# ---- design 1 ----
**Design 1: the metal 1 layer**

Supply wires on this layer in grey.
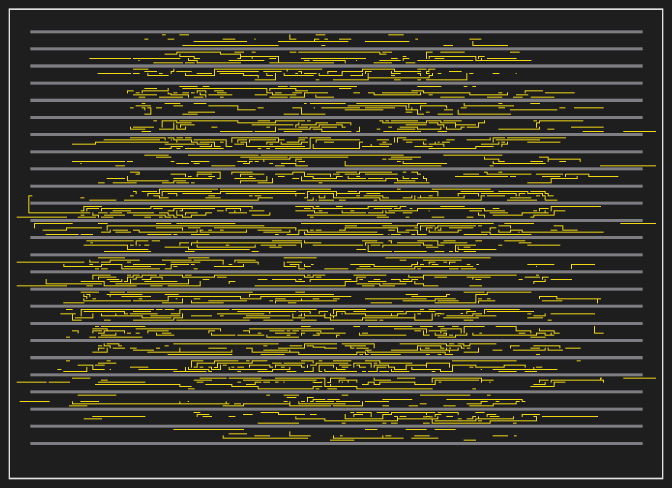
--- src/rtl/square_wave_analyzer.sv ---
// Hysteresis slicer for a sampled square wave: measures period and high time
// in valid-sample units and strobes each completed measurement.
module square_wave_analyzer #(
    parameter int unsigned DATA_W    = 8,
    parameter int unsigned CNT_W     = 16,
    parameter int unsigned THRESH_HI = 192,
    parameter int unsigned THRESH_LO = 64
) (
    input  logic              clk,
    input  logic              rst,
    input  logic              samp_valid,
    input  logic [DATA_W-1:0] samp,
    output logic              level,
    output logic [CNT_W-1:0]  period,
    output logic [CNT_W-1:0]  high_time,
    output logic              meas_valid,
    output logic              timeout,
    output logic              locked
);

    typedef enum logic [1:0] {
        WAIT_RISE,
        MEAS_HIGH,
        MEAS_LOW
    } state_t;

    localparam logic [DATA_W-1:0] TH_HI   = DATA_W'(THRESH_HI);
    localparam logic [DATA_W-1:0] TH_LO   = DATA_W'(THRESH_LO);
    localparam logic [CNT_W-1:0]  CNT_MAX = '1;
    localparam logic [CNT_W-1:0]  CNT_ONE = CNT_W'(1);

    state_t            state_q;
    logic              level_q;
    logic [CNT_W-1:0]  per_cnt_q, hi_cnt_q;
    logic [CNT_W-1:0]  period_q, high_time_q;
    logic              meas_valid_q, timeout_q, locked_q;

    logic rise, fall;

    assign rise = samp_valid && !level_q && (samp >= TH_HI);
    assign fall = samp_valid &&  level_q && (samp <= TH_LO);

    // A full per_cnt aborts on any valid sample, including a coincident rise.
    always_ff @(posedge clk) begin
        if (!rst) begin
            state_q      <= WAIT_RISE;
            level_q      <= 1'b0;
            per_cnt_q    <= '0;
            hi_cnt_q     <= '0;
            period_q     <= '0;
            high_time_q  <= '0;
            meas_valid_q <= 1'b0;
            timeout_q    <= 1'b0;
            locked_q     <= 1'b0;
        end else begin
            // NOTE: non-blocking throughout so every branch sees the pre-edge state.
            meas_valid_q <= 1'b0;
            timeout_q    <= 1'b0;
            if (samp_valid) begin
                if (rise)      level_q <= 1'b1;
                else if (fall) level_q <= 1'b0;

                case (state_q)
                    WAIT_RISE: begin
                        if (rise) begin
                            per_cnt_q <= CNT_ONE;
                            hi_cnt_q  <= CNT_ONE;
                            state_q   <= MEAS_HIGH;
                        end
                    end
                    MEAS_HIGH: begin
                        if (per_cnt_q == CNT_MAX) begin
                            timeout_q <= 1'b1;
                            locked_q  <= 1'b0;
                            state_q   <= WAIT_RISE;
                        end else begin
                            per_cnt_q <= per_cnt_q + CNT_ONE;
                            if (fall) state_q  <= MEAS_LOW;
                            else      hi_cnt_q <= hi_cnt_q + CNT_ONE;
                        end
                    end
                    MEAS_LOW: begin
                        if (per_cnt_q == CNT_MAX) begin
                            timeout_q <= 1'b1;
                            locked_q  <= 1'b0;
                            state_q   <= WAIT_RISE;
                        end else if (rise) begin
                            period_q     <= per_cnt_q;
                            high_time_q  <= hi_cnt_q;
                            meas_valid_q <= 1'b1;
                            locked_q     <= 1'b1;
                            per_cnt_q    <= CNT_ONE;
                            hi_cnt_q     <= CNT_ONE;
                            state_q      <= MEAS_HIGH;
                        end else begin
                            per_cnt_q <= per_cnt_q + CNT_ONE;
                        end
                    end
                    default: state_q <= WAIT_RISE;
                endcase
            end
        end
    end

    assign level      = level_q;
    assign period     = period_q;
    assign high_time  = high_time_q;
    assign meas_valid = meas_valid_q;
    assign timeout    = timeout_q;
    assign locked     = locked_q;

endmodule

--- config.mk ---
export PLATFORM = sky130hd
export DESIGN_NAME = square_wave_analyzer
export DESIGN_NICKNAME = d
export VERILOG_FILES = /design/src/rtl/square_wave_analyzer.sv
export SDC_FILE = /design/constraint.sdc
export NUM_CORES = 1
export LEC_CHECK = 0
export CAP_MARGIN = 10
export CORE_ASPECT_RATIO = 0.7
export CORE_MARGIN = 3
export CORE_UTILIZATION = 49
export DETAILED_ROUTE_END_ITERATION = 8
export PLACE_DENSITY = 0.84
export SYNTH_ARGS = -nofsm -noshare
export SYNTH_HDL_FRONTEND = slang
export SYNTH_SLANG_ARGS = --single-unit
--- constraint.sdc ---
create_clock -name clk -period 2.17 [get_ports clk]
set_input_delay 0.434 -clock clk [delete_from_list [all_inputs] [get_ports clk]]
set_output_delay 0.434 -clock clk [all_outputs]
set_load 0.02 [all_outputs]
==> flow_summary_export.csv <==
group,metric,value,unit
power,clockPowerShare,44.9,%
outcome,status,"finished clean",
cts,clk_latency,0.35,ns
floorplanning,rows,24,
power,switchingPower,0.6279,mW
timing,fin_ws,0.03504,ns
power,comb-power,0.182,mW
floorplanning,n_tap_cell,91,
drt,route.met2.wl,4164,µm
cts,path_clk_slew,0.08,ns
finish,bufAreaShareNonClock,20.06,%
placement,io_buffer_count,46,
grt,use_met3,6.467,%
timing,setup_viol,0,
power,pwr-share-comb,6.8,%
yosys,synth_top_area_share,43.09,%
floorplanning,io_pins,47,
drt,drc,0,
grt,first_global_vias,3211,
finish,final_cell_mix,"nand2_1 (99), dfxtp_1 (67), a21oi_1 (52)",
yosys,top_logic_kind,"simple AND/OR/NAND/NOR gates",
yosys,adder_share,2.309,%
critical_path,setup.worst_path.end,"per_cnt_q[5]",
critical_path,r2r_slack,0.04,ns
critical_path,crit_arrival,2.38,ns
floorplanning,fp_util,51.32,%
## Picture notes: 'the metal 1 layer' of design 1
- share of all routed wire: 45%
- longest straight run: 24.8 µm
- main direction: horizontal
- nets with wire on the layer: 477
met1 usage: 34.56%
final wirelength: 9418 µm
Vias: 3518


# ---- design 2 ----
**Design 2: routed metal per tile**

The die is cut into 10 by 10 equal tiles; black is low, pale yellow is high, scaled to the fullest tile. Values are wire area over tile area, all layers added.
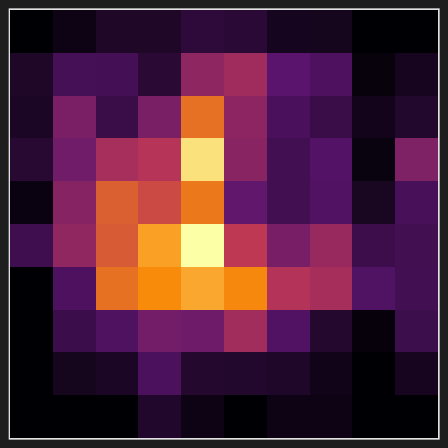
**Design 2: placement by cell class**

The bar under the picture is 20 µm long. Fill, decap, tap and diode cells in grey.
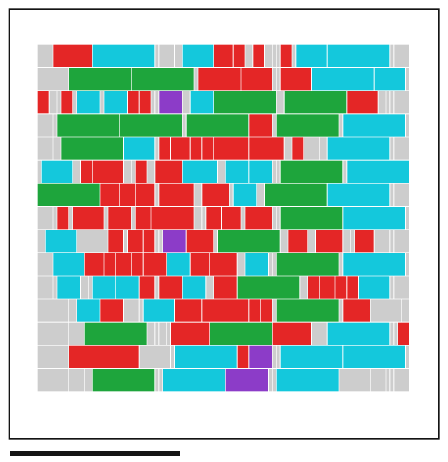
**config.mk**
```make
export PLATFORM = sky130hd
export DESIGN_NAME = alu_sequencer_flat
export DESIGN_NICKNAME = d
export VERILOG_FILES = /design/src/rtl/alu_seq_pkg.sv /design/src/rtl/alu_sequencer_if.sv /design/src/rtl/alu_op_decode.sv /design/src/rtl/alu_sequencer.sv /design/src/flat_wrapper.sv
export SDC_FILE = /design/constraint.sdc
export NUM_CORES = 1
export LEC_CHECK = 0
export CAP_MARGIN = 5
export CORE_MARGIN = 3
export CORE_UTILIZATION = 45
export DETAILED_ROUTE_END_ITERATION = 10
export PLACE_DENSITY = 0.79
export SYNTH_ARGS = -nofsm -noshare
export SYNTH_HDL_FRONTEND = slang
export SYNTH_SLANG_ARGS = --single-unit
export TNS_END_PERCENT = 5
```
**constraint.sdc**
```tcl
create_clock -name clk -period 1.91 [get_ports clk]
set_clock_uncertainty 0.15 [all_clocks]
set_input_delay 0.382 -clock clk [delete_from_list [all_inputs] [get_ports clk]]
set_output_delay 0.382 -clock clk [all_outputs]
set_load 0.1 [all_outputs]
```
**src/rtl/alu_seq_pkg.sv**
```systemverilog
// alu_seq_pkg: shared opcode, control-word and state types for the ALU sequencer
package alu_seq_pkg;
  localparam int C = 2;
  localparam int N = 1;
  localparam int Z = 0;
  typedef enum logic [3:0] {
    OP_NOP, OP_AND, OP_OR, OP_XOR, OP_ADD, OP_ADDC, OP_SUB, OP_CMP,
    OP_INC, OP_DEC, OP_NEG, OP_NOT, OP_SHL1, OP_SHR1, OP_ADD16, OP_SUB16
  } op_e;
  typedef enum logic [2:0] {
    OUT_ZERO, OUT_AND, OUT_OR, OUT_XOR, OUT_ADD, OUT_SHIFT, OUT_NOT_A, OUT_ONE
  } out_sel_e;
  typedef struct packed {
    logic sel_a_mux;
    logic sel_b_mux;
    logic sel_gd_b_mux;
    logic sel_bit_mux;
    logic sel_shift_mux;
    logic shift_dir;
    logic shift_mode;
    out_sel_e sel_out_mux;
    logic byte_sel;
    logic res_we;
  } ctrl_word_t;
  typedef enum logic [1:0] {IDLE, EXEC, EXEC_HI} state_e;
endpackage

```
**src/rtl/alu_sequencer_if.sv**
```systemverilog
// alu_sequencer_if: opcode handshake, ALU control word and flag signals
interface alu_sequencer_if #(parameter int OP_W = 4);
  logic op_valid;
  logic [OP_W-1:0] op_code;
  logic op_ready;
  logic sel_a_mux;
  logic sel_b_mux;
  logic sel_gd_b_mux;
  logic sel_bit_mux;
  logic sel_shift_mux;
  logic shift_dir;
  logic shift_mode;
  logic [2:0] sel_out_mux;
  logic byte_sel;
  logic res_we;
  logic [2:0] alu_flags;
  logic [2:0] flags_q;
  logic busy;
  modport master (
    output op_valid, op_code, alu_flags,
    input op_ready, sel_a_mux, sel_b_mux, sel_gd_b_mux, sel_bit_mux, sel_shift_mux,
    shift_dir, shift_mode, sel_out_mux, byte_sel, res_we, flags_q, busy
  );
  modport slave (
    input op_valid, op_code, alu_flags,
    output op_ready, sel_a_mux, sel_b_mux, sel_gd_b_mux, sel_bit_mux, sel_shift_mux,
    shift_dir, shift_mode, sel_out_mux, byte_sel, res_we, flags_q, busy
  );
endinterface

```
**src/rtl/alu_op_decode.sv**
```systemverilog
// alu_op_decode: maps an opcode, byte phase and carry to the ALU control word
module alu_op_decode
  import alu_seq_pkg::*;
(
  input op_e op,
  input logic hi_phase,
  input logic carry_in,
  output ctrl_word_t ctrl
);
  always_comb begin
    ctrl = ctrl_word_t'(0);
    ctrl.res_we = !(op inside {OP_NOP, OP_CMP});
    case (op)
      OP_AND: ctrl.sel_out_mux = OUT_AND;
      OP_OR: ctrl.sel_out_mux = OUT_OR;
      OP_XOR: ctrl.sel_out_mux = OUT_XOR;
      OP_ADD: ctrl.sel_out_mux = OUT_ADD;
      OP_ADDC: begin
        ctrl.sel_out_mux = OUT_ADD;
        ctrl.sel_bit_mux = carry_in;
      end
      OP_SUB, OP_CMP: begin
        ctrl.sel_out_mux = OUT_ADD;
        ctrl.sel_b_mux = 1'b1;
        ctrl.sel_bit_mux = 1'b1;
      end
      OP_INC: begin
        ctrl.sel_out_mux = OUT_ADD;
        ctrl.sel_gd_b_mux = 1'b1;
        ctrl.sel_bit_mux = 1'b1;
      end
      OP_DEC: begin
        ctrl.sel_out_mux = OUT_ADD;
        ctrl.sel_gd_b_mux = 1'b1;
        ctrl.sel_b_mux = 1'b1;
      end
      OP_NEG: begin
        ctrl.sel_out_mux = OUT_ADD;
        ctrl.sel_a_mux = 1'b1;
        ctrl.sel_gd_b_mux = 1'b1;
        ctrl.sel_bit_mux = 1'b1;
      end
      OP_NOT: ctrl.sel_out_mux = OUT_NOT_A;
      OP_SHL1, OP_SHR1: begin
        ctrl.sel_out_mux = OUT_SHIFT;
        ctrl.sel_bit_mux = 1'b1;
        ctrl.shift_dir = op == OP_SHR1;
      end
      OP_ADD16, OP_SUB16: begin
        ctrl.sel_out_mux = OUT_ADD;
        ctrl.byte_sel = hi_phase;
        ctrl.sel_b_mux = op == OP_SUB16;
        ctrl.sel_bit_mux = hi_phase ? carry_in : op == OP_SUB16;
      end
      default: ;
    endcase
  end
endmodule

```
**src/rtl/alu_sequencer.sv**
```systemverilog
// alu_sequencer: accepts opcodes, sequences the registered ALU control word and keeps the flag register
module alu_sequencer
  import alu_seq_pkg::*;
#(parameter int OP_W = 4)
(
  input logic clk,
  input logic reset,
  alu_sequencer_if.slave bus
);
  state_e state, state_n;
  op_e op_q, op_n;
  ctrl_word_t ctrl_q, ctrl_d, dec;
  logic [2:0] flags, flags_n;
  logic z_lo;
  logic wide;
  logic flag_ld;
  assign wide = op_q inside {OP_ADD16, OP_SUB16};
  alu_op_decode u_dec (
    .op(op_n),
    .hi_phase(state_n == EXEC_HI),
    .carry_in(flags_n[C]),
    .ctrl(dec)
  );
  always_ff @(posedge clk) begin
    if (reset) begin
      state <= IDLE;
      op_q <= OP_NOP;
      ctrl_q <= ctrl_word_t'(0);
      flags <= 3'b000;
      z_lo <= 1'b0;
    end else begin
      state <= state_n;
      op_q <= op_n;
      ctrl_q <= ctrl_d;
      flags <= flags_n;
      z_lo <= (state == EXEC && wide) ? bus.alu_flags[Z] : z_lo;
    end
  end
  always_comb begin
    op_n = (state == IDLE && bus.op_valid) ? op_e'(bus.op_code[OP_W-1:0]) : op_q;
    state_n = state == IDLE ? (bus.op_valid ? EXEC : IDLE) : ((state == EXEC && wide) ? EXEC_HI : IDLE);
  end
  always_comb begin
    flag_ld = state != IDLE && ctrl_q.sel_out_mux == OUT_ADD;
    flags_n = !flag_ld ? flags :
              state == EXEC_HI ? {bus.alu_flags[C], bus.alu_flags[N], bus.alu_flags[Z] & z_lo} :
              bus.alu_flags;
    ctrl_d = state_n == IDLE ? ctrl_word_t'(0) : dec;
  end
  assign bus.op_ready = state == IDLE;
  assign bus.busy = state != IDLE;
  assign bus.sel_a_mux = ctrl_q.sel_a_mux;
  assign bus.sel_b_mux = ctrl_q.sel_b_mux;
  assign bus.sel_gd_b_mux = ctrl_q.sel_gd_b_mux;
  assign bus.sel_bit_mux = ctrl_q.sel_bit_mux;
  assign bus.sel_shift_mux = ctrl_q.sel_shift_mux;
  assign bus.shift_dir = ctrl_q.shift_dir;
  assign bus.shift_mode = ctrl_q.shift_mode;
  assign bus.sel_out_mux = ctrl_q.sel_out_mux;
  assign bus.byte_sel = ctrl_q.byte_sel;
  assign bus.res_we = ctrl_q.res_we;
  assign bus.flags_q = flags;
endmodule

```
**src/flat_wrapper.sv**
```systemverilog
// flat-port wrapper written by rule: the top's interface ports become plain ports
module alu_sequencer_flat import alu_seq_pkg::*;
#(parameter int OP_W = 4)
  (clk, reset, bus_op_valid, bus_op_code, bus_alu_flags, bus_op_ready, bus_sel_a_mux, bus_sel_b_mux, bus_sel_gd_b_mux, bus_sel_bit_mux, bus_sel_shift_mux, bus_shift_dir, bus_shift_mode, bus_sel_out_mux, bus_byte_sel, bus_res_we, bus_flags_q, bus_busy);
  alu_sequencer_if #(.OP_W(OP_W)) bus_i ();
  input logic clk;
  input logic reset;
  input wire logic [$bits(bus_i.op_valid)-1:0] bus_op_valid;
  input wire logic [$bits(bus_i.op_code)-1:0] bus_op_code;
  input wire logic [$bits(bus_i.alu_flags)-1:0] bus_alu_flags;
  output wire logic [$bits(bus_i.op_ready)-1:0] bus_op_ready;
  output wire logic [$bits(bus_i.sel_a_mux)-1:0] bus_sel_a_mux;
  output wire logic [$bits(bus_i.sel_b_mux)-1:0] bus_sel_b_mux;
  output wire logic [$bits(bus_i.sel_gd_b_mux)-1:0] bus_sel_gd_b_mux;
  output wire logic [$bits(bus_i.sel_bit_mux)-1:0] bus_sel_bit_mux;
  output wire logic [$bits(bus_i.sel_shift_mux)-1:0] bus_sel_shift_mux;
  output wire logic [$bits(bus_i.shift_dir)-1:0] bus_shift_dir;
  output wire logic [$bits(bus_i.shift_mode)-1:0] bus_shift_mode;
  output wire logic [$bits(bus_i.sel_out_mux)-1:0] bus_sel_out_mux;
  output wire logic [$bits(bus_i.byte_sel)-1:0] bus_byte_sel;
  output wire logic [$bits(bus_i.res_we)-1:0] bus_res_we;
  output wire logic [$bits(bus_i.flags_q)-1:0] bus_flags_q;
  output wire logic [$bits(bus_i.busy)-1:0] bus_busy;
  assign bus_i.op_valid = bus_op_valid;
  assign bus_i.op_code = bus_op_code;
  assign bus_i.alu_flags = bus_alu_flags;
  assign bus_op_ready = bus_i.op_ready;
  assign bus_sel_a_mux = bus_i.sel_a_mux;
  assign bus_sel_b_mux = bus_i.sel_b_mux;
  assign bus_sel_gd_b_mux = bus_i.sel_gd_b_mux;
  assign bus_sel_bit_mux = bus_i.sel_bit_mux;
  assign bus_sel_shift_mux = bus_i.sel_shift_mux;
  assign bus_shift_dir = bus_i.shift_dir;
  assign bus_shift_mode = bus_i.shift_mode;
  assign bus_sel_out_mux = bus_i.sel_out_mux;
  assign bus_byte_sel = bus_i.byte_sel;
  assign bus_res_we = bus_i.res_we;
  assign bus_flags_q = bus_i.flags_q;
  assign bus_busy = bus_i.busy;
  alu_sequencer #(.OP_W(OP_W)) u_core (.clk(clk), .reset(reset), .bus(bus_i));
endmodule
```
==> flow_summary_export.csv <==
group,metric,value,unit
placement,placed_cell_area,0.001383,mm²
yosys,netlist_area,882.1,µm²
outcome,status,"complete, but fails checks",
floorplanning,rows,15,
timing,setup_viol,3,
timing,fin_setup_tns,-0.03582,ns
job,warnings,28,
power,peakVddDrop,0.5607,mV
timing,rsz0062_at_grt,"true",
power,comb-power,0.274,mW
grt,antenna_found_initial,0,
critical_path,max_stage_delay,0.49,ns
timing,fin_ws,-0.03029,ns
outcome,violations,"negative setup slack",
yosys,top_area_cell,"dfxtp_1",
About 'routed metal per tile' of design 2:
- densest ninth of the die: centre
- tiles over half the peak: 13%
- fullest tile: 0.67
GRT Util Overall: 21.09%
final wirelength: 2439 µm
routed wire length per instance: 15.54 µm
Vias: 882

About 'placement by cell class' of design 2:
- combinational and other logic: red (cells 70; share of their area 34%)
- flops: green (cells 20; share of their area 28%)
- clock drivers and dummy loads: purple (cells 4; share of their area 2.5%)
- other buffers and delay cells: cyan (cells 38; share of their area 35%)
Seq area share: 27.51%
Final Instance Area: 0.001455 mm²
core box area: 0.001783 mm²


# ---- design 3 ----
`config.mk`:
```
export PLATFORM = sky130hd
export DESIGN_NAME = load_store_unit
export DESIGN_NICKNAME = d
export VERILOG_FILES = /design/src/rtl/load_store_unit.sv
export SDC_FILE = /design/constraint.sdc
export NUM_CORES = 1
export LEC_CHECK = 0
export CAP_MARGIN = 30
export CELL_PAD_IN_SITES_DETAIL_PLACEMENT = 2
export CELL_PAD_IN_SITES_GLOBAL_PLACEMENT = 2
export CORE_MARGIN = 2
export CORE_UTILIZATION = 26
export CTS_BUF_LIST = sky130_fd_sc_hd__clkbuf_4
export CTS_CLUSTER_DIAMETER = 50
export DETAILED_ROUTE_END_ITERATION = 8
export HOLD_SLACK_MARGIN = 0.15
export PLACE_DENSITY = 0.87
export SLEW_MARGIN = 20
export SYNTH_ARGS = -nofsm -noshare
export SYNTH_HDL_FRONTEND = slang
export SYNTH_SLANG_ARGS = --single-unit
```
`constraint.sdc`:
```
create_clock -name clk -period 4.05 [get_ports clk]
set_input_delay 1.0125 -clock clk [delete_from_list [all_inputs] [get_ports clk]]
set_output_delay 1.0125 -clock clk [all_outputs]
set_load 0.01 [all_outputs]
```
`src/rtl/load_store_unit.sv`:
```
// Memory-stage load/store unit: validates and formats loads/stores, runs a
// req/ack data-memory transaction with timeout, and stalls the pipeline meanwhile.
module load_store_unit #(
    parameter int unsigned ACK_TIMEOUT = 255
) (
    input  logic        clk,
    input  logic        rst,
    input  logic        ex_valid,
    input  logic        ex_is_load,
    input  logic        ex_is_store,
    input  logic [2:0]  ex_funct3,
    input  logic [31:0] ex_addr,
    input  logic [31:0] ex_store_data,
    output logic        stall,
    output logic [31:0] data_result,
    output logic        result_valid,
    output logic        misaligned,
    output logic        bus_error,
    output logic        mem_req,
    output logic        mem_we,
    output logic [31:0] mem_addr,
    output logic [31:0] mem_wdata,
    output logic [3:0]  mem_be,
    input  logic        mem_ack,
    input  logic [31:0] mem_rdata
);

    typedef enum logic [1:0] {IDLE, BUSY, RESP} state_t;

    localparam logic [7:0] CNT_LAST = 8'(ACK_TIMEOUT - 1);

    state_t      state_q, state_d;
    logic [7:0]  cnt_q, cnt_d;
    logic        is_load_q, is_load_d;
    logic [2:0]  f3_q, f3_d;
    logic [1:0]  lo_q, lo_d;
    logic        mem_req_q, mem_req_d;
    logic        mem_we_q, mem_we_d;
    logic [31:0] mem_addr_q, mem_addr_d;
    logic [31:0] mem_wdata_q, mem_wdata_d;
    logic [3:0]  mem_be_q, mem_be_d;
    logic [31:0] data_result_q, data_result_d;
    logic        result_valid_q, result_valid_d;
    logic        misaligned_q, misaligned_d;
    logic        bus_error_q, bus_error_d;

    logic        op_ok, f3_legal, aligned, accept, reject_mis;
    logic [31:0] wdata_fmt;
    logic [3:0]  be_fmt;
    logic [7:0]  rd_byte;
    logic [15:0] rd_half;
    logic [31:0] load_fmt;

    // Request decode and alignment
    always_comb begin
        op_ok = ex_valid && (ex_is_load ^ ex_is_store);
        if (ex_is_load)
            f3_legal = (ex_funct3 == 3'b000) || (ex_funct3 == 3'b001) || (ex_funct3 == 3'b010)
                    || (ex_funct3 == 3'b100) || (ex_funct3 == 3'b101);
        else
            f3_legal = (ex_funct3 == 3'b000) || (ex_funct3 == 3'b001) || (ex_funct3 == 3'b010);
        case (ex_funct3[1:0])
            2'b00:   aligned = 1'b1;
            2'b01:   aligned = !ex_addr[0];
            2'b10:   aligned = (ex_addr[1:0] == 2'b00);
            default: aligned = 1'b0;
        endcase
        accept     = (state_q == IDLE) && op_ok && f3_legal && aligned;
        reject_mis = (state_q == IDLE) && op_ok && f3_legal && !aligned;
    end

    // Store lane replication and byte enables
    always_comb begin
        wdata_fmt = '0;
        be_fmt    = 4'b1111;
        if (ex_is_store) begin
            case (ex_funct3[1:0])
                2'b00: begin
                    wdata_fmt = {4{ex_store_data[7:0]}};
                    be_fmt    = 4'b0001 << ex_addr[1:0];
                end
                2'b01: begin
                    wdata_fmt = {2{ex_store_data[15:0]}};
                    be_fmt    = ex_addr[1] ? 4'b1100 : 4'b0011;
                end
                default: wdata_fmt = ex_store_data;
            endcase
        end
    end

    // Load lane select and extension
    always_comb begin
        case (lo_q)
            2'b00:   rd_byte = mem_rdata[7:0];
            2'b01:   rd_byte = mem_rdata[15:8];
            2'b10:   rd_byte = mem_rdata[23:16];
            default: rd_byte = mem_rdata[31:24];
        endcase
        rd_half = lo_q[1] ? mem_rdata[31:16] : mem_rdata[15:0];
        case (f3_q)
            3'b000:  load_fmt = {{24{rd_byte[7]}}, rd_byte};
            3'b001:  load_fmt = {{16{rd_half[15]}}, rd_half};
            3'b100:  load_fmt = {24'h0, rd_byte};
            3'b101:  load_fmt = {16'h0, rd_half};
            default: load_fmt = mem_rdata;
        endcase
    end

    always_comb begin
        state_d        = state_q;
        cnt_d          = cnt_q;
        is_load_d      = is_load_q;
        f3_d           = f3_q;
        lo_d           = lo_q;
        mem_req_d      = mem_req_q;
        mem_we_d       = mem_we_q;
        mem_addr_d     = mem_addr_q;
        mem_wdata_d    = mem_wdata_q;
        mem_be_d       = mem_be_q;
        data_result_d  = data_result_q;
        result_valid_d = 1'b0;
        misaligned_d   = 1'b0;
        bus_error_d    = 1'b0;
        case (state_q)
            IDLE: begin
                if (accept) begin
                    is_load_d   = ex_is_load;
                    f3_d        = ex_funct3;
                    lo_d        = ex_addr[1:0];
                    mem_req_d   = 1'b1;
                    mem_we_d    = ex_is_store;
                    mem_addr_d  = {ex_addr[31:2], 2'b00};
                    mem_wdata_d = wdata_fmt;
                    mem_be_d    = be_fmt;
                    cnt_d       = '0;
                    state_d     = BUSY;
                end else if (reject_mis) begin
                    misaligned_d = 1'b1;
                end
            end
            BUSY: begin
                cnt_d = cnt_q + 8'd1;
                // Ack takes priority over a coincident timeout
                if (mem_ack) begin
                    mem_req_d = 1'b0;
                    if (is_load_q) begin
                        data_result_d  = load_fmt;
                        result_valid_d = 1'b1;
                    end
                    state_d = RESP;
                end else if (cnt_q == CNT_LAST) begin
                    mem_req_d   = 1'b0;
                    bus_error_d = 1'b1;
                    if (is_load_q)
                        data_result_d = '0;
                    state_d = RESP;
                end
            end
            default: state_d = IDLE;
        endcase
    end

    always_ff @(posedge clk or posedge rst) begin
        if (rst) begin
            state_q        <= IDLE;
            cnt_q          <= '0;
            is_load_q      <= 1'b0;
            f3_q           <= '0;
            lo_q           <= '0;
            mem_req_q      <= 1'b0;
            mem_we_q       <= 1'b0;
            mem_addr_q     <= '0;
            mem_wdata_q    <= '0;
            mem_be_q       <= '0;
            data_result_q  <= '0;
            result_valid_q <= 1'b0;
            misaligned_q   <= 1'b0;
            bus_error_q    <= 1'b0;
        end else begin
            state_q        <= state_d;
            cnt_q          <= cnt_d;
            is_load_q      <= is_load_d;
            f3_q           <= f3_d;
            lo_q           <= lo_d;
            mem_req_q      <= mem_req_d;
            mem_we_q       <= mem_we_d;
            mem_addr_q     <= mem_addr_d;
            mem_wdata_q    <= mem_wdata_d;
            mem_be_q       <= mem_be_d;
            data_result_q  <= data_result_d;
            result_valid_q <= result_valid_d;
            misaligned_q   <= misaligned_d;
            bus_error_q    <= bus_error_d;
        end
    end

    // Stall is forced low during reset even if EX still presents a valid op
    assign stall        = !rst && (accept || (state_q == BUSY));
    assign data_result  = data_result_q;
    assign result_valid = result_valid_q;
    assign misaligned   = misaligned_q;
    assign bus_error    = bus_error_q;
    assign mem_req      = mem_req_q;
    assign mem_we       = mem_we_q;
    assign mem_addr     = mem_addr_q;
    assign mem_wdata    = mem_wdata_q;
    assign mem_be       = mem_be_q;

endmodule

```
**Design 3: placed standard cells**

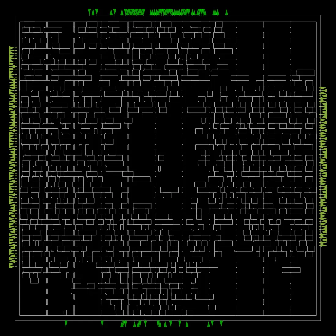
Rows: 55
Seq area share: 34.29%
core box area: 0.02264 mm²

**Design 3: placement by cell class**

The bar under the picture is 50 µm long. Fill, decap, tap and diode cells in grey.
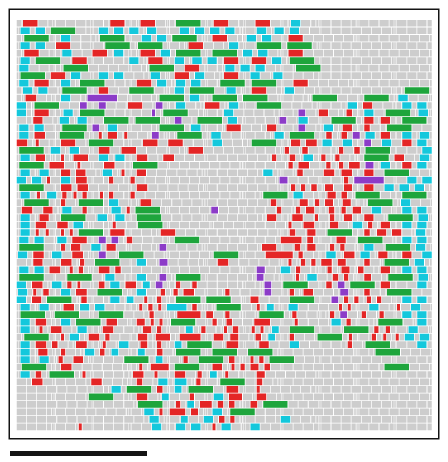
- other buffers and delay cells: cyan (cells 224; share of their area 27%)
- flops: green (cells 119; share of their area 36%)
- combinational and other logic: red (cells 339; share of their area 34%)
- clock drivers and dummy loads: purple (cells 32; share of their area 3.5%)
Final Instance Area: 0.008683 mm²
Finished Core Util: 38.35%

==> flow_summary_export.csv <==
group,metric,value,unit
outcome,status,"finished clean",
worst_hold_path,min_to,"data_result[7]",
drt,routed.top_layer,"met4",
finish,largestClassByArea,"flip-flops and latches",
cts,htreeDepth,4,
critical_path,path_common_cell,"clkdlybuf4s50_1",
cts,clock-sinks,119,
power,clockPowerShare,18.7,%
timing,fin_ws,0.09407,ns
drt,drc,0,
yosys,yosys.area_share.xor_xnor,0.7310,%
yosys,syn_area_per_cell,12.13,µm²
floorplanning,io_pins,211,
finish,antenna_cells,1,
critical_path,cp_max_fo,2,

# ---- design 4 ----
==> src/rtl/rx_lbuf_sched.sv <==
// rx_lbuf_sched: receive-side large-buffer scheduler.
//
// Hands the two host buffers to the RX DMA write engine in strict ping-pong
// order (buffer 1, buffer 2, buffer 1, ...). Byte ranges inside the active
// buffer are allocated per write request. A buffer is closed when it is
// exactly full, when a request does not fit, or on flush. Each close raises a
// one-cycle lbufN_dn pulse with the used byte count on dn_bytes.
//
// Ports:
//   clk, rst_n           clock, asynchronous active-low reset
//   lbufN_addr/lbufN_en  host buffer base (size-aligned) and ownership level
//   lbufN_dn             buffer N closed (one-cycle pulse)
//   wr_req/wr_len        space request from the DMA engine (level, held to gnt)
//   wr_gnt/wr_addr       grant pulse and host address of the granted range
//   flush                pulse: close the current buffer if non-empty
//   dn_bytes             bytes used in the buffer just closed
//   cur_sel              0 = buffer 1, 1 = buffer 2 is current/next
//   active               a buffer is currently held
module rx_lbuf_sched #(
  parameter int SZ_LOG2 = 20,
  parameter int LEN_W   = 12
) (
  input  logic               clk,
  input  logic               rst_n,
  input  logic [63:0]        lbuf1_addr,
  input  logic               lbuf1_en,
  output logic               lbuf1_dn,
  input  logic [63:0]        lbuf2_addr,
  input  logic               lbuf2_en,
  output logic               lbuf2_dn,
  input  logic               wr_req,
  input  logic [LEN_W-1:0]   wr_len,
  output logic               wr_gnt,
  output logic [63:0]        wr_addr,
  input  logic               flush,
  output logic [SZ_LOG2:0]   dn_bytes,
  output logic               cur_sel,
  output logic               active
);

  // One bit of headroom above the offset so offset+len never overflows.
  localparam int SW = SZ_LOG2 + 2;
  localparam logic [SZ_LOG2:0] FULL_OFF = {1'b1, {SZ_LOG2{1'b0}}};
  localparam logic [SW-1:0]    FULL_SUM = {2'b01, {SZ_LOG2{1'b0}}};

  typedef enum logic [1:0] {
    S_WAIT,
    S_ACTIVE,
    S_GNT,
    S_CLOSE
  } state_t;

  state_t               state_q, state_d;
  logic                 cur_sel_q, cur_sel_d;
  logic [63:SZ_LOG2]    base_q, base_d;
  logic [SZ_LOG2:0]     offset_q, offset_d;
  logic                 flush_pend_q, flush_pend_d;
  logic [63:0]          wr_addr_q, wr_addr_d;
  logic [SZ_LOG2:0]     dn_bytes_q, dn_bytes_d;

  logic                 sel_en;
  logic [63:0]          sel_addr;
  logic [SW-1:0]        sum;
  logic                 fits;

  // Buffer bases are size-aligned, so their low bits carry no information.
  logic unused_addr_bits;
  assign unused_addr_bits = ^{lbuf1_addr[SZ_LOG2-1:0], lbuf2_addr[SZ_LOG2-1:0]};

  // Only the buffer next in ping-pong order is ever looked at.
  assign sel_en   = cur_sel_q ? lbuf2_en   : lbuf1_en;
  assign sel_addr = cur_sel_q ? lbuf2_addr : lbuf1_addr;

  assign sum  = {1'b0, offset_q} + SW'(wr_len);
  assign fits = (sum <= FULL_SUM);

  always_comb begin
    state_d      = state_q;
    cur_sel_d    = cur_sel_q;
    base_d       = base_q;
    offset_d     = offset_q;
    // A flush is remembered in every state; CLOSE overrides this below.
    flush_pend_d = flush_pend_q | flush;
    wr_addr_d    = wr_addr_q;
    dn_bytes_d   = dn_bytes_q;

    case (state_q)
      S_WAIT: begin
        if (sel_en) begin
          base_d   = sel_addr[63:SZ_LOG2];
          offset_d = '0;
          state_d  = S_ACTIVE;
        end
      end
      S_ACTIVE: begin
        if (wr_req && fits) begin
          // Length is consumed here, so wr_len may change once wr_gnt is seen.
          wr_addr_d = {base_q, offset_q[SZ_LOG2-1:0]};
          offset_d  = sum[SZ_LOG2:0];
          state_d   = S_GNT;
        end else if (wr_req) begin
          // Request stays pending and is served from the next buffer.
          dn_bytes_d = offset_q;
          state_d    = S_CLOSE;
        end else if (flush_pend_q && (offset_q != '0)) begin
          dn_bytes_d = offset_q;
          state_d    = S_CLOSE;
        end else if (flush_pend_q) begin
          // Nothing to flush in an empty buffer; a new flush still registers.
          flush_pend_d = flush;
        end
      end
      S_GNT: begin
        if (offset_q == FULL_OFF) begin
          dn_bytes_d = offset_q;
          state_d    = S_CLOSE;
        end else begin
          state_d = S_ACTIVE;
        end
      end
      S_CLOSE: begin
        flush_pend_d = 1'b0;
        cur_sel_d    = ~cur_sel_q;
        offset_d     = '0;
        state_d      = S_WAIT;
      end
      default: state_d = S_WAIT;
    endcase
  end

  always_ff @(posedge clk or negedge rst_n) begin
    if (!rst_n) begin
      state_q      <= S_WAIT;
      cur_sel_q    <= 1'b0;
      base_q       <= '0;
      offset_q     <= '0;
      flush_pend_q <= 1'b0;
      wr_addr_q    <= '0;
      dn_bytes_q   <= '0;
    end else begin
      state_q      <= state_d;
      cur_sel_q    <= cur_sel_d;
      base_q       <= base_d;
      offset_q     <= offset_d;
      flush_pend_q <= flush_pend_d;
      wr_addr_q    <= wr_addr_d;
      dn_bytes_q   <= dn_bytes_d;
    end
  end

  // All outputs decode directly from registers.
  assign wr_gnt   = (state_q == S_GNT);
  assign lbuf1_dn = (state_q == S_CLOSE) && !cur_sel_q;
  assign lbuf2_dn = (state_q == S_CLOSE) &&  cur_sel_q;
  assign active   = (state_q == S_ACTIVE) || (state_q == S_GNT);
  assign wr_addr  = wr_addr_q;
  assign dn_bytes = dn_bytes_q;
  assign cur_sel  = cur_sel_q;

endmodule

==> config.mk <==
export PLATFORM = sky130hd
export DESIGN_NAME = rx_lbuf_sched
export DESIGN_NICKNAME = d
export VERILOG_FILES = /design/src/rtl/rx_lbuf_sched.sv
export SDC_FILE = /design/constraint.sdc
export NUM_CORES = 1
export LEC_CHECK = 0
export ABC_CLOCK_PERIOD_IN_PS = 4100
export CAP_MARGIN = 20
export CORE_MARGIN = 3
export CORE_UTILIZATION = 48
export CTS_CLUSTER_SIZE = 30
export DETAILED_ROUTE_END_ITERATION = 10
export MAX_ROUTING_LAYER = met4
export PLACE_DENSITY = 0.81
export SLEW_MARGIN = 25
export SYNTH_ARGS = -nofsm -noshare
export SYNTH_HDL_FRONTEND = slang
export SYNTH_SLANG_ARGS = --single-unit
==> constraint.sdc <==
create_clock -name clk -period 4.1 [get_ports clk]
set_input_delay 0.82 -clock clk [delete_from_list [all_inputs] [get_ports clk]]
set_output_delay 0.82 -clock clk [all_outputs]
set_load 0.005 [all_outputs]
**Design 4: placed standard cells**

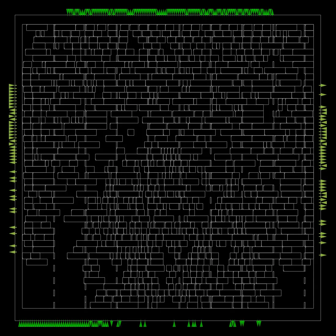
Finished Core Util: 69.49%
Rows: 46
# fillers: 1173
final non-filler cell total: 1164

**Design 4: the metal 1 layer**

Supply wires on this layer in grey.
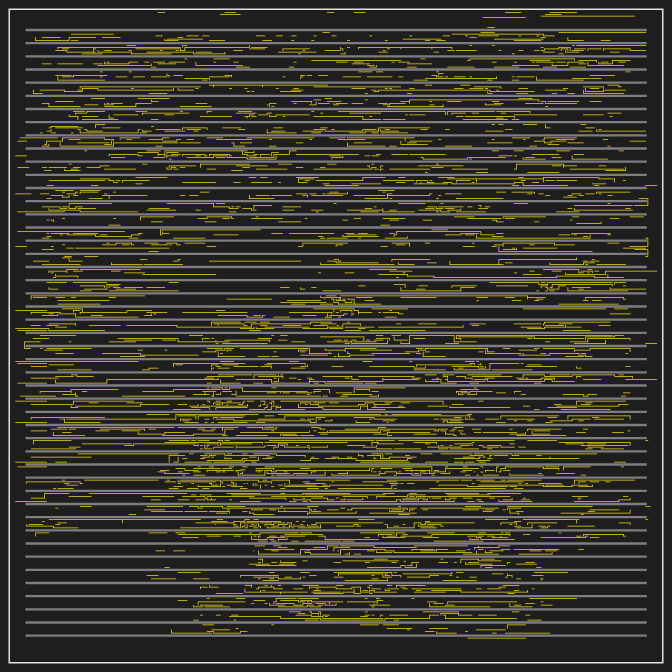
- longest straight run: 38.6 µm
- nets with wire on the layer: 958
- wire length on this layer: 9020 µm

==> flow_summary_export.csv <==
group,metric,value,unit
cts,cts_resized,11,
timing,fin_setup_tns,0,ns
critical_path,critical_path.top_delay_family,"simple AND/OR/NAND/NOR gates",
timing,worst_clock_skew,0.01044,ns
yosys,top_cells_by_count,"dfrtp_1 (154), nand2_1 (85), o21ai_0 (63)",
critical_path,setup.worst_path.end,"dn_bytes[5]",
finish,comb_area,0.003860,mm²
yosys,adder_share,2.927,%
finish,clkCellAreaFrac,4.878,%
placement,io_buffer_count,195,
cts,path_clk_slew,0.07,ns
cts,clk_latency,0.42,ns
placement,placed_cell_area,0.01048,mm²
outcome,status,"finished clean",
yosys,netlist_area,0.007950,mm²
yosys,yosysWarnings,0,

# ---- design 5 ----
**Design 5: the metal 1 layer**

Supply wires on this layer in grey.
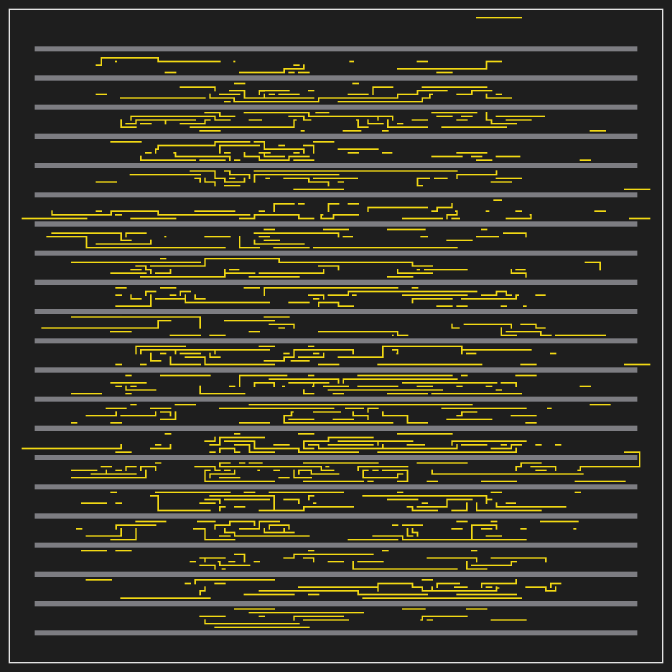
**Design 5: placed standard cells**

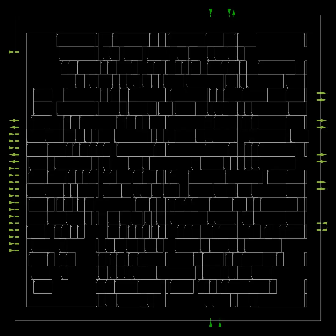
**src/rtl/key_arb_pkg.sv**
```systemverilog
// -----------------------------------------------------------------------------
// key_arb_pkg
//   Shared types and constants for the key request arbiter.
//   - key_arb_state_e : arbiter FSM states
//   - KEY_W_DEF       : default key width (matches the responder counter)
//   - STAT_W          : width of the optional statistics counters
// -----------------------------------------------------------------------------
package key_arb_pkg;

    typedef enum logic [1:0] {
        IDLE  = 2'd0,
        ISSUE = 2'd1,
        RESP  = 2'd2
    } key_arb_state_e;

    localparam int KEY_W_DEF = 4;
    localparam int STAT_W    = 16;

endpackage

```
**src/rtl/key_req_arb_rr_arbiter.sv**
```systemverilog
// -----------------------------------------------------------------------------
// rr_arbiter
//   Purely combinational round-robin pick: the first requesting client at or
//   after i_ptr, wrapping around N.
// Ports
//   i_req     in  N          request vector
//   i_ptr     in  $clog2(N)  highest-priority index for this pick
//   o_gnt     out N          one-hot grant (all zero when nothing requests)
//   o_gnt_idx out $clog2(N)  binary index of the granted client
//   o_any     out 1          at least one request present
// -----------------------------------------------------------------------------
module rr_arbiter #(
    parameter int N = 4
) (
    input  logic [N-1:0]         i_req,
    input  logic [$clog2(N)-1:0] i_ptr,
    output logic [N-1:0]         o_gnt,
    output logic [$clog2(N)-1:0] o_gnt_idx,
    output logic                 o_any
);

    localparam int IW = $clog2(N);

    always_comb begin
        int w_idx;
        // NOTE: every output gets a default before the search so no path leaves it unassigned (no latch).
        o_gnt     = '0;
        o_gnt_idx = '0;
        o_any     = 1'b0;
        for (int off = 0; off < N; off++) begin
            w_idx = (int'(i_ptr) + off) % N;
            if (!o_any && i_req[IW'(w_idx)]) begin
                o_any              = 1'b1;
                o_gnt[IW'(w_idx)]  = 1'b1;
                o_gnt_idx          = IW'(w_idx);
            end
        end
    end

endmodule

```
**src/rtl/key_req_arb.sv**
```systemverilog
// -----------------------------------------------------------------------------
// key_req_arb
//   Shares one key-match responder among NUM_REQ clients. One transaction is in
//   flight at a time; the granted client's key is held on the responder until
//   it acks or TIMEOUT cycles pass, then a one-cycle done/timeout pulse is sent
//   back to that client. o_rsp_req/o_rsp_key are registered, so the responder's
//   combinational ack never loops back into the request.
//   Optional build macro KEY_ARB_STATS_EN adds saturating hit/timeout counters.
// Ports
//   clk            in   1                clock
//   rst            in   1                synchronous active-high reset
//   i_cli_req      in   NUM_REQ          level request per client
//   i_cli_key      in   NUM_REQ x KEY_W  key per client
//   o_cli_done     out  NUM_REQ          1-cycle pulse: key matched
//   o_cli_timeout  out  NUM_REQ          1-cycle pulse: no match in time
//   o_rsp_req      out  1                request to responder
//   o_rsp_key      out  KEY_W            key to responder
//   i_rsp_ack      in   1                responder match
//   o_stat_hits    out  STAT_W           (KEY_ARB_STATS_EN) done pulse count
//   o_stat_tmo     out  STAT_W           (KEY_ARB_STATS_EN) timeout pulse count
// -----------------------------------------------------------------------------
module key_req_arb
    import key_arb_pkg::*;
#(
    parameter int NUM_REQ = 4,
    parameter int KEY_W   = KEY_W_DEF,
    parameter int TIMEOUT = 16
) (
    input  logic                            clk,
    input  logic                            rst,
    input  logic [NUM_REQ-1:0]              i_cli_req,
    input  logic [NUM_REQ-1:0][KEY_W-1:0]   i_cli_key,
    output logic [NUM_REQ-1:0]              o_cli_done,
    output logic [NUM_REQ-1:0]              o_cli_timeout,
    output logic                            o_rsp_req,
    output logic [KEY_W-1:0]                o_rsp_key,
    input  logic                            i_rsp_ack
`ifdef KEY_ARB_STATS_EN
   ,output logic [STAT_W-1:0]               o_stat_hits,
    output logic [STAT_W-1:0]               o_stat_tmo
`endif
);

    localparam int PTR_W = $clog2(NUM_REQ);
    localparam int CNT_W = $clog2(TIMEOUT + 1);

    key_arb_state_e       r_state, w_state_nxt;
    logic [PTR_W-1:0]     r_grant, w_grant_nxt;
    logic [PTR_W-1:0]     r_rr_ptr, w_rr_ptr_nxt;
    logic [CNT_W-1:0]     r_wait_cnt, w_wait_cnt_nxt;
    logic                 r_rsp_req, w_rsp_req_nxt;
    logic [KEY_W-1:0]     r_rsp_key, w_rsp_key_nxt;
    logic [NUM_REQ-1:0]   r_done, w_done_nxt;
    logic [NUM_REQ-1:0]   r_tmo, w_tmo_nxt;
    logic                 w_hit, w_miss;

    logic [NUM_REQ-1:0]   w_arb_gnt;
    logic [PTR_W-1:0]     w_arb_idx;
    logic                 w_arb_any;
    logic [KEY_W-1:0]     w_key_sel;
    logic                 w_ack;
    logic                 w_last;

    rr_arbiter #(.N(NUM_REQ)) u_rr (
        .i_req     (i_cli_req),
        .i_ptr     (r_rr_ptr),
        .o_gnt     (w_arb_gnt),
        .o_gnt_idx (w_arb_idx),
        .o_any     (w_arb_any)
    );

    // One-hot AND-OR mux of the winning client's key.
    always_comb begin
        w_key_sel = '0;
        for (int i = 0; i < NUM_REQ; i++) begin
            w_key_sel = w_key_sel | ({KEY_W{w_arb_gnt[i]}} & i_cli_key[i]);
        end
    end

    // Ack only counts while a request is actually on the responder.
    assign w_ack  = r_rsp_req && i_rsp_ack;
    assign w_last = (r_wait_cnt == CNT_W'(TIMEOUT - 1));

    // State register.
    always_ff @(posedge clk) begin
        // NOTE: sequential state uses non-blocking assignments so all flops update together.
        if (rst) r_state <= IDLE;
        else     r_state <= w_state_nxt;
    end

    // Next-state logic.
    always_comb begin
        w_state_nxt = r_state;
        case (r_state)
            IDLE:    if (w_arb_any)       w_state_nxt = ISSUE;
            ISSUE:   if (w_ack || w_last) w_state_nxt = RESP;
            RESP:                         w_state_nxt = IDLE;
            default:                      w_state_nxt = IDLE;
        endcase
    end

    // Output / datapath next values. Ack is tested before the limit so a
    // match on the final wait cycle still reports done.
    always_comb begin
        w_rsp_req_nxt  = r_rsp_req;
        w_rsp_key_nxt  = r_rsp_key;
        w_grant_nxt    = r_grant;
        w_rr_ptr_nxt   = r_rr_ptr;
        w_wait_cnt_nxt = r_wait_cnt;
        w_done_nxt     = '0;
        w_tmo_nxt      = '0;
        w_hit          = 1'b0;
        w_miss         = 1'b0;
        case (r_state)
            IDLE: begin
                if (w_arb_any) begin
                    w_rsp_req_nxt  = 1'b1;
                    w_rsp_key_nxt  = w_key_sel;
                    w_grant_nxt    = w_arb_idx;
                    w_wait_cnt_nxt = '0;
                end
            end
            ISSUE: begin
                if (w_ack) begin
                    w_rsp_req_nxt       = 1'b0;
                    w_done_nxt[r_grant] = 1'b1;
                    w_hit               = 1'b1;
                end else if (w_last) begin
                    w_rsp_req_nxt       = 1'b0;
                    w_tmo_nxt[r_grant]  = 1'b1;
                    w_miss              = 1'b1;
                end else begin
                    w_wait_cnt_nxt = r_wait_cnt + 1'b1;
                end
            end
            RESP: begin
                w_rr_ptr_nxt = (r_grant == PTR_W'(NUM_REQ - 1)) ? '0 : r_grant + 1'b1;
            end
            default: ;
        endcase
    end

    always_ff @(posedge clk) begin
        if (rst) begin
            r_rsp_req  <= 1'b0;
            r_rsp_key  <= '0;
            r_grant    <= '0;
            r_rr_ptr   <= '0;
            r_wait_cnt <= '0;
            r_done     <= '0;
            r_tmo      <= '0;
        end else begin
            r_rsp_req  <= w_rsp_req_nxt;
            r_rsp_key  <= w_rsp_key_nxt;
            r_grant    <= w_grant_nxt;
            r_rr_ptr   <= w_rr_ptr_nxt;
            r_wait_cnt <= w_wait_cnt_nxt;
            r_done     <= w_done_nxt;
            r_tmo      <= w_tmo_nxt;
        end
    end

    assign o_rsp_req     = r_rsp_req;
    assign o_rsp_key     = r_rsp_key;
    assign o_cli_done    = r_done;
    assign o_cli_timeout = r_tmo;

`ifdef KEY_ARB_STATS_EN
    logic [STAT_W-1:0] r_stat_hits;
    logic [STAT_W-1:0] r_stat_tmo;

    // Counters saturate instead of wrapping.
    always_ff @(posedge clk) begin
        if (rst) begin
            r_stat_hits <= '0;
            r_stat_tmo  <= '0;
        end else begin
            if (w_hit  && (r_stat_hits != '1)) r_stat_hits <= r_stat_hits + 1'b1;
            if (w_miss && (r_stat_tmo  != '1)) r_stat_tmo  <= r_stat_tmo + 1'b1;
        end
    end

    assign o_stat_hits = r_stat_hits;
    assign o_stat_tmo  = r_stat_tmo;
`endif

endmodule

```
**config.mk**
```make
export PLATFORM = sky130hd
export DESIGN_NAME = key_req_arb
export DESIGN_NICKNAME = d
export VERILOG_FILES = /design/src/rtl/key_arb_pkg.sv /design/src/rtl/key_req_arb_rr_arbiter.sv /design/src/rtl/key_req_arb.sv
export SDC_FILE = /design/constraint.sdc
export NUM_CORES = 1
export LEC_CHECK = 0
export ABC_AREA = 1
export CORE_MARGIN = 2
export CORE_UTILIZATION = 50
export DETAILED_ROUTE_END_ITERATION = 8
export PLACE_DENSITY = 0.81
export SYNTH_ARGS = -nofsm -noshare
export SYNTH_HDL_FRONTEND = slang
export SYNTH_SLANG_ARGS = --single-unit
export TNS_END_PERCENT = 30
```
**constraint.sdc**
```tcl
create_clock -name clk -period 2.51 [get_ports clk]
set_input_delay 0.502 -clock clk [delete_from_list [all_inputs] [get_ports clk]]
set_output_delay 0.502 -clock clk [all_outputs]
set_load 0.01 [all_outputs]
```
==> flow_summary_export.csv <==
group,metric,value,unit
outcome,status,"finished clean",
finish,largestClassByArea,"combinational gates",
finish,clkCellAreaFrac,1.750,%
power,pwr.group.sequential,0.422,mW
finish,final_cell_count_no_fill,310,
yosys,yosys.cell_count.top_type,"nand2_1",
timing,hold_slack,0.5031,ns
critical_path,r2r_slack,0.31,ns
yosys,synth_cells,224,
yosys,async_flop_share,0,%
grt,busiest_layer,"met2",
critical_path,reg2reg_to,"o_rsp_key[2]",
floorplanning,fp_util,52.70,%
placement,dp_hpwl,2813,µm
power,power_frac_seq,47.5,%
cts,ctsHoldBuffers,0,
grt,track_usage,20.54,%
grt,use_met3,4.691,%
placement,dp.cells,306,
yosys,ys_types,28,
finish,final_util,67.91,%
yosys,yosys.area_share.xor_xnor,0,%
critical_path,crit_slowest_cell,"dfxtp_1",
finish,flop_area,480.5,µm²
timing,fin_setup_tns,0,ns
finish,num-multi-input-gates,166,
cts,cts_resized,0,
critical_path,required,2.74,ns
yosys,area_leaders,"dfxtp_1 (30%), nand2_1 (12%), ha_1 (11%), nor2_1 (6.8%), inv_1 (6.5%)",
worst_hold_path,hold_path.class,"flop to flop",
## Picture notes: 'the metal 1 layer' of design 5
- longest straight run: 20.7 µm
- main direction: horizontal
- share of all routed wire: 48%
- nets with wire on the layer: 257
met1 usage: 28.02%
final wirelength: 3516 µm
Vias: 1555

## Picture notes: 'placed standard cells' of design 5
Rows: 20
Seq area share: 23.17%


# ---- design 6 ----
$ cat src/rtl/tx_frame_scheduler_if.sv
// Requester/transmitter bundle for tx_frame_scheduler.
// The master side drives the requests; the slave side is the scheduler.
interface tx_frame_scheduler_if #(
    parameter int NUM_REQ = 4,
    parameter int DATA_W  = 8
);
    localparam int ID_W = $clog2(NUM_REQ);

    logic [NUM_REQ-1:0]        req;
    logic [NUM_REQ*DATA_W-1:0] req_data;
    logic [NUM_REQ-1:0]        ack;
    logic [ID_W-1:0]           grant_id;
    logic [DATA_W-1:0]         tx_data;
    logic                      tx_parity;
    logic                      tx_send;
    logic                      busy;
    logic                      frame_done;

    modport master (
        output req, req_data,
        input  ack, grant_id, tx_data, tx_parity, tx_send, busy, frame_done
    );

    modport slave (
        input  req, req_data,
        output ack, grant_id, tx_data, tx_parity, tx_send, busy, frame_done
    );
endinterface

$ cat src/rtl/tx_frame_scheduler.sv
// Round-robin arbiter sharing one serial transmitter between NUM_REQ producers.
// Grants one byte, pulses Send once, then holds the transmitter for FRAME_CYC cycles.
//
// state | meaning
// IDLE  | sampling requests, next grant chosen round-robin after ptr_q
// GRANT | ack pulse out, byte and parity latched
// SEND  | single-cycle Send pulse to the transmitter
// WAIT  | frame window, counter runs down to zero
// DONE  | frame_done pulse, busy drops on the next edge
module tx_frame_scheduler #(
    parameter int NUM_REQ    = 4,
    parameter int DATA_W     = 8,
    parameter int FRAME_CYC  = 11,
    parameter int ODD_PARITY = 0
) (
    input  logic                clk,
    input  logic                rst_n,
    tx_frame_scheduler_if.slave bus
);
    localparam int ID_W  = $clog2(NUM_REQ);
    localparam int CNT_W = $clog2(FRAME_CYC + 1);

    typedef enum logic [2:0] {
        S_IDLE,
        S_GRANT,
        S_SEND,
        S_WAIT,
        S_DONE
    } state_t;

    state_t              state_q, state_d;
    logic [CNT_W-1:0]    cnt_q, cnt_d;
    logic [ID_W-1:0]     ptr_q, ptr_d;
    logic [NUM_REQ-1:0]  ack_q, ack_d;
    logic [ID_W-1:0]     grant_id_q, grant_id_d;
    logic [DATA_W-1:0]   tx_data_q, tx_data_d;
    logic                tx_parity_q, tx_parity_d;
    logic                tx_send_q, tx_send_d;
    logic                busy_q, busy_d;
    logic                frame_done_q, frame_done_d;

    logic                sel_found;
    logic [ID_W-1:0]     sel_idx;
    logic [ID_W-1:0]     cand;
    logic [DATA_W-1:0]   sel_data;

    // Search starts one past the last winner so the last winner gets lowest priority.
    always_comb begin
        sel_found = 1'b0;
        sel_idx   = '0;
        cand      = '0;
        for (int k = 1; k <= NUM_REQ; k++) begin
            cand = ID_W'((int'(ptr_q) + k) % NUM_REQ);
            if (!sel_found && bus.req[cand]) begin
                sel_found = 1'b1;
                sel_idx   = cand;
            end
        end
        sel_data = bus.req_data[sel_idx*DATA_W +: DATA_W];
    end

    always_comb begin
        state_d      = state_q;
        cnt_d        = cnt_q;
        ptr_d        = ptr_q;
        ack_d        = ack_q;
        grant_id_d   = grant_id_q;
        tx_data_d    = tx_data_q;
        tx_parity_d  = tx_parity_q;
        tx_send_d    = tx_send_q;
        busy_d       = busy_q;
        frame_done_d = frame_done_q;

        case (state_q)
            S_IDLE: begin
                if (sel_found) begin
                    ack_d          = '0;
                    ack_d[sel_idx] = 1'b1;
                    grant_id_d     = sel_idx;
                    tx_data_d      = sel_data;
                    tx_parity_d    = (^sel_data) ^ 1'(ODD_PARITY);
                    busy_d         = 1'b1;
                    state_d        = S_GRANT;
                end
            end
            S_GRANT: begin
                ack_d     = '0;
                tx_send_d = 1'b1;
                cnt_d     = CNT_W'(FRAME_CYC - 1);
                state_d   = S_SEND;
            end
            S_SEND: begin
                tx_send_d = 1'b0;
                state_d   = S_WAIT;
            end
            S_WAIT: begin
                if (cnt_q == '0) begin
                    frame_done_d = 1'b1;
                    ptr_d        = grant_id_q;
                    state_d      = S_DONE;
                end else begin
                    cnt_d = cnt_q - 1'b1;
                end
            end
            S_DONE: begin
                frame_done_d = 1'b0;
                busy_d       = 1'b0;
                state_d      = S_IDLE;
            end
            default: state_d = S_IDLE;
        endcase
    end

    always_ff @(posedge clk or negedge rst_n) begin
        if (!rst_n) begin
            state_q      <= S_IDLE;
            cnt_q        <= '0;
            ptr_q        <= ID_W'(NUM_REQ - 1);
            ack_q        <= '0;
            grant_id_q   <= '0;
            tx_data_q    <= '0;
            tx_parity_q  <= 1'b0;
            tx_send_q    <= 1'b0;
            busy_q       <= 1'b0;
            frame_done_q <= 1'b0;
        end else begin
            state_q      <= state_d;
            cnt_q        <= cnt_d;
            ptr_q        <= ptr_d;
            ack_q        <= ack_d;
            grant_id_q   <= grant_id_d;
            tx_data_q    <= tx_data_d;
            tx_parity_q  <= tx_parity_d;
            tx_send_q    <= tx_send_d;
            busy_q       <= busy_d;
            frame_done_q <= frame_done_d;
        end
    end

    assign bus.ack        = ack_q;
    assign bus.grant_id   = grant_id_q;
    assign bus.tx_data    = tx_data_q;
    assign bus.tx_parity  = tx_parity_q;
    assign bus.tx_send    = tx_send_q;
    assign bus.busy       = busy_q;
    assign bus.frame_done = frame_done_q;
endmodule

$ cat src/flat_wrapper.sv
// flat-port wrapper written by rule: the top's interface ports become plain ports
module tx_frame_scheduler_flat 
#(
    parameter int NUM_REQ    = 4,
    parameter int DATA_W     = 8,
    parameter int FRAME_CYC  = 11,
    parameter int ODD_PARITY = 0
)
  (clk, rst_n, bus_req, bus_req_data, bus_ack, bus_grant_id, bus_tx_data, bus_tx_parity, bus_tx_send, bus_busy, bus_frame_done);
  tx_frame_scheduler_if #(.NUM_REQ(NUM_REQ), .DATA_W(DATA_W)) bus_i ();
  input  logic clk;
  input  logic rst_n;
  input wire logic [$bits(bus_i.req)-1:0] bus_req;
  input wire logic [$bits(bus_i.req_data)-1:0] bus_req_data;
  output wire logic [$bits(bus_i.ack)-1:0] bus_ack;
  output wire logic [$bits(bus_i.grant_id)-1:0] bus_grant_id;
  output wire logic [$bits(bus_i.tx_data)-1:0] bus_tx_data;
  output wire logic [$bits(bus_i.tx_parity)-1:0] bus_tx_parity;
  output wire logic [$bits(bus_i.tx_send)-1:0] bus_tx_send;
  output wire logic [$bits(bus_i.busy)-1:0] bus_busy;
  output wire logic [$bits(bus_i.frame_done)-1:0] bus_frame_done;
  assign bus_i.req = bus_req;
  assign bus_i.req_data = bus_req_data;
  assign bus_ack = bus_i.ack;
  assign bus_grant_id = bus_i.grant_id;
  assign bus_tx_data = bus_i.tx_data;
  assign bus_tx_parity = bus_i.tx_parity;
  assign bus_tx_send = bus_i.tx_send;
  assign bus_busy = bus_i.busy;
  assign bus_frame_done = bus_i.frame_done;
  tx_frame_scheduler #(.NUM_REQ(NUM_REQ), .DATA_W(DATA_W), .FRAME_CYC(FRAME_CYC), .ODD_PARITY(ODD_PARITY)) u_core (.clk(clk), .rst_n(rst_n), .bus(bus_i));
endmodule
$ cat config.mk
export PLATFORM = sky130hd
export DESIGN_NAME = tx_frame_scheduler_flat
export DESIGN_NICKNAME = d
export VERILOG_FILES = /design/src/rtl/tx_frame_scheduler_if.sv /design/src/rtl/tx_frame_scheduler.sv /design/src/flat_wrapper.sv
export SDC_FILE = /design/constraint.sdc
export NUM_CORES = 1
export LEC_CHECK = 0
export ABC_AREA = 1
export CAP_MARGIN = 20
export CORE_ASPECT_RATIO = 2
export CORE_MARGIN = 1.5
export CORE_UTILIZATION = 45
export CTS_CLUSTER_DIAMETER = 100
export DETAILED_ROUTE_END_ITERATION = 12
export GPL_TIMING_DRIVEN = 0
export PLACE_DENSITY = 0.8
export SYNTH_ARGS = -nofsm -noshare
export SYNTH_HDL_FRONTEND = slang
export SYNTH_SLANG_ARGS = --single-unit
$ cat constraint.sdc
create_clock -name clk -period 3.22 [get_ports clk]
set_clock_uncertainty 0.1 [all_clocks]
set_input_delay 0.483 -clock clk [delete_from_list [all_inputs] [get_ports clk]]
set_output_delay 0.483 -clock clk [all_outputs]
set_load 0.03 [all_outputs]
**Design 6: placement by cell class**

The bar under the picture is 20 µm long. Fill, decap, tap and diode cells in grey.
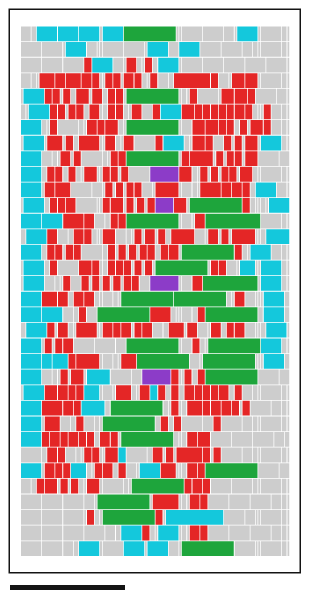
- combinational and other logic: red (cells 265; share of their area 48%)
- flops: green (cells 27; share of their area 26%)
- other buffers and delay cells: cyan (cells 66; share of their area 25%)
- clock drivers and dummy loads: purple (cells 4; share of their area 1.9%)

==> flow_summary_export.csv <==
group,metric,value,unit
placement,dp.cells,412,
drt,route.met2.wl,2704,µm
finish,clkCellAreaFrac,1.836,%
critical_path,reg2reg_to,"u_core.bus.tx_parity",
yosys,simple_gate_area_share,45.47,%
yosys,top_cells_by_count,"nand2_1 (104), inv_1 (35), nand3_1 (32)",
timing,hold_viol,0,
critical_path,cp_max_fo,10,
floorplanning,dieArea,0.004949,mm²
grt,use_met3,1.070,%
critical_path,crit_arrival,2.75,ns
finish,largest_reg_flops,8,
yosys,async_flop_share,100.0,%
timing,slew_viol_final,0,
worst_hold_path,min_to,"u_core.bus.tx_send",
critical_path,worst_setup_path_start_kind,"primary input",
job,warnings,27,
grt,grt_overflow,0,
worst_hold_path,worstHoldStart,"u_core.bus.tx_send",
cts,cts_tree,"yes",
timing,rsz0062_at_grt,"false",
finish,clock_buffers,3,
yosys,yosys.area_share.xor_xnor,0,%
grt,track_usage,21.33,%
yosys,ys_types,28,
outcome,status,"finished clean",
critical_path,path_common_cell,"nand2_1",

# ---- design 7 ----
**config.mk**
```make
export PLATFORM = sky130hd
export DESIGN_NAME = alu_mp_seq_flat
export DESIGN_NICKNAME = d
export VERILOG_FILES = /design/src/rtl/alu_mp_seq_pkg.sv /design/src/rtl/alu_mp_seq_if.sv /design/src/rtl/alu_mp_seq_alu.sv /design/src/rtl/alu_mp_seq.sv /design/src/flat_wrapper.sv
export SDC_FILE = /design/constraint.sdc
export NUM_CORES = 1
export LEC_CHECK = 0
export CAP_MARGIN = 10
export CORE_ASPECT_RATIO = 2
export CORE_UTILIZATION = 55
export CTS_CLUSTER_DIAMETER = 50
export DETAILED_ROUTE_END_ITERATION = 6
export GPL_ROUTABILITY_DRIVEN = 0
export GPL_TIMING_DRIVEN = 1
export PLACE_DENSITY = 0.84
export SLEW_MARGIN = 20
export SYNTH_ARGS = -nofsm -noshare
export SYNTH_HDL_FRONTEND = slang
export SYNTH_HIERARCHICAL = 1
export SYNTH_SLANG_ARGS = --single-unit
```
**constraint.sdc**
```tcl
create_clock -name clk -period 6.3 [get_ports clk]
set_clock_uncertainty 0.05 [all_clocks]
set_input_delay 0.63 -clock clk [delete_from_list [all_inputs] [get_ports clk]]
set_output_delay 0.63 -clock clk [all_outputs]
set_load 0.01 [all_outputs]
```
**src/rtl/alu_mp_seq_pkg.sv**
```systemverilog
// Shared types for the multi-precision sequencer and its byte ALU.
// Holds the command opcode, sequencer state and ALU control encodings.
package alu_mp_seq_pkg;

    typedef enum logic {
        MP_ADD,
        MP_SUB
    } MP_OP;

    typedef enum {
        MP_IDLE,
        MP_RUN,
        MP_DONE
    } mp_state_t;

    typedef enum logic {
        ALU_ADD,
        ALU_ADDC
    } ALU_CTRL;

endpackage

```
**src/rtl/alu_mp_seq_if.sv**
```systemverilog
// Command/result handshake bundle for the multi-precision sequencer.
// master: issues commands, consumes results; slave: the sequencer.
interface alu_mp_seq_if
    import alu_mp_seq_pkg::*;
#(
    parameter int NBYTES = 4
);
    logic                  start_valid;
    logic                  start_ready;
    MP_OP                  op;
    logic [8*NBYTES-1:0]   a_in;
    logic [8*NBYTES-1:0]   b_in;
    logic [8*NBYTES-1:0]   result;
    logic                  carry_out;
    logic                  zero;
    logic                  done_valid;
    logic                  done_ready;

    modport master (
        output start_valid, op, a_in, b_in, done_ready,
        input  start_ready, result, carry_out, zero, done_valid
    );

    modport slave (
        input  start_valid, op, a_in, b_in, done_ready,
        output start_ready, result, carry_out, zero, done_valid
    );

endinterface

```
**src/rtl/alu_mp_seq_alu.sv**
```systemverilog
// 8-bit combinational ALU: add, or add with carry-in.
// Ports: cin, ctrl_input, a, b in; out, cout, zero out.
module alu
    import alu_mp_seq_pkg::*;
(
    input  logic       cin,
    input  ALU_CTRL    ctrl_input,
    input  logic [7:0] a,
    input  logic [7:0] b,
    output logic [7:0] out,
    output logic       cout,
    output logic       zero
);

    logic       cin_eff;
    logic [8:0] sum;

    always_comb begin
        cin_eff = 1'b0;
        unique case (ctrl_input)
            ALU_ADD:  cin_eff = 1'b0;
            ALU_ADDC: cin_eff = cin;
            default:  cin_eff = 1'b0;
        endcase
        sum  = {1'b0, a} + {1'b0, b} + {8'd0, cin_eff};
        out  = sum[7:0];
        cout = sum[8];
        zero = (sum[7:0] == 8'd0);
    end

endmodule

```
**src/rtl/alu_mp_seq.sv**
```systemverilog
// Multi-precision add/sub sequencer: one byte per cycle through the
// 8-bit ALU, LSB first. Ports: clk, reset, bus (slave handshake).
module alu_mp_seq
    import alu_mp_seq_pkg::*;
#(
    parameter int NBYTES = 4
)(
    input  logic         clk,
    input  logic         reset,
    alu_mp_seq_if.slave  bus
);

    localparam int IW = $clog2(NBYTES);
    localparam int OW = IW + 3;
    localparam int W  = 8 * NBYTES;

    mp_state_t     state;
    logic [IW-1:0] idx;
    logic [W-1:0]  a_q;
    logic [W-1:0]  b_q;
    MP_OP          op_q;
    logic [W-1:0]  res_q;
    logic          carry_q;
    logic          zacc_q;
    logic          dv_q;

    logic [OW-1:0] off;
    logic          first;
    logic          last;

    logic          alu_cin;
    ALU_CTRL       alu_ctrl;
    logic [7:0]    alu_a;
    logic [7:0]    alu_b;
    logic [7:0]    alu_out;
    logic          alu_cout;
    logic          alu_zero;

    assign off   = {idx, 3'b000};
    assign first = (idx == '0);
    assign last  = (idx == IW'(NBYTES - 1));

    // SUB is A + ~B + 1: the +1 enters as carry-in on byte 0.
    always_comb begin
        alu_a    = a_q[off +: 8];
        alu_b    = b_q[off +: 8];
        alu_ctrl = ALU_ADDC;
        alu_cin  = carry_q;
        if (op_q == MP_SUB) begin
            alu_b = ~b_q[off +: 8];
            if (first) begin
                alu_cin = 1'b1;
            end
        end else if (first) begin
            alu_ctrl = ALU_ADD;
            alu_cin  = 1'b0;
        end
    end

    alu u_alu (
        .cin        (alu_cin),
        .ctrl_input (alu_ctrl),
        .a          (alu_a),
        .b          (alu_b),
        .out        (alu_out),
        .cout       (alu_cout),
        .zero       (alu_zero)
    );

    always_ff @(posedge clk or posedge reset) begin
        if (reset) begin
            state   <= MP_IDLE;
            idx     <= '0;
            a_q     <= '0;
            b_q     <= '0;
            op_q    <= MP_ADD;
            res_q   <= '0;
            carry_q <= 1'b0;
            zacc_q  <= 1'b0;
            dv_q    <= 1'b0;
        end else begin
            unique case (state)
                MP_IDLE: begin
                    if (bus.start_valid) begin
                        a_q   <= bus.a_in;
                        b_q   <= bus.b_in;
                        op_q  <= bus.op;
                        idx   <= '0;
                        state <= MP_RUN;
                    end
                end
                MP_RUN: begin
                    res_q[off +: 8] <= alu_out;
                    carry_q         <= alu_cout;
                    zacc_q          <= first ? alu_zero
                                             : (zacc_q & alu_zero);
                    if (last) begin
                        state <= MP_DONE;
                        dv_q  <= 1'b1;
                    end else begin
                        idx <= idx + 1'b1;
                    end
                end
                MP_DONE: begin
                    if (bus.done_ready) begin
                        state <= MP_IDLE;
                        dv_q  <= 1'b0;
                    end
                end
                default: begin
                    state <= MP_IDLE;
                end
            endcase
        end
    end

    assign bus.start_ready = (state == MP_IDLE);
    assign bus.done_valid  = dv_q;
    assign bus.result      = res_q;
    assign bus.carry_out   = carry_q;
    assign bus.zero        = zacc_q;

endmodule

```
**src/flat_wrapper.sv**
```systemverilog
// flat-port wrapper written by rule: the top's interface ports become plain ports
module alu_mp_seq_flat import alu_mp_seq_pkg::*;
#(
    parameter int NBYTES = 4
)
  (clk, reset, bus_start_valid, bus_op, bus_a_in, bus_b_in, bus_done_ready, bus_start_ready, bus_result, bus_carry_out, bus_zero, bus_done_valid);
  alu_mp_seq_if #(.NBYTES(NBYTES)) bus_i ();
  input  logic clk;
  input  logic reset;
  input wire logic [$bits(bus_i.start_valid)-1:0] bus_start_valid;
  input wire logic [$bits(bus_i.op)-1:0] bus_op;
  input wire logic [$bits(bus_i.a_in)-1:0] bus_a_in;
  input wire logic [$bits(bus_i.b_in)-1:0] bus_b_in;
  input wire logic [$bits(bus_i.done_ready)-1:0] bus_done_ready;
  output wire logic [$bits(bus_i.start_ready)-1:0] bus_start_ready;
  output wire logic [$bits(bus_i.result)-1:0] bus_result;
  output wire logic [$bits(bus_i.carry_out)-1:0] bus_carry_out;
  output wire logic [$bits(bus_i.zero)-1:0] bus_zero;
  output wire logic [$bits(bus_i.done_valid)-1:0] bus_done_valid;
  assign bus_i.start_valid = bus_start_valid;
  assign bus_i.op = bus_op;
  assign bus_i.a_in = bus_a_in;
  assign bus_i.b_in = bus_b_in;
  assign bus_i.done_ready = bus_done_ready;
  assign bus_start_ready = bus_i.start_ready;
  assign bus_result = bus_i.result;
  assign bus_carry_out = bus_i.carry_out;
  assign bus_zero = bus_i.zero;
  assign bus_done_valid = bus_i.done_valid;
  alu_mp_seq #(.NBYTES(NBYTES)) u_core (.clk(clk), .reset(reset), .bus(bus_i));
endmodule
```
**Design 7: placement by cell class**

The bar under the picture is 20 µm long. Fill, decap, tap and diode cells in grey.
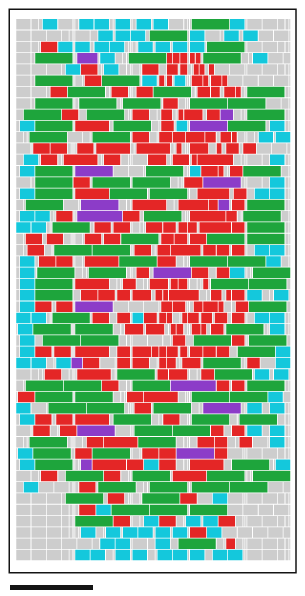
- flops: green (cells 104; share of their area 42%)
- combinational and other logic: red (cells 212; share of their area 35%)
- clock drivers and dummy loads: purple (cells 16; share of their area 5.3%)
- other buffers and delay cells: cyan (cells 108; share of their area 17%)

**Design 7: wiring by layer**

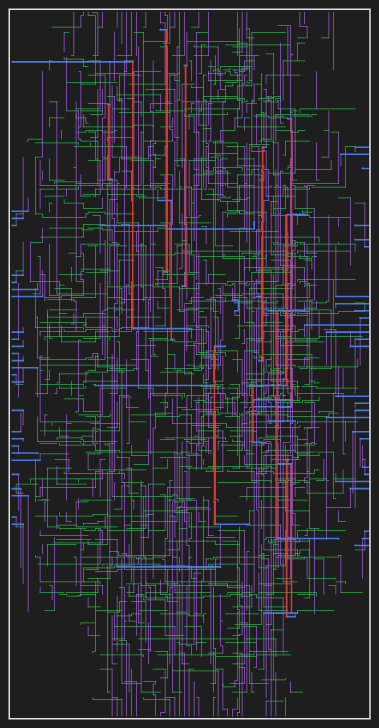
- metal 3: blue (wire length 350 µm)
- metal 4: red (wire length 456 µm)
- metal 2: purple (wire length 5890 µm)
- metal 1: green (wire length 3610 µm)

==> flow_summary_export.csv <==
group,metric,value,unit
drt,drt_wl_total,10310,µm
cts,cts_buffers,9,
outcome,status,"finished clean",
grt,grt_use_met2,43.79,%
critical_path,critical_path.startpoint,"u_core/idx[0]",
critical_path,crit_arrival,4.93,ns
cts,path_clk_slew,0.07,ns
drt,drc,0,
yosys,async_flop_share,100.0,%
timing,hold_viol,0,
cts,clockBufferDepth,2,
critical_path,crit_cells,14,
critical_path,setup.worst_path.end,"u_core/bus.result[30]",
yosys,ys_chip_area,0.004892,mm²
finish,seq_area_share,41.23,%
finish,final_cell_count_no_fill,540,
yosys,ys.flops,104,
power,powerDensity,642.2,mW/mm²
floorplanning,fp_util,56.57,%
critical_path,r2r_start,"u_core/idx[0]",
critical_path,worst_setup_path_start_kind,"flop",
timing,min_period,4.709,ns
floorplanning,n_tap_cell,100,
floorplanning,die_h,135.4,µm
power,pwr-share-comb,56.9,%
cts,clk_latency,0.34,ns
drt,wl_per_cell,19.09,µm
power,power,4.054,mW
floorplanning,rows,48,
timing,hold_slack,0.4257,ns

# ---- design 8 ----
## config.mk

```make
export PLATFORM = sky130hd
export DESIGN_NAME = alu_16
export DESIGN_NICKNAME = d
export VERILOG_FILES = /design/src/rtl/alu_16.sv
export SDC_FILE = /design/constraint.sdc
export NUM_CORES = 1
export LEC_CHECK = 0
export CAP_MARGIN = 5
export CORE_ASPECT_RATIO = 1.4
export CORE_MARGIN = 2
export CORE_UTILIZATION = 59
export DETAILED_ROUTE_END_ITERATION = 8
export PLACE_DENSITY = 0.78
export RECOVER_POWER = 100
export SLEW_MARGIN = 20
export SYNTH_ARGS = -nofsm -noshare
export SYNTH_HDL_FRONTEND = slang
export SYNTH_SLANG_ARGS = --single-unit
export TNS_END_PERCENT = 1
```

## constraint.sdc

```tcl
create_clock -name clk -period 10.6 [get_ports clk]
set_input_delay 1.06 -clock clk [delete_from_list [all_inputs] [get_ports clk]]
set_output_delay 1.06 -clock clk [all_outputs]
set_load 0.01 [all_outputs]
```

## src/rtl/alu_16.sv

```systemverilog
// alu_16: signed 16-bit multi-cycle ALU with a start/done handshake.
//   Add/sub finish one edge after acceptance. Mul (shift-add) and div
//   (restoring) run WIDTH iterations on operand magnitudes and then apply the sign.
//   Optional feature macro: ALU16_LOGIC_OPS_EN enables the AND/OR/XOR/NOT opcodes (1xx).
//   When the macro is undefined, 1xx opcodes complete with result 0.
module alu_16 #(
   parameter int unsigned WIDTH = 16
) (
   input  logic                    clk,
   input  logic                    reset,
   input  logic                    start,
   input  logic [2:0]              opcode,
   input  logic signed [WIDTH-1:0] A,
   input  logic signed [WIDTH-1:0] B,
   output logic signed [WIDTH-1:0] result,
   output logic                    done
);

   localparam int unsigned CW = $clog2(WIDTH + 1);

   typedef enum logic [1:0] {S_IDLE, S_CALC, S_FINISH} state_t;
   typedef enum logic [2:0] {
      OP_ADD = 3'b000, OP_SUB = 3'b001, OP_MUL = 3'b010, OP_DIV = 3'b011,
      OP_AND = 3'b100, OP_OR  = 3'b101, OP_XOR = 3'b110, OP_NOT = 3'b111
   } op_t;

   state_t           state_q;
   op_t              op_q;
   logic [WIDTH-1:0] a_q, b_q;
   logic             neg_q;
   logic [CW-1:0]    cnt_q;
   // Multiply datapath: only the low WIDTH product bits are ever returned, and
   // low bits of a sum depend only on low bits of its addends, so the
   // accumulator and shifted multiplicand are kept WIDTH bits wide.
   logic [WIDTH-1:0] acc_q, mcand_q, mplier_q;
   // Divide datapath: partial remainder, dividend shifting into quotient, divisor.
   logic [WIDTH-1:0] rem_q, dvd_q, dvsr_q;
   logic [WIDTH-1:0] result_q;
   logic             done_q;

   logic [WIDTH-1:0] mul_sum_d;
   logic [WIDTH:0]   div_shift_d;
   logic [WIDTH-1:0] div_sub_d;
   logic             div_ge_d;
   logic [WIDTH-1:0] single_d, mul_res_d, div_res_d;
   logic             iter_op_d;

   function automatic logic [WIDTH-1:0] mag(input logic [WIDTH-1:0] x);
      return x[WIDTH-1] ? (~x + WIDTH'(1)) : x;
   endfunction

   // Per-iteration datapath values and final results for every opcode.
   always_comb begin
      mul_sum_d   = mplier_q[0] ? (acc_q + mcand_q) : acc_q;
      div_shift_d = {rem_q, dvd_q[WIDTH-1]};
      div_ge_d    = (div_shift_d >= {1'b0, dvsr_q});
      // When the trial subtraction succeeds the difference is below the divisor,
      // so the low WIDTH bits hold it exactly.
      div_sub_d   = div_shift_d[WIDTH-1:0] - dvsr_q;
      iter_op_d   = (op_q == OP_MUL) || (op_q == OP_DIV);
      mul_res_d   = neg_q ? (~acc_q + WIDTH'(1)) : acc_q;
      if (b_q == '0)
         div_res_d = a_q[WIDTH-1] ? {1'b1, {(WIDTH-1){1'b0}}} : {1'b0, {(WIDTH-1){1'b1}}};
      else
         div_res_d = neg_q ? (~dvd_q + WIDTH'(1)) : dvd_q;
      single_d = '0;
      case (op_q)
         OP_ADD:  single_d = a_q + b_q;
         OP_SUB:  single_d = a_q - b_q;
`ifdef ALU16_LOGIC_OPS_EN
         OP_AND:  single_d = a_q & b_q;
         OP_OR:   single_d = a_q | b_q;
         OP_XOR:  single_d = a_q ^ b_q;
         OP_NOT:  single_d = ~a_q;
`endif
         default: single_d = '0;
      endcase
   end

   // Control FSM with registered result/done and iterative mul/div datapath.
   always_ff @(posedge clk or negedge reset) begin
      if (!reset) begin
         state_q  <= S_IDLE;
         op_q     <= OP_ADD;
         a_q      <= '0;
         b_q      <= '0;
         neg_q    <= 1'b0;
         cnt_q    <= '0;
         acc_q    <= '0;
         mcand_q  <= '0;
         mplier_q <= '0;
         rem_q    <= '0;
         dvd_q    <= '0;
         dvsr_q   <= '0;
         result_q <= '0;
         done_q   <= 1'b0;
      end else begin
         case (state_q)
            S_IDLE, S_FINISH: begin
               if (start) begin
                  op_q     <= op_t'(opcode);
                  a_q      <= A;
                  b_q      <= B;
                  neg_q    <= A[WIDTH-1] ^ B[WIDTH-1];
                  cnt_q    <= '0;
                  acc_q    <= '0;
                  mcand_q  <= mag(A);
                  mplier_q <= mag(B);
                  rem_q    <= '0;
                  dvd_q    <= mag(A);
                  dvsr_q   <= mag(B);
                  done_q   <= 1'b0;
                  state_q  <= S_CALC;
               end
            end
            S_CALC: begin
               if (!iter_op_d) begin
                  result_q <= single_d;
                  done_q   <= 1'b1;
                  state_q  <= S_FINISH;
               end else if (cnt_q == CW'(WIDTH)) begin
                  result_q <= (op_q == OP_MUL) ? mul_res_d : div_res_d;
                  done_q   <= 1'b1;
                  state_q  <= S_FINISH;
               end else begin
                  cnt_q <= cnt_q + CW'(1);
                  if (op_q == OP_MUL) begin
                     acc_q    <= mul_sum_d;
                     mcand_q  <= mcand_q << 1;
                     mplier_q <= mplier_q >> 1;
                  end else begin
                     rem_q <= div_ge_d ? div_sub_d : div_shift_d[WIDTH-1:0];
                     dvd_q <= {dvd_q[WIDTH-2:0], div_ge_d};
                  end
               end
            end
            default: state_q <= S_IDLE;
         endcase
      end
   end

   assign result = result_q;
   assign done   = done_q;

endmodule

```

**Design 8: routed metal per tile**

The die is cut into 23 by 32 equal tiles; black is low, pale yellow is high, scaled to the fullest tile. Values are wire area over tile area, all layers added.
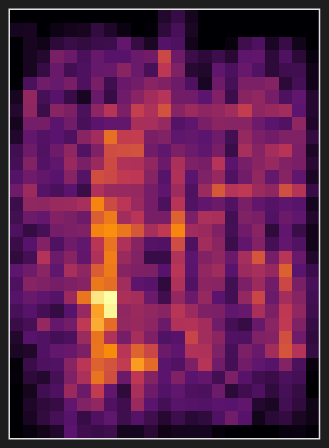
- tiles over half the peak: 8.8%
- nearly empty tiles: 7.2%
- mean over tiles: 0.25

==> flow_summary_export.csv <==
group,metric,value,unit
outcome,status,"complete, but fails checks",
outcome,violations,"max-capacitance violations, max-slew violations",
finish,fillCellCount,1441,
drt,dr_total_vias,9100,
grt,antenna_found_initial,0,
drt,route.met2.wl,14060,µm
cts,path_clk_slew,0.07,ns
job,cap_violations,3,
finish,final_cell_mix,"nand2_1 (221), dfrtp_1 (155), o21ai_0 (139)",
yosys,ys_types,60,
floorplanning,dieArea,0.01841,mm²
finish,largestClassByArea,"combinational gates",
power,power,2.973,mW
timing,slew_viol_final,199,
drt,vias_per_cell,6.047,

# ---- design 9 ----
**Design 9: wiring by layer**

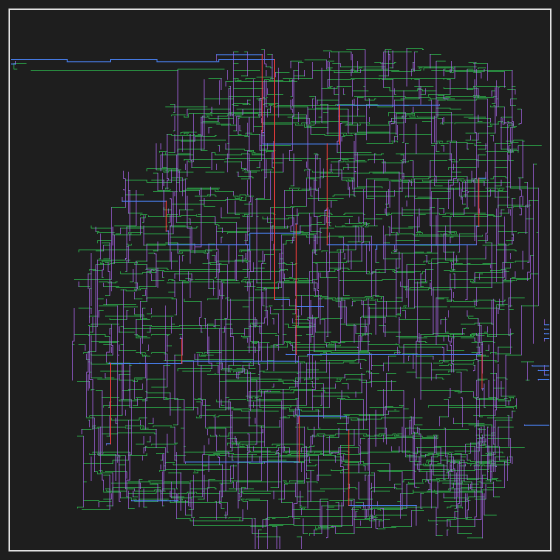
**Design 9: placement by cell class**

The bar under the picture is 50 µm long. Fill, decap, tap and diode cells in grey.
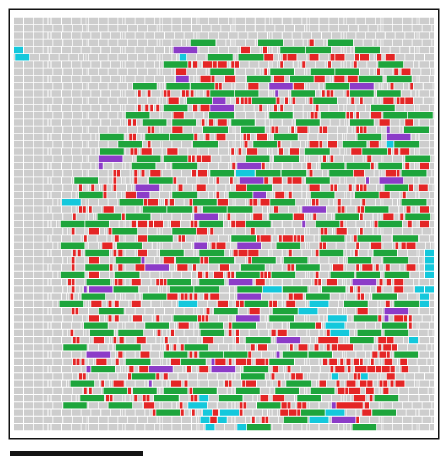
==> config.mk <==
export PLATFORM = sky130hd
export DESIGN_NAME = frame_tx
export DESIGN_NICKNAME = d
export VERILOG_FILES = /design/src/rtl/lvds_pkg.sv /design/src/rtl/frame_tx_ser.sv /design/src/rtl/frame_tx.sv
export SDC_FILE = /design/constraint.sdc
export NUM_CORES = 1
export LEC_CHECK = 0
export ABC_CLOCK_PERIOD_IN_PS = 2400
export CORE_UTILIZATION = 35
export DETAILED_ROUTE_END_ITERATION = 10
export GPL_ROUTABILITY_DRIVEN = 0
export PLACE_DENSITY_LB_ADDON = 0.2
export SLEW_MARGIN = 20
export SYNTH_ARGS = -nofsm -noshare
export SYNTH_HDL_FRONTEND = slang
export SYNTH_SLANG_ARGS = --single-unit
==> constraint.sdc <==
create_clock -name c -period 2.4 [get_ports c]
set_input_delay 0.24 -clock c [delete_from_list [all_inputs] [get_ports c]]
set_output_delay 0.24 -clock c [all_outputs]
set_load 0.005 [all_outputs]
==> src/rtl/lvds_pkg.sv <==
// lvds_pkg: constants, serializer state type and frame helpers shared by frame_tx and frame_tx_ser.
package lvds_pkg;

  localparam int         FRAME_NIBBLES   = 16;
  localparam int         STOP_BITS       = 3;
  localparam int         SAMPLES_PER_BIT = 4;
  localparam logic [7:0] IDLE_WORD       = 8'hFF;
  localparam int         FRAME_CYCLES    = 34;

  localparam int DATA_BITS  = FRAME_NIBBLES * 4;
  localparam int FRAME_BITS = 1 + DATA_BITS + STOP_BITS;

  typedef enum logic [1:0] {
    SER_IDLE,
    SER_DATA,
    SER_GAP
  } ser_state_t;

  // Line order: bit 0 is the start bit, then D[63] down to D[0], then the stop bits.
  function automatic logic [FRAME_BITS-1:0] build_frame(input logic [DATA_BITS-1:0] d);
    logic [FRAME_BITS-1:0] s;
    s    = '1;
    s[0] = 1'b0;
    for (int i = 0; i < DATA_BITS; i++) begin
      s[1+i] = d[DATA_BITS-1-i];
    end
    return s;
  endfunction

  // Two line bits per clock, each repeated SAMPLES_PER_BIT times; the earlier bit lands in the MSBs.
  function automatic logic [7:0] expand_pair(input logic b_first, input logic b_second);
    return {{SAMPLES_PER_BIT{b_first}}, {SAMPLES_PER_BIT{b_second}}};
  endfunction

endpackage

==> src/rtl/frame_tx_ser.sv <==
// frame_tx_ser: frame serializer FSM, shift register and sample expansion.
// Optional build macro: FRAME_TX_SKEW_EN (adds static ph input, delays samples by 0..3).
//
//   state    | meaning
//   ---------+-----------------------------------------------------------
//   SER_IDLE | o idle (8'hFF); a valid shadow frame is loaded at once
//   SER_DATA | frame word on o; cnt counts down 33..0 to the last word
//   SER_GAP  | idle words after the frame; cnt counts down GAP-1..0
module frame_tx_ser
  import lvds_pkg::*;
#(
  parameter int GAP = 4
) (
  input  logic                 c,
  input  logic                 rst_n,
  input  logic [DATA_BITS-1:0] load_d,
  input  logic                 load_v,
  output logic                 take,
  output logic [7:0]           o,
  output logic                 busy
`ifdef FRAME_TX_SKEW_EN
  ,
  input  logic [1:0]           ph
`endif
);

  ser_state_t            state, state_nx;
  logic [5:0]            cnt, cnt_nx;
  logic [FRAME_BITS-1:0] shreg, shreg_nx, frame_s;
  logic [7:0]            word_nx, o_nx;

  assign frame_s = build_frame(load_d);
  assign busy    = (state != SER_IDLE);

  // Next state, next raw word and shift-register update; a load overrides everything.
  always_comb begin
    state_nx = state;
    cnt_nx   = cnt;
    shreg_nx = shreg;
    word_nx  = IDLE_WORD;
    take     = 1'b0;
    case (state)
      SER_IDLE: take = load_v;
      SER_DATA: begin
        if (cnt == 6'd0) begin
          state_nx = SER_GAP;
          cnt_nx   = 6'(GAP - 1);
        end else begin
          cnt_nx   = cnt - 6'd1;
          word_nx  = expand_pair(shreg[0], shreg[1]);
          shreg_nx = shreg >> 2;
        end
      end
      SER_GAP: begin
        if (cnt == 6'd0) begin
          take = load_v;
          if (!load_v) state_nx = SER_IDLE;
        end else begin
          cnt_nx = cnt - 6'd1;
        end
      end
      default: state_nx = SER_IDLE;
    endcase
    if (take) begin
      state_nx = SER_DATA;
      cnt_nx   = 6'(FRAME_CYCLES - 1);
      word_nx  = expand_pair(frame_s[0], frame_s[1]);
      shreg_nx = frame_s >> 2;
    end
  end

`ifdef FRAME_TX_SKEW_EN
  logic [7:0] raw;

  // The delayed word borrows the previous raw word's trailing samples.
  assign o_nx = 8'({raw, word_nx} >> ph);

  // Delay line holding the previous unskewed word.
  always_ff @(posedge c or negedge rst_n) begin
    if (!rst_n) raw <= IDLE_WORD;
    else        raw <= word_nx;
  end
`else
  assign o_nx = word_nx;
`endif

  // State, counter, shift register and the output word register.
  always_ff @(posedge c or negedge rst_n) begin
    if (!rst_n) begin
      state <= SER_IDLE;
      cnt   <= 6'd0;
      shreg <= '1;
      o     <= IDLE_WORD;
    end else begin
      state <= state_nx;
      cnt   <= cnt_nx;
      shreg <= shreg_nx;
      o     <= o_nx;
    end
  end

endmodule

==> src/rtl/frame_tx.sv <==
// frame_tx: nibble collect and shadow buffering plus handshake in front of frame_tx_ser.
// Optional build macro: FRAME_TX_SKEW_EN (adds static ph port, sample delay 0..3).
module frame_tx
  import lvds_pkg::*;
#(
  parameter int GAP = 4
) (
  input  logic       c,
  input  logic       rst_n,
  input  logic [3:0] s_d,
  input  logic       s_v,
  output logic       s_rdy,
  output logic [7:0] o,
  output logic       busy
`ifdef FRAME_TX_SKEW_EN
  ,
  input  logic [1:0] ph
`endif
);

  logic [DATA_BITS-1:0] col, sh;
  logic [3:0]           nib_cnt;
  logic                 col_full, sh_v, rdy_en;
  logic                 accept, take, col_to_sh;

  // Stall only when both buffer stages hold a complete frame.
  assign s_rdy     = rdy_en & ~(col_full & sh_v);
  assign accept    = s_v & s_rdy;
  assign col_to_sh = col_full & (~sh_v | take);

  // Handshake enable: low through reset, high from the first edge afterwards.
  always_ff @(posedge c or negedge rst_n) begin
    if (!rst_n) rdy_en <= 1'b0;
    else        rdy_en <= 1'b1;
  end

  // Collect stage: shift nibbles in so the first one ends up in the top nibble.
  always_ff @(posedge c or negedge rst_n) begin
    if (!rst_n) begin
      col      <= '0;
      nib_cnt  <= 4'd0;
      col_full <= 1'b0;
    end else begin
      if (accept) begin
        col     <= {col[DATA_BITS-5:0], s_d};
        nib_cnt <= nib_cnt + 4'd1;
      end
      if (accept && (nib_cnt == 4'(FRAME_NIBBLES - 1))) col_full <= 1'b1;
      else if (col_to_sh)                               col_full <= 1'b0;
    end
  end

  // Shadow stage: refilled from collect in the same edge the serializer empties it.
  always_ff @(posedge c or negedge rst_n) begin
    if (!rst_n) begin
      sh   <= '0;
      sh_v <= 1'b0;
    end else begin
      if (col_to_sh) begin
        sh   <= col;
        sh_v <= 1'b1;
      end else if (take) begin
        sh_v <= 1'b0;
      end
    end
  end

  frame_tx_ser #(
    .GAP(GAP)
  ) u_ser (
    .c      (c),
    .rst_n  (rst_n),
    .load_d (sh),
    .load_v (sh_v),
    .take   (take),
    .o      (o),
    .busy   (busy)
`ifdef FRAME_TX_SKEW_EN
    ,
    .ph     (ph)
`endif
  );

endmodule

==> flow_summary_export.csv <==
group,metric,value,unit
drt,ant_nets,0,
timing,worst_clock_skew,0.006344,ns
finish,final_cell_count_no_fill,1138,
critical_path,setup.worst_path.end,"s_rdy",
drt,drt_wl_total,15210,µm
grt,track_usage,12.41,%
timing,min_period,2.105,ns
floorplanning,n_tap_cell,324,
power,power.internal,8.040,mW
power,peakVddDrop,0.4319,mV
timing,worst_slew_pin_slew,0.5914,ns
cts,clk_latency,0.50,ns
grt,grt_max_degree,87,
yosys,ys.flops,211,
floorplanning,coreArea,0.02446,mm²
power,p_clk,3.43,mW
grt,grt_overflow,0,
yosys,ys_chip_area,0.008798,mm²
finish,n_all_inverters,9,
finish,largest_reg_flops,66,
outcome,status,"finished clean",
cts,clock-sinks,211,
timing,hold_viol,0,
finish,lay_top_count,"nand2_1",
grt,use_met1,17.47,%
## Picture notes: 'wiring by layer' of design 9
- metal 2: purple (wire length 6790 µm)
- metal 4: red (wire length 275 µm)
- metal 3: blue (wire length 491 µm)
- metal 1: green (wire length 7650 µm)

## Picture notes: 'placement by cell class' of design 9
- combinational and other logic: red (cells 526; share of their area 33%)
- flops: green (cells 211; share of their area 55%)
- clock drivers and dummy loads: purple (cells 43; share of their area 7.7%)
- other buffers and delay cells: cyan (cells 34; share of their area 4.8%)


# ---- design 10 ----
**Design 10: routed metal per tile**

The die is cut into 23 by 21 equal tiles; black is low, pale yellow is high, scaled to the fullest tile. Values are wire area over tile area, all layers added.
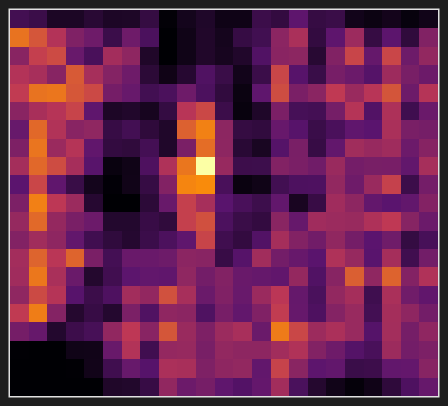
**Design 10: wiring by layer**

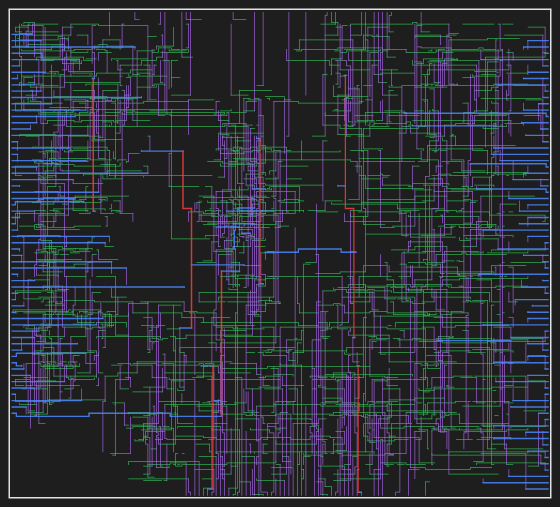
===== config.mk =====
export PLATFORM = sky130hd
export DESIGN_NAME = sfr_bus_master_v1_flat
export DESIGN_NICKNAME = d
export VERILOG_FILES = /design/src/rtl/sfr_bus_master_v1_if.sv /design/src/rtl/sfr_bus_master_v1.sv /design/src/flat_wrapper.sv
export SDC_FILE = /design/constraint.sdc
export NUM_CORES = 1
export LEC_CHECK = 0
export CORE_ASPECT_RATIO = 0.9
export CORE_UTILIZATION = 44
export DETAILED_ROUTE_END_ITERATION = 7
export PLACE_DENSITY = 0.83
export SETUP_SLACK_MARGIN = 0.5
export SLEW_MARGIN = 5
export SYNTH_ARGS = -nofsm -noshare
export SYNTH_HDL_FRONTEND = slang
export SYNTH_SLANG_ARGS = --single-unit

===== constraint.sdc =====
create_clock -name sys_clk -period 3.95 [get_ports sys_clk]
set_input_delay 0.395 -clock sys_clk [delete_from_list [all_inputs] [get_ports sys_clk]]
set_output_delay 0.395 -clock sys_clk [all_outputs]
set_load 0.05 [all_outputs]

===== src/rtl/sfr_bus_master_v1_if.sv =====
// ---------------------------------------------------------------------------
// sfr_bus_master_v1_if
//
// Bundles the core-side request/response handshake and the SFR bus between
// the initiator (sfr_bus_master_v1) and its environment.
//
// Signals:
//   cpu_req_valid / cpu_req_ready   request handshake
//   cpu_req_we                      1 = store, 0 = load
//   cpu_req_addr                    byte address, bits [1:0] ignored
//   cpu_req_wdata / cpu_req_be      store data and byte enables
//   cpu_rsp_valid                   one-cycle response pulse
//   cpu_rsp_rdata / cpu_rsp_err     load data, address error
//   sys_addr / sys_wr_en            SFR address (word aligned), write strobe
//   sys_sw_value                    SFR write data
//   sfr_rd_dout                     wired-OR SFR read data
//
// Modports:
//   master : the bus initiator (drives requests onto the SFR bus)
//   slave  : the environment (core plus SFR peripherals)
// ---------------------------------------------------------------------------
interface sfr_bus_master_v1_if #(
  parameter int DATA_WIDTH = 32,
  parameter int ADDR_WIDTH = 32
);
  logic                      cpu_req_valid;
  logic                      cpu_req_ready;
  logic                      cpu_req_we;
  logic [ADDR_WIDTH-1:0]     cpu_req_addr;
  logic [DATA_WIDTH-1:0]     cpu_req_wdata;
  logic [DATA_WIDTH/8-1:0]   cpu_req_be;
  logic                      cpu_rsp_valid;
  logic [DATA_WIDTH-1:0]     cpu_rsp_rdata;
  logic                      cpu_rsp_err;
  logic [ADDR_WIDTH-1:0]     sys_addr;
  logic                      sys_wr_en;
  logic [DATA_WIDTH-1:0]     sys_sw_value;
  logic [DATA_WIDTH-1:0]     sfr_rd_dout;

  modport master (
    input  cpu_req_valid, cpu_req_we, cpu_req_addr, cpu_req_wdata, cpu_req_be,
    input  sfr_rd_dout,
    output cpu_req_ready, cpu_rsp_valid, cpu_rsp_rdata, cpu_rsp_err,
    output sys_addr, sys_wr_en, sys_sw_value
  );

  modport slave (
    output cpu_req_valid, cpu_req_we, cpu_req_addr, cpu_req_wdata, cpu_req_be,
    output sfr_rd_dout,
    input  cpu_req_ready, cpu_rsp_valid, cpu_rsp_rdata, cpu_rsp_err,
    input  sys_addr, sys_wr_en, sys_sw_value
  );
endinterface


===== src/rtl/sfr_bus_master_v1.sv =====
// ---------------------------------------------------------------------------
// sfr_bus_master_v1
//
// Initiator side of the peripheral SFR bus. Accepts one word-addressed
// load/store from the core at a time, drives sys_addr / sys_wr_en /
// sys_sw_value to the SFR peripherals, samples the wired-OR read bus and
// returns a single-cycle response. Partial-byte stores are done as
// read-modify-write because SFRs only take full-word writes.
//
// Ports:
//   sys_clk     system clock
//   sys_rst_n   synchronous reset, active-low (honoured regardless of enable)
//   sys_clk_en  global clock enable; all state holds while 0
//   bus         sfr_bus_master_v1_if.master (request/response + SFR bus)
//
// Parameters:
//   DATA_WIDTH  SFR data width, multiple of 8
//   ADDR_WIDTH  SFR address width
//   RD_LATENCY  extra cycles sys_addr is held before sampling (0..7)
//   SFR_BASE    lowest legal SFR byte address (address check only)
//   SFR_SIZE    legal window size in bytes (address check only)
//
// Optional feature macro: SFR_BUS_ADDR_CHECK_EN
//   Defined   : out-of-window requests respond with cpu_rsp_err=1 and
//               never reach the bus.
//   Undefined : cpu_rsp_err is always 0, every address goes to the bus.
// ---------------------------------------------------------------------------
module sfr_bus_master_v1 #(
  parameter int                     DATA_WIDTH = 32,
  parameter int                     ADDR_WIDTH = 32,
  parameter int                     RD_LATENCY = 0,
  parameter logic [ADDR_WIDTH-1:0]  SFR_BASE   = '0,
  parameter longint unsigned        SFR_SIZE   = 4096
) (
  input  logic                 sys_clk,
  input  logic                 sys_rst_n,
  input  logic                 sys_clk_en,
  sfr_bus_master_v1_if.master  bus
);

  localparam int BE_W = DATA_WIDTH / 8;
  // Counter is 3 bits wide; RD_LATENCY above 7 is not supported.
  localparam logic [2:0] LAT = 3'(RD_LATENCY);

`ifdef SFR_BUS_ADDR_CHECK_EN
  localparam bit ADDR_CHECK = 1'b1;
`else
  localparam bit ADDR_CHECK = 1'b0;
`endif

  // One extra bit so SFR_BASE+SFR_SIZE cannot wrap at the top of the map.
  localparam logic [ADDR_WIDTH:0] WIN_LO = {1'b0, SFR_BASE};
  localparam logic [ADDR_WIDTH:0] WIN_HI = WIN_LO + SFR_SIZE[ADDR_WIDTH:0];

  typedef enum logic [2:0] {
    IDLE   = 3'd0,
    RD     = 3'd1,
    RMW_RD = 3'd2,
    WR     = 3'd3,
    RESP   = 3'd4
  } state_t;

  function automatic logic [DATA_WIDTH-1:0] byte_mask(input logic [BE_W-1:0] be);
    logic [DATA_WIDTH-1:0] m;
    m = '0;
    for (int i = 0; i < BE_W; i++) begin
      m[i*8 +: 8] = {8{be[i]}};
    end
    return m;
  endfunction

  function automatic logic [DATA_WIDTH-1:0] rmw_merge(
    input logic [DATA_WIDTH-1:0] rd_val,
    input logic [DATA_WIDTH-1:0] wr_val,
    input logic [BE_W-1:0]       be
  );
    logic [DATA_WIDTH-1:0] m;
    m = byte_mask(be);
    return (rd_val & ~m) | (wr_val & m);
  endfunction

  state_t                 state, state_nx;
  logic [2:0]             cnt, cnt_nx;
  logic [ADDR_WIDTH-1:0]  sys_addr_q;
  logic                   err_q;
  logic                   we_q;
  logic [DATA_WIDTH-1:0]  wdata_q;
  logic [BE_W-1:0]        be_q;
  logic [DATA_WIDTH-1:0]  rd_data_q;

  logic                   in_window;
  logic                   req_err;
  logic                   accept;
  logic                   sample;

  logic                   req_ready;
  logic                   wr_en;
  logic [DATA_WIDTH-1:0]  sw_value;
  logic                   rsp_valid;
  logic [DATA_WIDTH-1:0]  rsp_rdata;
  logic                   rsp_err;

  assign in_window = ({1'b0, bus.cpu_req_addr} >= WIN_LO) &&
                     ({1'b0, bus.cpu_req_addr} <  WIN_HI);
  assign req_err   = ADDR_CHECK && !in_window;

  assign accept = (state == IDLE) && bus.cpu_req_valid;
  // Capture happens in the last read cycle of both RD and RMW_RD.
  assign sample = ((state == RD) || (state == RMW_RD)) && (cnt == LAT);

  // Next-state and output decode
  always_comb begin
    state_nx  = state;
    cnt_nx    = '0;
    req_ready = 1'b0;
    wr_en     = 1'b0;
    sw_value  = '0;
    rsp_valid = 1'b0;
    rsp_rdata = '0;
    rsp_err   = 1'b0;
    case (state)
      IDLE: begin
        req_ready = 1'b1;
        if (bus.cpu_req_valid) begin
          if (req_err)                      state_nx = RESP;
          else if (!bus.cpu_req_we)         state_nx = RD;
          else if (&bus.cpu_req_be)         state_nx = WR;
          else if (bus.cpu_req_be == '0)    state_nx = RESP;
          else                              state_nx = RMW_RD;
        end
      end
      RD, RMW_RD: begin
        if (cnt == LAT) state_nx = (state == RD) ? RESP : WR;
        else            cnt_nx   = cnt + 3'd1;
      end
      WR: begin
        wr_en    = 1'b1;
        sw_value = wdata_q;
        state_nx = RESP;
      end
      RESP: begin
        rsp_valid = 1'b1;
        rsp_rdata = (we_q || err_q) ? '0 : rd_data_q;
        rsp_err   = err_q;
        state_nx  = IDLE;
      end
      default: state_nx = IDLE;
    endcase
  end

  // Control state
  always_ff @(posedge sys_clk) begin
    if (!sys_rst_n) begin
      state      <= IDLE;
      cnt        <= '0;
      sys_addr_q <= '0;
      err_q      <= 1'b0;
      we_q       <= 1'b0;
    end else if (sys_clk_en) begin
      state <= state_nx;
      cnt   <= cnt_nx;
      if (accept) begin
        err_q <= req_err;
        we_q  <= bus.cpu_req_we;
        // Rejected addresses never reach the bus, so sys_addr keeps its value.
        if (!req_err) sys_addr_q <= {bus.cpu_req_addr[ADDR_WIDTH-1:2], 2'b00};
      end
    end
  end

  // Datapath registers; only meaningful while the FSM says so
  always_ff @(posedge sys_clk) begin
    if (sys_clk_en) begin
      if (accept) begin
        wdata_q <= bus.cpu_req_wdata;
        be_q    <= bus.cpu_req_be;
      end
      if (sample) begin
        rd_data_q <= bus.sfr_rd_dout;
        if (state == RMW_RD) wdata_q <= rmw_merge(bus.sfr_rd_dout, wdata_q, be_q);
      end
    end
  end

  assign bus.cpu_req_ready = req_ready;
  assign bus.cpu_rsp_valid = rsp_valid;
  assign bus.cpu_rsp_rdata = rsp_rdata;
  assign bus.cpu_rsp_err   = rsp_err;
  assign bus.sys_addr      = sys_addr_q;
  assign bus.sys_wr_en     = wr_en;
  assign bus.sys_sw_value  = sw_value;

endmodule


===== src/flat_wrapper.sv =====
// flat-port wrapper written by rule: the top's interface ports become plain ports
module sfr_bus_master_v1_flat 
#(
  parameter int                     DATA_WIDTH = 32,
  parameter int                     ADDR_WIDTH = 32,
  parameter int                     RD_LATENCY = 0,
  parameter logic [ADDR_WIDTH-1:0]  SFR_BASE   = '0,
  parameter longint unsigned        SFR_SIZE   = 4096
)
  (sys_clk, sys_rst_n, sys_clk_en, bus_cpu_req_valid, bus_cpu_req_we, bus_cpu_req_addr, bus_cpu_req_wdata, bus_cpu_req_be, bus_sfr_rd_dout, bus_cpu_req_ready, bus_cpu_rsp_valid, bus_cpu_rsp_rdata, bus_cpu_rsp_err, bus_sys_addr, bus_sys_wr_en, bus_sys_sw_value);
  sfr_bus_master_v1_if #(.DATA_WIDTH(DATA_WIDTH), .ADDR_WIDTH(ADDR_WIDTH)) bus_i ();
  input  logic sys_clk;
  input  logic sys_rst_n;
  input  logic sys_clk_en;
  input wire logic [$bits(bus_i.cpu_req_valid)-1:0] bus_cpu_req_valid;
  input wire logic [$bits(bus_i.cpu_req_we)-1:0] bus_cpu_req_we;
  input wire logic [$bits(bus_i.cpu_req_addr)-1:0] bus_cpu_req_addr;
  input wire logic [$bits(bus_i.cpu_req_wdata)-1:0] bus_cpu_req_wdata;
  input wire logic [$bits(bus_i.cpu_req_be)-1:0] bus_cpu_req_be;
  input wire logic [$bits(bus_i.sfr_rd_dout)-1:0] bus_sfr_rd_dout;
  output wire logic [$bits(bus_i.cpu_req_ready)-1:0] bus_cpu_req_ready;
  output wire logic [$bits(bus_i.cpu_rsp_valid)-1:0] bus_cpu_rsp_valid;
  output wire logic [$bits(bus_i.cpu_rsp_rdata)-1:0] bus_cpu_rsp_rdata;
  output wire logic [$bits(bus_i.cpu_rsp_err)-1:0] bus_cpu_rsp_err;
  output wire logic [$bits(bus_i.sys_addr)-1:0] bus_sys_addr;
  output wire logic [$bits(bus_i.sys_wr_en)-1:0] bus_sys_wr_en;
  output wire logic [$bits(bus_i.sys_sw_value)-1:0] bus_sys_sw_value;
  assign bus_i.cpu_req_valid = bus_cpu_req_valid;
  assign bus_i.cpu_req_we = bus_cpu_req_we;
  assign bus_i.cpu_req_addr = bus_cpu_req_addr;
  assign bus_i.cpu_req_wdata = bus_cpu_req_wdata;
  assign bus_i.cpu_req_be = bus_cpu_req_be;
  assign bus_i.sfr_rd_dout = bus_sfr_rd_dout;
  assign bus_cpu_req_ready = bus_i.cpu_req_ready;
  assign bus_cpu_rsp_valid = bus_i.cpu_rsp_valid;
  assign bus_cpu_rsp_rdata = bus_i.cpu_rsp_rdata;
  assign bus_cpu_rsp_err = bus_i.cpu_rsp_err;
  assign bus_sys_addr = bus_i.sys_addr;
  assign bus_sys_wr_en = bus_i.sys_wr_en;
  assign bus_sys_sw_value = bus_i.sys_sw_value;
  sfr_bus_master_v1 #(.DATA_WIDTH(DATA_WIDTH), .ADDR_WIDTH(ADDR_WIDTH), .RD_LATENCY(RD_LATENCY), .SFR_BASE(SFR_BASE), .SFR_SIZE(SFR_SIZE)) u_core (.sys_clk(sys_clk), .sys_rst_n(sys_rst_n), .sys_clk_en(sys_clk_en), .bus(bus_i));
endmodule

==> flow_summary_export.csv <==
group,metric,value,unit
outcome,status,"complete, but fails checks",
outcome,violations,"design-rule violations",
cts,clk_latency,0.34,ns
timing,rsz0062_at_grt,"false",
yosys,synth_top_area_share,39.48,%
timing,min_period,3.007,ns
worst_hold_path,hold_path.class,"flop to flop",
yosys,edf_count,68,
grt,busiest_layer,"met2",
drt,drc,2,
yosys,mux_area_share,12.39,%
floorplanning,fp_util,45.23,%
critical_path,crit_slowest_cell,"clkdlybuf4s50_1",
timing,fin_crit_sh,76.12,%
power,peakVddDrop,0.2496,mV
timing,fmax,0.3326,GHz
critical_path,critical_path.top_delay_family,"buffers and inverters",
finish,clkCellAreaFrac,3.615,%
critical_path,r2r_slack,1.63,ns
cts,htreeDepth,3,
critical_path,crit_arrival,2.61,ns
job,cap_violations,0,
About 'routed metal per tile' of design 10:
- emptiest ninth of the die: top centre
- nearly empty tiles: 3.9%
- mean over tiles: 0.18
- tiles over half the peak: 11%
- fullest tile: 0.61
final wirelength: 13460 µm
Vias: 4129
GRT Util Overall: 22.19%
routed wire length per instance: 16.80 µm

About 'wiring by layer' of design 10:
- metal 2: purple (wire length 6340 µm)
- metal 4: red (wire length 246 µm)
- metal 3: blue (wire length 1180 µm)
- metal 1: green (wire length 5690 µm)


# ---- design 11 ----
**Design 11: routed metal per tile**

The die is cut into 23 by 23 equal tiles; black is low, pale yellow is high, scaled to the fullest tile. Values are wire area over tile area, all layers added.
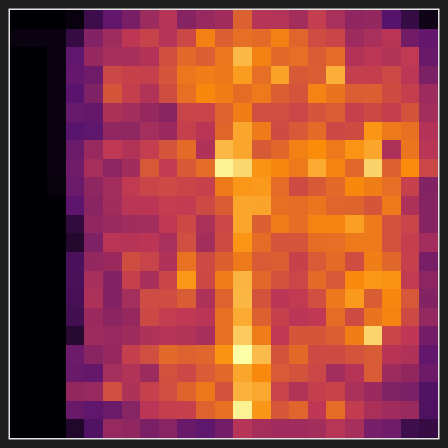
$ cat config.mk
export PLATFORM = sky130hd
export DESIGN_NAME = key_store
export DESIGN_NICKNAME = d
export VERILOG_FILES = /design/src/rtl/crypto_pkg.sv /design/src/rtl/key_slot.sv /design/src/rtl/key_store.sv
export SDC_FILE = /design/constraint.sdc
export NUM_CORES = 2
export LEC_CHECK = 0
export CAP_MARGIN = 40
export CORE_MARGIN = 1
export CORE_UTILIZATION = 40
export CTS_CLUSTER_SIZE = 30
export DETAILED_ROUTE_END_ITERATION = 16
export PLACE_DENSITY_LB_ADDON = 0.12
export SYNTH_ARGS = -nofsm -noshare
export SYNTH_HDL_FRONTEND = slang
export SYNTH_SLANG_ARGS = --single-unit
$ cat constraint.sdc
create_clock -name clock -period 91.9 [get_ports clock]
set_clock_uncertainty 0.1 [all_clocks]
set_input_delay 9.19 -clock clock [delete_from_list [all_inputs] [get_ports clock]]
set_output_delay 9.19 -clock clock [all_outputs]
set_load 0.02 [all_outputs]
$ cat src/rtl/crypto_pkg.sv
// Shared definitions for the key store: widths and the read/zeroize FSM encoding.
package crypto_pkg;
   localparam int KEY_W  = 256;
   localparam int WORD_W = 32;

   typedef enum logic [1:0] {
      ST_IDLE = 2'd0,
      ST_READ = 2'd1,
      ST_ZERO = 2'd2
   } state_e;
endpackage

$ cat src/rtl/key_slot.sv
// One key slot: SLOT_WORDS x 32-bit data words plus a per-word written mask.
module key_slot
   import crypto_pkg::*;
#(
   parameter int SLOT_WORDS = 8
) (
   input  logic                         clock,
   input  logic                         reset,
   input  logic                         clr_i,
   input  logic                         wr_en_i,
   input  logic [2:0]                   wr_idx_i,
   input  logic [WORD_W-1:0]            wr_data_i,
   output logic [SLOT_WORDS*WORD_W-1:0] data_o,
   output logic [SLOT_WORDS-1:0]        mask_o
);

   logic [WORD_W-1:0]     data_q [SLOT_WORDS];
   logic [SLOT_WORDS-1:0] mask_q;

   // Clear takes priority so a zeroize sweep always leaves the slot empty.
   always_ff @(posedge clock or posedge reset) begin
      if (reset) begin
         for (int w = 0; w < SLOT_WORDS; w++) data_q[w] <= '0;
         mask_q <= '0;
      end else if (clr_i) begin
         for (int w = 0; w < SLOT_WORDS; w++) data_q[w] <= '0;
         mask_q <= '0;
      end else if (wr_en_i) begin
         data_q[wr_idx_i] <= wr_data_i;
         mask_q[wr_idx_i] <= 1'b1;
      end
   end

   for (genvar gi = 0; gi < SLOT_WORDS; gi++) begin : g_pack
      assign data_o[gi*WORD_W +: WORD_W] = data_q[gi];
   end

   assign mask_o = mask_q;

endmodule

$ cat src/rtl/key_store.sv
// Multi-slot key store: word-wise key loading, one-shot whole-key reads for
// the cipher core, and a slot-by-slot zeroize sweep.
module key_store
   import crypto_pkg::*;
#(
   parameter int NUM_SLOTS  = 6,
   parameter int SLOT_WORDS = 8
) (
   input  logic                 clock,
   input  logic                 reset,
   input  logic [WORD_W-1:0]    wordIn,
   input  logic [4:0]           sliceSelector,
   input  logic [NUM_SLOTS-1:0] writeEnableKey,
   input  logic                 zeroize,
   input  logic                 keyReq,
   input  logic [2:0]           keyIdx,
   output logic [KEY_W-1:0]     keyOut,
   output logic                 keyAck,
   output logic                 keyErr,
   output logic [NUM_SLOTS-1:0] keyValid,
   output logic [NUM_SLOTS-1:0] keyFull,
   output logic                 busy,
   output logic                 wrErr
);

   localparam int CNT_W = (NUM_SLOTS > 1) ? $clog2(NUM_SLOTS) : 1;

   state_e               state_q, state_d;
   logic [CNT_W-1:0]     cnt_q, cnt_d;
   logic [2:0]           idx_q, idx_d;
   logic [KEY_W-1:0]     key_out_q, key_out_d;
   logic                 ack_q, ack_d;
   logic                 err_q, err_d;
   logic                 wr_err_q, wr_err_d;

   logic                 busy_w;
   logic                 wr_onehot;
   logic                 wr_ok;
   logic                 wr_bad;
   logic                 rd_hit;
   logic [KEY_W-1:0]     rd_merged;
   logic [KEY_W-1:0]     slot_data [NUM_SLOTS];
   logic [SLOT_WORDS-1:0] slot_mask [NUM_SLOTS];

   assign busy_w    = (state_q == ST_ZERO);
   assign wr_onehot = (writeEnableKey != '0) &&
                      ((writeEnableKey & (writeEnableKey - NUM_SLOTS'(1))) == '0);
   assign wr_ok     = wr_onehot && (sliceSelector[4:3] == 2'b00) && !busy_w;
   assign wr_bad    = (writeEnableKey != '0) && !wr_ok;

   for (genvar gi = 0; gi < NUM_SLOTS; gi++) begin : g_slot
      key_slot #(
         .SLOT_WORDS(SLOT_WORDS)
      ) u_slot (
         .clock    (clock),
         .reset    (reset),
         .clr_i    (busy_w && (cnt_q == CNT_W'(gi))),
         .wr_en_i  (wr_ok && writeEnableKey[gi]),
         .wr_idx_i (sliceSelector[2:0]),
         .wr_data_i(wordIn),
         .data_o   (slot_data[gi]),
         .mask_o   (slot_mask[gi])
      );
      assign keyValid[gi] = &slot_mask[gi][3:0];
      assign keyFull[gi]  = &slot_mask[gi];
   end

   assign rd_hit = ({29'd0, idx_q} < NUM_SLOTS) && keyValid[idx_q];

   // A write landing on the same edge as the read is forwarded into keyOut.
   always_comb begin
      rd_merged = slot_data[idx_q];
      for (int w = 0; w < SLOT_WORDS; w++) begin
         if (wr_ok && writeEnableKey[idx_q] && (sliceSelector[2:0] == 3'(w)))
            rd_merged[w*WORD_W +: WORD_W] = wordIn;
      end
   end

   always_comb begin
      state_d   = state_q;
      cnt_d     = cnt_q;
      idx_d     = idx_q;
      key_out_d = key_out_q;
      ack_d     = 1'b0;
      err_d     = 1'b0;
      wr_err_d  = wr_err_q | wr_bad;
      case (state_q)
         ST_IDLE: begin
            if (zeroize) begin
               state_d   = ST_ZERO;
               cnt_d     = '0;
               key_out_d = '0;
            end else if (keyReq) begin
               idx_d   = keyIdx;
               state_d = ST_READ;
            end
         end
         ST_READ: begin
            if (zeroize) begin
               state_d   = ST_ZERO;
               cnt_d     = '0;
               key_out_d = '0;
            end else begin
               state_d = ST_IDLE;
               if (rd_hit) begin
                  key_out_d = rd_merged;
                  ack_d     = 1'b1;
               end else begin
                  err_d = 1'b1;
               end
            end
         end
         ST_ZERO: begin
            if (cnt_q == CNT_W'(NUM_SLOTS - 1)) begin
               state_d = ST_IDLE;
               cnt_d   = '0;
            end else begin
               cnt_d = cnt_q + CNT_W'(1);
            end
         end
         default: begin
            state_d = ST_IDLE;
         end
      endcase
   end

   always_ff @(posedge clock or posedge reset) begin
      if (reset) begin
         state_q   <= ST_IDLE;
         cnt_q     <= '0;
         idx_q     <= '0;
         key_out_q <= '0;
         ack_q     <= 1'b0;
         err_q     <= 1'b0;
         wr_err_q  <= 1'b0;
      end else begin
         state_q   <= state_d;
         cnt_q     <= cnt_d;
         idx_q     <= idx_d;
         key_out_q <= key_out_d;
         ack_q     <= ack_d;
         err_q     <= err_d;
         wr_err_q  <= wr_err_d;
      end
   end

   assign keyOut = key_out_q;
   assign keyAck = ack_q;
   assign keyErr = err_q;
   assign busy   = busy_w;
   assign wrErr  = wr_err_q;

endmodule

==> flow_summary_export.csv <==
group,metric,value,unit
outcome,status,"finished clean",
grt,first_global_vias,70120,
floorplanning,dieArea,0.2205,mm²
finish,final_util,46.09,%
critical_path,critical_path.startpoint,"writeEnableKey[2]",
critical_path,required,92.52,ns
floorplanning,n_tap_cell,2854,
yosys,fp_nets,9546,
yosys,ff_type,"dfrtp_1",
grt,busiest_layer,"met1",
yosys,yosys.area_share.xor_xnor,0,%
power,power,2.183,mW
yosys,yosys.cell_count.top_type,"nand2_1",
finish,final_cell_count_no_fill,12310,
worst_hold_path,hold_path_depth,1,
finish,largestClassByArea,"flip-flops and latches",
power,powerDensity,21.81,mW/mm²
cts,ctsHoldBuffers,0,
timing,fin_setup_tns,0,ns
power,power.internal,1.437,mW
power,power_leader,"sequential cells",
timing,fin_crit_sh,14.69,%
power,peakVddDrop,0.01952,mV
floorplanning,die_h,469.6,µm
power,p_clk,0.839,mW
drt,drtIter0Drc,8751,
## Picture notes: 'routed metal per tile' of design 11
- mean over tiles: 0.26
- nearly empty tiles: 11%
- tiles over half the peak: 52%
- fullest tile: 0.56
final wirelength: 342900 µm
GRT Util Overall: 30.67%
routed wire length per instance: 27.85 µm
Vias: 72.77k


# ---- design 12 ----
**Design 12: placed standard cells**

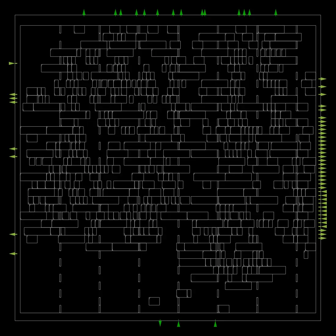
**src/rtl/pix_stream_pkg.sv**
```systemverilog
// rtl/pix_stream_pkg.sv - shared types, constants and helpers for the pixel stream blocks
package pix_stream_pkg;

    localparam int PIX_W       = 8;
    localparam int N_DEFAULT   = 480;
    localparam int M_DEFAULT   = 320;
    localparam int GAP_DEFAULT = 16;

    typedef enum logic [1:0] {
        S_IDLE,
        S_WAIT,
        S_STREAM,
        S_GAP
    } pix_state_e;

    // Number of bits needed to index v distinct values (0 for v <= 1).
    function automatic int clog2(input int unsigned v);
        int          r;
        int unsigned p;
        r = 0;
        p = 1;
        for (int i = 0; i < 32; i++) begin
            if (p < v) begin
                r = i + 1;
                p = p << 1;
            end
        end
        return r;
    endfunction

    // Counter width that is never zero, so a 1-row or 1-column image still gets a real signal.
    function automatic int cnt_w(input int unsigned n);
        return (n > 1) ? clog2(n) : 1;
    endfunction

endpackage

```
**src/rtl/pix_tx_raster_cnt.sv**
```systemverilog
// rtl/pix_tx_raster_cnt.sv - raster-order linear address with row/column counters
module pix_tx_raster_cnt
    import pix_stream_pkg::*;
#(
    parameter int N      = N_DEFAULT,
    parameter int M      = M_DEFAULT,
    parameter int ADDR_W = 18,
    parameter int ROW_W  = cnt_w(N),
    parameter int COL_W  = cnt_w(M)
)(
    input  logic              clk,
    input  logic              rst,
    input  logic              adv,
    output logic [ADDR_W-1:0] addr,
    output logic [ROW_W-1:0]  row,
    output logic [COL_W-1:0]  col,
    output logic              last_col,
    output logic              last_pix
);

    assign last_col = (col == COL_W'(M - 1));
    assign last_pix = last_col && (row == ROW_W'(N - 1));

    // Step one pixel per adv; wrap to the origin after the last pixel so the next frame starts clean.
    always_ff @(posedge clk or posedge rst) begin
        if (rst) begin
            addr <= '0;
            row  <= '0;
            col  <= '0;
        end else if (adv) begin
            if (last_pix) begin
                addr <= '0;
                row  <= '0;
                col  <= '0;
            end else begin
                addr <= addr + 1'b1;
                if (last_col) begin
                    col <= '0;
                    row <= row + 1'b1;
                end else begin
                    col <= col + 1'b1;
                end
            end
        end
    end

endmodule

```
**src/rtl/pixel_frame_tx.sv**
```systemverilog
// rtl/pixel_frame_tx.sv - frame memory to pixel stream sender (option: PIXEL_FRAME_TX_TESTPAT_EN)
module pixel_frame_tx
    import pix_stream_pkg::*;
#(
    parameter int N      = N_DEFAULT,
    parameter int M      = M_DEFAULT,
    parameter int GAP    = GAP_DEFAULT,
    parameter int ADDR_W = 18
)(
    input  logic              clk,
    input  logic              rst,
    input  logic              start,
    input  logic              cont,
    input  logic              dn_busy,
`ifdef PIXEL_FRAME_TX_TESTPAT_EN
    input  logic              pat_sel,
`endif
    output logic              mem_en,
    output logic [ADDR_W-1:0] mem_addr,
    input  logic [PIX_W-1:0]  mem_rdata,
    output logic [PIX_W-1:0]  pix_data,
    output logic              pix_valid,
    output logic              sof,
    output logic              eol,
    output logic              eof,
    output logic              busy,
    output logic              done,
    output logic [15:0]       frame_cnt
);

    localparam int ROW_W = cnt_w(N);
    localparam int COL_W = cnt_w(M);

    if (clog2(N * M) > ADDR_W) begin : g_addr_w_check
        $error("pixel_frame_tx: ADDR_W too small for N*M");
    end

    pix_state_e         state;
    pix_state_e         state_nxt;
    logic [7:0]         gap_cnt;
    logic               stream;
    logic [ROW_W-1:0]   row;
    logic [COL_W-1:0]   col;
    logic               last_col;
    logic               last_pix;

    assign stream = (state == S_STREAM);
    assign busy   = (state != S_IDLE);

    pix_tx_raster_cnt #(
        .N      (N),
        .M      (M),
        .ADDR_W (ADDR_W),
        .ROW_W  (ROW_W),
        .COL_W  (COL_W)
    ) u_raster (
        .clk      (clk),
        .rst      (rst),
        .adv      (stream),
        .addr     (mem_addr),
        .row      (row),
        .col      (col),
        .last_col (last_col),
        .last_pix (last_pix)
    );

    // State register.
    always_ff @(posedge clk or posedge rst) begin
        if (rst) state <= S_IDLE;
        else     state <= state_nxt;
    end

    // Next state. GAP lasts GAP+1 cycles: the first one drains the last pixel, the rest are idle.
    always_comb begin
        state_nxt = state;
        case (state)
            S_IDLE:   if (start)    state_nxt = S_WAIT;
            S_WAIT:   if (!dn_busy) state_nxt = S_STREAM;
            S_STREAM: if (last_pix) state_nxt = S_GAP;
            S_GAP:    if (gap_cnt == 8'(GAP)) state_nxt = cont ? S_WAIT : S_IDLE;
            default:  state_nxt = S_IDLE;
        endcase
    end

    // Inter-frame gap counter, held at zero outside GAP.
    always_ff @(posedge clk or posedge rst) begin
        if (rst)                 gap_cnt <= '0;
        else if (state == S_GAP) gap_cnt <= gap_cnt + 1'b1;
        else                     gap_cnt <= '0;
    end

    // Output stage: qualifier and markers follow the read cycle by one clock; done/frame_cnt one after eof.
    always_ff @(posedge clk or posedge rst) begin
        if (rst) begin
            pix_valid <= 1'b0;
            sof       <= 1'b0;
            eol       <= 1'b0;
            eof       <= 1'b0;
            done      <= 1'b0;
            frame_cnt <= '0;
        end else begin
            pix_valid <= stream;
            sof       <= stream && (row == '0) && (col == '0);
            eol       <= stream && last_col;
            eof       <= stream && last_pix;
            done      <= pix_valid && eof;
            if (pix_valid && eof) frame_cnt <= frame_cnt + 1'b1;
        end
    end

`ifdef PIXEL_FRAME_TX_TESTPAT_EN
    logic             pat_q;
    logic [PIX_W-1:0] pat_data;

    // Pattern select is latched on STREAM entry and held for the whole frame.
    always_ff @(posedge clk or posedge rst) begin
        if (rst)                               pat_q <= 1'b0;
        else if ((state == S_WAIT) && !dn_busy) pat_q <= pat_sel;
    end

    // Pattern byte registered alongside the qualifier so both modes share the same latency.
    always_ff @(posedge clk or posedge rst) begin
        if (rst) pat_data <= '0;
        else     pat_data <= PIX_W'(row) + PIX_W'(col);
    end

    assign mem_en   = stream && !pat_q;
    assign pix_data = !pix_valid ? '0 : (pat_q ? pat_data : mem_rdata);
`else
    assign mem_en   = stream;
    // RAM data arrives the cycle after mem_en, which is the cycle pix_valid is high.
    assign pix_data = pix_valid ? mem_rdata : '0;
`endif

endmodule

```
**config.mk**
```make
export PLATFORM = sky130hd
export DESIGN_NAME = pixel_frame_tx
export DESIGN_NICKNAME = d
export VERILOG_FILES = /design/src/rtl/pix_stream_pkg.sv /design/src/rtl/pix_tx_raster_cnt.sv /design/src/rtl/pixel_frame_tx.sv
export SDC_FILE = /design/constraint.sdc
export NUM_CORES = 1
export LEC_CHECK = 0
export ABC_AREA = 1
export CAP_MARGIN = 20
export CORE_MARGIN = 1.5
export CORE_UTILIZATION = 35
export CTS_BUF_LIST = sky130_fd_sc_hd__clkbuf_4
export CTS_CLUSTER_DIAMETER = 80
export DETAILED_ROUTE_END_ITERATION = 8
export SLEW_MARGIN = 30
export SYNTH_ARGS = -nofsm -noshare
export SYNTH_HDL_FRONTEND = slang
export SYNTH_SLANG_ARGS = --single-unit
```
**constraint.sdc**
```tcl
create_clock -name clk -period 2.41 [get_ports clk]
set_input_delay 0.6025 -clock clk [delete_from_list [all_inputs] [get_ports clk]]
set_output_delay 0.6025 -clock clk [all_outputs]
set_load 0.02 [all_outputs]
```
==> flow_summary_export.csv <==
group,metric,value,unit
power,power.leakage,2.377,nW
drt,ant_nets,0,
critical_path,r2r_slack,0.43,ns
yosys,ys_chip_area,0.003789,mm²
finish,clkCellAreaFrac,3.387,%
timing,rsz0062_at_grt,"false",
yosys,yosys.area_share.xor_xnor,5.086,%
drt,drc,0,
outcome,status,"finished clean",
drt,drt_wl_total,7969,µm
grt,grt_use_met2,23.89,%
finish,seq_area_share,35.49,%
finish,signal_buffers,64,
yosys,netlist_area,0.003789,mm²
timing,fin_setup_tns,0,ns
critical_path,crit_cells,4,
cts,cts_setup_buffers,0,
job,warnings,33,
floorplanning,fp_util,36.37,%
Notes on 'placed standard cells' of design 12 above:
final non-filler cell total: 691
core box area: 0.01042 mm²
Flops: 67
# fillers: 1057


# ---- design 13 ----
**Design 13: placed standard cells**

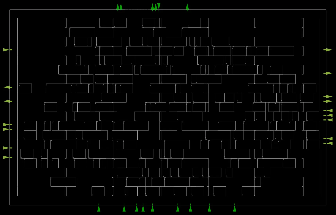
--- src/rtl/fpga_bitserial_pkg.sv ---
// Shared types and limits for the bit-serial adder.
package fpga_bitserial_pkg;

   typedef enum logic [1:0] {
      IDLE = 2'd0,
      RUN  = 2'd1,
      DONE = 2'd2
   } state_e;

   localparam int MAX_WIDTH = 32;

endpackage

--- src/rtl/fpga_carry_logic.sv ---
// Fabric carry cell: majority of the two operand bits and the incoming carry.
module fpga_carry_logic (
   input  logic i0_i,
   input  logic i1_i,
   input  logic fcin_i,
   output logic fcout_o
);

   assign fcout_o = (i0_i & i1_i) | (i0_i & fcin_i) | (i1_i & fcin_i);

endmodule

--- src/rtl/fpga_bitserial_adder.sv ---
// LSB-first bit-serial adder built around one carry cell and a carry flop.
// Define FPGA_BITSERIAL_SUB_EN to add the sub_i port (a - b via ~b and carry-in 1).
//
// state | meaning
// IDLE  | waiting for start_i; operands captured on accept
// RUN   | one sum bit per cycle, WIDTH cycles
// DONE  | one-cycle done_o pulse; result registers valid
module fpga_bitserial_adder
   import fpga_bitserial_pkg::*;
#(
   parameter int WIDTH = 8
) (
   input  logic             clk_i,
   input  logic             rst_ni,
   input  logic             start_i,
`ifdef FPGA_BITSERIAL_SUB_EN
   input  logic             sub_i,
`endif
   input  logic [WIDTH-1:0] a_i,
   input  logic [WIDTH-1:0] b_i,
   input  logic             cin_i,
   output logic             busy_o,
   output logic             done_o,
   output logic [WIDTH-1:0] sum_o,
   output logic             cout_o
);

   localparam int CNT_W = $clog2(WIDTH);

   if (WIDTH < 2 || WIDTH > MAX_WIDTH) begin : g_bad_width
      $error("fpga_bitserial_adder: WIDTH out of range");
   end

   state_e           state_q, state_d;
   logic [CNT_W-1:0] cnt_q;
   logic [WIDTH-1:0] a_q, b_q, acc_q, sum_q;
   logic             carry_q, cout_q;
   logic             accept, last, bit_s, fcout;
   logic [WIDTH-1:0] b_load;
   logic             c_load;

`ifdef FPGA_BITSERIAL_SUB_EN
   assign b_load = sub_i ? ~b_i : b_i;
   assign c_load = sub_i ? 1'b1 : cin_i;
`else
   assign b_load = b_i;
   assign c_load = cin_i;
`endif

   fpga_carry_logic u_carry (
      .i0_i    (a_q[0]),
      .i1_i    (b_q[0]),
      .fcin_i  (carry_q),
      .fcout_o (fcout)
   );

   assign bit_s = a_q[0] ^ b_q[0] ^ carry_q;
   assign last  = (state_q == RUN) && (cnt_q == CNT_W'(WIDTH - 1));

   always_ff @(posedge clk_i) begin
      if (!rst_ni) begin
         state_q <= IDLE;
      end else begin
         state_q <= state_d;
      end
   end

   always_comb begin
      state_d = state_q;
      busy_o  = 1'b0;
      done_o  = 1'b0;
      accept  = 1'b0;
      case (state_q)
         IDLE: begin
            if (start_i) begin
               accept  = 1'b1;
               state_d = RUN;
            end
         end
         RUN: begin
            busy_o = 1'b1;
            if (last) state_d = DONE;
         end
         DONE: begin
            busy_o  = 1'b1;
            done_o  = 1'b1;
            state_d = IDLE;
         end
         default: state_d = IDLE;
      endcase
   end

   // Result registers only update on the final bit, so sum_o/cout_o never show partial sums.
   always_ff @(posedge clk_i) begin
      if (!rst_ni) begin
         cnt_q   <= '0;
         a_q     <= '0;
         b_q     <= '0;
         acc_q   <= '0;
         carry_q <= 1'b0;
         sum_q   <= '0;
         cout_q  <= 1'b0;
      end else if (accept) begin
         cnt_q   <= '0;
         a_q     <= a_i;
         b_q     <= b_load;
         acc_q   <= '0;
         carry_q <= c_load;
      end else if (state_q == RUN) begin
         cnt_q   <= cnt_q + 1'b1;
         a_q     <= a_q >> 1;
         b_q     <= b_q >> 1;
         acc_q   <= {bit_s, acc_q[WIDTH-1:1]};
         carry_q <= fcout;
         if (last) begin
            sum_q  <= {bit_s, acc_q[WIDTH-1:1]};
            cout_q <= fcout;
         end
      end
   end

   assign sum_o  = sum_q;
   assign cout_o = cout_q;

endmodule

--- config.mk ---
export PLATFORM = sky130hd
export DESIGN_NAME = fpga_bitserial_adder
export DESIGN_NICKNAME = d
export VERILOG_FILES = /design/src/rtl/fpga_bitserial_pkg.sv /design/src/rtl/fpga_carry_logic.sv /design/src/rtl/fpga_bitserial_adder.sv
export SDC_FILE = /design/constraint.sdc
export NUM_CORES = 1
export LEC_CHECK = 0
export CORE_ASPECT_RATIO = 0.6
export CORE_MARGIN = 2
export CORE_UTILIZATION = 35
export CTS_CLUSTER_SIZE = 30
export DETAILED_ROUTE_END_ITERATION = 8
export HOLD_SLACK_MARGIN = 0.1
export PLACE_DENSITY = 0.67
export SYNTH_ARGS = -nofsm -noshare
export SYNTH_HDL_FRONTEND = slang
export SYNTH_SLANG_ARGS = --single-unit
--- constraint.sdc ---
create_clock -name clk_i -period 2.3 [get_ports clk_i]
set_input_delay 0.345 -clock clk_i [delete_from_list [all_inputs] [get_ports clk_i]]
set_output_delay 0.345 -clock clk_i [all_outputs]
set_load 0.05 [all_outputs]
==> flow_summary_export.csv <==
group,metric,value,unit
yosys,simple_gate_area_share,10.11,%
finish,area_delta_synth_final,28.10,%
power,power_leader,"sequential cells",
outcome,status,"finished clean",
cts,cts_tree,"yes",
cts,path_clk_slew,0.07,ns
yosys,seq_area_frac_synth,46.55,%
drt,drc,0,
floorplanning,fp_util,35.99,%
yosys,syn_area_per_cell,9.785,µm²
grt,use_met3,4.698,%
yosys,area_leaders,"dfxtp_1 (47%), mux2i_1 (21%), a21oi_1 (4.9%), o21ai_0 (4.9%), nand2_1 (4.8%)",
yosys,synth_top_area_share,46.55,%
yosys,ys_cells,167,
finish,largestClassByArea,"combinational gates",
timing,fin_ws,0.1714,ns
finish,final_cell_mix,"dfxtp_1 (38), mux2i_1 (34), clkdlybuf4s50_1 (30)",
power,powerDensity,839.5,mW/mm²
timing,fin_crit_sh,92.55,%
placement,pre_cts_slack,0.4666,ns
yosys,top_logic_kind,"multiplexers",
yosys,top_area_cell,"dfxtp_1",
power,pwr-share-comb,26.4,%
power,switchingPower,0.5078,mW
Notes on 'placed standard cells' of design 13 above:
final non-filler cell total: 262
Finished Core Util: 46.10%
# fillers: 454
Seq area share: 36.34%
tapcell count: 63


# ---- design 14 ----
**Design 14: the metal 1 layer**

Supply wires on this layer in grey.
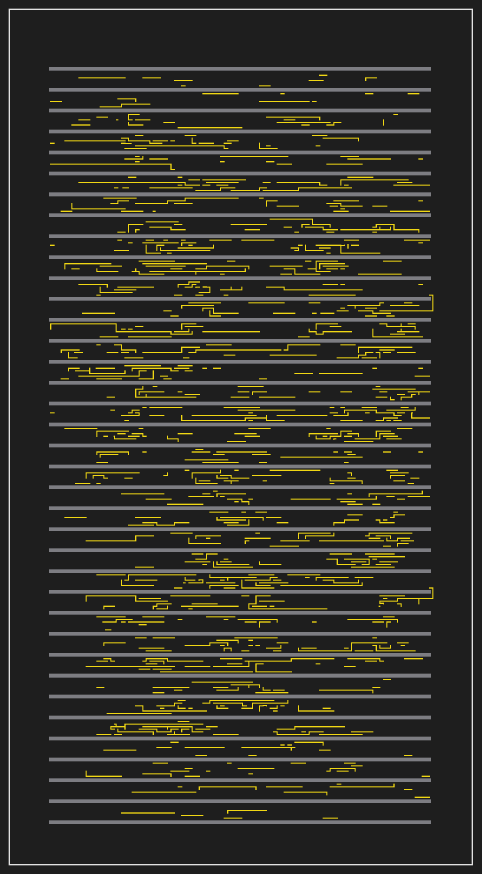
**Design 14: routed metal per tile**

The die is cut into 12 by 22 equal tiles; black is low, pale yellow is high, scaled to the fullest tile. Values are wire area over tile area, all layers added.
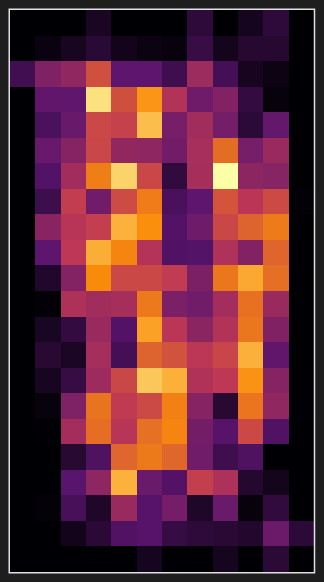
`src/rtl/btn_reset_pkg.sv`:
```
// btn_reset_pkg: reset FSM state type and timing helpers for btn_reset_conditioner
package btn_reset_pkg;
  typedef enum logic [1:0] {ST_ASSERT, ST_HOLD, ST_RUN} t_rst_state;
  function automatic int f_debounce_cycles(input int clk_hz, input int ms, input int sim);
    return sim != 0 ? 16 : clk_hz / 1000 * ms;
  endfunction
  function automatic int f_hold_cycles(input int hold, input int sim);
    return sim != 0 ? 32 : hold;
  endfunction
  function automatic int f_cnt_width(input int a, input int b);
    return $clog2((a > b ? a : b) + 1);
  endfunction
endpackage

```
`src/rtl/btn_debouncer.sv`:
```
// btn_debouncer: one button channel - 2-FF synchroniser, debounce counter, level and edge strobes
module btn_debouncer
  import btn_reset_pkg::*;
#(
  parameter int g_cycles = 16,
  parameter int g_cnt_w  = 6
) (
  input  logic clk,
  input  logic rst_n,
  input  logic btn,
  output logic level,
  output logic press_p,
  output logic release_p
);
  localparam logic [g_cnt_w-1:0] c_last = g_cnt_w'(g_cycles - 1);
  logic [1:0] sync;
  logic [g_cnt_w-1:0] cnt;
  logic prev;
  always_ff @(posedge clk or negedge rst_n) begin
    if (!rst_n) begin
      sync      <= '0;
      cnt       <= '0;
      level     <= 1'b0;
      prev      <= 1'b0;
      press_p   <= 1'b0;
      release_p <= 1'b0;
    end else begin
      sync      <= {sync[0], btn};
      cnt       <= (sync[1] == level || cnt == c_last) ? '0 : cnt + 1'b1;
      if (sync[1] != level && cnt == c_last) level <= sync[1];
      prev      <= level;
      press_p   <= level & ~prev;
      release_p <= ~level & prev;
    end
  end
endmodule

```
`src/rtl/btn_reset_conditioner.sv`:
```
// btn_reset_conditioner: debounced buttons with strobes and a held, glitch-free system reset
module btn_reset_conditioner
  import btn_reset_pkg::*;
#(
  parameter int g_num_buttons       = 2,
  parameter int g_reset_btn         = 0,
  parameter int g_clk_freq_hz       = 12000000,
  parameter int g_debounce_ms       = 10,
  parameter int g_reset_hold_cycles = 4096,
  parameter int g_simulation        = 0
) (
  input  logic                     clk_sys_i,
  input  logic                     rst_n_i,
  input  logic [g_num_buttons-1:0] btn_i,
  output logic [g_num_buttons-1:0] btn_o,
  output logic [g_num_buttons-1:0] btn_press_p_o,
  output logic [g_num_buttons-1:0] btn_release_p_o,
  output logic                     rst_sys_n_o,
  output logic                     rst_done_p_o
);
  localparam int c_db   = f_debounce_cycles(g_clk_freq_hz, g_debounce_ms, g_simulation);
  localparam int c_hold = f_hold_cycles(g_reset_hold_cycles, g_simulation);
  localparam int c_w    = f_cnt_width(c_db, c_hold);
  localparam logic [c_w-1:0] c_hold_last = c_w'(c_hold - 1);
  t_rst_state state, state_nxt;
  logic [c_w-1:0] hcnt;
  logic r;
  for (genvar g = 0; g < g_num_buttons; g++) begin : gen_db
    btn_debouncer #(.g_cycles(c_db), .g_cnt_w(c_w)) u_db (
      .clk      (clk_sys_i),
      .rst_n    (rst_n_i),
      .btn      (btn_i[g]),
      .level    (btn_o[g]),
      .press_p  (btn_press_p_o[g]),
      .release_p(btn_release_p_o[g])
    );
  end
  assign r = btn_o[g_reset_btn];
  always_comb
    state_nxt = r ? ST_ASSERT :
                (state == ST_HOLD && hcnt == c_hold_last) ? ST_RUN :
                (state == ST_ASSERT) ? ST_HOLD : state;
  // hcnt counts cycles the reset button has been low, so the leaving cycle of ST_ASSERT counts as the first
  always_ff @(posedge clk_sys_i or negedge rst_n_i) begin
    if (!rst_n_i) begin
      state        <= ST_HOLD;
      hcnt         <= '0;
      rst_sys_n_o  <= 1'b0;
      rst_done_p_o <= 1'b0;
    end else begin
      state        <= state_nxt;
      hcnt         <= (state_nxt == ST_HOLD) ? hcnt + 1'b1 : '0;
      rst_sys_n_o  <= state_nxt == ST_RUN;
      rst_done_p_o <= state_nxt == ST_RUN && state != ST_RUN;
    end
  end
endmodule

```
`config.mk`:
```
export PLATFORM = sky130hd
export DESIGN_NAME = btn_reset_conditioner
export DESIGN_NICKNAME = d
export VERILOG_FILES = /design/src/rtl/btn_reset_pkg.sv /design/src/rtl/btn_debouncer.sv /design/src/rtl/btn_reset_conditioner.sv
export SDC_FILE = /design/constraint.sdc
export NUM_CORES = 1
export LEC_CHECK = 0
export CORE_AREA = 5 5 55 106
export DETAILED_ROUTE_END_ITERATION = 8
export DIE_AREA = 0 0 60 111
export PLACE_DENSITY_LB_ADDON = 0.25
export SYNTH_ARGS = -nofsm -noshare
export SYNTH_HDL_FRONTEND = slang
export SYNTH_SLANG_ARGS = --single-unit
```
`constraint.sdc`:
```
create_clock -name clk_sys_i -period 3.79 [get_ports clk_sys_i]
set_clock_uncertainty 0.1 [all_clocks]
set_input_delay 0.758 -clock clk_sys_i [delete_from_list [all_inputs] [get_ports clk_sys_i]]
set_output_delay 0.758 -clock clk_sys_i [all_outputs]
set_load 0.05 [all_outputs]
```
==> flow_summary_export.csv <==
group,metric,value,unit
finish,lay_top_count,"dfrtp_1",
yosys,yosys.area_share.xor_xnor,11.63,%
drt,ant_nets,0,
finish,final_util,69.03,%
critical_path,crit_cells,1,
timing,fmax,0.3847,GHz
finish,seq_area_share,49.96,%
placement,placed_cell_area,0.003186,mm²
grt,grt_use_met2,31.79,%
critical_path,setup.worst_path.end,"btn_o[0]",
outcome,status,"finished clean",
critical_path,reg2reg_to,"hcnt[9]",
job,cap_violations,0,
yosys,yosys.cell_count.top_type,"dfrtp_1",
drt,vias_per_cell,5.798,
finish,largestClassByArea,"flip-flops and latches",
power,comb-power,0.0345,mW
finish,clock_buffers,14,
critical_path,worstPathBufferInverterCount,1,
placement,dp.cells,355,
placement,io_buffer_count,11,
placement,dp_hpwl,3886,µm
floorplanning,die_h,111,µm
Notes on 'the metal 1 layer' of design 14 above:
- wire length on this layer: 2040 µm
- main direction: horizontal
- nets with wire on the layer: 299
- share of all routed wire: 38%

Notes on 'routed metal per tile' of design 14 above:
- fullest tile: 0.44
- nearly empty tiles: 25%
- mean over tiles: 0.13
- tiles over half the peak: 23%
- densest ninth of the die: centre
- emptiest ninth of the die: lower left
Vias: 2151
routed wire length per instance: 14.47 µm
final wirelength: 5368 µm
GRT Util Overall: 19.07%


# ---- design 15 ----
`src/rtl/cpack_pkg.sv`:
```
// Shared stage-1 compressor/decompressor definitions: prefix encodings,
// code lengths, the code classification and the dictionary push rule.
package cpack_pkg;

    localparam int unsigned CP_WIDTH = 32;
    localparam int unsigned CP_WORDS = 16;

    // Two-bit prefixes
    localparam logic [1:0] CP_ZZZZ = 2'b00;
    localparam logic [1:0] CP_XXXX = 2'b01;
    localparam logic [1:0] CP_MMMM = 2'b10;
    // Four-bit prefixes
    localparam logic [3:0] CP_MMXX = 4'b1100;
    localparam logic [3:0] CP_ZZZX = 4'b1101;
    localparam logic [3:0] CP_MMMX = 4'b1110;

    localparam logic [5:0] CP_LEN_ZZZZ    = 6'd2;
    localparam logic [5:0] CP_LEN_XXXX    = 6'd34;
    localparam logic [5:0] CP_LEN_MMMM    = 6'd6;
    localparam logic [5:0] CP_LEN_MMXX    = 6'd24;
    localparam logic [5:0] CP_LEN_ZZZX    = 6'd12;
    localparam logic [5:0] CP_LEN_MMMX    = 6'd16;
    localparam logic [5:0] CP_LEN_ILLEGAL = 6'd4;

    typedef enum logic [2:0] {
        CP_C_ZZZZ,
        CP_C_XXXX,
        CP_C_MMMM,
        CP_C_MMXX,
        CP_C_ZZZX,
        CP_C_MMMX,
        CP_C_ILLEGAL
    } cp_code_e;

    // Classify a code from its four MSBs
    function automatic cp_code_e cp_classify(input logic [3:0] prefix);
        cp_code_e kind;
        if (prefix[3:2] == CP_ZZZZ)      kind = CP_C_ZZZZ;
        else if (prefix[3:2] == CP_XXXX) kind = CP_C_XXXX;
        else if (prefix[3:2] == CP_MMMM) kind = CP_C_MMMM;
        else if (prefix == CP_MMXX)      kind = CP_C_MMXX;
        else if (prefix == CP_ZZZX)      kind = CP_C_ZZZX;
        else if (prefix == CP_MMMX)      kind = CP_C_MMMX;
        else                             kind = CP_C_ILLEGAL;
        return kind;
    endfunction

    function automatic logic [5:0] cp_code_len(input cp_code_e kind);
        logic [5:0] len;
        case (kind)
            CP_C_ZZZZ: len = CP_LEN_ZZZZ;
            CP_C_XXXX: len = CP_LEN_XXXX;
            CP_C_MMMM: len = CP_LEN_MMMM;
            CP_C_MMXX: len = CP_LEN_MMXX;
            CP_C_ZZZX: len = CP_LEN_ZZZX;
            CP_C_MMMX: len = CP_LEN_MMMX;
            default:   len = CP_LEN_ILLEGAL;
        endcase
        return len;
    endfunction

    // Only codes carrying new literal bits enter the dictionary
    function automatic logic cp_pushes(input cp_code_e kind);
        logic push;
        case (kind)
            CP_C_XXXX, CP_C_MMXX, CP_C_MMMX: push = 1'b1;
            default:                         push = 1'b0;
        endcase
        return push;
    endfunction

endpackage

```
`src/rtl/cpack_dictionary.sv`:
```
// Circular word dictionary: push writes at wr_ptr and advances it,
// flush clears all entries; one combinational read port.
module cpack_dictionary
    import cpack_pkg::*;
#(
    parameter int unsigned WIDTH = CP_WIDTH,
    parameter int unsigned WORDS = CP_WORDS,
    parameter int unsigned IDX_W = $clog2(WORDS)
) (
    input  logic             clk_i,
    input  logic             rst_i,
    input  logic             flush_i,
    input  logic             push_i,
    input  logic [WIDTH-1:0] push_word_i,
    input  logic [IDX_W-1:0] rd_idx_i,
    output logic [WIDTH-1:0] rd_word_o
);

    logic [WIDTH-1:0] entries [WORDS];
    logic [IDX_W-1:0] wr_ptr;

    // Entry storage and write pointer; reset and flush clear everything
    always_ff @(posedge clk_i) begin
        if (rst_i || flush_i) begin
            for (int unsigned i = 0; i < WORDS; i++) begin
                entries[i] <= '0;
            end
            wr_ptr <= '0;
        end else if (push_i) begin
            entries[wr_ptr] <= push_word_i;
            wr_ptr <= (wr_ptr == IDX_W'(WORDS - 1)) ? '0 : wr_ptr + IDX_W'(1);
        end
    end

    // Read reflects the state before this cycle's push
    always_comb begin
        rd_word_o = entries[rd_idx_i];
    end

endmodule

```
`src/rtl/stage1_decompressor.sv`:
```
// Stage-1 decompressor top: prefix decode, word reconstruction against the
// dictionary, one-deep output register and valid/ready handshake.
module stage1_decompressor
    import cpack_pkg::*;
#(
    parameter int unsigned WIDTH  = CP_WIDTH,
    parameter int unsigned WORDS  = CP_WORDS,
    parameter int unsigned CODE_W = 34
) (
    input  logic              clk_i,
    input  logic              rst_i,
    input  logic              flush_i,
    input  logic [CODE_W-1:0] code_i,
    input  logic              code_valid_i,
    output logic              code_ready_o,
    output logic [5:0]        code_len_o,
    output logic [WIDTH-1:0]  word_o,
    output logic              word_valid_o,
    input  logic              word_ready_i,
    output logic              err_o
);

    localparam int unsigned IDX_W = $clog2(WORDS);

    cp_code_e         kind;
    logic [IDX_W-1:0] rd_idx;
    logic [WIDTH-1:0] rd_word;
    logic [WIDTH-1:0] dec_word;
    logic             accept;
    logic             push;

    // Handshake: ready depends only on flush and the output register state
    always_comb begin
        code_ready_o = !flush_i && (!word_valid_o || word_ready_i);
        accept       = code_valid_i && code_ready_o;
    end

    // Prefix decode, length and word reconstruction
    always_comb begin
        kind       = cp_classify(code_i[CODE_W-1 -: 4]);
        code_len_o = cp_code_len(kind);
        rd_idx     = (kind == CP_C_MMMM) ? code_i[CODE_W-3 -: IDX_W]
                                         : code_i[CODE_W-5 -: IDX_W];
        push       = accept && cp_pushes(kind);
        dec_word   = '0;
        case (kind)
            CP_C_XXXX: dec_word = code_i[WIDTH-1:0];
            CP_C_MMMM: dec_word = rd_word;
            CP_C_MMXX: dec_word = {rd_word[WIDTH-1:16], code_i[CODE_W-9 -: 16]};
            CP_C_ZZZX: dec_word[7:0] = code_i[CODE_W-5 -: 8];
            CP_C_MMMX: dec_word = {rd_word[WIDTH-1:8], code_i[CODE_W-9 -: 8]};
            default:   dec_word = '0;
        endcase
    end

    cpack_dictionary #(
        .WIDTH (WIDTH),
        .WORDS (WORDS)
    ) u_dict (
        .clk_i       (clk_i),
        .rst_i       (rst_i),
        .flush_i     (flush_i),
        .push_i      (push),
        .push_word_i (dec_word),
        .rd_idx_i    (rd_idx),
        .rd_word_o   (rd_word)
    );

    // Output register, valid flag and sticky illegal-prefix flag
    always_ff @(posedge clk_i) begin
        if (rst_i) begin
            word_o       <= '0;
            word_valid_o <= 1'b0;
            err_o        <= 1'b0;
        end else if (accept) begin
            word_o       <= dec_word;
            word_valid_o <= 1'b1;
            if (kind == CP_C_ILLEGAL) begin
                err_o <= 1'b1;
            end
        end else if (word_ready_i) begin
            word_valid_o <= 1'b0;
        end
    end

endmodule

```
`config.mk`:
```
export PLATFORM = sky130hd
export DESIGN_NAME = stage1_decompressor
export DESIGN_NICKNAME = d
export VERILOG_FILES = /design/src/rtl/cpack_pkg.sv /design/src/rtl/cpack_dictionary.sv /design/src/rtl/stage1_decompressor.sv
export SDC_FILE = /design/constraint.sdc
export NUM_CORES = 1
export LEC_CHECK = 0
export ABC_AREA = 1
export CORE_MARGIN = 2
export CORE_UTILIZATION = 50
export DETAILED_ROUTE_END_ITERATION = 8
export PLACE_DENSITY = 0.69
export SKIP_LAST_GASP = 1
export SLEW_MARGIN = 25
export SYNTH_ARGS = -nofsm -noshare
export SYNTH_HDL_FRONTEND = slang
export SYNTH_SLANG_ARGS = --single-unit
```
`constraint.sdc`:
```
create_clock -name clk_i -period 8.25 [get_ports clk_i]
set_clock_uncertainty 0.2 [all_clocks]
set_input_delay 0.825 -clock clk_i [delete_from_list [all_inputs] [get_ports clk_i]]
set_output_delay 0.825 -clock clk_i [all_outputs]
set_load 0.02 [all_outputs]
```
**Design 15: routed metal per tile**

The die is cut into 23 by 23 equal tiles; black is low, pale yellow is high, scaled to the fullest tile. Values are wire area over tile area, all layers added.
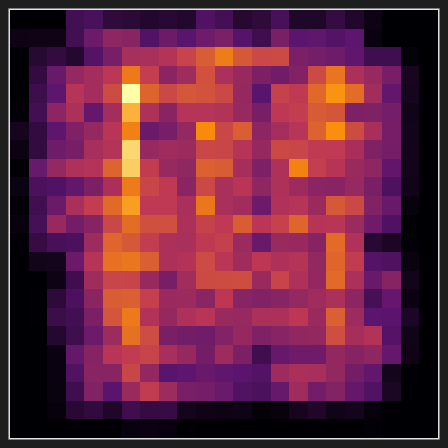
- fullest tile: 0.79
- nearly empty tiles: 16%
- tiles over half the peak: 19%

**Design 15: wiring by layer**

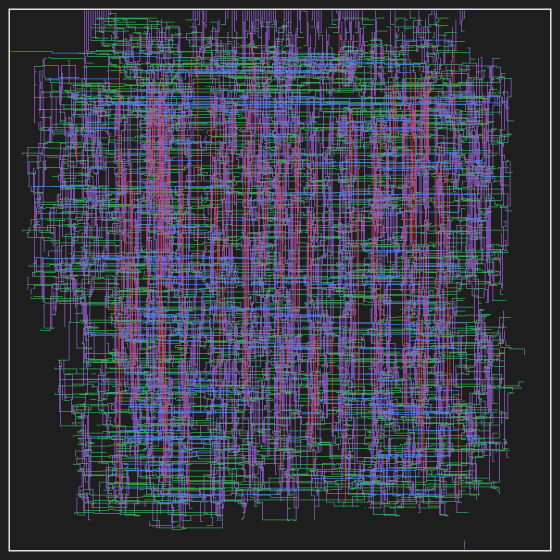
- metal 2: purple (wire length 34.7 mm)
- metal 1: green (wire length 27.8 mm)
- metal 4: red (wire length 4740 µm)
- metal 3: blue (wire length 6950 µm)
routed wire length per instance: 22.28 µm
final wirelength: 74210 µm
Vias: 19.58k
GRT Util Overall: 28.10%

**Design 15: placed standard cells**

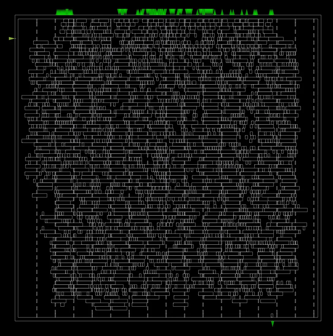
Rows: 82
final non-filler cell total: 3330
Finished Core Util: 56.17%
tapcell count: 672
Flops: 550

==> flow_summary_export.csv <==
group,metric,value,unit
yosys,simple_gate_area_share,27.84,%
critical_path,worst_setup_path_start_kind,"primary input",
timing,min_period,4.853,ns
yosys,ff_type,"edfxtp_1",
yosys,async_flop_share,0,%
cts,path_clk_slew,0.06,ns
power,pwr.group.sequential,3.19,mW
drt,ant_nets,0,
outcome,status,"finished clean",
critical_path,crit_slowest_cell,"buf_4",
cts,cts_resized,0,
yosys,top_area_cell,"edfxtp_1",
placement,place.gp.congestion,0.9310,
timing,slew_viol_final,0,
critical_path,path_class,"primary input to flop",
cts,ctsHoldBuffers,0,
grt,busiest_layer,"met2",
grt,use_met3,4.266,%
timing,rsz0062_at_grt,"false",
timing,fin_ws,3.397,ns
power,sw_frac_of_total,26.12,%

# ---- design 16 ----
**src/rtl/mdio_pkg.sv**
```systemverilog
// Shared definitions for the MDIO management master: frame layout, opcodes,
// frame lengths, controller state encoding and the debug view of the FSM.
package mdio_pkg;

   // Frame lengths, in MDC periods
   localparam int FRAME_BITS      = 32;
   localparam int READ_DRIVE_BITS = 14;
   localparam int TA_BITS         = 2;
   localparam int DATA_BITS       = 16;
   localparam int BIT_IDX_W       = 6;

   // Field codes
   localparam logic [1:0] ST_CODE  = 2'b01;
   localparam logic [1:0] OP_WRITE = 2'b01;
   localparam logic [1:0] OP_READ  = 2'b10;

   // Field bit positions inside the 32-bit frame (MSB goes out first)
   localparam int ST_MSB    = 31;
   localparam int ST_LSB    = 30;
   localparam int OP_MSB    = 29;
   localparam int OP_LSB    = 28;
   localparam int PHYAD_MSB = 27;
   localparam int PHYAD_LSB = 23;
   localparam int REGAD_MSB = 22;
   localparam int REGAD_LSB = 18;
   localparam int TA_MSB    = 17;
   localparam int TA_LSB    = 16;
   localparam int WDATA_MSB = 15;
   localparam int WDATA_LSB = 0;

   typedef enum logic [1:0] {
      ST_IDLE    = 2'd0,
      ST_SEND    = 2'd1,
      ST_RECEIVE = 2'd2
   } mdio_state_e;

   // Debug view of the controller, for checkers and waveform reading
   typedef struct packed {
      mdio_state_e            state;
      logic [BIT_IDX_W-1:0]   bit_idx;
      logic                   mdc_rise;
      logic                   mdc_fall;
   } mdio_dbg_t;

   // Only the read opcode turns the bus around; every other code is a write
   function automatic logic is_read_op(input logic [1:0] op);
      return op == OP_READ;
   endfunction

endpackage

```
**src/rtl/mdio_clkgen.sv**
```systemverilog
// MDC generator. While active, MDC runs low for MDC_HALF cycles then high for
// MDC_HALF cycles. rise_o / fall_o are high in the cycle whose closing edge
// raises / lowers MDC. When inactive MDC is held low and the phase restarts.
module mdio_clkgen #(
   parameter int MDC_HALF = 1
) (
   input  logic clk_i,
   input  logic rst_n_i,
   input  logic active_i,
   output logic mdc_o,
   output logic rise_o,
   output logic fall_o
);

   localparam int              CW   = (MDC_HALF > 1) ? $clog2(MDC_HALF) : 1;
   localparam logic [CW-1:0]   LAST = CW'(MDC_HALF - 1);

   logic [CW-1:0] cnt_q, cnt_d;
   logic          mdc_q, mdc_d;
   logic          phase_end;

   assign phase_end = active_i && (cnt_q == LAST);
   assign rise_o    = phase_end && !mdc_q;
   assign fall_o    = phase_end && mdc_q;
   assign mdc_o     = mdc_q;

   // Next phase counter / MDC level
   always_comb begin
      cnt_d = cnt_q;
      mdc_d = mdc_q;
      if (!active_i) begin
         cnt_d = '0;
         mdc_d = 1'b0;
      end else if (cnt_q == LAST) begin
         cnt_d = '0;
         mdc_d = ~mdc_q;
      end else begin
         cnt_d = cnt_q + 1'b1;
      end
   end

   // Phase counter and MDC registers
   always_ff @(posedge clk_i) begin
      if (!rst_n_i) begin
         cnt_q <= '0;
         mdc_q <= 1'b0;
      end else begin
         cnt_q <= cnt_d;
         mdc_q <= mdc_d;
      end
   end

endmodule

```
**src/rtl/mdio_controller.sv**
```systemverilog
// Clause-22 style MDIO master. Shifts a 32-bit frame out on MDIO, turning the
// bus around after REGAD for reads and capturing 16 data bits from the PHY.
//
// Request handshake: MDIO_START is a level sampled only while idle. The edge
// that sees MDIO_START=1 in IDLE accepts the request and latches T_DATA; the
// caller may change T_DATA afterwards. There is no ready output: MDIO_START
// outside IDLE is simply ignored, so callers wait for the frame to end (or
// for DATA_RDY on reads) before requesting again.
module mdio_controller
   import mdio_pkg::*;
#(
   parameter int MDC_HALF = 1
) (
   input  logic                 CLK,
   input  logic                 RESET,
   input  logic                 MDIO_START,
   input  logic [31:0]          T_DATA,
   input  logic                 MDIO_IN,
   output logic [15:0]          RD_DATA,
   output logic                 DATA_RDY,
   output logic                 MDC,
   output logic                 MDIO_OE,
   output logic                 MDIO_OUT,
   output mdio_dbg_t            DBG_O
);

   localparam logic [BIT_IDX_W-1:0] LAST_SEND_WR = BIT_IDX_W'(FRAME_BITS - 1);
   localparam logic [BIT_IDX_W-1:0] LAST_SEND_RD = BIT_IDX_W'(READ_DRIVE_BITS - 1);
   localparam logic [BIT_IDX_W-1:0] FIRST_DATA   = BIT_IDX_W'(TA_BITS);
   localparam logic [BIT_IDX_W-1:0] LAST_RX      = BIT_IDX_W'(TA_BITS + DATA_BITS - 1);

   mdio_state_e                state_q;
   logic [FRAME_BITS-2:0]      shift_q;
   logic [BIT_IDX_W-1:0]       bit_idx_q;
   logic [DATA_BITS-2:0]       rx_q;
   logic [DATA_BITS-1:0]       rd_data_q;
   logic                       data_rdy_q;
   logic                       oe_q;
   logic                       out_q;
   logic                       is_read_q;

   logic                       mdc;
   logic                       mdc_rise;
   logic                       mdc_fall;

   mdio_clkgen #(
      .MDC_HALF (MDC_HALF)
   ) u_clkgen (
      .clk_i    (CLK),
      .rst_n_i  (RESET),
      .active_i (state_q != ST_IDLE),
      .mdc_o    (mdc),
      .rise_o   (mdc_rise),
      .fall_o   (mdc_fall)
   );

   // Frame sequencer: every step happens on the edge that ends a high phase,
   // which is also the start of the next low phase, so MDIO_OUT only moves
   // while MDC is low.
   always_ff @(posedge CLK) begin
      if (!RESET) begin
         state_q    <= ST_IDLE;
         shift_q    <= '0;
         bit_idx_q  <= '0;
         rx_q       <= '0;
         rd_data_q  <= '0;
         data_rdy_q <= 1'b0;
         oe_q       <= 1'b0;
         out_q      <= 1'b0;
         is_read_q  <= 1'b0;
      end else begin
         data_rdy_q <= 1'b0;
         unique case (state_q)
            ST_IDLE: begin
               oe_q  <= 1'b0;
               out_q <= 1'b0;
               if (MDIO_START) begin
                  // Bit 31 goes straight to the pin; the rest waits in shift_q
                  out_q     <= T_DATA[FRAME_BITS-1];
                  shift_q   <= T_DATA[FRAME_BITS-2:0];
                  oe_q      <= 1'b1;
                  bit_idx_q <= '0;
                  is_read_q <= is_read_op(T_DATA[OP_MSB:OP_LSB]);
                  state_q   <= ST_SEND;
               end
            end

            ST_SEND: begin
               if (mdc_fall) begin
                  if (is_read_q && (bit_idx_q == LAST_SEND_RD)) begin
                     // Release the bus for turnaround and PHY data
                     oe_q      <= 1'b0;
                     out_q     <= 1'b0;
                     bit_idx_q <= '0;
                     state_q   <= ST_RECEIVE;
                  end else if (!is_read_q && (bit_idx_q == LAST_SEND_WR)) begin
                     oe_q      <= 1'b0;
                     out_q     <= 1'b0;
                     bit_idx_q <= '0;
                     state_q   <= ST_IDLE;
                  end else begin
                     out_q     <= shift_q[FRAME_BITS-2];
                     shift_q   <= {shift_q[FRAME_BITS-3:0], 1'b0};
                     bit_idx_q <= bit_idx_q + 1'b1;
                  end
               end
            end

            ST_RECEIVE: begin
               if (mdc_fall) begin
                  // The two turnaround samples are dropped
                  if (bit_idx_q >= FIRST_DATA) begin
                     rx_q <= {rx_q[DATA_BITS-3:0], MDIO_IN};
                  end
                  if (bit_idx_q == LAST_RX) begin
                     rd_data_q  <= {rx_q, MDIO_IN};
                     data_rdy_q <= 1'b1;
                     bit_idx_q  <= '0;
                     state_q    <= ST_IDLE;
                  end else begin
                     bit_idx_q <= bit_idx_q + 1'b1;
                  end
               end
            end

            default: begin
               oe_q    <= 1'b0;
               out_q   <= 1'b0;
               state_q <= ST_IDLE;
            end
         endcase
      end
   end

   assign RD_DATA  = rd_data_q;
   assign DATA_RDY = data_rdy_q;
   assign MDC      = mdc;
   assign MDIO_OE  = oe_q;
   assign MDIO_OUT = out_q;

   // Debug view of the sequencer
   always_comb begin
      DBG_O          = '0;
      DBG_O.state    = state_q;
      DBG_O.bit_idx  = bit_idx_q;
      DBG_O.mdc_rise = mdc_rise;
      DBG_O.mdc_fall = mdc_fall;
   end

endmodule

```
**config.mk**
```make
export PLATFORM = sky130hd
export DESIGN_NAME = mdio_controller
export DESIGN_NICKNAME = d
export VERILOG_FILES = /design/src/rtl/mdio_pkg.sv /design/src/rtl/mdio_clkgen.sv /design/src/rtl/mdio_controller.sv
export SDC_FILE = /design/constraint.sdc
export NUM_CORES = 1
export LEC_CHECK = 0
export CORE_MARGIN = 4
export CORE_UTILIZATION = 53
export CTS_CLUSTER_SIZE = 10
export DETAILED_ROUTE_END_ITERATION = 10
export HOLD_SLACK_MARGIN = 0.08
export PLACE_DENSITY = 0.8
export SLEW_MARGIN = 30
export SYNTH_ARGS = -nofsm -noshare
export SYNTH_HDL_FRONTEND = slang
export SYNTH_HIERARCHICAL = 1
export SYNTH_SLANG_ARGS = --single-unit
export TNS_END_PERCENT = 5
```
**constraint.sdc**
```tcl
create_clock -name CLK -period 2.62 [get_ports CLK]
set_input_delay 0.786 -clock CLK [delete_from_list [all_inputs] [get_ports CLK]]
set_output_delay 0.786 -clock CLK [all_outputs]
set_load 0.02 [all_outputs]
```
**Design 16: placement by cell class**

The bar under the picture is 20 µm long. Fill, decap, tap and diode cells in grey.
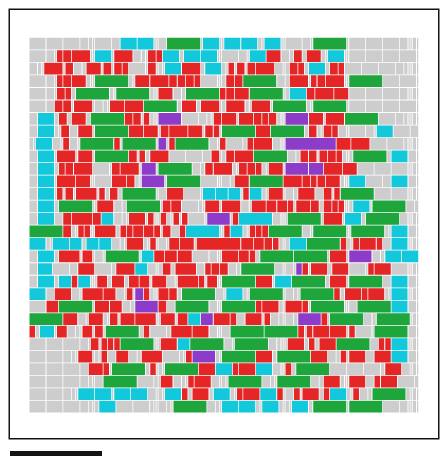
- clock drivers and dummy loads: purple (cells 16; share of their area 4.2%)
- combinational and other logic: red (cells 310; share of their area 46%)
- other buffers and delay cells: cyan (cells 82; share of their area 17%)
- flops: green (cells 76; share of their area 33%)

**Design 16: the metal 1 layer**

Supply wires on this layer in grey.
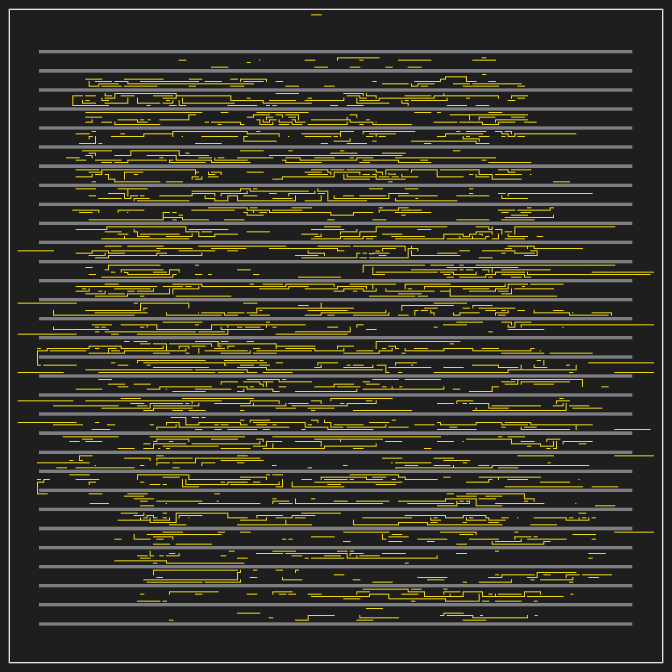
- wire length on this layer: 4120 µm
- share of all routed wire: 47%
- nets with wire on the layer: 470
- main direction: horizontal
- longest straight run: 23.9 µm

**Design 16: routed metal per tile**

The die is cut into 19 by 19 equal tiles; black is low, pale yellow is high, scaled to the fullest tile. Values are wire area over tile area, all layers added.
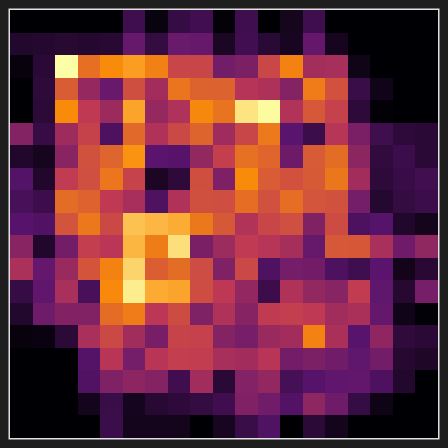
- densest ninth of the die: centre
- tiles over half the peak: 28%
- mean over tiles: 0.16
- emptiest ninth of the die: upper right

==> flow_summary_export.csv <==
group,metric,value,unit
drt,wl_per_cell,15.16,µm
drt,drt-met1-wl,4123,µm
drt,vias_per_cell,5.684,
power,power,3.262,mW
timing,slew_viol_final,0,
drt,drc,0,
cts,cts_tree,"yes",
critical_path,r2r_start,"state_q[0]",
finish,clock_buffers,10,
finish,lay_top_count,"dfxtp_1",
cts,cts_resized,2,
cts,cts_buffers,9,
cts,clockBufferDepth,2,
power,power_leader,"sequential cells",
outcome,status,"finished clean",
floorplanning,n_tap_cell,96,
yosys,seq_area_frac_synth,39.74,%
power,power.leakage,1.881,nW
floorplanning,chipWidth,93.00,µm
finish,largest_reg_flops,31,
timing,fin_ws,0.1480,ns

# ---- design 17 ----
**Design 17: placement by cell class**

The bar under the picture is 100 µm long. Fill, decap, tap and diode cells in grey.
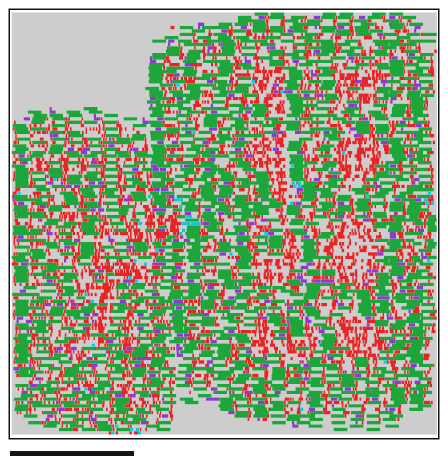
**Design 17: wiring by layer**

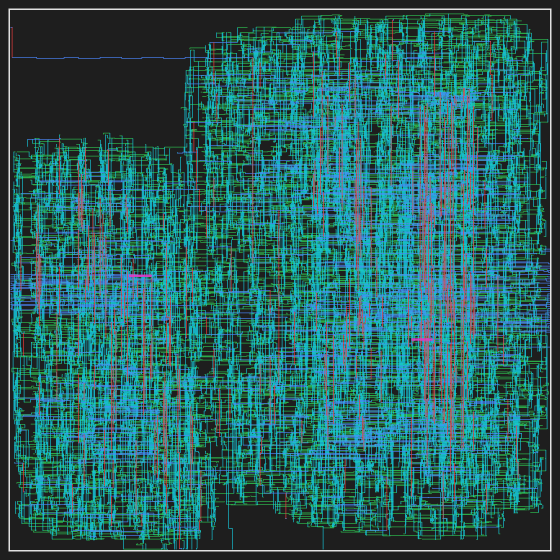
--- src/rtl/rename_ckpt_unit.sv ---
// Single-issue register rename with a circular free list and branch checkpoints.
// Optional build macro REN_PERF_EN adds a saturating stall-cycle counter output.
module rename_ckpt_unit #(
   parameter int ARCH_REGS = 32,
   parameter int AREG_W    = 5,
   parameter int PHYS_REGS = 64,
   parameter int PREG_W    = 6,
   parameter int NUM_CKPT  = 4,
   parameter int CKPT_W    = 2
) (
   input  logic              CLK,
   input  logic              RESET,
   input  logic              ren_valid_IN,
   input  logic [AREG_W-1:0] ren_src1_IN,
   input  logic [AREG_W-1:0] ren_src2_IN,
   input  logic [AREG_W-1:0] ren_dst_IN,
   input  logic              ren_dstEn_IN,
   input  logic              ren_ckpt_IN,
   input  logic              stall_IN,
   output logic              ren_ready_OUT,
   output logic              out_valid_OUT,
   output logic [PREG_W-1:0] out_psrc1_OUT,
   output logic [PREG_W-1:0] out_psrc2_OUT,
   output logic [PREG_W-1:0] out_pdst_OUT,
   output logic [PREG_W-1:0] out_pold_OUT,
   output logic [CKPT_W-1:0] out_ckptId_OUT,
   output logic              out_hasCkpt_OUT,
   input  logic              commit_free_IN,
   input  logic [PREG_W-1:0] commit_preg_IN,
   input  logic              recover_IN,
   input  logic [CKPT_W-1:0] recover_ckptId_IN,
   input  logic              release_IN,
   output logic [PREG_W:0]   freeCount_OUT
`ifdef REN_PERF_EN
   ,
   output logic [31:0]       stallCycles_OUT
`endif
);

   localparam logic [PREG_W:0] P_ONE      = (PREG_W+1)'(1);
   localparam logic [PREG_W:0] P_INIT_CNT = (PREG_W+1)'(PHYS_REGS - ARCH_REGS);
   localparam logic [CKPT_W-1:0] C_ONE    = CKPT_W'(1);
   localparam logic [CKPT_W:0] CC_ONE     = (CKPT_W+1)'(1);
   localparam logic [CKPT_W:0] CC_FULL    = (CKPT_W+1)'(NUM_CKPT);

   logic [PREG_W-1:0] map_q    [ARCH_REGS];
   logic [PREG_W-1:0] fl_q     [PHYS_REGS];
   logic [PREG_W-1:0] ck_map_q [NUM_CKPT][ARCH_REGS];
   logic [PREG_W:0]   ck_head_q[NUM_CKPT];

   logic [PREG_W:0]   head_q, head_d;
   logic [PREG_W:0]   tail_q, tail_d;
   logic [PREG_W:0]   count;
   logic [CKPT_W-1:0] alloc_q, alloc_d;
   logic [CKPT_W-1:0] oldest_q, oldest_d;
   logic [CKPT_W:0]   ck_cnt_q, ck_cnt_d;

   logic              out_valid_q;
   logic [PREG_W-1:0] out_psrc1_q, out_psrc2_q, out_pdst_q, out_pold_q;
   logic [CKPT_W-1:0] out_ckptId_q;
   logic              out_hasCkpt_q;

   logic              dst_en, ck_full, fire, pop, ck_push, rel_en;
   logic [PREG_W-1:0] new_preg;

   // Occupancy uses the extra wrap bit so a completely full list reads as PHYS_REGS.
   assign count    = tail_q - head_q;
   assign dst_en   = ren_dstEn_IN && (ren_dst_IN != '0);
   assign ck_full  = (ck_cnt_q == CC_FULL);
   assign new_preg = fl_q[head_q[PREG_W-1:0]];

   assign ren_ready_OUT = RESET && !recover_IN && !stall_IN &&
                          (!dst_en || (count != '0)) &&
                          (!ren_ckpt_IN || !ck_full);

   assign fire    = ren_valid_IN && ren_ready_OUT;
   assign pop     = fire && dst_en;
   assign ck_push = fire && ren_ckpt_IN;
   assign rel_en  = release_IN && (ck_cnt_q != '0);

   always_comb begin
      head_d   = head_q;
      tail_d   = tail_q;
      alloc_d  = alloc_q;
      oldest_d = oldest_q;
      ck_cnt_d = ck_cnt_q;
      if (commit_free_IN) begin
         tail_d = tail_q + P_ONE;
      end
      // Release is applied before recovery so the surviving-slot count is
      // measured from the post-release oldest slot.
      if (rel_en) begin
         oldest_d = oldest_q + C_ONE;
         ck_cnt_d = ck_cnt_q - CC_ONE;
      end
      if (recover_IN) begin
         head_d   = ck_head_q[recover_ckptId_IN];
         alloc_d  = recover_ckptId_IN + C_ONE;
         ck_cnt_d = {1'b0, CKPT_W'(recover_ckptId_IN - oldest_d)} + CC_ONE;
      end else begin
         if (pop) begin
            head_d = head_q + P_ONE;
         end
         if (ck_push) begin
            alloc_d  = alloc_q + C_ONE;
            ck_cnt_d = ck_cnt_d + CC_ONE;
         end
      end
   end

   always_ff @(posedge CLK) begin
      if (!RESET) begin
         head_q   <= '0;
         tail_q   <= P_INIT_CNT;
         alloc_q  <= '0;
         oldest_q <= '0;
         ck_cnt_q <= '0;
      end else begin
         head_q   <= head_d;
         tail_q   <= tail_d;
         alloc_q  <= alloc_d;
         oldest_q <= oldest_d;
         ck_cnt_q <= ck_cnt_d;
      end
   end

   always_ff @(posedge CLK) begin
      if (!RESET) begin
         for (int i = 0; i < ARCH_REGS; i++) begin
            map_q[i] <= PREG_W'(i);
         end
         for (int j = 0; j < PHYS_REGS; j++) begin
            fl_q[j] <= (j < PHYS_REGS - ARCH_REGS) ? PREG_W'(j + ARCH_REGS) : '0;
         end
      end else begin
         if (commit_free_IN) begin
            fl_q[tail_q[PREG_W-1:0]] <= commit_preg_IN;
         end
         if (recover_IN) begin
            for (int i = 0; i < ARCH_REGS; i++) begin
               map_q[i] <= ck_map_q[recover_ckptId_IN][i];
            end
         end else if (pop) begin
            map_q[ren_dst_IN] <= new_preg;
         end
      end
   end

   // Snapshot includes this branch's own destination update and post-pop head.
   always_ff @(posedge CLK) begin
      if (ck_push) begin
         for (int i = 0; i < ARCH_REGS; i++) begin
            ck_map_q[alloc_q][i] <= (pop && (ren_dst_IN == AREG_W'(i))) ? new_preg : map_q[i];
         end
         ck_head_q[alloc_q] <= pop ? (head_q + P_ONE) : head_q;
      end
   end

   always_ff @(posedge CLK) begin
      if (!RESET) begin
         out_valid_q   <= 1'b0;
         out_psrc1_q   <= '0;
         out_psrc2_q   <= '0;
         out_pdst_q    <= '0;
         out_pold_q    <= '0;
         out_ckptId_q  <= '0;
         out_hasCkpt_q <= 1'b0;
      end else begin
         out_valid_q <= fire;
         if (fire) begin
            out_psrc1_q   <= map_q[ren_src1_IN];
            out_psrc2_q   <= map_q[ren_src2_IN];
            out_pdst_q    <= pop ? new_preg : '0;
            out_pold_q    <= pop ? map_q[ren_dst_IN] : '0;
            out_ckptId_q  <= ren_ckpt_IN ? alloc_q : '0;
            out_hasCkpt_q <= ren_ckpt_IN;
         end
      end
   end

   assign out_valid_OUT   = out_valid_q;
   assign out_psrc1_OUT   = out_psrc1_q;
   assign out_psrc2_OUT   = out_psrc2_q;
   assign out_pdst_OUT    = out_pdst_q;
   assign out_pold_OUT    = out_pold_q;
   assign out_ckptId_OUT  = out_ckptId_q;
   assign out_hasCkpt_OUT = out_hasCkpt_q;
   assign freeCount_OUT   = count;

`ifdef REN_PERF_EN
   logic [31:0] stall_cyc_q;

   always_ff @(posedge CLK) begin
      if (!RESET) begin
         stall_cyc_q <= '0;
      end else if (ren_valid_IN && !ren_ready_OUT && !recover_IN && (stall_cyc_q != '1)) begin
         stall_cyc_q <= stall_cyc_q + 32'd1;
      end
   end

   assign stallCycles_OUT = stall_cyc_q;
`endif

endmodule

--- config.mk ---
export PLATFORM = sky130hd
export DESIGN_NAME = rename_ckpt_unit
export DESIGN_NICKNAME = d
export VERILOG_FILES = /design/src/rtl/rename_ckpt_unit.sv
export SDC_FILE = /design/constraint.sdc
export NUM_CORES = 2
export LEC_CHECK = 0
export ABC_AREA = 1
export CORE_UTILIZATION = 55
export CTS_BUF_LIST = sky130_fd_sc_hd__clkbuf_8
export DETAILED_ROUTE_END_ITERATION = 16
export DONT_BUFFER_PORTS = 1
export HOLD_SLACK_MARGIN = 0.03
export PLACE_DENSITY_LB_ADDON = 0.2
export SYNTH_ARGS = -nofsm -noshare
export SYNTH_HDL_FRONTEND = slang
export SYNTH_SLANG_ARGS = --single-unit
export TNS_END_PERCENT = 5
--- constraint.sdc ---
create_clock -name CLK -period 27.8 [get_ports CLK]
set_clock_uncertainty 0.1 [all_clocks]
set_input_delay 2.78 -clock CLK [delete_from_list [all_inputs] [get_ports CLK]]
set_output_delay 2.78 -clock CLK [all_outputs]
set_load 0.02 [all_outputs]
==> flow_summary_export.csv <==
group,metric,value,unit
cts,htreeDepth,4,
drt,drc,0,
power,clockPowerShare,36.9,%
cts,clockBufferDepth,3,
yosys,netlist_area,0.06459,mm²
critical_path,crit_arrival,4.57,ns
grt,grt_use_met2,47.54,%
worst_hold_path,worstHoldStart,"tail_q[6]",
grt,first_global_vias,45060,
yosys,yosysWarnings,0,
worst_hold_path,min_to,"tail_q[6]",
job,cap_violations,0,
timing,worst_slew_pin_slew,1.260,ns
cts,clk_latency,0.91,ns
yosys,mux_area_share,0,%
critical_path,worstPathBufferInverterCount,2,
finish,comb_area_share,28.05,%
cts,clock-sinks,1421,
yosys,synth_cells,6452,
finish,bufAreaShareNonClock,0.5633,%
timing,hold_slack,0.4478,ns
timing,fmax,0.1342,GHz
outcome,status,"finished clean",
yosys,top_area_cell,"edfxtp_1",
finish,lay_top_count,"edfxtp_1",
power,power_frac_seq,54.1,%
timing,slew_viol_final,0,
critical_path,path_common_cell,"nand2_1",
Notes on 'placement by cell class' of design 17 above:
- clock drivers and dummy loads: purple (cells 411; share of their area 6.2%)
- other buffers and delay cells: cyan (cells 47; share of their area 0.58%)
- flops: green (cells 1421; share of their area 63%)
- combinational and other logic: red (cells 4579; share of their area 31%)
Finished Core Util: 59.55%
core box area: 0.1164 mm²
Final Instance Area: 0.06930 mm²
Seq area share: 60.88%
Rows: 125

Notes on 'wiring by layer' of design 17 above:
- metal 4: red (wire length 8530 µm)
- metal 3: blue (wire length 21.0 mm)
- metal 2: cyan (wire length 83.1 mm)
- metal 1: green (wire length 71.2 mm)
- metal 5: magenta (wire length 24.8 µm)


# ---- design 18 ----
**Design 18: placement by cell class**

The bar under the picture is 100 µm long. Fill, decap, tap and diode cells in grey.
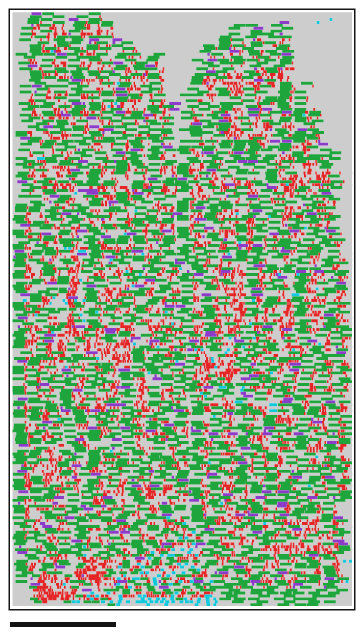
**src/rtl/sobel_window_reader_pkg.sv**
```systemverilog
// Shared types and constants for the Sobel window reader.
// Holds the default pixel width, the packed window width and the tap numbering.
// Tap k of a packed window occupies bits [k*PIX_W +: PIX_W]; TL is tap 8, BR is tap 0.
package sobel_pkg;

  localparam int PIX_W_DEF = 8;
  localparam int WIN_W     = 9 * PIX_W_DEF;

  // Window taps, row-major from top-left (oldest row, oldest column).
  localparam int TAP_TL = 8;
  localparam int TAP_TM = 7;
  localparam int TAP_TR = 6;
  localparam int TAP_ML = 5;
  localparam int TAP_MM = 4;
  localparam int TAP_MR = 3;
  localparam int TAP_BL = 2;
  localparam int TAP_BM = 1;
  localparam int TAP_BR = 0;

  // Pull one pixel out of a packed window.
  function automatic logic [PIX_W_DEF-1:0] win_tap(input logic [WIN_W-1:0] win,
                                                   input int unsigned     k);
    return win[k*PIX_W_DEF +: PIX_W_DEF];
  endfunction

endpackage

```
**src/rtl/sobel_window_reader_if.sv**
```systemverilog
// Pixel-in / window-out bundle for the Sobel window reader.
// master drives the raster stream and observes windows; slave is the reader itself.
// No backpressure: pix_valid_i alone qualifies each pixel.
interface sobel_window_reader_if
  import sobel_pkg::*;
#(
  parameter int IMG_W = 128,
  parameter int IMG_H = 128,
  parameter int PIX_W = PIX_W_DEF
);

  localparam int CW = (IMG_W > 1) ? $clog2(IMG_W) : 1;
  localparam int RW = (IMG_H > 1) ? $clog2(IMG_H) : 1;

  logic                 pix_valid_i;
  logic [PIX_W-1:0]     pix_i;
  logic [9*PIX_W-1:0]   win_o;
  logic                 win_valid_o;
  logic                 frame_done_o;
  logic [RW-1:0]        row_o;
  logic [CW-1:0]        col_o;

  modport master (
    output pix_valid_i, pix_i,
    input  win_o, win_valid_o, frame_done_o, row_o, col_o
  );

  modport slave (
    input  pix_valid_i, pix_i,
    output win_o, win_valid_o, frame_done_o, row_o, col_o
  );

endinterface

```
**src/rtl/sobel_window_reader_line_delay.sv**
```systemverilog
// One-line pixel delay: output is the pixel written exactly DEPTH enables earlier.
// Latency: DEPTH accepted pixels; read is combinational from the current pointer.
// No backpressure; the pointer and memory only move when en is high.
module line_delay
  import sobel_pkg::*;
#(
  parameter int DEPTH = 128,
  parameter int PIX_W = PIX_W_DEF
) (
  input  logic             clk,
  input  logic             rst,
  input  logic             en_i,
  input  logic [PIX_W-1:0] din_i,
  output logic [PIX_W-1:0] dout_o
);

  localparam int PTR_W = (DEPTH > 1) ? $clog2(DEPTH) : 1;

  logic [PIX_W-1:0] mem_q [DEPTH];
  logic [PTR_W-1:0] ptr_q;
  logic [PTR_W-1:0] ptr_d;

  // Read-before-write: the slot under the pointer still holds last line's pixel.
  assign dout_o = mem_q[ptr_q];

  // Next pointer wraps at DEPTH-1 so one line equals one full lap.
  always_comb begin
    ptr_d = ptr_q;
    if (en_i) begin
      ptr_d = (ptr_q == PTR_W'(DEPTH - 1)) ? '0 : ptr_q + PTR_W'(1);
    end
  end

  // Pointer register; reset rewinds to slot 0.
  always_ff @(posedge clk) begin
    if (rst) begin
      ptr_q <= '0;
    end else begin
      ptr_q <= ptr_d;
    end
  end

  // Storage is left uncleared; a pixel arriving with reset is dropped.
  always_ff @(posedge clk) begin
    if (en_i && !rst) begin
      mem_q[ptr_q] <= din_i;
    end
  end

endmodule

```
**src/rtl/sobel_window_reader.sv**
```systemverilog
// Builds a 3x3 neighbourhood from a raster stream and flags windows fully inside the image.
// Latency: outputs registered one cycle after each accepted pixel.
// No backpressure; nothing advances on cycles without pix_valid_i.
module sobel_window_reader
  import sobel_pkg::*;
#(
  parameter int IMG_W = 128,
  parameter int IMG_H = 128,
  parameter int PIX_W = PIX_W_DEF
) (
  input  logic clk,
  input  logic rst,
  sobel_window_reader_if.slave bus
);

  localparam int CW = (IMG_W > 1) ? $clog2(IMG_W) : 1;
  localparam int RW = (IMG_H > 1) ? $clog2(IMG_H) : 1;

  logic             acc;
  logic [PIX_W-1:0] a_out;
  logic [PIX_W-1:0] b_out;

  logic [CW-1:0]    col_cnt_q, col_cnt_d;
  logic [RW-1:0]    row_cnt_q, row_cnt_d;
  logic             last_col, last_row, in_window;

  logic [PIX_W-1:0] tap_q [9];
  logic [PIX_W-1:0] tap_d [9];

  logic             win_valid_q, win_valid_d;
  logic             frame_done_q, frame_done_d;
  logic [RW-1:0]    row_out_q;
  logic [CW-1:0]    col_out_q;

  assign acc = bus.pix_valid_i;

  // A holds the previous line; B is fed from A's outgoing pixel, so it lags two lines.
  line_delay #(.DEPTH(IMG_W), .PIX_W(PIX_W)) u_delay_a (
    .clk    (clk),
    .rst    (rst),
    .en_i   (acc),
    .din_i  (bus.pix_i),
    .dout_o (a_out)
  );

  line_delay #(.DEPTH(IMG_W), .PIX_W(PIX_W)) u_delay_b (
    .clk    (clk),
    .rst    (rst),
    .en_i   (acc),
    .din_i  (a_out),
    .dout_o (b_out)
  );

  // Raster position of the pixel presented this cycle, and where it moves next.
  always_comb begin
    last_col  = (col_cnt_q == CW'(IMG_W - 1));
    last_row  = (row_cnt_q == RW'(IMG_H - 1));
    in_window = (row_cnt_q >= RW'(2)) && (col_cnt_q >= CW'(2));
    col_cnt_d = col_cnt_q;
    row_cnt_d = row_cnt_q;
    if (acc) begin
      if (last_col) begin
        col_cnt_d = '0;
        row_cnt_d = last_row ? '0 : row_cnt_q + RW'(1);
      end else begin
        col_cnt_d = col_cnt_q + CW'(1);
      end
    end
    win_valid_d  = acc && in_window;
    frame_done_d = acc && last_col && last_row;
  end

  // Window shift: each row moves left, the new column is {two lines up, one line up, now}.
  always_comb begin
    tap_d[TAP_TL] = tap_q[TAP_TM];
    tap_d[TAP_TM] = tap_q[TAP_TR];
    tap_d[TAP_TR] = b_out;
    tap_d[TAP_ML] = tap_q[TAP_MM];
    tap_d[TAP_MM] = tap_q[TAP_MR];
    tap_d[TAP_MR] = a_out;
    tap_d[TAP_BL] = tap_q[TAP_BM];
    tap_d[TAP_BM] = tap_q[TAP_BR];
    tap_d[TAP_BR] = bus.pix_i;
  end

  // Counters, window register and registered outputs; reset wins over an incoming pixel.
  always_ff @(posedge clk) begin
    if (rst) begin
      col_cnt_q    <= '0;
      row_cnt_q    <= '0;
      win_valid_q  <= 1'b0;
      frame_done_q <= 1'b0;
      row_out_q    <= '0;
      col_out_q    <= '0;
      for (int i = 0; i < 9; i++) begin
        tap_q[i] <= '0;
      end
    end else begin
      col_cnt_q    <= col_cnt_d;
      row_cnt_q    <= row_cnt_d;
      win_valid_q  <= win_valid_d;
      frame_done_q <= frame_done_d;
      if (acc) begin
        tap_q <= tap_d;
      end
      // Report the window centre, one row and one column behind the newest pixel.
      if (win_valid_d) begin
        row_out_q <= row_cnt_q - RW'(1);
        col_out_q <= col_cnt_q - CW'(1);
      end
    end
  end

  assign bus.win_o        = {tap_q[TAP_TL], tap_q[TAP_TM], tap_q[TAP_TR],
                             tap_q[TAP_ML], tap_q[TAP_MM], tap_q[TAP_MR],
                             tap_q[TAP_BL], tap_q[TAP_BM], tap_q[TAP_BR]};
  assign bus.win_valid_o  = win_valid_q;
  assign bus.frame_done_o = frame_done_q;
  assign bus.row_o        = row_out_q;
  assign bus.col_o        = col_out_q;

endmodule

```
**src/flat_wrapper.sv**
```systemverilog
// flat-port wrapper written by rule: the top's interface ports become plain ports
module sobel_window_reader_flat import sobel_pkg::*;
#(
  parameter int IMG_W = 128,
  parameter int IMG_H = 128,
  parameter int PIX_W = PIX_W_DEF
)
  (clk, rst, bus_pix_valid_i, bus_pix_i, bus_win_o, bus_win_valid_o, bus_frame_done_o, bus_row_o, bus_col_o);
  sobel_window_reader_if #(.IMG_W(IMG_W), .IMG_H(IMG_H), .PIX_W(PIX_W)) bus_i ();
  input  logic clk;
  input  logic rst;
  input wire logic [$bits(bus_i.pix_valid_i)-1:0] bus_pix_valid_i;
  input wire logic [$bits(bus_i.pix_i)-1:0] bus_pix_i;
  output wire logic [$bits(bus_i.win_o)-1:0] bus_win_o;
  output wire logic [$bits(bus_i.win_valid_o)-1:0] bus_win_valid_o;
  output wire logic [$bits(bus_i.frame_done_o)-1:0] bus_frame_done_o;
  output wire logic [$bits(bus_i.row_o)-1:0] bus_row_o;
  output wire logic [$bits(bus_i.col_o)-1:0] bus_col_o;
  assign bus_i.pix_valid_i = bus_pix_valid_i;
  assign bus_i.pix_i = bus_pix_i;
  assign bus_win_o = bus_i.win_o;
  assign bus_win_valid_o = bus_i.win_valid_o;
  assign bus_frame_done_o = bus_i.frame_done_o;
  assign bus_row_o = bus_i.row_o;
  assign bus_col_o = bus_i.col_o;
  sobel_window_reader #(.IMG_W(IMG_W), .IMG_H(IMG_H), .PIX_W(PIX_W)) u_core (.clk(clk), .rst(rst), .bus(bus_i));
endmodule
```
**config.mk**
```make
export PLATFORM = sky130hd
export DESIGN_NAME = sobel_window_reader_flat
export DESIGN_NICKNAME = d
export VERILOG_FILES = /design/src/rtl/sobel_window_reader_pkg.sv /design/src/rtl/sobel_window_reader_if.sv /design/src/rtl/sobel_window_reader_line_delay.sv /design/src/rtl/sobel_window_reader.sv /design/src/flat_wrapper.sv
export SDC_FILE = /design/constraint.sdc
export NUM_CORES = 2
export LEC_CHECK = 0
export ABC_AREA = 1
export CORE_ASPECT_RATIO = 1.75
export CORE_MARGIN = 2
export CORE_UTILIZATION = 50
export CTS_CLUSTER_SIZE = 14
export DETAILED_ROUTE_END_ITERATION = 7
export PLACE_DENSITY_LB_ADDON = 0.08
export SYNTH_ARGS = -nofsm -noshare
export SYNTH_HDL_FRONTEND = slang
export SYNTH_HIERARCHICAL = 1
export SYNTH_SLANG_ARGS = --single-unit
```
**constraint.sdc**
```tcl
create_clock -name clk -period 7.75 [get_ports clk]
set_input_delay 1.55 -clock clk [delete_from_list [all_inputs] [get_ports clk]]
set_output_delay 1.55 -clock clk [all_outputs]
set_load 0.05 [all_outputs]
```
==> flow_summary_export.csv <==
group,metric,value,unit
outcome,status,"finished clean",
finish,comb_area,0.02170,mm²
job,warnings,61,
drt,drt_first_pass_iters,6,
timing,min_period,5.054,ns
grt,antenna_found_initial,1,
power,pwr.group.sequential,13.1,mW
finish,clkCellAreaFrac,6.482,%
power,power.internal,18.93,mW
cts,clk_latency,0.88,ns
finish,flop_area,0.06413,mm²
drt,drc,0,
finish,clock_buffers,273,
grt,grt_max_degree,228,
finish,n_all_inverters,74,
yosys,synth_cells,7772,
drt,vias_per_cell,5.656,
floorplanning,dieArea,0.1817,mm²
yosys,ys_chip_area,0.08911,mm²
worst_hold_path,min_to,"u_core/bus.row_o[1]",
critical_path,crit_cells,13,
power,sw_frac_of_total,23.62,%
timing,relSlewSlack,19.33,%
cts,path_clk_slew,0.06,ns
About 'placement by cell class' of design 18:
- clock drivers and dummy loads: purple (cells 360; share of their area 6.7%)
- combinational and other logic: red (cells 5095; share of their area 23%)
- other buffers and delay cells: cyan (cells 180; share of their area 1.8%)
- flops: green (cells 2178; share of their area 68%)
core box area: 0.1778 mm²
Seq area share: 66.04%
Final Instance Area: 0.09710 mm²
Finished Core Util: 54.62%
Rows: 205


# ---- design 19 ----
**src/rtl/apb2axi_pkg.sv**
```systemverilog
// apb2axi_pkg: directory entry layout, directory/scheduler state encodings and sizing constants.
package apb2axi_pkg;
  localparam int DIR_ENTRIES = 16;
  localparam int TAG_W = $clog2(DIR_ENTRIES);
  typedef enum logic [1:0] {DIR_ST_EMPTY, DIR_ST_PENDING, DIR_ST_ISSUED, DIR_ST_DONE} dir_state_e;
  typedef struct packed {
    logic             is_write;
    logic [TAG_W-1:0] tag;
    logic [31:0]      addr;
    logic [7:0]       len;
    logic [2:0]       size;
  } directory_entry_t;
  localparam int REQ_WIDTH = $bits(directory_entry_t);
  typedef enum logic [1:0] {SCH_IDLE, SCH_FETCH, SCH_ISSUE} sched_state_e;
endpackage

```
**src/rtl/apb2axi_rr_arbiter.sv**
```systemverilog
// apb2axi_rr_arbiter: picks the first requester at or after ptr (wrapping), as one-hot and index.
module apb2axi_rr_arbiter #(
  parameter int N = 16,
  parameter int IW = $clog2(N)
) (
  input  logic [N-1:0]  req,
  input  logic [IW-1:0] ptr,
  output logic [N-1:0]  grant,
  output logic [IW-1:0] idx,
  output logic          any
);
  logic [N-1:0]  rot;
  logic [IW-1:0] off;
  logic [IW:0]   sum;
  assign rot = N'({req, req} >> ptr);
  assign any = |req;
  always_comb begin
    off = '0;
    for (int i = N - 1; i >= 0; i--) if (rot[i]) off = IW'(i);
    sum = {1'b0, ptr} + {1'b0, off};
    idx = (sum >= (IW+1)'(N)) ? IW'(sum - (IW+1)'(N)) : IW'(sum);
  end
  assign grant = any ? N'(1) << idx : '0;
endmodule

```
**src/rtl/apb2axi_issue_sched.sv**
```systemverilog
// apb2axi_issue_sched: round-robin issue of pending directory slots to AR/AW builders; APB2AXI_SCHED_PERF_EN adds perf counters.
module apb2axi_issue_sched
  import apb2axi_pkg::*;
#(
  parameter int N_ENTRIES = DIR_ENTRIES,
  parameter int MAX_RD_OUT = 8,
  parameter int MAX_WR_OUT = 8,
  localparam int RCW = $clog2(MAX_RD_OUT + 1),
  localparam int WCW = $clog2(MAX_WR_OUT + 1)
) (
  input  logic                 aclk,
  input  logic                 aresetn,
  input  logic [N_ENTRIES-1:0] dir_pending,
  input  logic [N_ENTRIES-1:0] dir_is_write,
  output logic [TAG_W-1:0]     dir_rd_tag,
  input  logic [REQ_WIDTH-1:0] dir_rd_entry,
  output logic                 issued_valid,
  output logic [TAG_W-1:0]     issued_tag,
  output logic                 ar_valid,
  input  logic                 ar_ready,
  output logic                 aw_valid,
  input  logic                 aw_ready,
  output logic [REQ_WIDTH-1:0] req_entry,
  input  logic                 cpl_valid,
  input  logic                 cpl_is_write,
  output logic [RCW-1:0]       rd_out_cnt,
  output logic [WCW-1:0]       wr_out_cnt
`ifdef APB2AXI_SCHED_PERF_EN
  ,
  output logic [31:0]          perf_issued_cnt,
  output logic [31:0]          perf_stall_cnt
`endif
);
  sched_state_e         state, state_nx;
  directory_entry_t     req_q;
  logic [TAG_W-1:0]     rr_ptr, grant_idx;
  logic [N_ENTRIES-1:0] req, grant, excl;
  logic                 any, hs, rd_ok, wr_ok, rd_inc, rd_dec, wr_inc, wr_dec;
  assign req_entry = req_q;
  assign rd_ok = rd_out_cnt < RCW'(MAX_RD_OUT);
  assign wr_ok = wr_out_cnt < WCW'(MAX_WR_OUT);
  assign excl = issued_valid ? N_ENTRIES'(1) << issued_tag : '0;
  assign req = dir_pending & ~excl & ((dir_is_write & {N_ENTRIES{wr_ok}}) | (~dir_is_write & {N_ENTRIES{rd_ok}}));
  apb2axi_rr_arbiter #(.N(N_ENTRIES), .IW(TAG_W)) u_arb (
    .req(req),
    .ptr(rr_ptr),
    .grant(grant),
    .idx(grant_idx),
    .any(any)
  );
  assign ar_valid = state == SCH_ISSUE && !req_q.is_write;
  assign aw_valid = state == SCH_ISSUE && req_q.is_write;
  assign hs = (ar_valid && ar_ready) || (aw_valid && aw_ready);
  assign rd_inc = hs && !req_q.is_write;
  assign wr_inc = hs && req_q.is_write;
  assign rd_dec = cpl_valid && !cpl_is_write;
  assign wr_dec = cpl_valid && cpl_is_write;
  always_comb begin
    state_nx = (state == SCH_IDLE) ? (any ? SCH_FETCH : SCH_IDLE) :
               (state == SCH_FETCH) ? SCH_ISSUE : (hs ? SCH_IDLE : SCH_ISSUE);
  end
  always_ff @(posedge aclk) begin
    if (!aresetn) begin
      state <= SCH_IDLE;
      rr_ptr <= '0;
      dir_rd_tag <= '0;
      req_q <= '0;
      issued_valid <= 1'b0;
      issued_tag <= '0;
      rd_out_cnt <= '0;
      wr_out_cnt <= '0;
    end else begin
      state <= state_nx;
      issued_valid <= hs;
      if (hs) issued_tag <= dir_rd_tag;
      if (state == SCH_IDLE && any) begin
        dir_rd_tag <= grant_idx;
        rr_ptr <= (grant_idx == TAG_W'(N_ENTRIES - 1)) ? '0 : grant_idx + 1'b1;
      end
      if (state == SCH_FETCH) req_q <= dir_rd_entry;
      rd_out_cnt <= (rd_inc && !rd_dec && rd_ok) ? rd_out_cnt + 1'b1 :
                    (rd_dec && !rd_inc && |rd_out_cnt) ? rd_out_cnt - 1'b1 : rd_out_cnt;
      wr_out_cnt <= (wr_inc && !wr_dec && wr_ok) ? wr_out_cnt + 1'b1 :
                    (wr_dec && !wr_inc && |wr_out_cnt) ? wr_out_cnt - 1'b1 : wr_out_cnt;
    end
  end
`ifdef APB2AXI_SCHED_PERF_EN
  always_ff @(posedge aclk) begin
    if (!aresetn) begin
      perf_issued_cnt <= '0;
      perf_stall_cnt <= '0;
    end else begin
      perf_issued_cnt <= perf_issued_cnt + 32'(hs);
      perf_stall_cnt <= perf_stall_cnt + 32'(state == SCH_ISSUE && !hs);
    end
  end
`endif
  assert property (@(posedge aclk) disable iff (!aresetn) !(rd_dec && !rd_inc && rd_out_cnt == '0));
  assert property (@(posedge aclk) disable iff (!aresetn) !(wr_dec && !wr_inc && wr_out_cnt == '0));
  assert property (@(posedge aclk) disable iff (!aresetn) !(rd_inc && !rd_dec && !rd_ok));
  assert property (@(posedge aclk) disable iff (!aresetn) !(wr_inc && !wr_dec && !wr_ok));
  assert property (@(posedge aclk) disable iff (!aresetn) (state == SCH_IDLE && any) |-> $onehot(grant));
endmodule

```
**config.mk**
```make
export PLATFORM = sky130hd
export DESIGN_NAME = apb2axi_issue_sched
export DESIGN_NICKNAME = d
export VERILOG_FILES = /design/src/rtl/apb2axi_pkg.sv /design/src/rtl/apb2axi_rr_arbiter.sv /design/src/rtl/apb2axi_issue_sched.sv
export SDC_FILE = /design/constraint.sdc
export NUM_CORES = 1
export LEC_CHECK = 0
export ABC_CLOCK_PERIOD_IN_PS = 4980
export CAP_MARGIN = 15
export CORE_MARGIN = 4
export CORE_UTILIZATION = 47
export DETAILED_ROUTE_END_ITERATION = 12
export GPL_ROUTABILITY_DRIVEN = 0
export GPL_TIMING_DRIVEN = 0
export PLACE_DENSITY = 0.81
export SLEW_MARGIN = 5
export SYNTH_ARGS = -nofsm -noshare
export SYNTH_HDL_FRONTEND = slang
export SYNTH_HIERARCHICAL = 1
export SYNTH_SLANG_ARGS = --single-unit
```
**constraint.sdc**
```tcl
create_clock -name aclk -period 4.98 [get_ports aclk]
set_input_delay 0.996 -clock aclk [delete_from_list [all_inputs] [get_ports aclk]]
set_output_delay 0.996 -clock aclk [all_outputs]
set_load 0.01 [all_outputs]
```
**Design 19: placement by cell class**

The bar under the picture is 20 µm long. Fill, decap, tap and diode cells in grey.
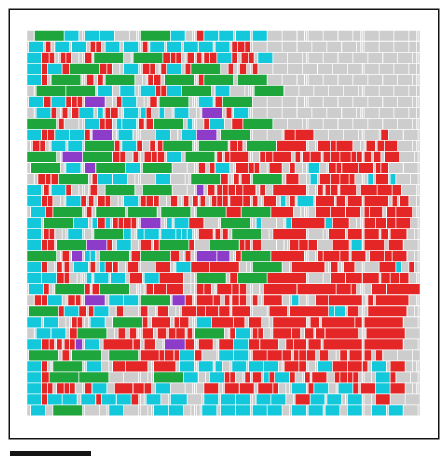
- other buffers and delay cells: cyan (cells 186; share of their area 27%)
- combinational and other logic: red (cells 428; share of their area 48%)
- clock drivers and dummy loads: purple (cells 16; share of their area 2.9%)
- flops: green (cells 71; share of their area 23%)
Rows: 35
Seq area share: 22.10%
Finished Core Util: 69.60%
Final Instance Area: 0.006431 mm²
core box area: 0.009240 mm²

**Design 19: routed metal per tile**

The die is cut into 21 by 21 equal tiles; black is low, pale yellow is high, scaled to the fullest tile. Values are wire area over tile area, all layers added.
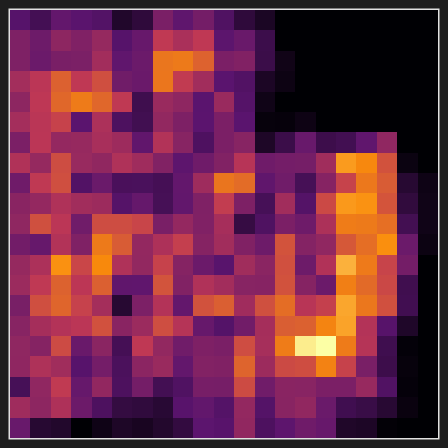
- emptiest ninth of the die: upper right
- tiles over half the peak: 21%
- nearly empty tiles: 14%
Vias: 4537
final wirelength: 13780 µm
GRT Util Overall: 24.45%
routed wire length per instance: 16.60 µm

==> flow_summary_export.csv <==
group,metric,value,unit
finish,antenna_cells,0,
finish,lay_top_count,"clkdlybuf4s50_1",
placement,io_buffer_count,152,
finish,seq_cells,71,
grt,use_met3,10.53,%
finish,final_cell_mix,"clkdlybuf4s50_1 (152), nand2_1 (134), a21oi_1 (75)",
floorplanning,dieArea,0.01116,mm²
outcome,status,"finished clean",
finish,final_cell_count_no_fill,830,
finish,signal_buffers,186,
power,comb-power,1.44,mW
timing,slew_viol_final,0,
worst_hold_path,hold_path_depth,2,
critical_path,critical_path.top_delay_family,"AND-OR/OR-AND gates",
job,cap_violations,0,
finish,nets,793,
grt,busiest_layer,"met2",
cts,cts_buffers,9,
power,power_frac_seq,27.2,%

# ---- design 20 ----
**Design 20: routed metal per tile**

The die is cut into 29 by 30 equal tiles; black is low, pale yellow is high, scaled to the fullest tile. Values are wire area over tile area, all layers added.
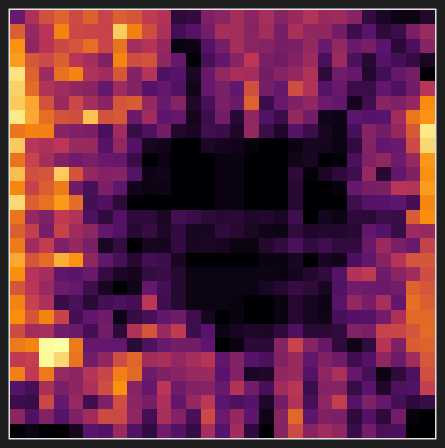
**Design 20: placed standard cells**

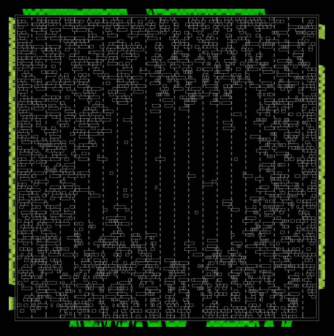
--- src/rtl/dram_arbiter_pkg.sv ---
// rtl/dram_arbiter_pkg.sv - shared types and default widths for the DRAM burst arbiter
// Contents:
//   DEF_COL_NUM / DEF_ADDR_W / DEF_LEN_W : default data, address and burst-length widths
//   arb_state_t                          : sequencer state (IDLE, BURST, DONE)
//   burst_desc_t                         : burst descriptor {wr, addr, len}
package dram_arbiter_pkg;

  localparam int DEF_COL_NUM = 128;
  localparam int DEF_ADDR_W  = 25;
  localparam int DEF_LEN_W   = 8;

  typedef enum logic [1:0] {
    IDLE  = 2'd0,
    BURST = 2'd1,
    DONE  = 2'd2
  } arb_state_t;

  typedef struct packed {
    logic                  wr;
    logic [DEF_ADDR_W-1:0] addr;
    logic [DEF_LEN_W-1:0]  len;
  } burst_desc_t;

endpackage

--- src/rtl/dram_arbiter_rr_arb2.sv ---
// rtl/dram_arbiter_rr_arb2.sv - two-way round-robin grant selector
// Ports:
//   req  in  2  request vector
//   last in  1  index of the most recently granted requester
//   gnt  out 2  one-hot grant (zero when no request)
module rr_arb2 (
  input  logic [1:0] req,
  input  logic       last,
  output logic [1:0] gnt
);

  always_comb begin
    gnt = 2'b00;
    case (req)
      2'b01:   gnt = 2'b01;
      2'b10:   gnt = 2'b10;
      // On a tie, the requester that did not win last time goes first.
      2'b11:   gnt = last ? 2'b01 : 2'b10;
      default: gnt = 2'b00;
    endcase
  end

endmodule

--- src/rtl/dram_arbiter.sv ---
// rtl/dram_arbiter.sv - two-requester round-robin burst sequencer for a single-port DRAM
// Ports:
//   clk, rst_n                    clock, asynchronous active-low reset
//   req, req_wr, req_addr, req_len  burst request and descriptor per requester
//   gnt                           one-cycle pulse when requester i's descriptor is captured
//   wdata, wvalid, wready         write beat handshake per requester
//   rdata, rvalid                 registered read beat toward the owner
//   done                          one-cycle pulse after the last beat of a burst
//   DRAM_*                        single-port DRAM access interface
module dram_arbiter
  import dram_arbiter_pkg::*;
#(
  parameter int COL_NUM = DEF_COL_NUM,
  parameter int ADDR_W  = DEF_ADDR_W,
  parameter int LEN_W   = DEF_LEN_W
) (
  input  logic                 clk,
  input  logic                 rst_n,
  input  logic [1:0]           req,
  input  logic [1:0]           req_wr,
  input  logic [2*ADDR_W-1:0]  req_addr,
  input  logic [2*LEN_W-1:0]   req_len,
  output logic [1:0]           gnt,
  input  logic [2*COL_NUM-1:0] wdata,
  input  logic [1:0]           wvalid,
  output logic [1:0]           wready,
  output logic [COL_NUM-1:0]   rdata,
  output logic [1:0]           rvalid,
  output logic [1:0]           done,
  output logic                 DRAM_valid,
  output logic                 DRAM_wr_en,
  output logic [ADDR_W-1:0]    DRAM_addr,
  input  logic [COL_NUM-1:0]   DRAM_rd_data,
  output logic [COL_NUM-1:0]   DRAM_wr_data
);

  arb_state_t          state, state_nxt;
  logic                owner;
  logic                rr_last;
  logic                desc_wr;
  logic [ADDR_W-1:0]   desc_addr;
  logic [LEN_W-1:0]    desc_len;
  logic [LEN_W-1:0]    beat_cnt;
  logic [COL_NUM-1:0]  wr_data_q;

  logic [1:0]          arb_gnt;
  logic                win;
  logic                owner_wvalid;
  logic [COL_NUM-1:0]  owner_wdata;
  logic                beat_fire;
  logic                last_beat;

  rr_arb2 u_rr_arb2 (
    .req  (req),
    .last (rr_last),
    .gnt  (arb_gnt)
  );

  assign win          = arb_gnt[1];
  assign owner_wvalid = owner ? wvalid[1] : wvalid[0];
  assign owner_wdata  = owner ? wdata[2*COL_NUM-1:COL_NUM] : wdata[COL_NUM-1:0];

  // Reads issue every burst cycle; writes only when the owner has a beat ready.
  assign beat_fire = (state == BURST) && (desc_wr ? owner_wvalid : 1'b1);
  assign last_beat = beat_fire && (beat_cnt == desc_len);

  always_comb begin
    state_nxt = state;
    case (state)
      IDLE:    if (|req) state_nxt = BURST;
      BURST:   if (last_beat) state_nxt = DONE;
      DONE:    state_nxt = IDLE;
      default: state_nxt = IDLE;
    endcase
  end

  always_comb begin
    gnt          = (state == IDLE) ? arb_gnt : 2'b00;
    DRAM_valid   = beat_fire;
    DRAM_wr_en   = (state == BURST) && desc_wr;
    // beat_cnt is not advanced on the last beat, so the address holds afterwards.
    DRAM_addr    = desc_addr + {{(ADDR_W-LEN_W){1'b0}}, beat_cnt};
    DRAM_wr_data = ((state == BURST) && desc_wr) ? owner_wdata : wr_data_q;
    wready       = 2'b00;
    if ((state == BURST) && desc_wr) wready[owner] = owner_wvalid;
    done         = 2'b00;
    if (state == DONE) done[owner] = 1'b1;
  end

  always_ff @(posedge clk or negedge rst_n) begin
    if (!rst_n) begin
      state     <= IDLE;
      owner     <= 1'b0;
      rr_last   <= 1'b1;
      desc_wr   <= 1'b0;
      desc_addr <= '0;
      desc_len  <= '0;
      beat_cnt  <= '0;
      wr_data_q <= '0;
      rdata     <= '0;
      rvalid    <= 2'b00;
    end else begin
      state  <= state_nxt;
      rvalid <= 2'b00;
      if ((state == IDLE) && (|req)) begin
        owner     <= win;
        rr_last   <= win;
        desc_wr   <= win ? req_wr[1] : req_wr[0];
        desc_addr <= win ? req_addr[2*ADDR_W-1:ADDR_W] : req_addr[ADDR_W-1:0];
        desc_len  <= win ? req_len[2*LEN_W-1:LEN_W] : req_len[LEN_W-1:0];
        beat_cnt  <= '0;
      end
      if (beat_fire && !last_beat) beat_cnt <= beat_cnt + 1'b1;
      if (beat_fire && desc_wr) wr_data_q <= owner_wdata;
      if (beat_fire && !desc_wr) begin
        rdata  <= DRAM_rd_data;
        rvalid <= {owner, ~owner};
      end
    end
  end

endmodule
--- config.mk ---
export PLATFORM = sky130hd
export DESIGN_NAME = dram_arbiter
export DESIGN_NICKNAME = d
export VERILOG_FILES = /design/src/rtl/dram_arbiter_pkg.sv /design/src/rtl/dram_arbiter_rr_arb2.sv /design/src/rtl/dram_arbiter.sv
export SDC_FILE = /design/constraint.sdc
export NUM_CORES = 1
export LEC_CHECK = 0
export CORE_AREA = 2 2 292 294
export CTS_BUF_LIST = sky130_fd_sc_hd__clkbuf_16
export DETAILED_ROUTE_END_ITERATION = 8
export DIE_AREA = 0 0 294 296
export PLACE_DENSITY_LB_ADDON = 0.1
export SYNTH_ARGS = -nofsm -noshare
export SYNTH_HDL_FRONTEND = slang
export SYNTH_SLANG_ARGS = --single-unit
--- constraint.sdc ---
create_clock -name clk -period 3.5 [get_ports clk]
set_input_delay 0.7 -clock clk [delete_from_list [all_inputs] [get_ports clk]]
set_output_delay 0.7 -clock clk [all_outputs]
set_load 0.01 [all_outputs]
==> flow_summary_export.csv <==
group,metric,value,unit
power,power.internal,6.837,mW
finish,nets,2646,
critical_path,reg2reg_to,"beat_cnt[4]",
critical_path,crit_cells,9,
cts,clockBufferDepth,3,
finish,seq_cells,304,
cts,cts_setup_buffers,6,
outcome,status,"finished clean",
yosys,ys.flops,304,
drt,route.met2.wl,33230,µm
power,pwr.group.sequential,3.78,mW
placement,dp.cells,3215,
yosys,mux_area_share,19.16,%
power,peakVddDrop,0.3879,mV
critical_path,max_stage_delay,0.39,ns
yosys,ys_chip_area,0.01465,mm²
grt,grt_max_degree,109,
drt,vias_per_cell,4.081,
worst_hold_path,hold_path.class,"primary input to asynchronous set/reset pin",
finish,drive_gt1_share,12.69,%
grt,grt_use_met2,25.89,%
cts,root_buffer,"clkbuf_16",
placement,place.gp.congestion,0.7668,
## Picture notes: 'routed metal per tile' of design 20
- nearly empty tiles: 7.4%
- emptiest ninth of the die: centre
- tiles over half the peak: 18%
- fullest tile: 0.41
routed wire length per instance: 19.72 µm
final wirelength: 65070 µm
Vias: 13.46k
GRT Util Overall: 14.36%

## Picture notes: 'placed standard cells' of design 20
core box area: 0.08421 mm²
Finished Core Util: 29.56%
tapcell count: 1090


# ---- design 21 ----
**Design 21: the metal 1 layer**

Supply wires on this layer in grey.
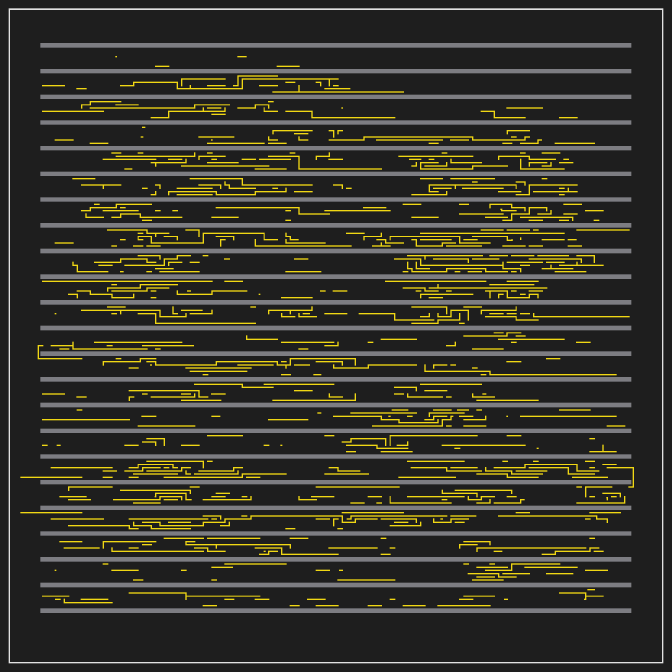
**Design 21: placed standard cells**

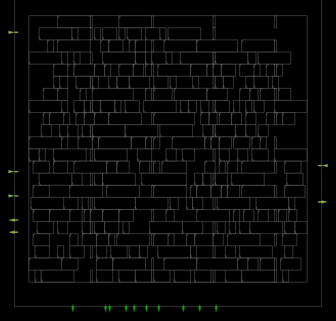
**config.mk**
```make
export PLATFORM = sky130hd
export DESIGN_NAME = clk_rst_ctrl
export DESIGN_NICKNAME = d
export VERILOG_FILES = /design/src/rtl/clk_rst_ctrl_pkg.sv /design/src/rtl/clk_rst_ctrl_btn_debounce.sv /design/src/rtl/clk_rst_ctrl.sv
export SDC_FILE = /design/constraint.sdc
export NUM_CORES = 1
export LEC_CHECK = 0
export CAP_MARGIN = 20
export CORE_MARGIN = 3
export CORE_UTILIZATION = 57
export CTS_BUF_LIST = sky130_fd_sc_hd__clkbuf_16
export CTS_CLUSTER_DIAMETER = 40
export DETAILED_ROUTE_END_ITERATION = 7
export GPL_ROUTABILITY_DRIVEN = 0
export HOLD_SLACK_MARGIN = 0.02
export PLACE_DENSITY = 0.76
export SETUP_SLACK_MARGIN = 0.3
export SKIP_LAST_GASP = 1
export SLEW_MARGIN = 20
export SYNTH_ARGS = -nofsm -noshare
export SYNTH_HDL_FRONTEND = slang
export SYNTH_SLANG_ARGS = --single-unit
```
**constraint.sdc**
```tcl
create_clock -name clk -period 2.25 [get_ports clk]
set_input_delay 0.225 -clock clk [delete_from_list [all_inputs] [get_ports clk]]
set_output_delay 0.225 -clock clk [all_outputs]
set_load 0.03 [all_outputs]
```
**src/rtl/clk_rst_ctrl_pkg.sv**
```systemverilog
// Shared types for the clock/reset controller: FSM states, reset cause codes,
// and the saturating event-counter increment.
package clk_rst_ctrl_pkg;

  typedef enum logic [1:0] {
    WAIT_LOCK = 2'd0,
    HOLD      = 2'd1,
    RUN       = 2'd2
  } state_e;

  typedef enum logic [1:0] {
    CAUSE_POR  = 2'b00,
    CAUSE_LOCK = 2'b01,
    CAUSE_BTN  = 2'b10
  } cause_e;

  localparam logic [7:0] LOSS_CNT_MAX = 8'hFF;

  // Increment that sticks at the top value instead of wrapping.
  function automatic logic [7:0] sat_inc8(input logic [7:0] v);
    return (v == LOSS_CNT_MAX) ? v : v + 8'd1;
  endfunction

endpackage

```
**src/rtl/clk_rst_ctrl_btn_debounce.sv**
```systemverilog
// Button conditioner: synchroniser chain, stability counter and a one-cycle
// press strobe on the debounced falling edge. Reused for other board buttons.
module btn_debounce #(
  parameter int DEBOUNCE_CYCLES = 30_000,
  parameter int SYNC_STAGES     = 2
) (
  input  logic clk,
  input  logic rst,
  input  logic btn_n_i,
  output logic btn_db_o,
  output logic press_o
);

  localparam int CW = (DEBOUNCE_CYCLES > 1) ? $clog2(DEBOUNCE_CYCLES) : 1;
  localparam logic [CW-1:0] DB_LAST = CW'(DEBOUNCE_CYCLES - 1);

  logic [SYNC_STAGES-1:0] sync_q;
  logic [CW-1:0]          cnt_q;
  logic                   db_q;
  logic                   db_prev_q;
  logic                   btn_s;

  assign btn_s = sync_q[SYNC_STAGES-1];

  // Synchroniser; idles high so a reset never looks like a press.
  always_ff @(posedge clk) begin
    if (rst) sync_q <= '1;
    else     sync_q <= {sync_q[SYNC_STAGES-2:0], btn_n_i};
  end

  // Accept a new level only after it has been stable for DEBOUNCE_CYCLES.
  always_ff @(posedge clk) begin
    if (rst) begin
      cnt_q     <= '0;
      db_q      <= 1'b1;
      db_prev_q <= 1'b1;
    end else begin
      db_prev_q <= db_q;
      if (btn_s == db_q) begin
        cnt_q <= '0;
      end else if (cnt_q == DB_LAST) begin
        db_q  <= btn_s;
        cnt_q <= '0;
      end else begin
        cnt_q <= cnt_q + 1'b1;
      end
    end
  end

  assign btn_db_o = db_q;
  assign press_o  = db_prev_q & ~db_q;

endmodule

```
**src/rtl/clk_rst_ctrl.sv**
```systemverilog
// SoC reset controller downstream of the PLL: combines lock, button and rst
// into a registered sys_rst, records the reset cause, counts lock losses and
// generates a 1 us tick while the SoC is running.
module clk_rst_ctrl
  import clk_rst_ctrl_pkg::*;
#(
  parameter int CLK_HZ          = 30_000_000,
  parameter int HOLD_CYCLES     = 1024,
  parameter int DEBOUNCE_CYCLES = 30_000,
  parameter int SYNC_STAGES     = 2
) (
  input  logic       clk,
  input  logic       rst,
  input  logic       pll_lock,
  input  logic       btn_n,
  output logic       sys_rst,
  output logic       locked,
  output logic [1:0] rst_cause,
  output logic [7:0] lock_loss_cnt,
  output logic       tick_us
);

  localparam int TICK_P = CLK_HZ / 1_000_000;
  localparam int TW     = $clog2(TICK_P);
  localparam int HW     = $clog2(HOLD_CYCLES);
  localparam logic [TW-1:0] TICK_LAST = TW'(TICK_P - 1);
  localparam logic [HW-1:0] HOLD_LAST = HW'(HOLD_CYCLES - 1);

  logic [SYNC_STAGES-1:0] lock_sync_q;
  logic                   locked_q;
  logic                   btn_db;
  logic                   press;
  logic                   btn_held_q;

  state_e                 state_q, state_d;
  logic [HW-1:0]          hold_cnt_q, hold_cnt_d;
  cause_e                 cause_q, cause_d;
  logic [7:0]             loss_cnt_q, loss_cnt_d;
  logic                   sys_rst_q, sys_rst_d;
  logic [TW-1:0]          tick_cnt_q;
  logic                   tick_q;

  btn_debounce #(
    .DEBOUNCE_CYCLES (DEBOUNCE_CYCLES),
    .SYNC_STAGES     (SYNC_STAGES)
  ) u_btn (
    .clk      (clk),
    .rst      (rst),
    .btn_n_i  (btn_n),
    .btn_db_o (btn_db),
    .press_o  (press)
  );

  // Lock synchroniser plus output register; button level registered the same
  // way so both release paths see one extra cycle before HOLD starts counting.
  always_ff @(posedge clk) begin
    if (rst) begin
      lock_sync_q <= '0;
      locked_q    <= 1'b0;
      btn_held_q  <= 1'b0;
    end else begin
      lock_sync_q <= {lock_sync_q[SYNC_STAGES-2:0], pll_lock};
      locked_q    <= lock_sync_q[SYNC_STAGES-1];
      btn_held_q  <= ~btn_db;
    end
  end

  // Next state, hold counter, cause and lock-loss counter; lock loss has
  // priority over a press in RUN.
  always_comb begin
    state_d    = state_q;
    hold_cnt_d = hold_cnt_q;
    cause_d    = cause_q;
    loss_cnt_d = loss_cnt_q;
    case (state_q)
      WAIT_LOCK: begin
        hold_cnt_d = '0;
        if (locked_q && !btn_held_q) state_d = HOLD;
      end
      HOLD: begin
        if (!locked_q) begin
          state_d    = WAIT_LOCK;
          hold_cnt_d = '0;
        end else if (btn_held_q) begin
          hold_cnt_d = '0;
        end else if (hold_cnt_q == HOLD_LAST) begin
          state_d    = RUN;
          hold_cnt_d = '0;
        end else begin
          hold_cnt_d = hold_cnt_q + 1'b1;
        end
      end
      RUN: begin
        if (!locked_q) begin
          state_d    = WAIT_LOCK;
          cause_d    = CAUSE_LOCK;
          loss_cnt_d = sat_inc8(loss_cnt_q);
        end else if (press) begin
          state_d    = HOLD;
          hold_cnt_d = '0;
          cause_d    = CAUSE_BTN;
        end
      end
      default: begin
        state_d    = WAIT_LOCK;
        hold_cnt_d = '0;
      end
    endcase
    sys_rst_d = (state_d != RUN);
  end

  // FSM and status registers.
  always_ff @(posedge clk) begin
    if (rst) begin
      state_q    <= WAIT_LOCK;
      hold_cnt_q <= '0;
      cause_q    <= CAUSE_POR;
      loss_cnt_q <= '0;
      sys_rst_q  <= 1'b1;
    end else begin
      state_q    <= state_d;
      hold_cnt_q <= hold_cnt_d;
      cause_q    <= cause_d;
      loss_cnt_q <= loss_cnt_d;
      sys_rst_q  <= sys_rst_d;
    end
  end

  // 1 us tick: idle while in reset or entering/leaving it, so the first pulse
  // lands TICK_P cycles after sys_rst falls and none overlaps sys_rst=1.
  always_ff @(posedge clk) begin
    if (rst || sys_rst_q || sys_rst_d) begin
      tick_cnt_q <= '0;
      tick_q     <= 1'b0;
    end else begin
      tick_q     <= (tick_cnt_q == TICK_LAST);
      tick_cnt_q <= (tick_cnt_q == TICK_LAST) ? '0 : tick_cnt_q + 1'b1;
    end
  end

  assign sys_rst       = sys_rst_q;
  assign locked        = locked_q;
  assign rst_cause     = cause_q;
  assign lock_loss_cnt = loss_cnt_q;
  assign tick_us       = tick_q;

endmodule

```
==> flow_summary_export.csv <==
group,metric,value,unit
outcome,status,"finished clean",
cts,clock-sinks,52,
finish,antenna_cells,0,
critical_path,path_class,"flop to flop",
critical_path,crit_arrival,1.92,ns
finish,largest_reg_flops,15,
yosys,syn_area_per_cell,9.244,µm²
finish,final_cell_mix,"dfxtp_1 (52), nor2_1 (29), nand2_1 (16), clkdlybuf4s50_1 (16), nand3_1 (13)",
critical_path,critical_path.startpoint,"hold_cnt_q[0]",
job,warnings,28,
yosys,simple_gate_area_share,27.68,%
drt,vias_per_cell,5.608,
yosys,synth_top_area_share,45.97,%
timing,min_period,1.757,ns
yosys,yosys.area_share.xor_xnor,9.282,%
yosys,netlist_area,0.002265,mm²
critical_path,cp_cell_sequence,"ha_1 -> nand4_1 -> or3_1 -> nand2_1 -> o311ai_1",
placement,io_buffer_count,16,
grt,antenna_found_initial,0,
cts,cts_tree,"yes",
timing,worst_slew_pin_slew,0.6171,ns
grt,use_met3,4.519,%
drt,route.met2.wl,1921,µm
critical_path,worstPathBufferInverterCount,0,
grt,grt_pass1_wl,7217,µm
placement,placed_cell_area,0.002479,mm²
drt,drt_first_pass_iters,4,
## Picture notes: 'the metal 1 layer' of design 21
- longest straight run: 17.9 µm
- wire length on this layer: 1940 µm
- nets with wire on the layer: 258
- share of all routed wire: 48%
Vias: 1761
met1 usage: 23.63%
final wirelength: 4047 µm

## Picture notes: 'placed standard cells' of design 21
Flops: 52
# fillers: 321
core box area: 0.003744 mm²
tapcell count: 48


# ---- design 22 ----
**Design 22: the metal 1 layer**

Supply wires on this layer in grey.
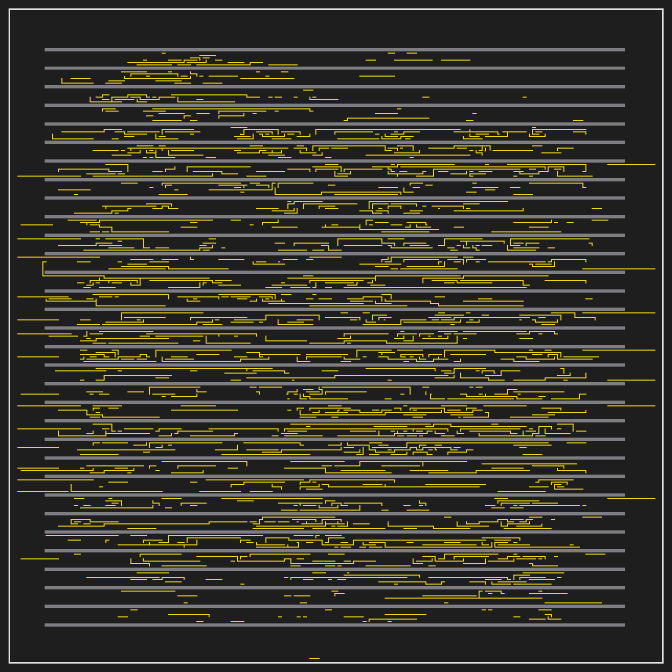
**Design 22: wiring by layer**

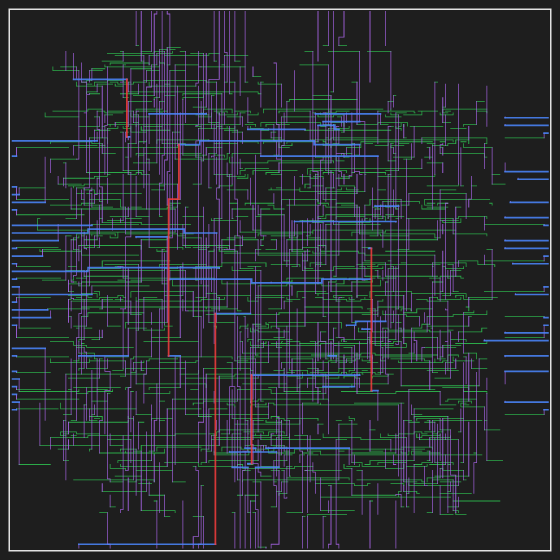
<file path="src/rtl/instruction_fetch_unit.sv">
// instruction_fetch_unit
//   Owns the program counter, instruction register and operand register.
//   Single-cycle commands from control start a read of mem[pc] over a
//   req/ack handshake. The word lands in the instruction or operand register
//   and pc advances. A fetch that sees no ack within TIMEOUT cycles raises a
//   sticky fault and loads HALT_WORD (instruction) or 0 (operand) instead.
//
// Ports
//   clock, reset         rising-edge clock, async active-low reset
//   fetch_instr          pulse: mem[pc] -> instruction, pc+1
//   fetch_operand        pulse: mem[pc] -> operand, pc+1
//   load_pc              pulse: pc <= operand
//   mem_req/mem_addr     read request and address, held until ack
//   mem_ack/mem_rdata    read data valid and data
//   instruction/operand  registered instruction and operand words
//   pc                   program counter
//   busy                 high while a fetch is outstanding
//   done                 one-cycle completion pulse
//   fault                sticky fetch-timeout flag
//
// state    | meaning
// IDLE     | accepts commands (load_pc > fetch_instr > fetch_operand)
// WAIT_ACK | request outstanding, timeout counter running

module instruction_fetch_unit #(
  parameter int unsigned           ADDR_WIDTH = 16,
  parameter logic [ADDR_WIDTH-1:0] RESET_PC   = '0,
  parameter int unsigned           TIMEOUT    = 15,
  parameter logic [15:0]           HALT_WORD  = 16'hF800
) (
  input  logic                  clock,
  input  logic                  reset,
  input  logic                  fetch_instr,
  input  logic                  fetch_operand,
  input  logic                  load_pc,
  output logic                  mem_req,
  output logic [ADDR_WIDTH-1:0] mem_addr,
  input  logic                  mem_ack,
  input  logic [15:0]           mem_rdata,
  output logic [15:0]           instruction,
  output logic [15:0]           operand,
  output logic [ADDR_WIDTH-1:0] pc,
  output logic                  busy,
  output logic                  done,
  output logic                  fault
);

  localparam int unsigned   CW      = (TIMEOUT > 1) ? $clog2(TIMEOUT) : 1;
  // Down-counter loaded on request; reaching zero without ack is the
  // TIMEOUT-th wait cycle.
  localparam logic [CW-1:0] TC_LOAD = CW'(TIMEOUT - 1);

  typedef enum logic {IDLE, WAIT_ACK} state_t;

  state_t                  state_q, state_d;
  logic                    tgt_opr_q, tgt_opr_d;
  logic [CW-1:0]           cnt_q, cnt_d;
  logic [ADDR_WIDTH-1:0]   pc_q, pc_d;
  logic [15:0]             instr_q, instr_d;
  logic [15:0]             opr_q, opr_d;
  logic                    req_q, req_d;
  logic [ADDR_WIDTH-1:0]   addr_q, addr_d;
  logic                    busy_q, busy_d;
  logic                    done_q, done_d;
  logic                    fault_q, fault_d;

  always_ff @(posedge clock or negedge reset) begin
    if (!reset) begin
      state_q   <= IDLE;
      tgt_opr_q <= 1'b0;
      cnt_q     <= '0;
      pc_q      <= RESET_PC;
      instr_q   <= '0;
      opr_q     <= '0;
      req_q     <= 1'b0;
      addr_q    <= '0;
      busy_q    <= 1'b0;
      done_q    <= 1'b0;
      fault_q   <= 1'b0;
    end else begin
      state_q   <= state_d;
      tgt_opr_q <= tgt_opr_d;
      cnt_q     <= cnt_d;
      pc_q      <= pc_d;
      instr_q   <= instr_d;
      opr_q     <= opr_d;
      req_q     <= req_d;
      addr_q    <= addr_d;
      busy_q    <= busy_d;
      done_q    <= done_d;
      fault_q   <= fault_d;
    end
  end

  always_comb begin
    state_d   = state_q;
    tgt_opr_d = tgt_opr_q;
    cnt_d     = cnt_q;
    pc_d      = pc_q;
    instr_d   = instr_q;
    opr_d     = opr_q;
    req_d     = req_q;
    addr_d    = addr_q;
    busy_d    = busy_q;
    done_d    = 1'b0;
    fault_d   = fault_q;

    unique case (state_q)
      IDLE: begin
        if (load_pc) begin
          pc_d   = ADDR_WIDTH'(opr_q);
          done_d = 1'b1;
        end else if (fetch_instr || fetch_operand) begin
          tgt_opr_d = ~fetch_instr;
          if (fault_q) begin
            // Faulted unit never touches memory again until reset.
            if (fetch_instr) instr_d = HALT_WORD;
            else             opr_d   = '0;
            done_d = 1'b1;
          end else begin
            addr_d  = pc_q;
            req_d   = 1'b1;
            busy_d  = 1'b1;
            cnt_d   = TC_LOAD;
            state_d = WAIT_ACK;
          end
        end
      end

      WAIT_ACK: begin
        // Ack is checked first so an ack on the terminal cycle still succeeds.
        if (mem_ack) begin
          if (tgt_opr_q) opr_d   = mem_rdata;
          else           instr_d = mem_rdata;
          pc_d    = pc_q + ADDR_WIDTH'(1);
          req_d   = 1'b0;
          busy_d  = 1'b0;
          done_d  = 1'b1;
          state_d = IDLE;
        end else if (cnt_q == '0) begin
          if (tgt_opr_q) opr_d   = '0;
          else           instr_d = HALT_WORD;
          req_d   = 1'b0;
          busy_d  = 1'b0;
          fault_d = 1'b1;
          done_d  = 1'b1;
          state_d = IDLE;
        end else begin
          cnt_d = cnt_q - CW'(1);
        end
      end

      default: state_d = IDLE;
    endcase
  end

  assign mem_req     = req_q;
  assign mem_addr    = addr_q;
  assign instruction = instr_q;
  assign operand     = opr_q;
  assign pc          = pc_q;
  assign busy        = busy_q;
  assign done        = done_q;
  assign fault       = fault_q;

endmodule

</file>
<file path="config.mk">
export PLATFORM = sky130hd
export DESIGN_NAME = instruction_fetch_unit
export DESIGN_NICKNAME = d
export VERILOG_FILES = /design/src/rtl/instruction_fetch_unit.sv
export SDC_FILE = /design/constraint.sdc
export NUM_CORES = 1
export LEC_CHECK = 0
export ABC_AREA = 1
export CAP_MARGIN = 25
export CORE_MARGIN = 5
export CORE_UTILIZATION = 50
export DETAILED_ROUTE_END_ITERATION = 10
export PLACE_DENSITY = 0.79
export SETUP_SLACK_MARGIN = 0.15
export SYNTH_ARGS = -nofsm -noshare
export SYNTH_HDL_FRONTEND = slang
export SYNTH_SLANG_ARGS = --single-unit
export TNS_END_PERCENT = 30
</file>
<file path="constraint.sdc">
create_clock -name clock -period 1.8 [get_ports clock]
set_clock_uncertainty 0.05 [all_clocks]
set_input_delay 0.18 -clock clock [delete_from_list [all_inputs] [get_ports clock]]
set_output_delay 0.18 -clock clock [all_outputs]
set_load 0.01 [all_outputs]
</file>
==> flow_summary_export.csv <==
group,metric,value,unit
power,power_leader,"sequential cells",
power,pwr.group.sequential,1.69,mW
outcome,status,"finished clean",
critical_path,crit_slowest_cell,"dfrtp_1",
timing,hold_slack,0.2474,ns
critical_path,reg2reg_to,"operand[13]",
power,power,3.472,mW
critical_path,cp-end-kind,"flop",
grt,grt_pass1_wl,14720,µm
finish,comb_area,0.001638,mm²
power,powerDensity,675.1,mW/mm²
cts,clk_latency,0.35,ns
critical_path,crit_cells,10,
timing,fmax,0.5980,GHz
critical_path,cp_max_fo,6,
About 'the metal 1 layer' of design 22:
- longest straight run: 26.7 µm
- wire length on this layer: 4320 µm
Vias: 3178
met1 usage: 29.07%
final wirelength: 9484 µm

About 'wiring by layer' of design 22:
- metal 1: green (wire length 4320 µm)
- metal 2: purple (wire length 4470 µm)
- metal 4: red (wire length 131 µm)
- metal 3: blue (wire length 566 µm)
routed wire length per instance: 14.87 µm
GRT Util Overall: 20.81%


# ---- design 23 ----
**Design 23: the metal 1 layer**

Supply wires on this layer in grey.
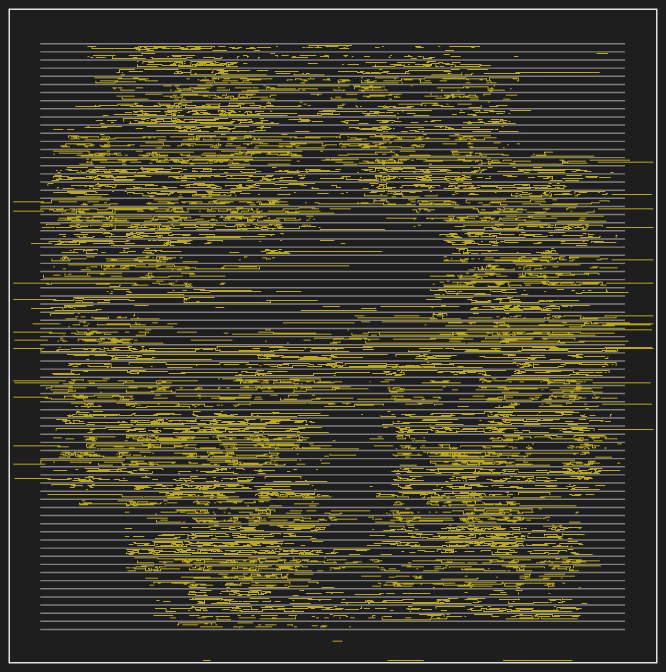
**Design 23: wiring by layer**

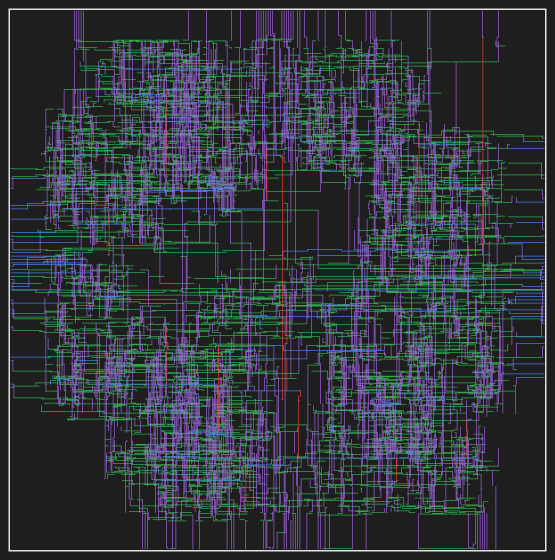
### config.mk
export PLATFORM = sky130hd
export DESIGN_NAME = cache_perf_counter_flat
export DESIGN_NICKNAME = d
export VERILOG_FILES = /design/src/rtl/cache_perf_counter_pkg.sv /design/src/rtl/cache_perf_counter_if.sv /design/src/rtl/cache_perf_counter_sat_counter.sv /design/src/rtl/cache_perf_counter.sv /design/src/flat_wrapper.sv
export SDC_FILE = /design/constraint.sdc
export NUM_CORES = 1
export LEC_CHECK = 0
export CORE_AREA = 10 10 206 208
export DETAILED_ROUTE_END_ITERATION = 10
export DIE_AREA = 0 0 216 218
export PLACE_DENSITY = 0.55
export SETUP_SLACK_MARGIN = 0.15
export SYNTH_ARGS = -nofsm -noshare
export SYNTH_HDL_FRONTEND = slang
export SYNTH_SLANG_ARGS = --single-unit
### constraint.sdc
create_clock -name clk -period 2.1 [get_ports clk]
set_input_delay 0.315 -clock clk [delete_from_list [all_inputs] [get_ports clk]]
set_output_delay 0.315 -clock clk [all_outputs]
set_load 0.1 [all_outputs]
### src/rtl/cache_perf_counter_pkg.sv
//==============================================================================
// Module      : cache_perf_counter_pkg
// Description : Shared types and constants for the cache performance counter.
// Revision    : 1.0
//==============================================================================
`default_nettype none

package cache_perf_counter_pkg;

   localparam int c_CNT_W_DEFAULT = 32;
   localparam int c_DROP_W        = 8;

   typedef enum logic [0:0] {
      ST_IDLE = 1'b0,
      ST_HOLD = 1'b1
   } state_t;

   // Width for a counter running 0 .. window-1 (never narrower than one bit).
   function automatic int win_width(input int window);
      return (window > 1) ? $clog2(window) : 1;
   endfunction

endpackage

`default_nettype wire

### src/rtl/cache_perf_counter_if.sv
//==============================================================================
// Module      : cache_perf_counter_if
// Description : Access/event inputs and snapshot handshake of the counter block.
// Revision    : 1.0
//==============================================================================
`default_nettype none

interface cache_perf_counter_if
   import cache_perf_counter_pkg::*;
#(
   parameter int CNT_W = c_CNT_W_DEFAULT
);

   logic                acc_valid;
   logic                l1_hit;
   logic                l2_hit;
   logic                clear;
   logic                snap_req;
   logic                snap_ready;
   logic                snap_valid;
   logic [CNT_W-1:0]    snap_access;
   logic [CNT_W-1:0]    snap_l1;
   logic [CNT_W-1:0]    snap_l2;
   logic [CNT_W-1:0]    snap_mem;
   logic                snap_auto;
   logic                sat_flag;
   logic                conflict_flag;
   logic [c_DROP_W-1:0] drop_cnt;

   modport master (
      output acc_valid, l1_hit, l2_hit, clear, snap_req, snap_ready,
      input  snap_valid, snap_access, snap_l1, snap_l2, snap_mem,
             snap_auto, sat_flag, conflict_flag, drop_cnt
   );

   modport slave (
      input  acc_valid, l1_hit, l2_hit, clear, snap_req, snap_ready,
      output snap_valid, snap_access, snap_l1, snap_l2, snap_mem,
             snap_auto, sat_flag, conflict_flag, drop_cnt
   );

endinterface

`default_nettype wire

### src/rtl/cache_perf_counter_sat_counter.sv
//==============================================================================
// Module      : sat_counter
// Description : Saturating event counter with clear and saturation pulse.
// Revision    : 1.0
//==============================================================================
`default_nettype none

module sat_counter #(
   parameter int WIDTH = 32
) (
   input  logic             clk,
   input  logic             rst_n,
   input  logic             inc,
   input  logic             clr,
   output logic [WIDTH-1:0] count_nxt,
   output logic             saturated
);

   localparam logic [WIDTH-1:0] c_MAX     = '1;
   localparam logic [WIDTH-1:0] c_PRE_MAX = c_MAX - 1'b1;

   logic [WIDTH-1:0] r_count;

   // count_nxt already includes this cycle's increment so a same-cycle snapshot sees it.
   assign count_nxt = (inc && (r_count != c_MAX)) ? r_count + 1'b1 : r_count;
   assign saturated = inc && (r_count == c_PRE_MAX);

   always_ff @(posedge clk or negedge rst_n) begin
      if (!rst_n) begin
         r_count <= '0;
      end else if (clr) begin
         r_count <= '0;
      end else begin
         r_count <= count_nxt;
      end
   end

endmodule

`default_nettype wire

### src/rtl/cache_perf_counter.sv
//==============================================================================
// Module      : cache_perf_counter
// Description : L1/L2/memory access counters with windowed and manual snapshots.
// Revision    : 1.0
//==============================================================================
`default_nettype none

module cache_perf_counter
   import cache_perf_counter_pkg::*;
#(
   parameter int CNT_W  = c_CNT_W_DEFAULT,
   parameter int WINDOW = 256
) (
   input  logic                 clk,
   input  logic                 rst_n,
   cache_perf_counter_if.slave  bus
);

   localparam logic [c_DROP_W-1:0] c_DROP_MAX = '1;

   logic             w_inc_any, w_inc_l1, w_inc_l2, w_inc_mem;
   logic             w_conflict, w_auto, w_trig, w_clr_live;
   logic             w_sat_acc, w_sat_l1, w_sat_l2, w_sat_mem;
   logic [CNT_W-1:0] w_nxt_acc, w_nxt_l1, w_nxt_l2, w_nxt_mem;

   state_t              r_state;
   logic                r_snap_valid, r_snap_auto;
   logic [CNT_W-1:0]    r_snap_acc, r_snap_l1, r_snap_l2, r_snap_mem;
   logic                r_sat, r_conflict;
   logic [c_DROP_W-1:0] r_drop;

   // clear wins over a same-cycle access, so the access is simply not counted.
   assign w_inc_any  = bus.acc_valid && !bus.clear;
   assign w_inc_l1   = w_inc_any && bus.l1_hit;
   assign w_inc_l2   = w_inc_any && !bus.l1_hit && bus.l2_hit;
   assign w_inc_mem  = w_inc_any && !bus.l1_hit && !bus.l2_hit;
   assign w_conflict = w_inc_any && bus.l1_hit && bus.l2_hit;
   assign w_trig     = bus.snap_req || w_auto;
   assign w_clr_live = bus.clear || w_auto;

   generate
      if (WINDOW > 0) begin : g_window
         localparam int                 c_WIN_W    = win_width(WINDOW);
         localparam logic [c_WIN_W-1:0] c_WIN_LAST = c_WIN_W'(WINDOW - 1);
         logic [c_WIN_W-1:0] r_win;

         assign w_auto = w_inc_any && (r_win == c_WIN_LAST);

         always_ff @(posedge clk or negedge rst_n) begin
            if (!rst_n) begin
               r_win <= '0;
            end else if (bus.clear || w_auto) begin
               r_win <= '0;
            end else if (w_inc_any) begin
               r_win <= r_win + 1'b1;
            end
         end
      end else begin : g_no_window
         assign w_auto = 1'b0;
      end
   endgenerate

   sat_counter #(.WIDTH(CNT_W)) u_cnt_acc (
      .clk(clk), .rst_n(rst_n), .inc(w_inc_any), .clr(w_clr_live),
      .count_nxt(w_nxt_acc), .saturated(w_sat_acc)
   );
   sat_counter #(.WIDTH(CNT_W)) u_cnt_l1 (
      .clk(clk), .rst_n(rst_n), .inc(w_inc_l1), .clr(w_clr_live),
      .count_nxt(w_nxt_l1), .saturated(w_sat_l1)
   );
   sat_counter #(.WIDTH(CNT_W)) u_cnt_l2 (
      .clk(clk), .rst_n(rst_n), .inc(w_inc_l2), .clr(w_clr_live),
      .count_nxt(w_nxt_l2), .saturated(w_sat_l2)
   );
   sat_counter #(.WIDTH(CNT_W)) u_cnt_mem (
      .clk(clk), .rst_n(rst_n), .inc(w_inc_mem), .clr(w_clr_live),
      .count_nxt(w_nxt_mem), .saturated(w_sat_mem)
   );

   always_ff @(posedge clk or negedge rst_n) begin
      if (!rst_n) begin
         r_sat      <= 1'b0;
         r_conflict <= 1'b0;
      end else if (bus.clear) begin
         r_sat      <= 1'b0;
         r_conflict <= 1'b0;
      end else begin
         r_sat      <= r_sat || w_sat_acc || w_sat_l1 || w_sat_l2 || w_sat_mem;
         r_conflict <= r_conflict || w_conflict;
      end
   end

   always_ff @(posedge clk or negedge rst_n) begin
      if (!rst_n) begin
         r_state      <= ST_IDLE;
         r_snap_valid <= 1'b0;
         r_snap_auto  <= 1'b0;
         r_snap_acc   <= '0;
         r_snap_l1    <= '0;
         r_snap_l2    <= '0;
         r_snap_mem   <= '0;
         r_drop       <= '0;
      end else begin
         case (r_state)
            ST_IDLE: begin
               if (w_trig) begin
                  r_state      <= ST_HOLD;
                  r_snap_valid <= 1'b1;
                  r_snap_auto  <= w_auto;
                  r_snap_acc   <= w_nxt_acc;
                  r_snap_l1    <= w_nxt_l1;
                  r_snap_l2    <= w_nxt_l2;
                  r_snap_mem   <= w_nxt_mem;
               end
            end
            ST_HOLD: begin
               if (bus.snap_ready) begin
                  r_state      <= ST_IDLE;
                  r_snap_valid <= 1'b0;
               end
            end
            default: r_state <= ST_IDLE;
         endcase

         // Any trigger seen while holding is lost, including one in the acceptance cycle.
         if (bus.clear) begin
            r_drop <= '0;
         end else if ((r_state == ST_HOLD) && w_trig && (r_drop != c_DROP_MAX)) begin
            r_drop <= r_drop + 1'b1;
         end
      end
   end

   assign bus.snap_valid    = r_snap_valid;
   assign bus.snap_auto     = r_snap_auto;
   assign bus.snap_access   = r_snap_acc;
   assign bus.snap_l1       = r_snap_l1;
   assign bus.snap_l2       = r_snap_l2;
   assign bus.snap_mem      = r_snap_mem;
   assign bus.sat_flag      = r_sat;
   assign bus.conflict_flag = r_conflict;
   assign bus.drop_cnt      = r_drop;

endmodule

`default_nettype wire

### src/flat_wrapper.sv
// flat-port wrapper written by rule: the top's interface ports become plain ports
module cache_perf_counter_flat import cache_perf_counter_pkg::*;
#(
   parameter int CNT_W  = c_CNT_W_DEFAULT,
   parameter int WINDOW = 256
)
  (clk, rst_n, bus_acc_valid, bus_l1_hit, bus_l2_hit, bus_clear, bus_snap_req, bus_snap_ready, bus_snap_valid, bus_snap_access, bus_snap_l1, bus_snap_l2, bus_snap_mem, bus_snap_auto, bus_sat_flag, bus_conflict_flag, bus_drop_cnt);
  cache_perf_counter_if #(.CNT_W(CNT_W)) bus_i ();
  input  logic clk;
  input  logic rst_n;
  input wire logic [$bits(bus_i.acc_valid)-1:0] bus_acc_valid;
  input wire logic [$bits(bus_i.l1_hit)-1:0] bus_l1_hit;
  input wire logic [$bits(bus_i.l2_hit)-1:0] bus_l2_hit;
  input wire logic [$bits(bus_i.clear)-1:0] bus_clear;
  input wire logic [$bits(bus_i.snap_req)-1:0] bus_snap_req;
  input wire logic [$bits(bus_i.snap_ready)-1:0] bus_snap_ready;
  output wire logic [$bits(bus_i.snap_valid)-1:0] bus_snap_valid;
  output wire logic [$bits(bus_i.snap_access)-1:0] bus_snap_access;
  output wire logic [$bits(bus_i.snap_l1)-1:0] bus_snap_l1;
  output wire logic [$bits(bus_i.snap_l2)-1:0] bus_snap_l2;
  output wire logic [$bits(bus_i.snap_mem)-1:0] bus_snap_mem;
  output wire logic [$bits(bus_i.snap_auto)-1:0] bus_snap_auto;
  output wire logic [$bits(bus_i.sat_flag)-1:0] bus_sat_flag;
  output wire logic [$bits(bus_i.conflict_flag)-1:0] bus_conflict_flag;
  output wire logic [$bits(bus_i.drop_cnt)-1:0] bus_drop_cnt;
  assign bus_i.acc_valid = bus_acc_valid;
  assign bus_i.l1_hit = bus_l1_hit;
  assign bus_i.l2_hit = bus_l2_hit;
  assign bus_i.clear = bus_clear;
  assign bus_i.snap_req = bus_snap_req;
  assign bus_i.snap_ready = bus_snap_ready;
  assign bus_snap_valid = bus_i.snap_valid;
  assign bus_snap_access = bus_i.snap_access;
  assign bus_snap_l1 = bus_i.snap_l1;
  assign bus_snap_l2 = bus_i.snap_l2;
  assign bus_snap_mem = bus_i.snap_mem;
  assign bus_snap_auto = bus_i.snap_auto;
  assign bus_sat_flag = bus_i.sat_flag;
  assign bus_conflict_flag = bus_i.conflict_flag;
  assign bus_drop_cnt = bus_i.drop_cnt;
  cache_perf_counter #(.CNT_W(CNT_W), .WINDOW(WINDOW)) u_core (.clk(clk), .rst_n(rst_n), .bus(bus_i));
endmodule
==> flow_summary_export.csv <==
group,metric,value,unit
timing,fmax,0.4428,GHz
outcome,violations,"negative setup slack",
timing,fin_ws,-0.1585,ns
drt,wl_per_cell,19.10,µm
power,powerDensity,753.3,mW/mm²
critical_path,cp_cell_sequence,"ha_4 -> nand3_4 -> or4_4 -> buf_6 -> or3_4 -> or3_4 -> a31oi_1",
critical_path,crit_arrival,2.74,ns
floorplanning,n_tap_cell,518,
cts,cts_setup_buffers,42,
yosys,top_area_cell,"dfrtp_1",
power,power.internal,10.25,mW
drt,route.met2.wl,22270,µm
outcome,status,"complete, but fails checks",
floorplanning,rows,72,
timing,setup_viol,14,
Notes on 'the metal 1 layer' of design 23 above:
- nets with wire on the layer: 1751
- longest straight run: 64.4 µm
- share of all routed wire: 45%
- main direction: horizontal

Notes on 'wiring by layer' of design 23 above:
- metal 1: green (wire length 20.7 mm)
- metal 3: blue (wire length 2130 µm)
- metal 2: purple (wire length 22.3 mm)
- metal 4: red (wire length 557 µm)


# ---- design 24 ----
==> config.mk <==
export PLATFORM = sky130hd
export DESIGN_NAME = load_store_unit_flat
export DESIGN_NICKNAME = d
export VERILOG_FILES = /design/src/rtl/load_store_unit_if.sv /design/src/rtl/load_store_unit.sv /design/src/flat_wrapper.sv
export SDC_FILE = /design/constraint.sdc
export NUM_CORES = 1
export LEC_CHECK = 0
export CORE_MARGIN = 5
export CORE_UTILIZATION = 40
export CTS_CLUSTER_DIAMETER = 40
export DETAILED_ROUTE_END_ITERATION = 10
export PLACE_DENSITY = 0.74
export SETUP_SLACK_MARGIN = 0.02
export SYNTH_ARGS = -nofsm -noshare
export SYNTH_HDL_FRONTEND = slang
export SYNTH_SLANG_ARGS = --single-unit
==> constraint.sdc <==
create_clock -name clk -period 2.22 [get_ports clk]
set_input_delay 0.222 -clock clk [delete_from_list [all_inputs] [get_ports clk]]
set_output_delay 0.222 -clock clk [all_outputs]
set_load 0.05 [all_outputs]
==> src/rtl/load_store_unit_if.sv <==
// Data-memory bus between the load/store unit (master) and the memory responder (slave).
// A request is issued on req/gnt, load data returns on rvalid.
interface load_store_unit_if;
  logic        mem_req;
  logic        mem_we;
  logic [31:0] mem_addr;
  logic [3:0]  mem_be;
  logic [31:0] mem_wdata;
  logic        mem_gnt;
  logic        mem_rvalid;
  logic [31:0] mem_rdata;

  modport master (
    output mem_req, mem_we, mem_addr, mem_be, mem_wdata,
    input  mem_gnt, mem_rvalid, mem_rdata
  );

  modport slave (
    input  mem_req, mem_we, mem_addr, mem_be, mem_wdata,
    output mem_gnt, mem_rvalid, mem_rdata
  );
endinterface

==> src/rtl/load_store_unit.sv <==
// MEM-stage load/store initiator: one bus access per op, byte-lane steering,
// load extension, alignment checks and a bus timeout.
module load_store_unit #(
  parameter int unsigned TIMEOUT_CYCLES = 255
) (
  input  logic        clk,
  input  logic        rst,
  input  logic [31:0] ALUResultM,
  input  logic [31:0] WriteDataM,
  input  logic        MemWriteM,
  input  logic        MemReadM,
  input  logic [2:0]  funct3M,
  output logic [31:0] ReadDataM,
  output logic        StallM,
  output logic        MisalignM,
  output logic        BusErrM,
  load_store_unit_if.master bus
);

  localparam int unsigned CNT_W = 8;
  localparam logic [CNT_W-1:0] CNT_LAST = CNT_W'(TIMEOUT_CYCLES - 1);

  typedef enum logic [1:0] {IDLE, REQ, RESP, DONE} state_t;

  state_t           state;
  logic [CNT_W-1:0] cnt;
  logic [1:0]       a_lo;
  logic [2:0]       f3;
  logic             req_q;
  logic             we_q;
  logic [31:0]      addr_q;
  logic [3:0]       be_q;
  logic [31:0]      wdata_q;

  logic             op;
  logic             misalign_c;
  logic [3:0]       be_c;
  logic [31:0]      wdata_c;
  logic [7:0]       lane_b;
  logic [15:0]      lane_h;
  logic [31:0]      load_ext;

  assign op     = MemWriteM | MemReadM;
  assign StallM = op && (state != DONE);

  assign bus.mem_req   = req_q;
  assign bus.mem_we    = we_q;
  assign bus.mem_addr  = addr_q;
  assign bus.mem_be    = be_q;
  assign bus.mem_wdata = wdata_q;

  // Alignment / legality of the incoming access
  always_comb begin
    misalign_c = 1'b1;
    case (funct3M)
      3'b000, 3'b100: misalign_c = 1'b0;
      3'b001, 3'b101: misalign_c = ALUResultM[0];
      3'b010:         misalign_c = (ALUResultM[1:0] != 2'b00);
      default:        misalign_c = 1'b1;
    endcase
  end

  // Store lane steering: enables select the lanes, data is replicated to every lane
  always_comb begin
    be_c    = 4'b1111;
    wdata_c = WriteDataM;
    case (funct3M[1:0])
      2'b00: begin
        be_c    = 4'b0001 << ALUResultM[1:0];
        wdata_c = {4{WriteDataM[7:0]}};
      end
      2'b01: begin
        be_c    = ALUResultM[1] ? 4'b1100 : 4'b0011;
        wdata_c = {2{WriteDataM[15:0]}};
      end
      default: begin
        be_c    = 4'b1111;
        wdata_c = WriteDataM;
      end
    endcase
  end

  // Load lane select and sign/zero extension from the latched address/funct3
  always_comb begin
    lane_b = 8'h00;
    case (a_lo)
      2'd0:    lane_b = bus.mem_rdata[7:0];
      2'd1:    lane_b = bus.mem_rdata[15:8];
      2'd2:    lane_b = bus.mem_rdata[23:16];
      default: lane_b = bus.mem_rdata[31:24];
    endcase
    lane_h   = a_lo[1] ? bus.mem_rdata[31:16] : bus.mem_rdata[15:0];
    load_ext = bus.mem_rdata;
    case (f3[1:0])
      2'b00:   load_ext = {{24{~f3[2] & lane_b[7]}}, lane_b};
      2'b01:   load_ext = {{16{~f3[2] & lane_h[15]}}, lane_h};
      default: load_ext = bus.mem_rdata;
    endcase
  end

  always_ff @(posedge clk) begin
    if (rst) begin
      state     <= IDLE;
      cnt       <= '0;
      a_lo      <= '0;
      f3        <= '0;
      req_q     <= 1'b0;
      we_q      <= 1'b0;
      addr_q    <= '0;
      be_q      <= '0;
      wdata_q   <= '0;
      ReadDataM <= '0;
      MisalignM <= 1'b0;
      BusErrM   <= 1'b0;
    end else begin
      MisalignM <= 1'b0;
      BusErrM   <= 1'b0;
      case (state)
        IDLE: begin
          if (op) begin
            a_lo <= ALUResultM[1:0];
            f3   <= funct3M;
            if (misalign_c) begin
              state     <= DONE;
              MisalignM <= 1'b1;
            end else begin
              state   <= REQ;
              cnt     <= '0;
              req_q   <= 1'b1;
              we_q    <= MemWriteM;
              addr_q  <= {ALUResultM[31:2], 2'b00};
              be_q    <= MemWriteM ? be_c : 4'b0000;
              wdata_q <= wdata_c;
            end
          end
        end
        REQ: begin
          if (bus.mem_gnt) begin
            req_q <= 1'b0;
            cnt   <= cnt + CNT_W'(1);
            if (we_q) begin
              state <= DONE;
            end else if (bus.mem_rvalid) begin
              ReadDataM <= load_ext;
              state     <= DONE;
            end else begin
              state <= RESP;
            end
          end else if (cnt == CNT_LAST) begin
            req_q     <= 1'b0;
            ReadDataM <= '0;
            BusErrM   <= 1'b1;
            state     <= DONE;
          end else begin
            cnt <= cnt + CNT_W'(1);
          end
        end
        RESP: begin
          if (bus.mem_rvalid) begin
            ReadDataM <= load_ext;
            state     <= DONE;
          end else if (cnt == CNT_LAST) begin
            ReadDataM <= '0;
            BusErrM   <= 1'b1;
            state     <= DONE;
          end else begin
            cnt <= cnt + CNT_W'(1);
          end
        end
        default: state <= IDLE;
      endcase
    end
  end

endmodule

==> src/flat_wrapper.sv <==
// flat-port wrapper written by rule: the top's interface ports become plain ports
module load_store_unit_flat 
#(
  parameter int unsigned TIMEOUT_CYCLES = 255
)
  (clk, rst, ALUResultM, WriteDataM, MemWriteM, MemReadM, funct3M, ReadDataM, StallM, MisalignM, BusErrM, bus_mem_req, bus_mem_we, bus_mem_addr, bus_mem_be, bus_mem_wdata, bus_mem_gnt, bus_mem_rvalid, bus_mem_rdata);
  load_store_unit_if bus_i ();
  input  logic clk;
  input  logic rst;
  input  logic [31:0] ALUResultM;
  input  logic [31:0] WriteDataM;
  input  logic MemWriteM;
  input  logic MemReadM;
  input  logic [2:0] funct3M;
  output logic [31:0] ReadDataM;
  output logic StallM;
  output logic MisalignM;
  output logic BusErrM;
  output wire logic [$bits(bus_i.mem_req)-1:0] bus_mem_req;
  output wire logic [$bits(bus_i.mem_we)-1:0] bus_mem_we;
  output wire logic [$bits(bus_i.mem_addr)-1:0] bus_mem_addr;
  output wire logic [$bits(bus_i.mem_be)-1:0] bus_mem_be;
  output wire logic [$bits(bus_i.mem_wdata)-1:0] bus_mem_wdata;
  input wire logic [$bits(bus_i.mem_gnt)-1:0] bus_mem_gnt;
  input wire logic [$bits(bus_i.mem_rvalid)-1:0] bus_mem_rvalid;
  input wire logic [$bits(bus_i.mem_rdata)-1:0] bus_mem_rdata;
  assign bus_mem_req = bus_i.mem_req;
  assign bus_mem_we = bus_i.mem_we;
  assign bus_mem_addr = bus_i.mem_addr;
  assign bus_mem_be = bus_i.mem_be;
  assign bus_mem_wdata = bus_i.mem_wdata;
  assign bus_i.mem_gnt = bus_mem_gnt;
  assign bus_i.mem_rvalid = bus_mem_rvalid;
  assign bus_i.mem_rdata = bus_mem_rdata;
  load_store_unit #(.TIMEOUT_CYCLES(TIMEOUT_CYCLES)) u_core (.clk(clk), .rst(rst), .ALUResultM(ALUResultM), .WriteDataM(WriteDataM), .MemWriteM(MemWriteM), .MemReadM(MemReadM), .funct3M(funct3M), .ReadDataM(ReadDataM), .StallM(StallM), .MisalignM(MisalignM), .BusErrM(BusErrM), .bus(bus_i));
endmodule
==> flow_summary_export.csv <==
group,metric,value,unit
finish,lay_top_count,"clkdlybuf4s50_1",
power,power,10.44,mW
finish,fin_area,0.008373,mm²
grt,grt_pass1_wl,27540,µm
placement,pre_cts_slack,0.07844,ns
yosys,ys_cells,687,
cts,cts_tree,"yes",
job,warnings,32,
yosys,yosysWarnings,0,
power,sw_frac_of_total,40.44,%
power,power.internal,6.220,mW
critical_path,r2r_cells,7,
finish,signal_buffers,229,
finish,fillCellCount,1172,
finish,comb_area,0.002799,mm²
outcome,status,"finished clean",
cts,cts_resized,0,
finish,clkCellAreaFrac,7.905,%
yosys,ys_types,54,
yosys,seq_area_frac_synth,43.16,%
grt,grt_overflow,0,
yosys,edf_count,0,
cts,cts_buffers,17,
grt,track_usage,21.21,%
finish,comb_area_share,33.43,%
power,clockPowerShare,29.0,%
floorplanning,chipWidth,126.5,µm
**Design 24: routed metal per tile**

The die is cut into 25 by 25 equal tiles; black is low, pale yellow is high, scaled to the fullest tile. Values are wire area over tile area, all layers added.
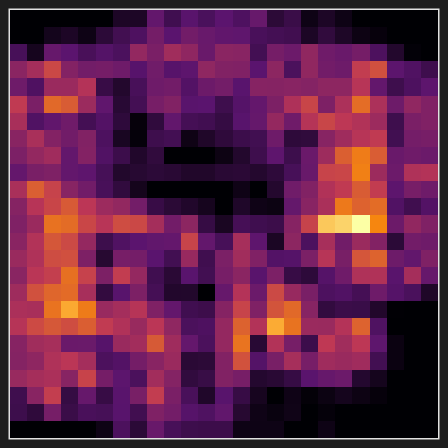
- nearly empty tiles: 12%
- fullest tile: 0.66
- emptiest ninth of the die: lower right
- tiles over half the peak: 12%
- mean over tiles: 0.18

**Design 24: the metal 1 layer**

Supply wires on this layer in grey.
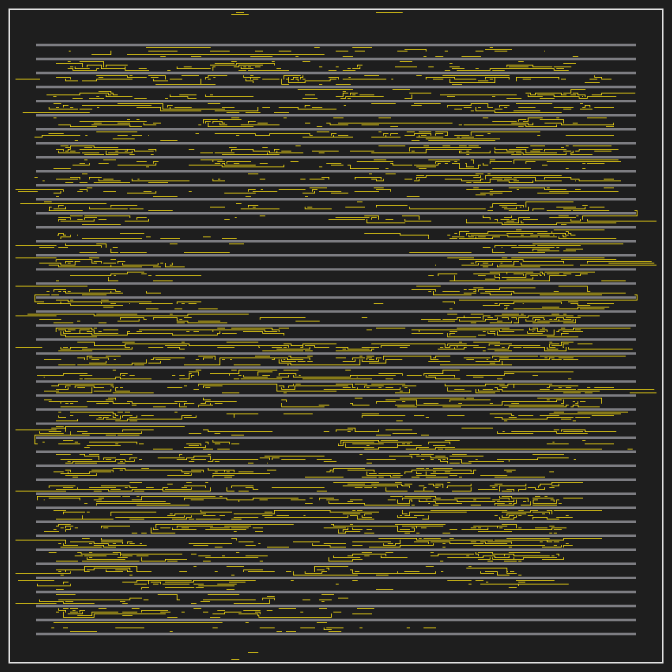
- main direction: horizontal
- wire length on this layer: 7260 µm
- longest straight run: 38.2 µm


# ---- design 25 ----
**Design 25: placement by cell class**

The bar under the picture is 20 µm long. Fill, decap, tap and diode cells in grey.
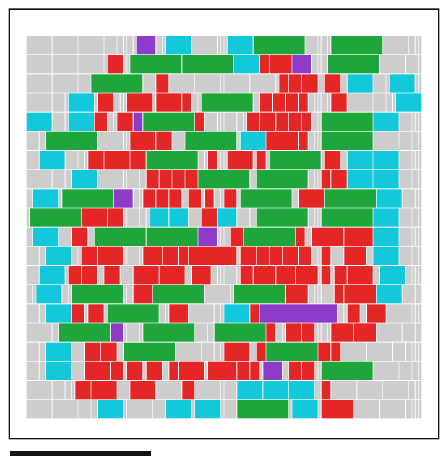
**Design 25: the metal 1 layer**

Supply wires on this layer in grey.
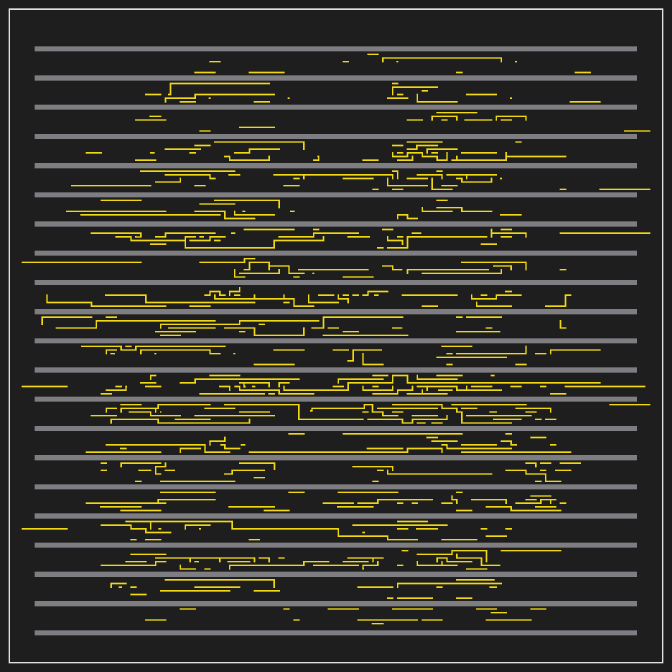
File: src/rtl/ticket_arbiter.sv
// Round-robin arbiter sharing one queue-FIFO write port between three ticket kiosks.
// Each grant writes {ticket number, service time}, then holds one cycle so the next decision sees an updated full.
module ticket_arbiter #(
  parameter int NUM_W  = 4,
  parameter int TIME_W = 4
) (
  input  logic              clk,
  input  logic              rst,
  input  logic [2:0]        req_in,
  input  logic [TIME_W-1:0] t0_in,
  input  logic [TIME_W-1:0] t1_in,
  input  logic [TIME_W-1:0] t2_in,
  input  logic              full,
  output logic              we_out,
  output logic [NUM_W-1:0]  wn_out,
  output logic [TIME_W-1:0] wt_out,
  output logic [2:0]        gnt_out,
  output logic [2:0]        rej_out,
  output logic [2:0]        pend_out,
  output logic [NUM_W-1:0]  next_num_out
);

  // state | meaning
  // IDLE  | may grant when not full and a kiosk is pending
  // HOLD  | write just issued; wait one cycle for full to reflect it
  typedef enum logic {IDLE, HOLD} state_t;

  state_t            state, state_n;
  logic [1:0]        ptr, ptr_n;
  logic [TIME_W-1:0] stime   [3];
  logic [TIME_W-1:0] stime_n [3];
  logic [TIME_W-1:0] t_in    [3];
  logic [2:0]        pend_n, gnt_n, rej_n;
  logic [NUM_W-1:0]  num_n, wn_n;
  logic [TIME_W-1:0] wt_n;
  logic              we_n, grant;
  logic [1:0]        gsel;

  assign t_in[0] = t0_in;
  assign t_in[1] = t1_in;
  assign t_in[2] = t2_in;

  always_comb begin
    state_n = state;
    ptr_n   = ptr;
    num_n   = next_num_out;
    pend_n  = pend_out;
    stime_n = stime;
    we_n    = 1'b0;
    gnt_n   = 3'b000;
    rej_n   = 3'b000;
    wn_n    = '0;
    wt_n    = '0;
    grant   = 1'b0;
    gsel    = 2'd0;

    if (state == HOLD) begin
      state_n = IDLE;
    end else if (!full && (|pend_out)) begin
      grant = 1'b1;
      // walk offsets from far to near so the kiosk closest to the pointer wins
      for (int i = 2; i >= 0; i--) begin
        if (pend_out[(int'(ptr) + i) % 3]) gsel = 2'((int'(ptr) + i) % 3);
      end
    end

    if (grant) begin
      state_n = HOLD;
      we_n    = 1'b1;
      gnt_n   = 3'b001 << gsel;
      wn_n    = next_num_out;
      wt_n    = stime[gsel];
      ptr_n   = (gsel == 2'd2) ? 2'd0 : gsel + 2'd1;
      num_n   = (next_num_out == '1) ? NUM_W'(1) : next_num_out + NUM_W'(1);
    end

    for (int k = 0; k < 3; k++) begin
      if (req_in[k]) begin
        if (!pend_out[k] || gnt_n[k]) begin
          pend_n[k]  = 1'b1;
          stime_n[k] = (t_in[k] == '0) ? TIME_W'(1) : t_in[k];
        end else begin
          rej_n[k] = 1'b1;
        end
      end else if (gnt_n[k]) begin
        pend_n[k] = 1'b0;
      end
    end
  end

  always_ff @(posedge clk) begin
    if (rst) begin
      state        <= IDLE;
      ptr          <= 2'd0;
      next_num_out <= NUM_W'(1);
      pend_out     <= 3'b000;
      we_out       <= 1'b0;
      gnt_out      <= 3'b000;
      rej_out      <= 3'b000;
      wn_out       <= '0;
      wt_out       <= '0;
      for (int k = 0; k < 3; k++) stime[k] <= TIME_W'(1);
    end else begin
      state        <= state_n;
      ptr          <= ptr_n;
      next_num_out <= num_n;
      pend_out     <= pend_n;
      we_out       <= we_n;
      gnt_out      <= gnt_n;
      rej_out      <= rej_n;
      wn_out       <= wn_n;
      wt_out       <= wt_n;
      for (int k = 0; k < 3; k++) stime[k] <= stime_n[k];
    end
  end

endmodule

File: config.mk
export PLATFORM = sky130hd
export DESIGN_NAME = ticket_arbiter
export DESIGN_NICKNAME = d
export VERILOG_FILES = /design/src/rtl/ticket_arbiter.sv
export SDC_FILE = /design/constraint.sdc
export NUM_CORES = 1
export LEC_CHECK = 0
export CORE_MARGIN = 2
export CORE_UTILIZATION = 48
export CTS_CLUSTER_SIZE = 14
export DETAILED_ROUTE_END_ITERATION = 8
export PLACE_DENSITY = 0.79
export SKIP_CTS_REPAIR_TIMING = 1
export SLEW_MARGIN = 40
export SYNTH_ARGS = -nofsm -noshare
export SYNTH_HDL_FRONTEND = slang
export SYNTH_SLANG_ARGS = --single-unit
File: constraint.sdc
create_clock -name clk -period 2.3 [get_ports clk]
set_input_delay 0.345 -clock clk [delete_from_list [all_inputs] [get_ports clk]]
set_output_delay 0.345 -clock clk [all_outputs]
set_load 0.005 [all_outputs]
==> flow_summary_export.csv <==
group,metric,value,unit
floorplanning,fp_util,50.61,%
critical_path,crit_cells,7,
grt,grt_max_degree,23,
finish,signal_buffers,42,
yosys,ys_types,36,
timing,slew_viol_final,0,
outcome,status,"finished clean",
critical_path,worstPathBufferInverterCount,1,
finish,final_cell_count_no_fill,251,
yosys,top_area_cell,"dfxtp_1",
yosys,area_leaders,"dfxtp_1 (47%), nand2b_1 (8.5%), mux2i_1 (7.8%), nand3_1 (3.6%), a21oi_1 (3.2%)",
yosys,seq_area_frac_synth,46.64,%
power,powerDensity,657.9,mW/mm²
grt,antenna_found_initial,0,
power,power.leakage,0.7902,nW
drt,drt_first_pass_iters,4,
yosys,edf_count,0,
floorplanning,dieArea,0.003689,mm²
critical_path,critical_path.top_delay_family,"AND-OR/OR-AND gates",
grt,grt_pass1_wl,5230,µm
placement,dp.cells,243,
yosys,netlist_area,0.001545,mm²
yosys,yosys.area_share.aoi,13.28,%
timing,setup_viol,0,
finish,largest_reg_flops,12,
worst_hold_path,min_to,"stime[1]",
## Picture notes: 'placement by cell class' of design 25
- combinational and other logic: red (cells 121; share of their area 39%)
- other buffers and delay cells: cyan (cells 42; share of their area 21%)
- clock drivers and dummy loads: purple (cells 8; share of their area 3.8%)
- flops: green (cells 36; share of their area 36%)

## Picture notes: 'the metal 1 layer' of design 25
- share of all routed wire: 42%
- wire length on this layer: 1360 µm



## Gallery

The metal 1 layer.
Supply wires on this layer in grey.
(a)
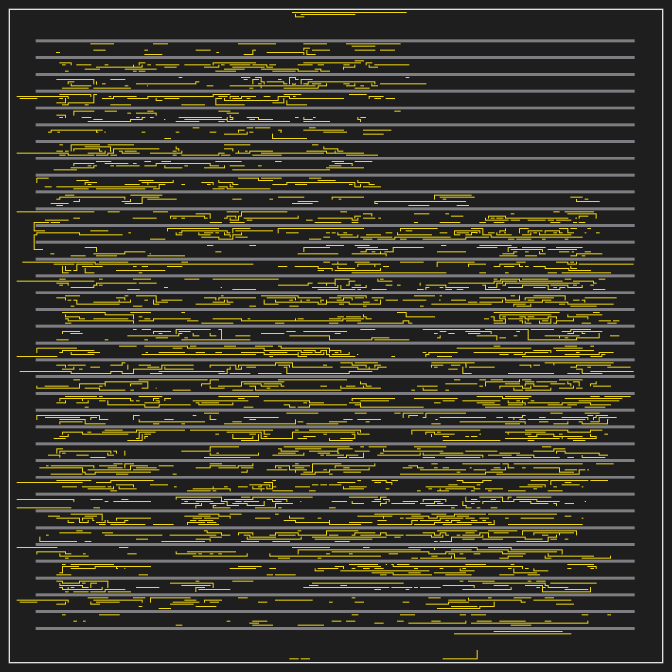
(b)
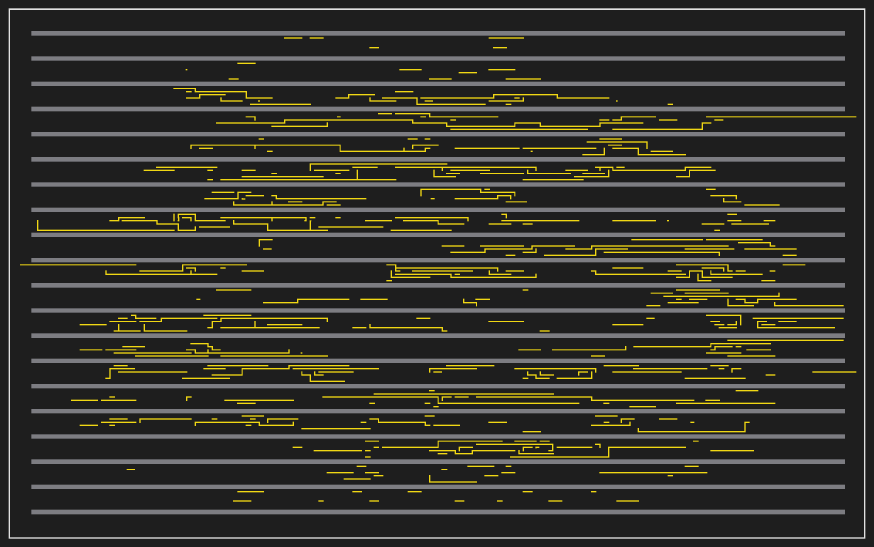
(c)
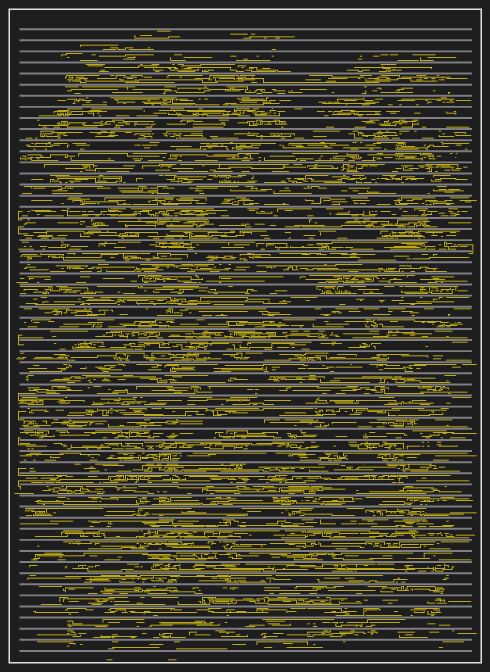
(d)
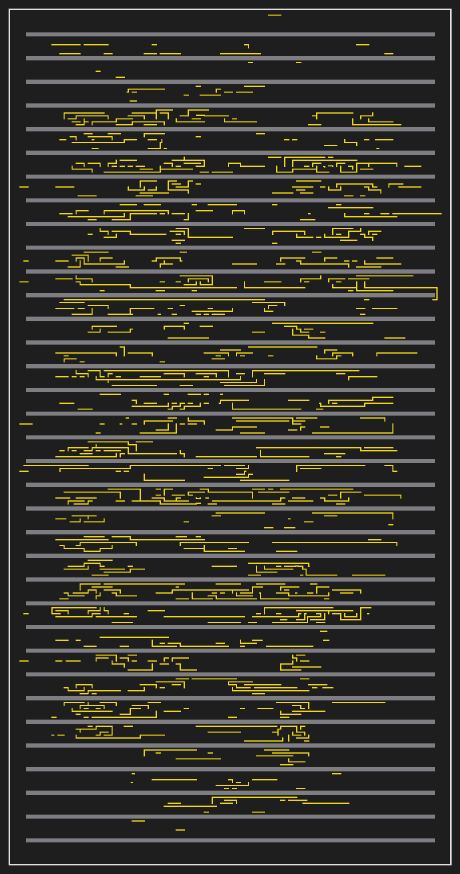
(e)
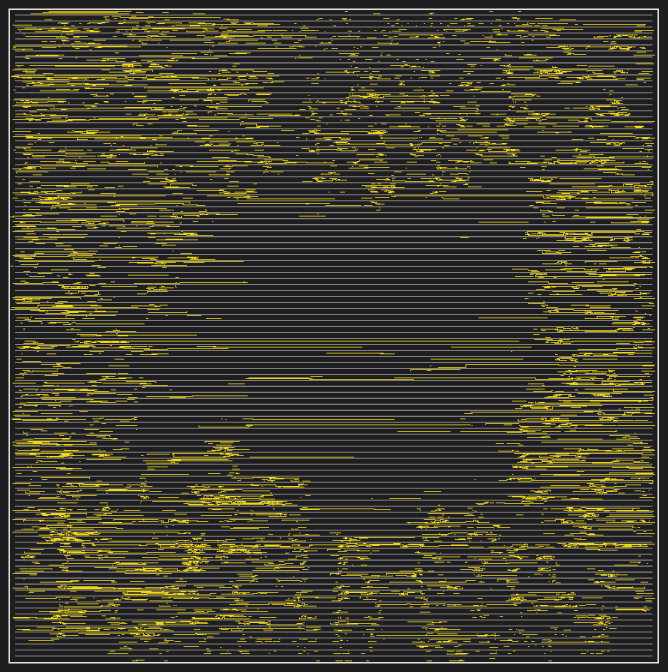
(f)
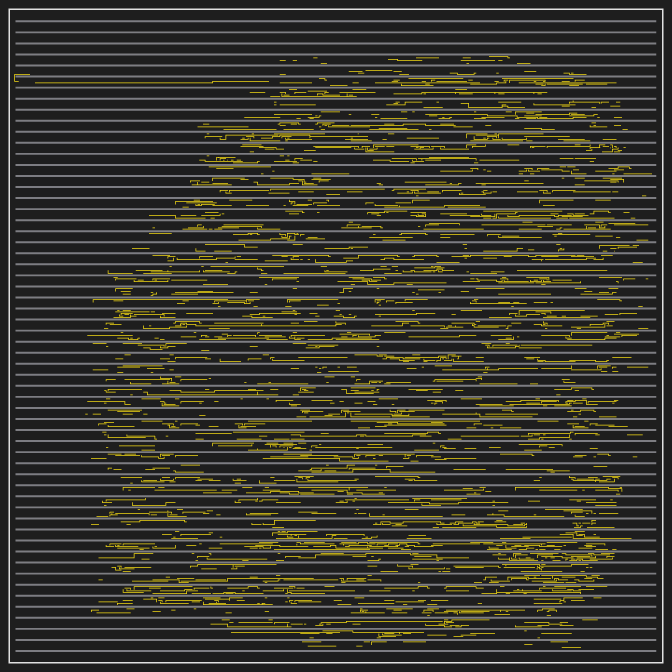
- design 6 = (d)
- design 9 = (f)
- design 19 = (a)
- design 8 = (c)
- design 13 = (b)
- design 20 = (e)

Key to (d):
- wire length on this layer: 1710 µm
- nets with wire on the layer: 351
- share of all routed wire: 36%
- main direction: horizontal
- longest straight run: 23.0 µm

Power is estimated from default activity; no workload was simulated.
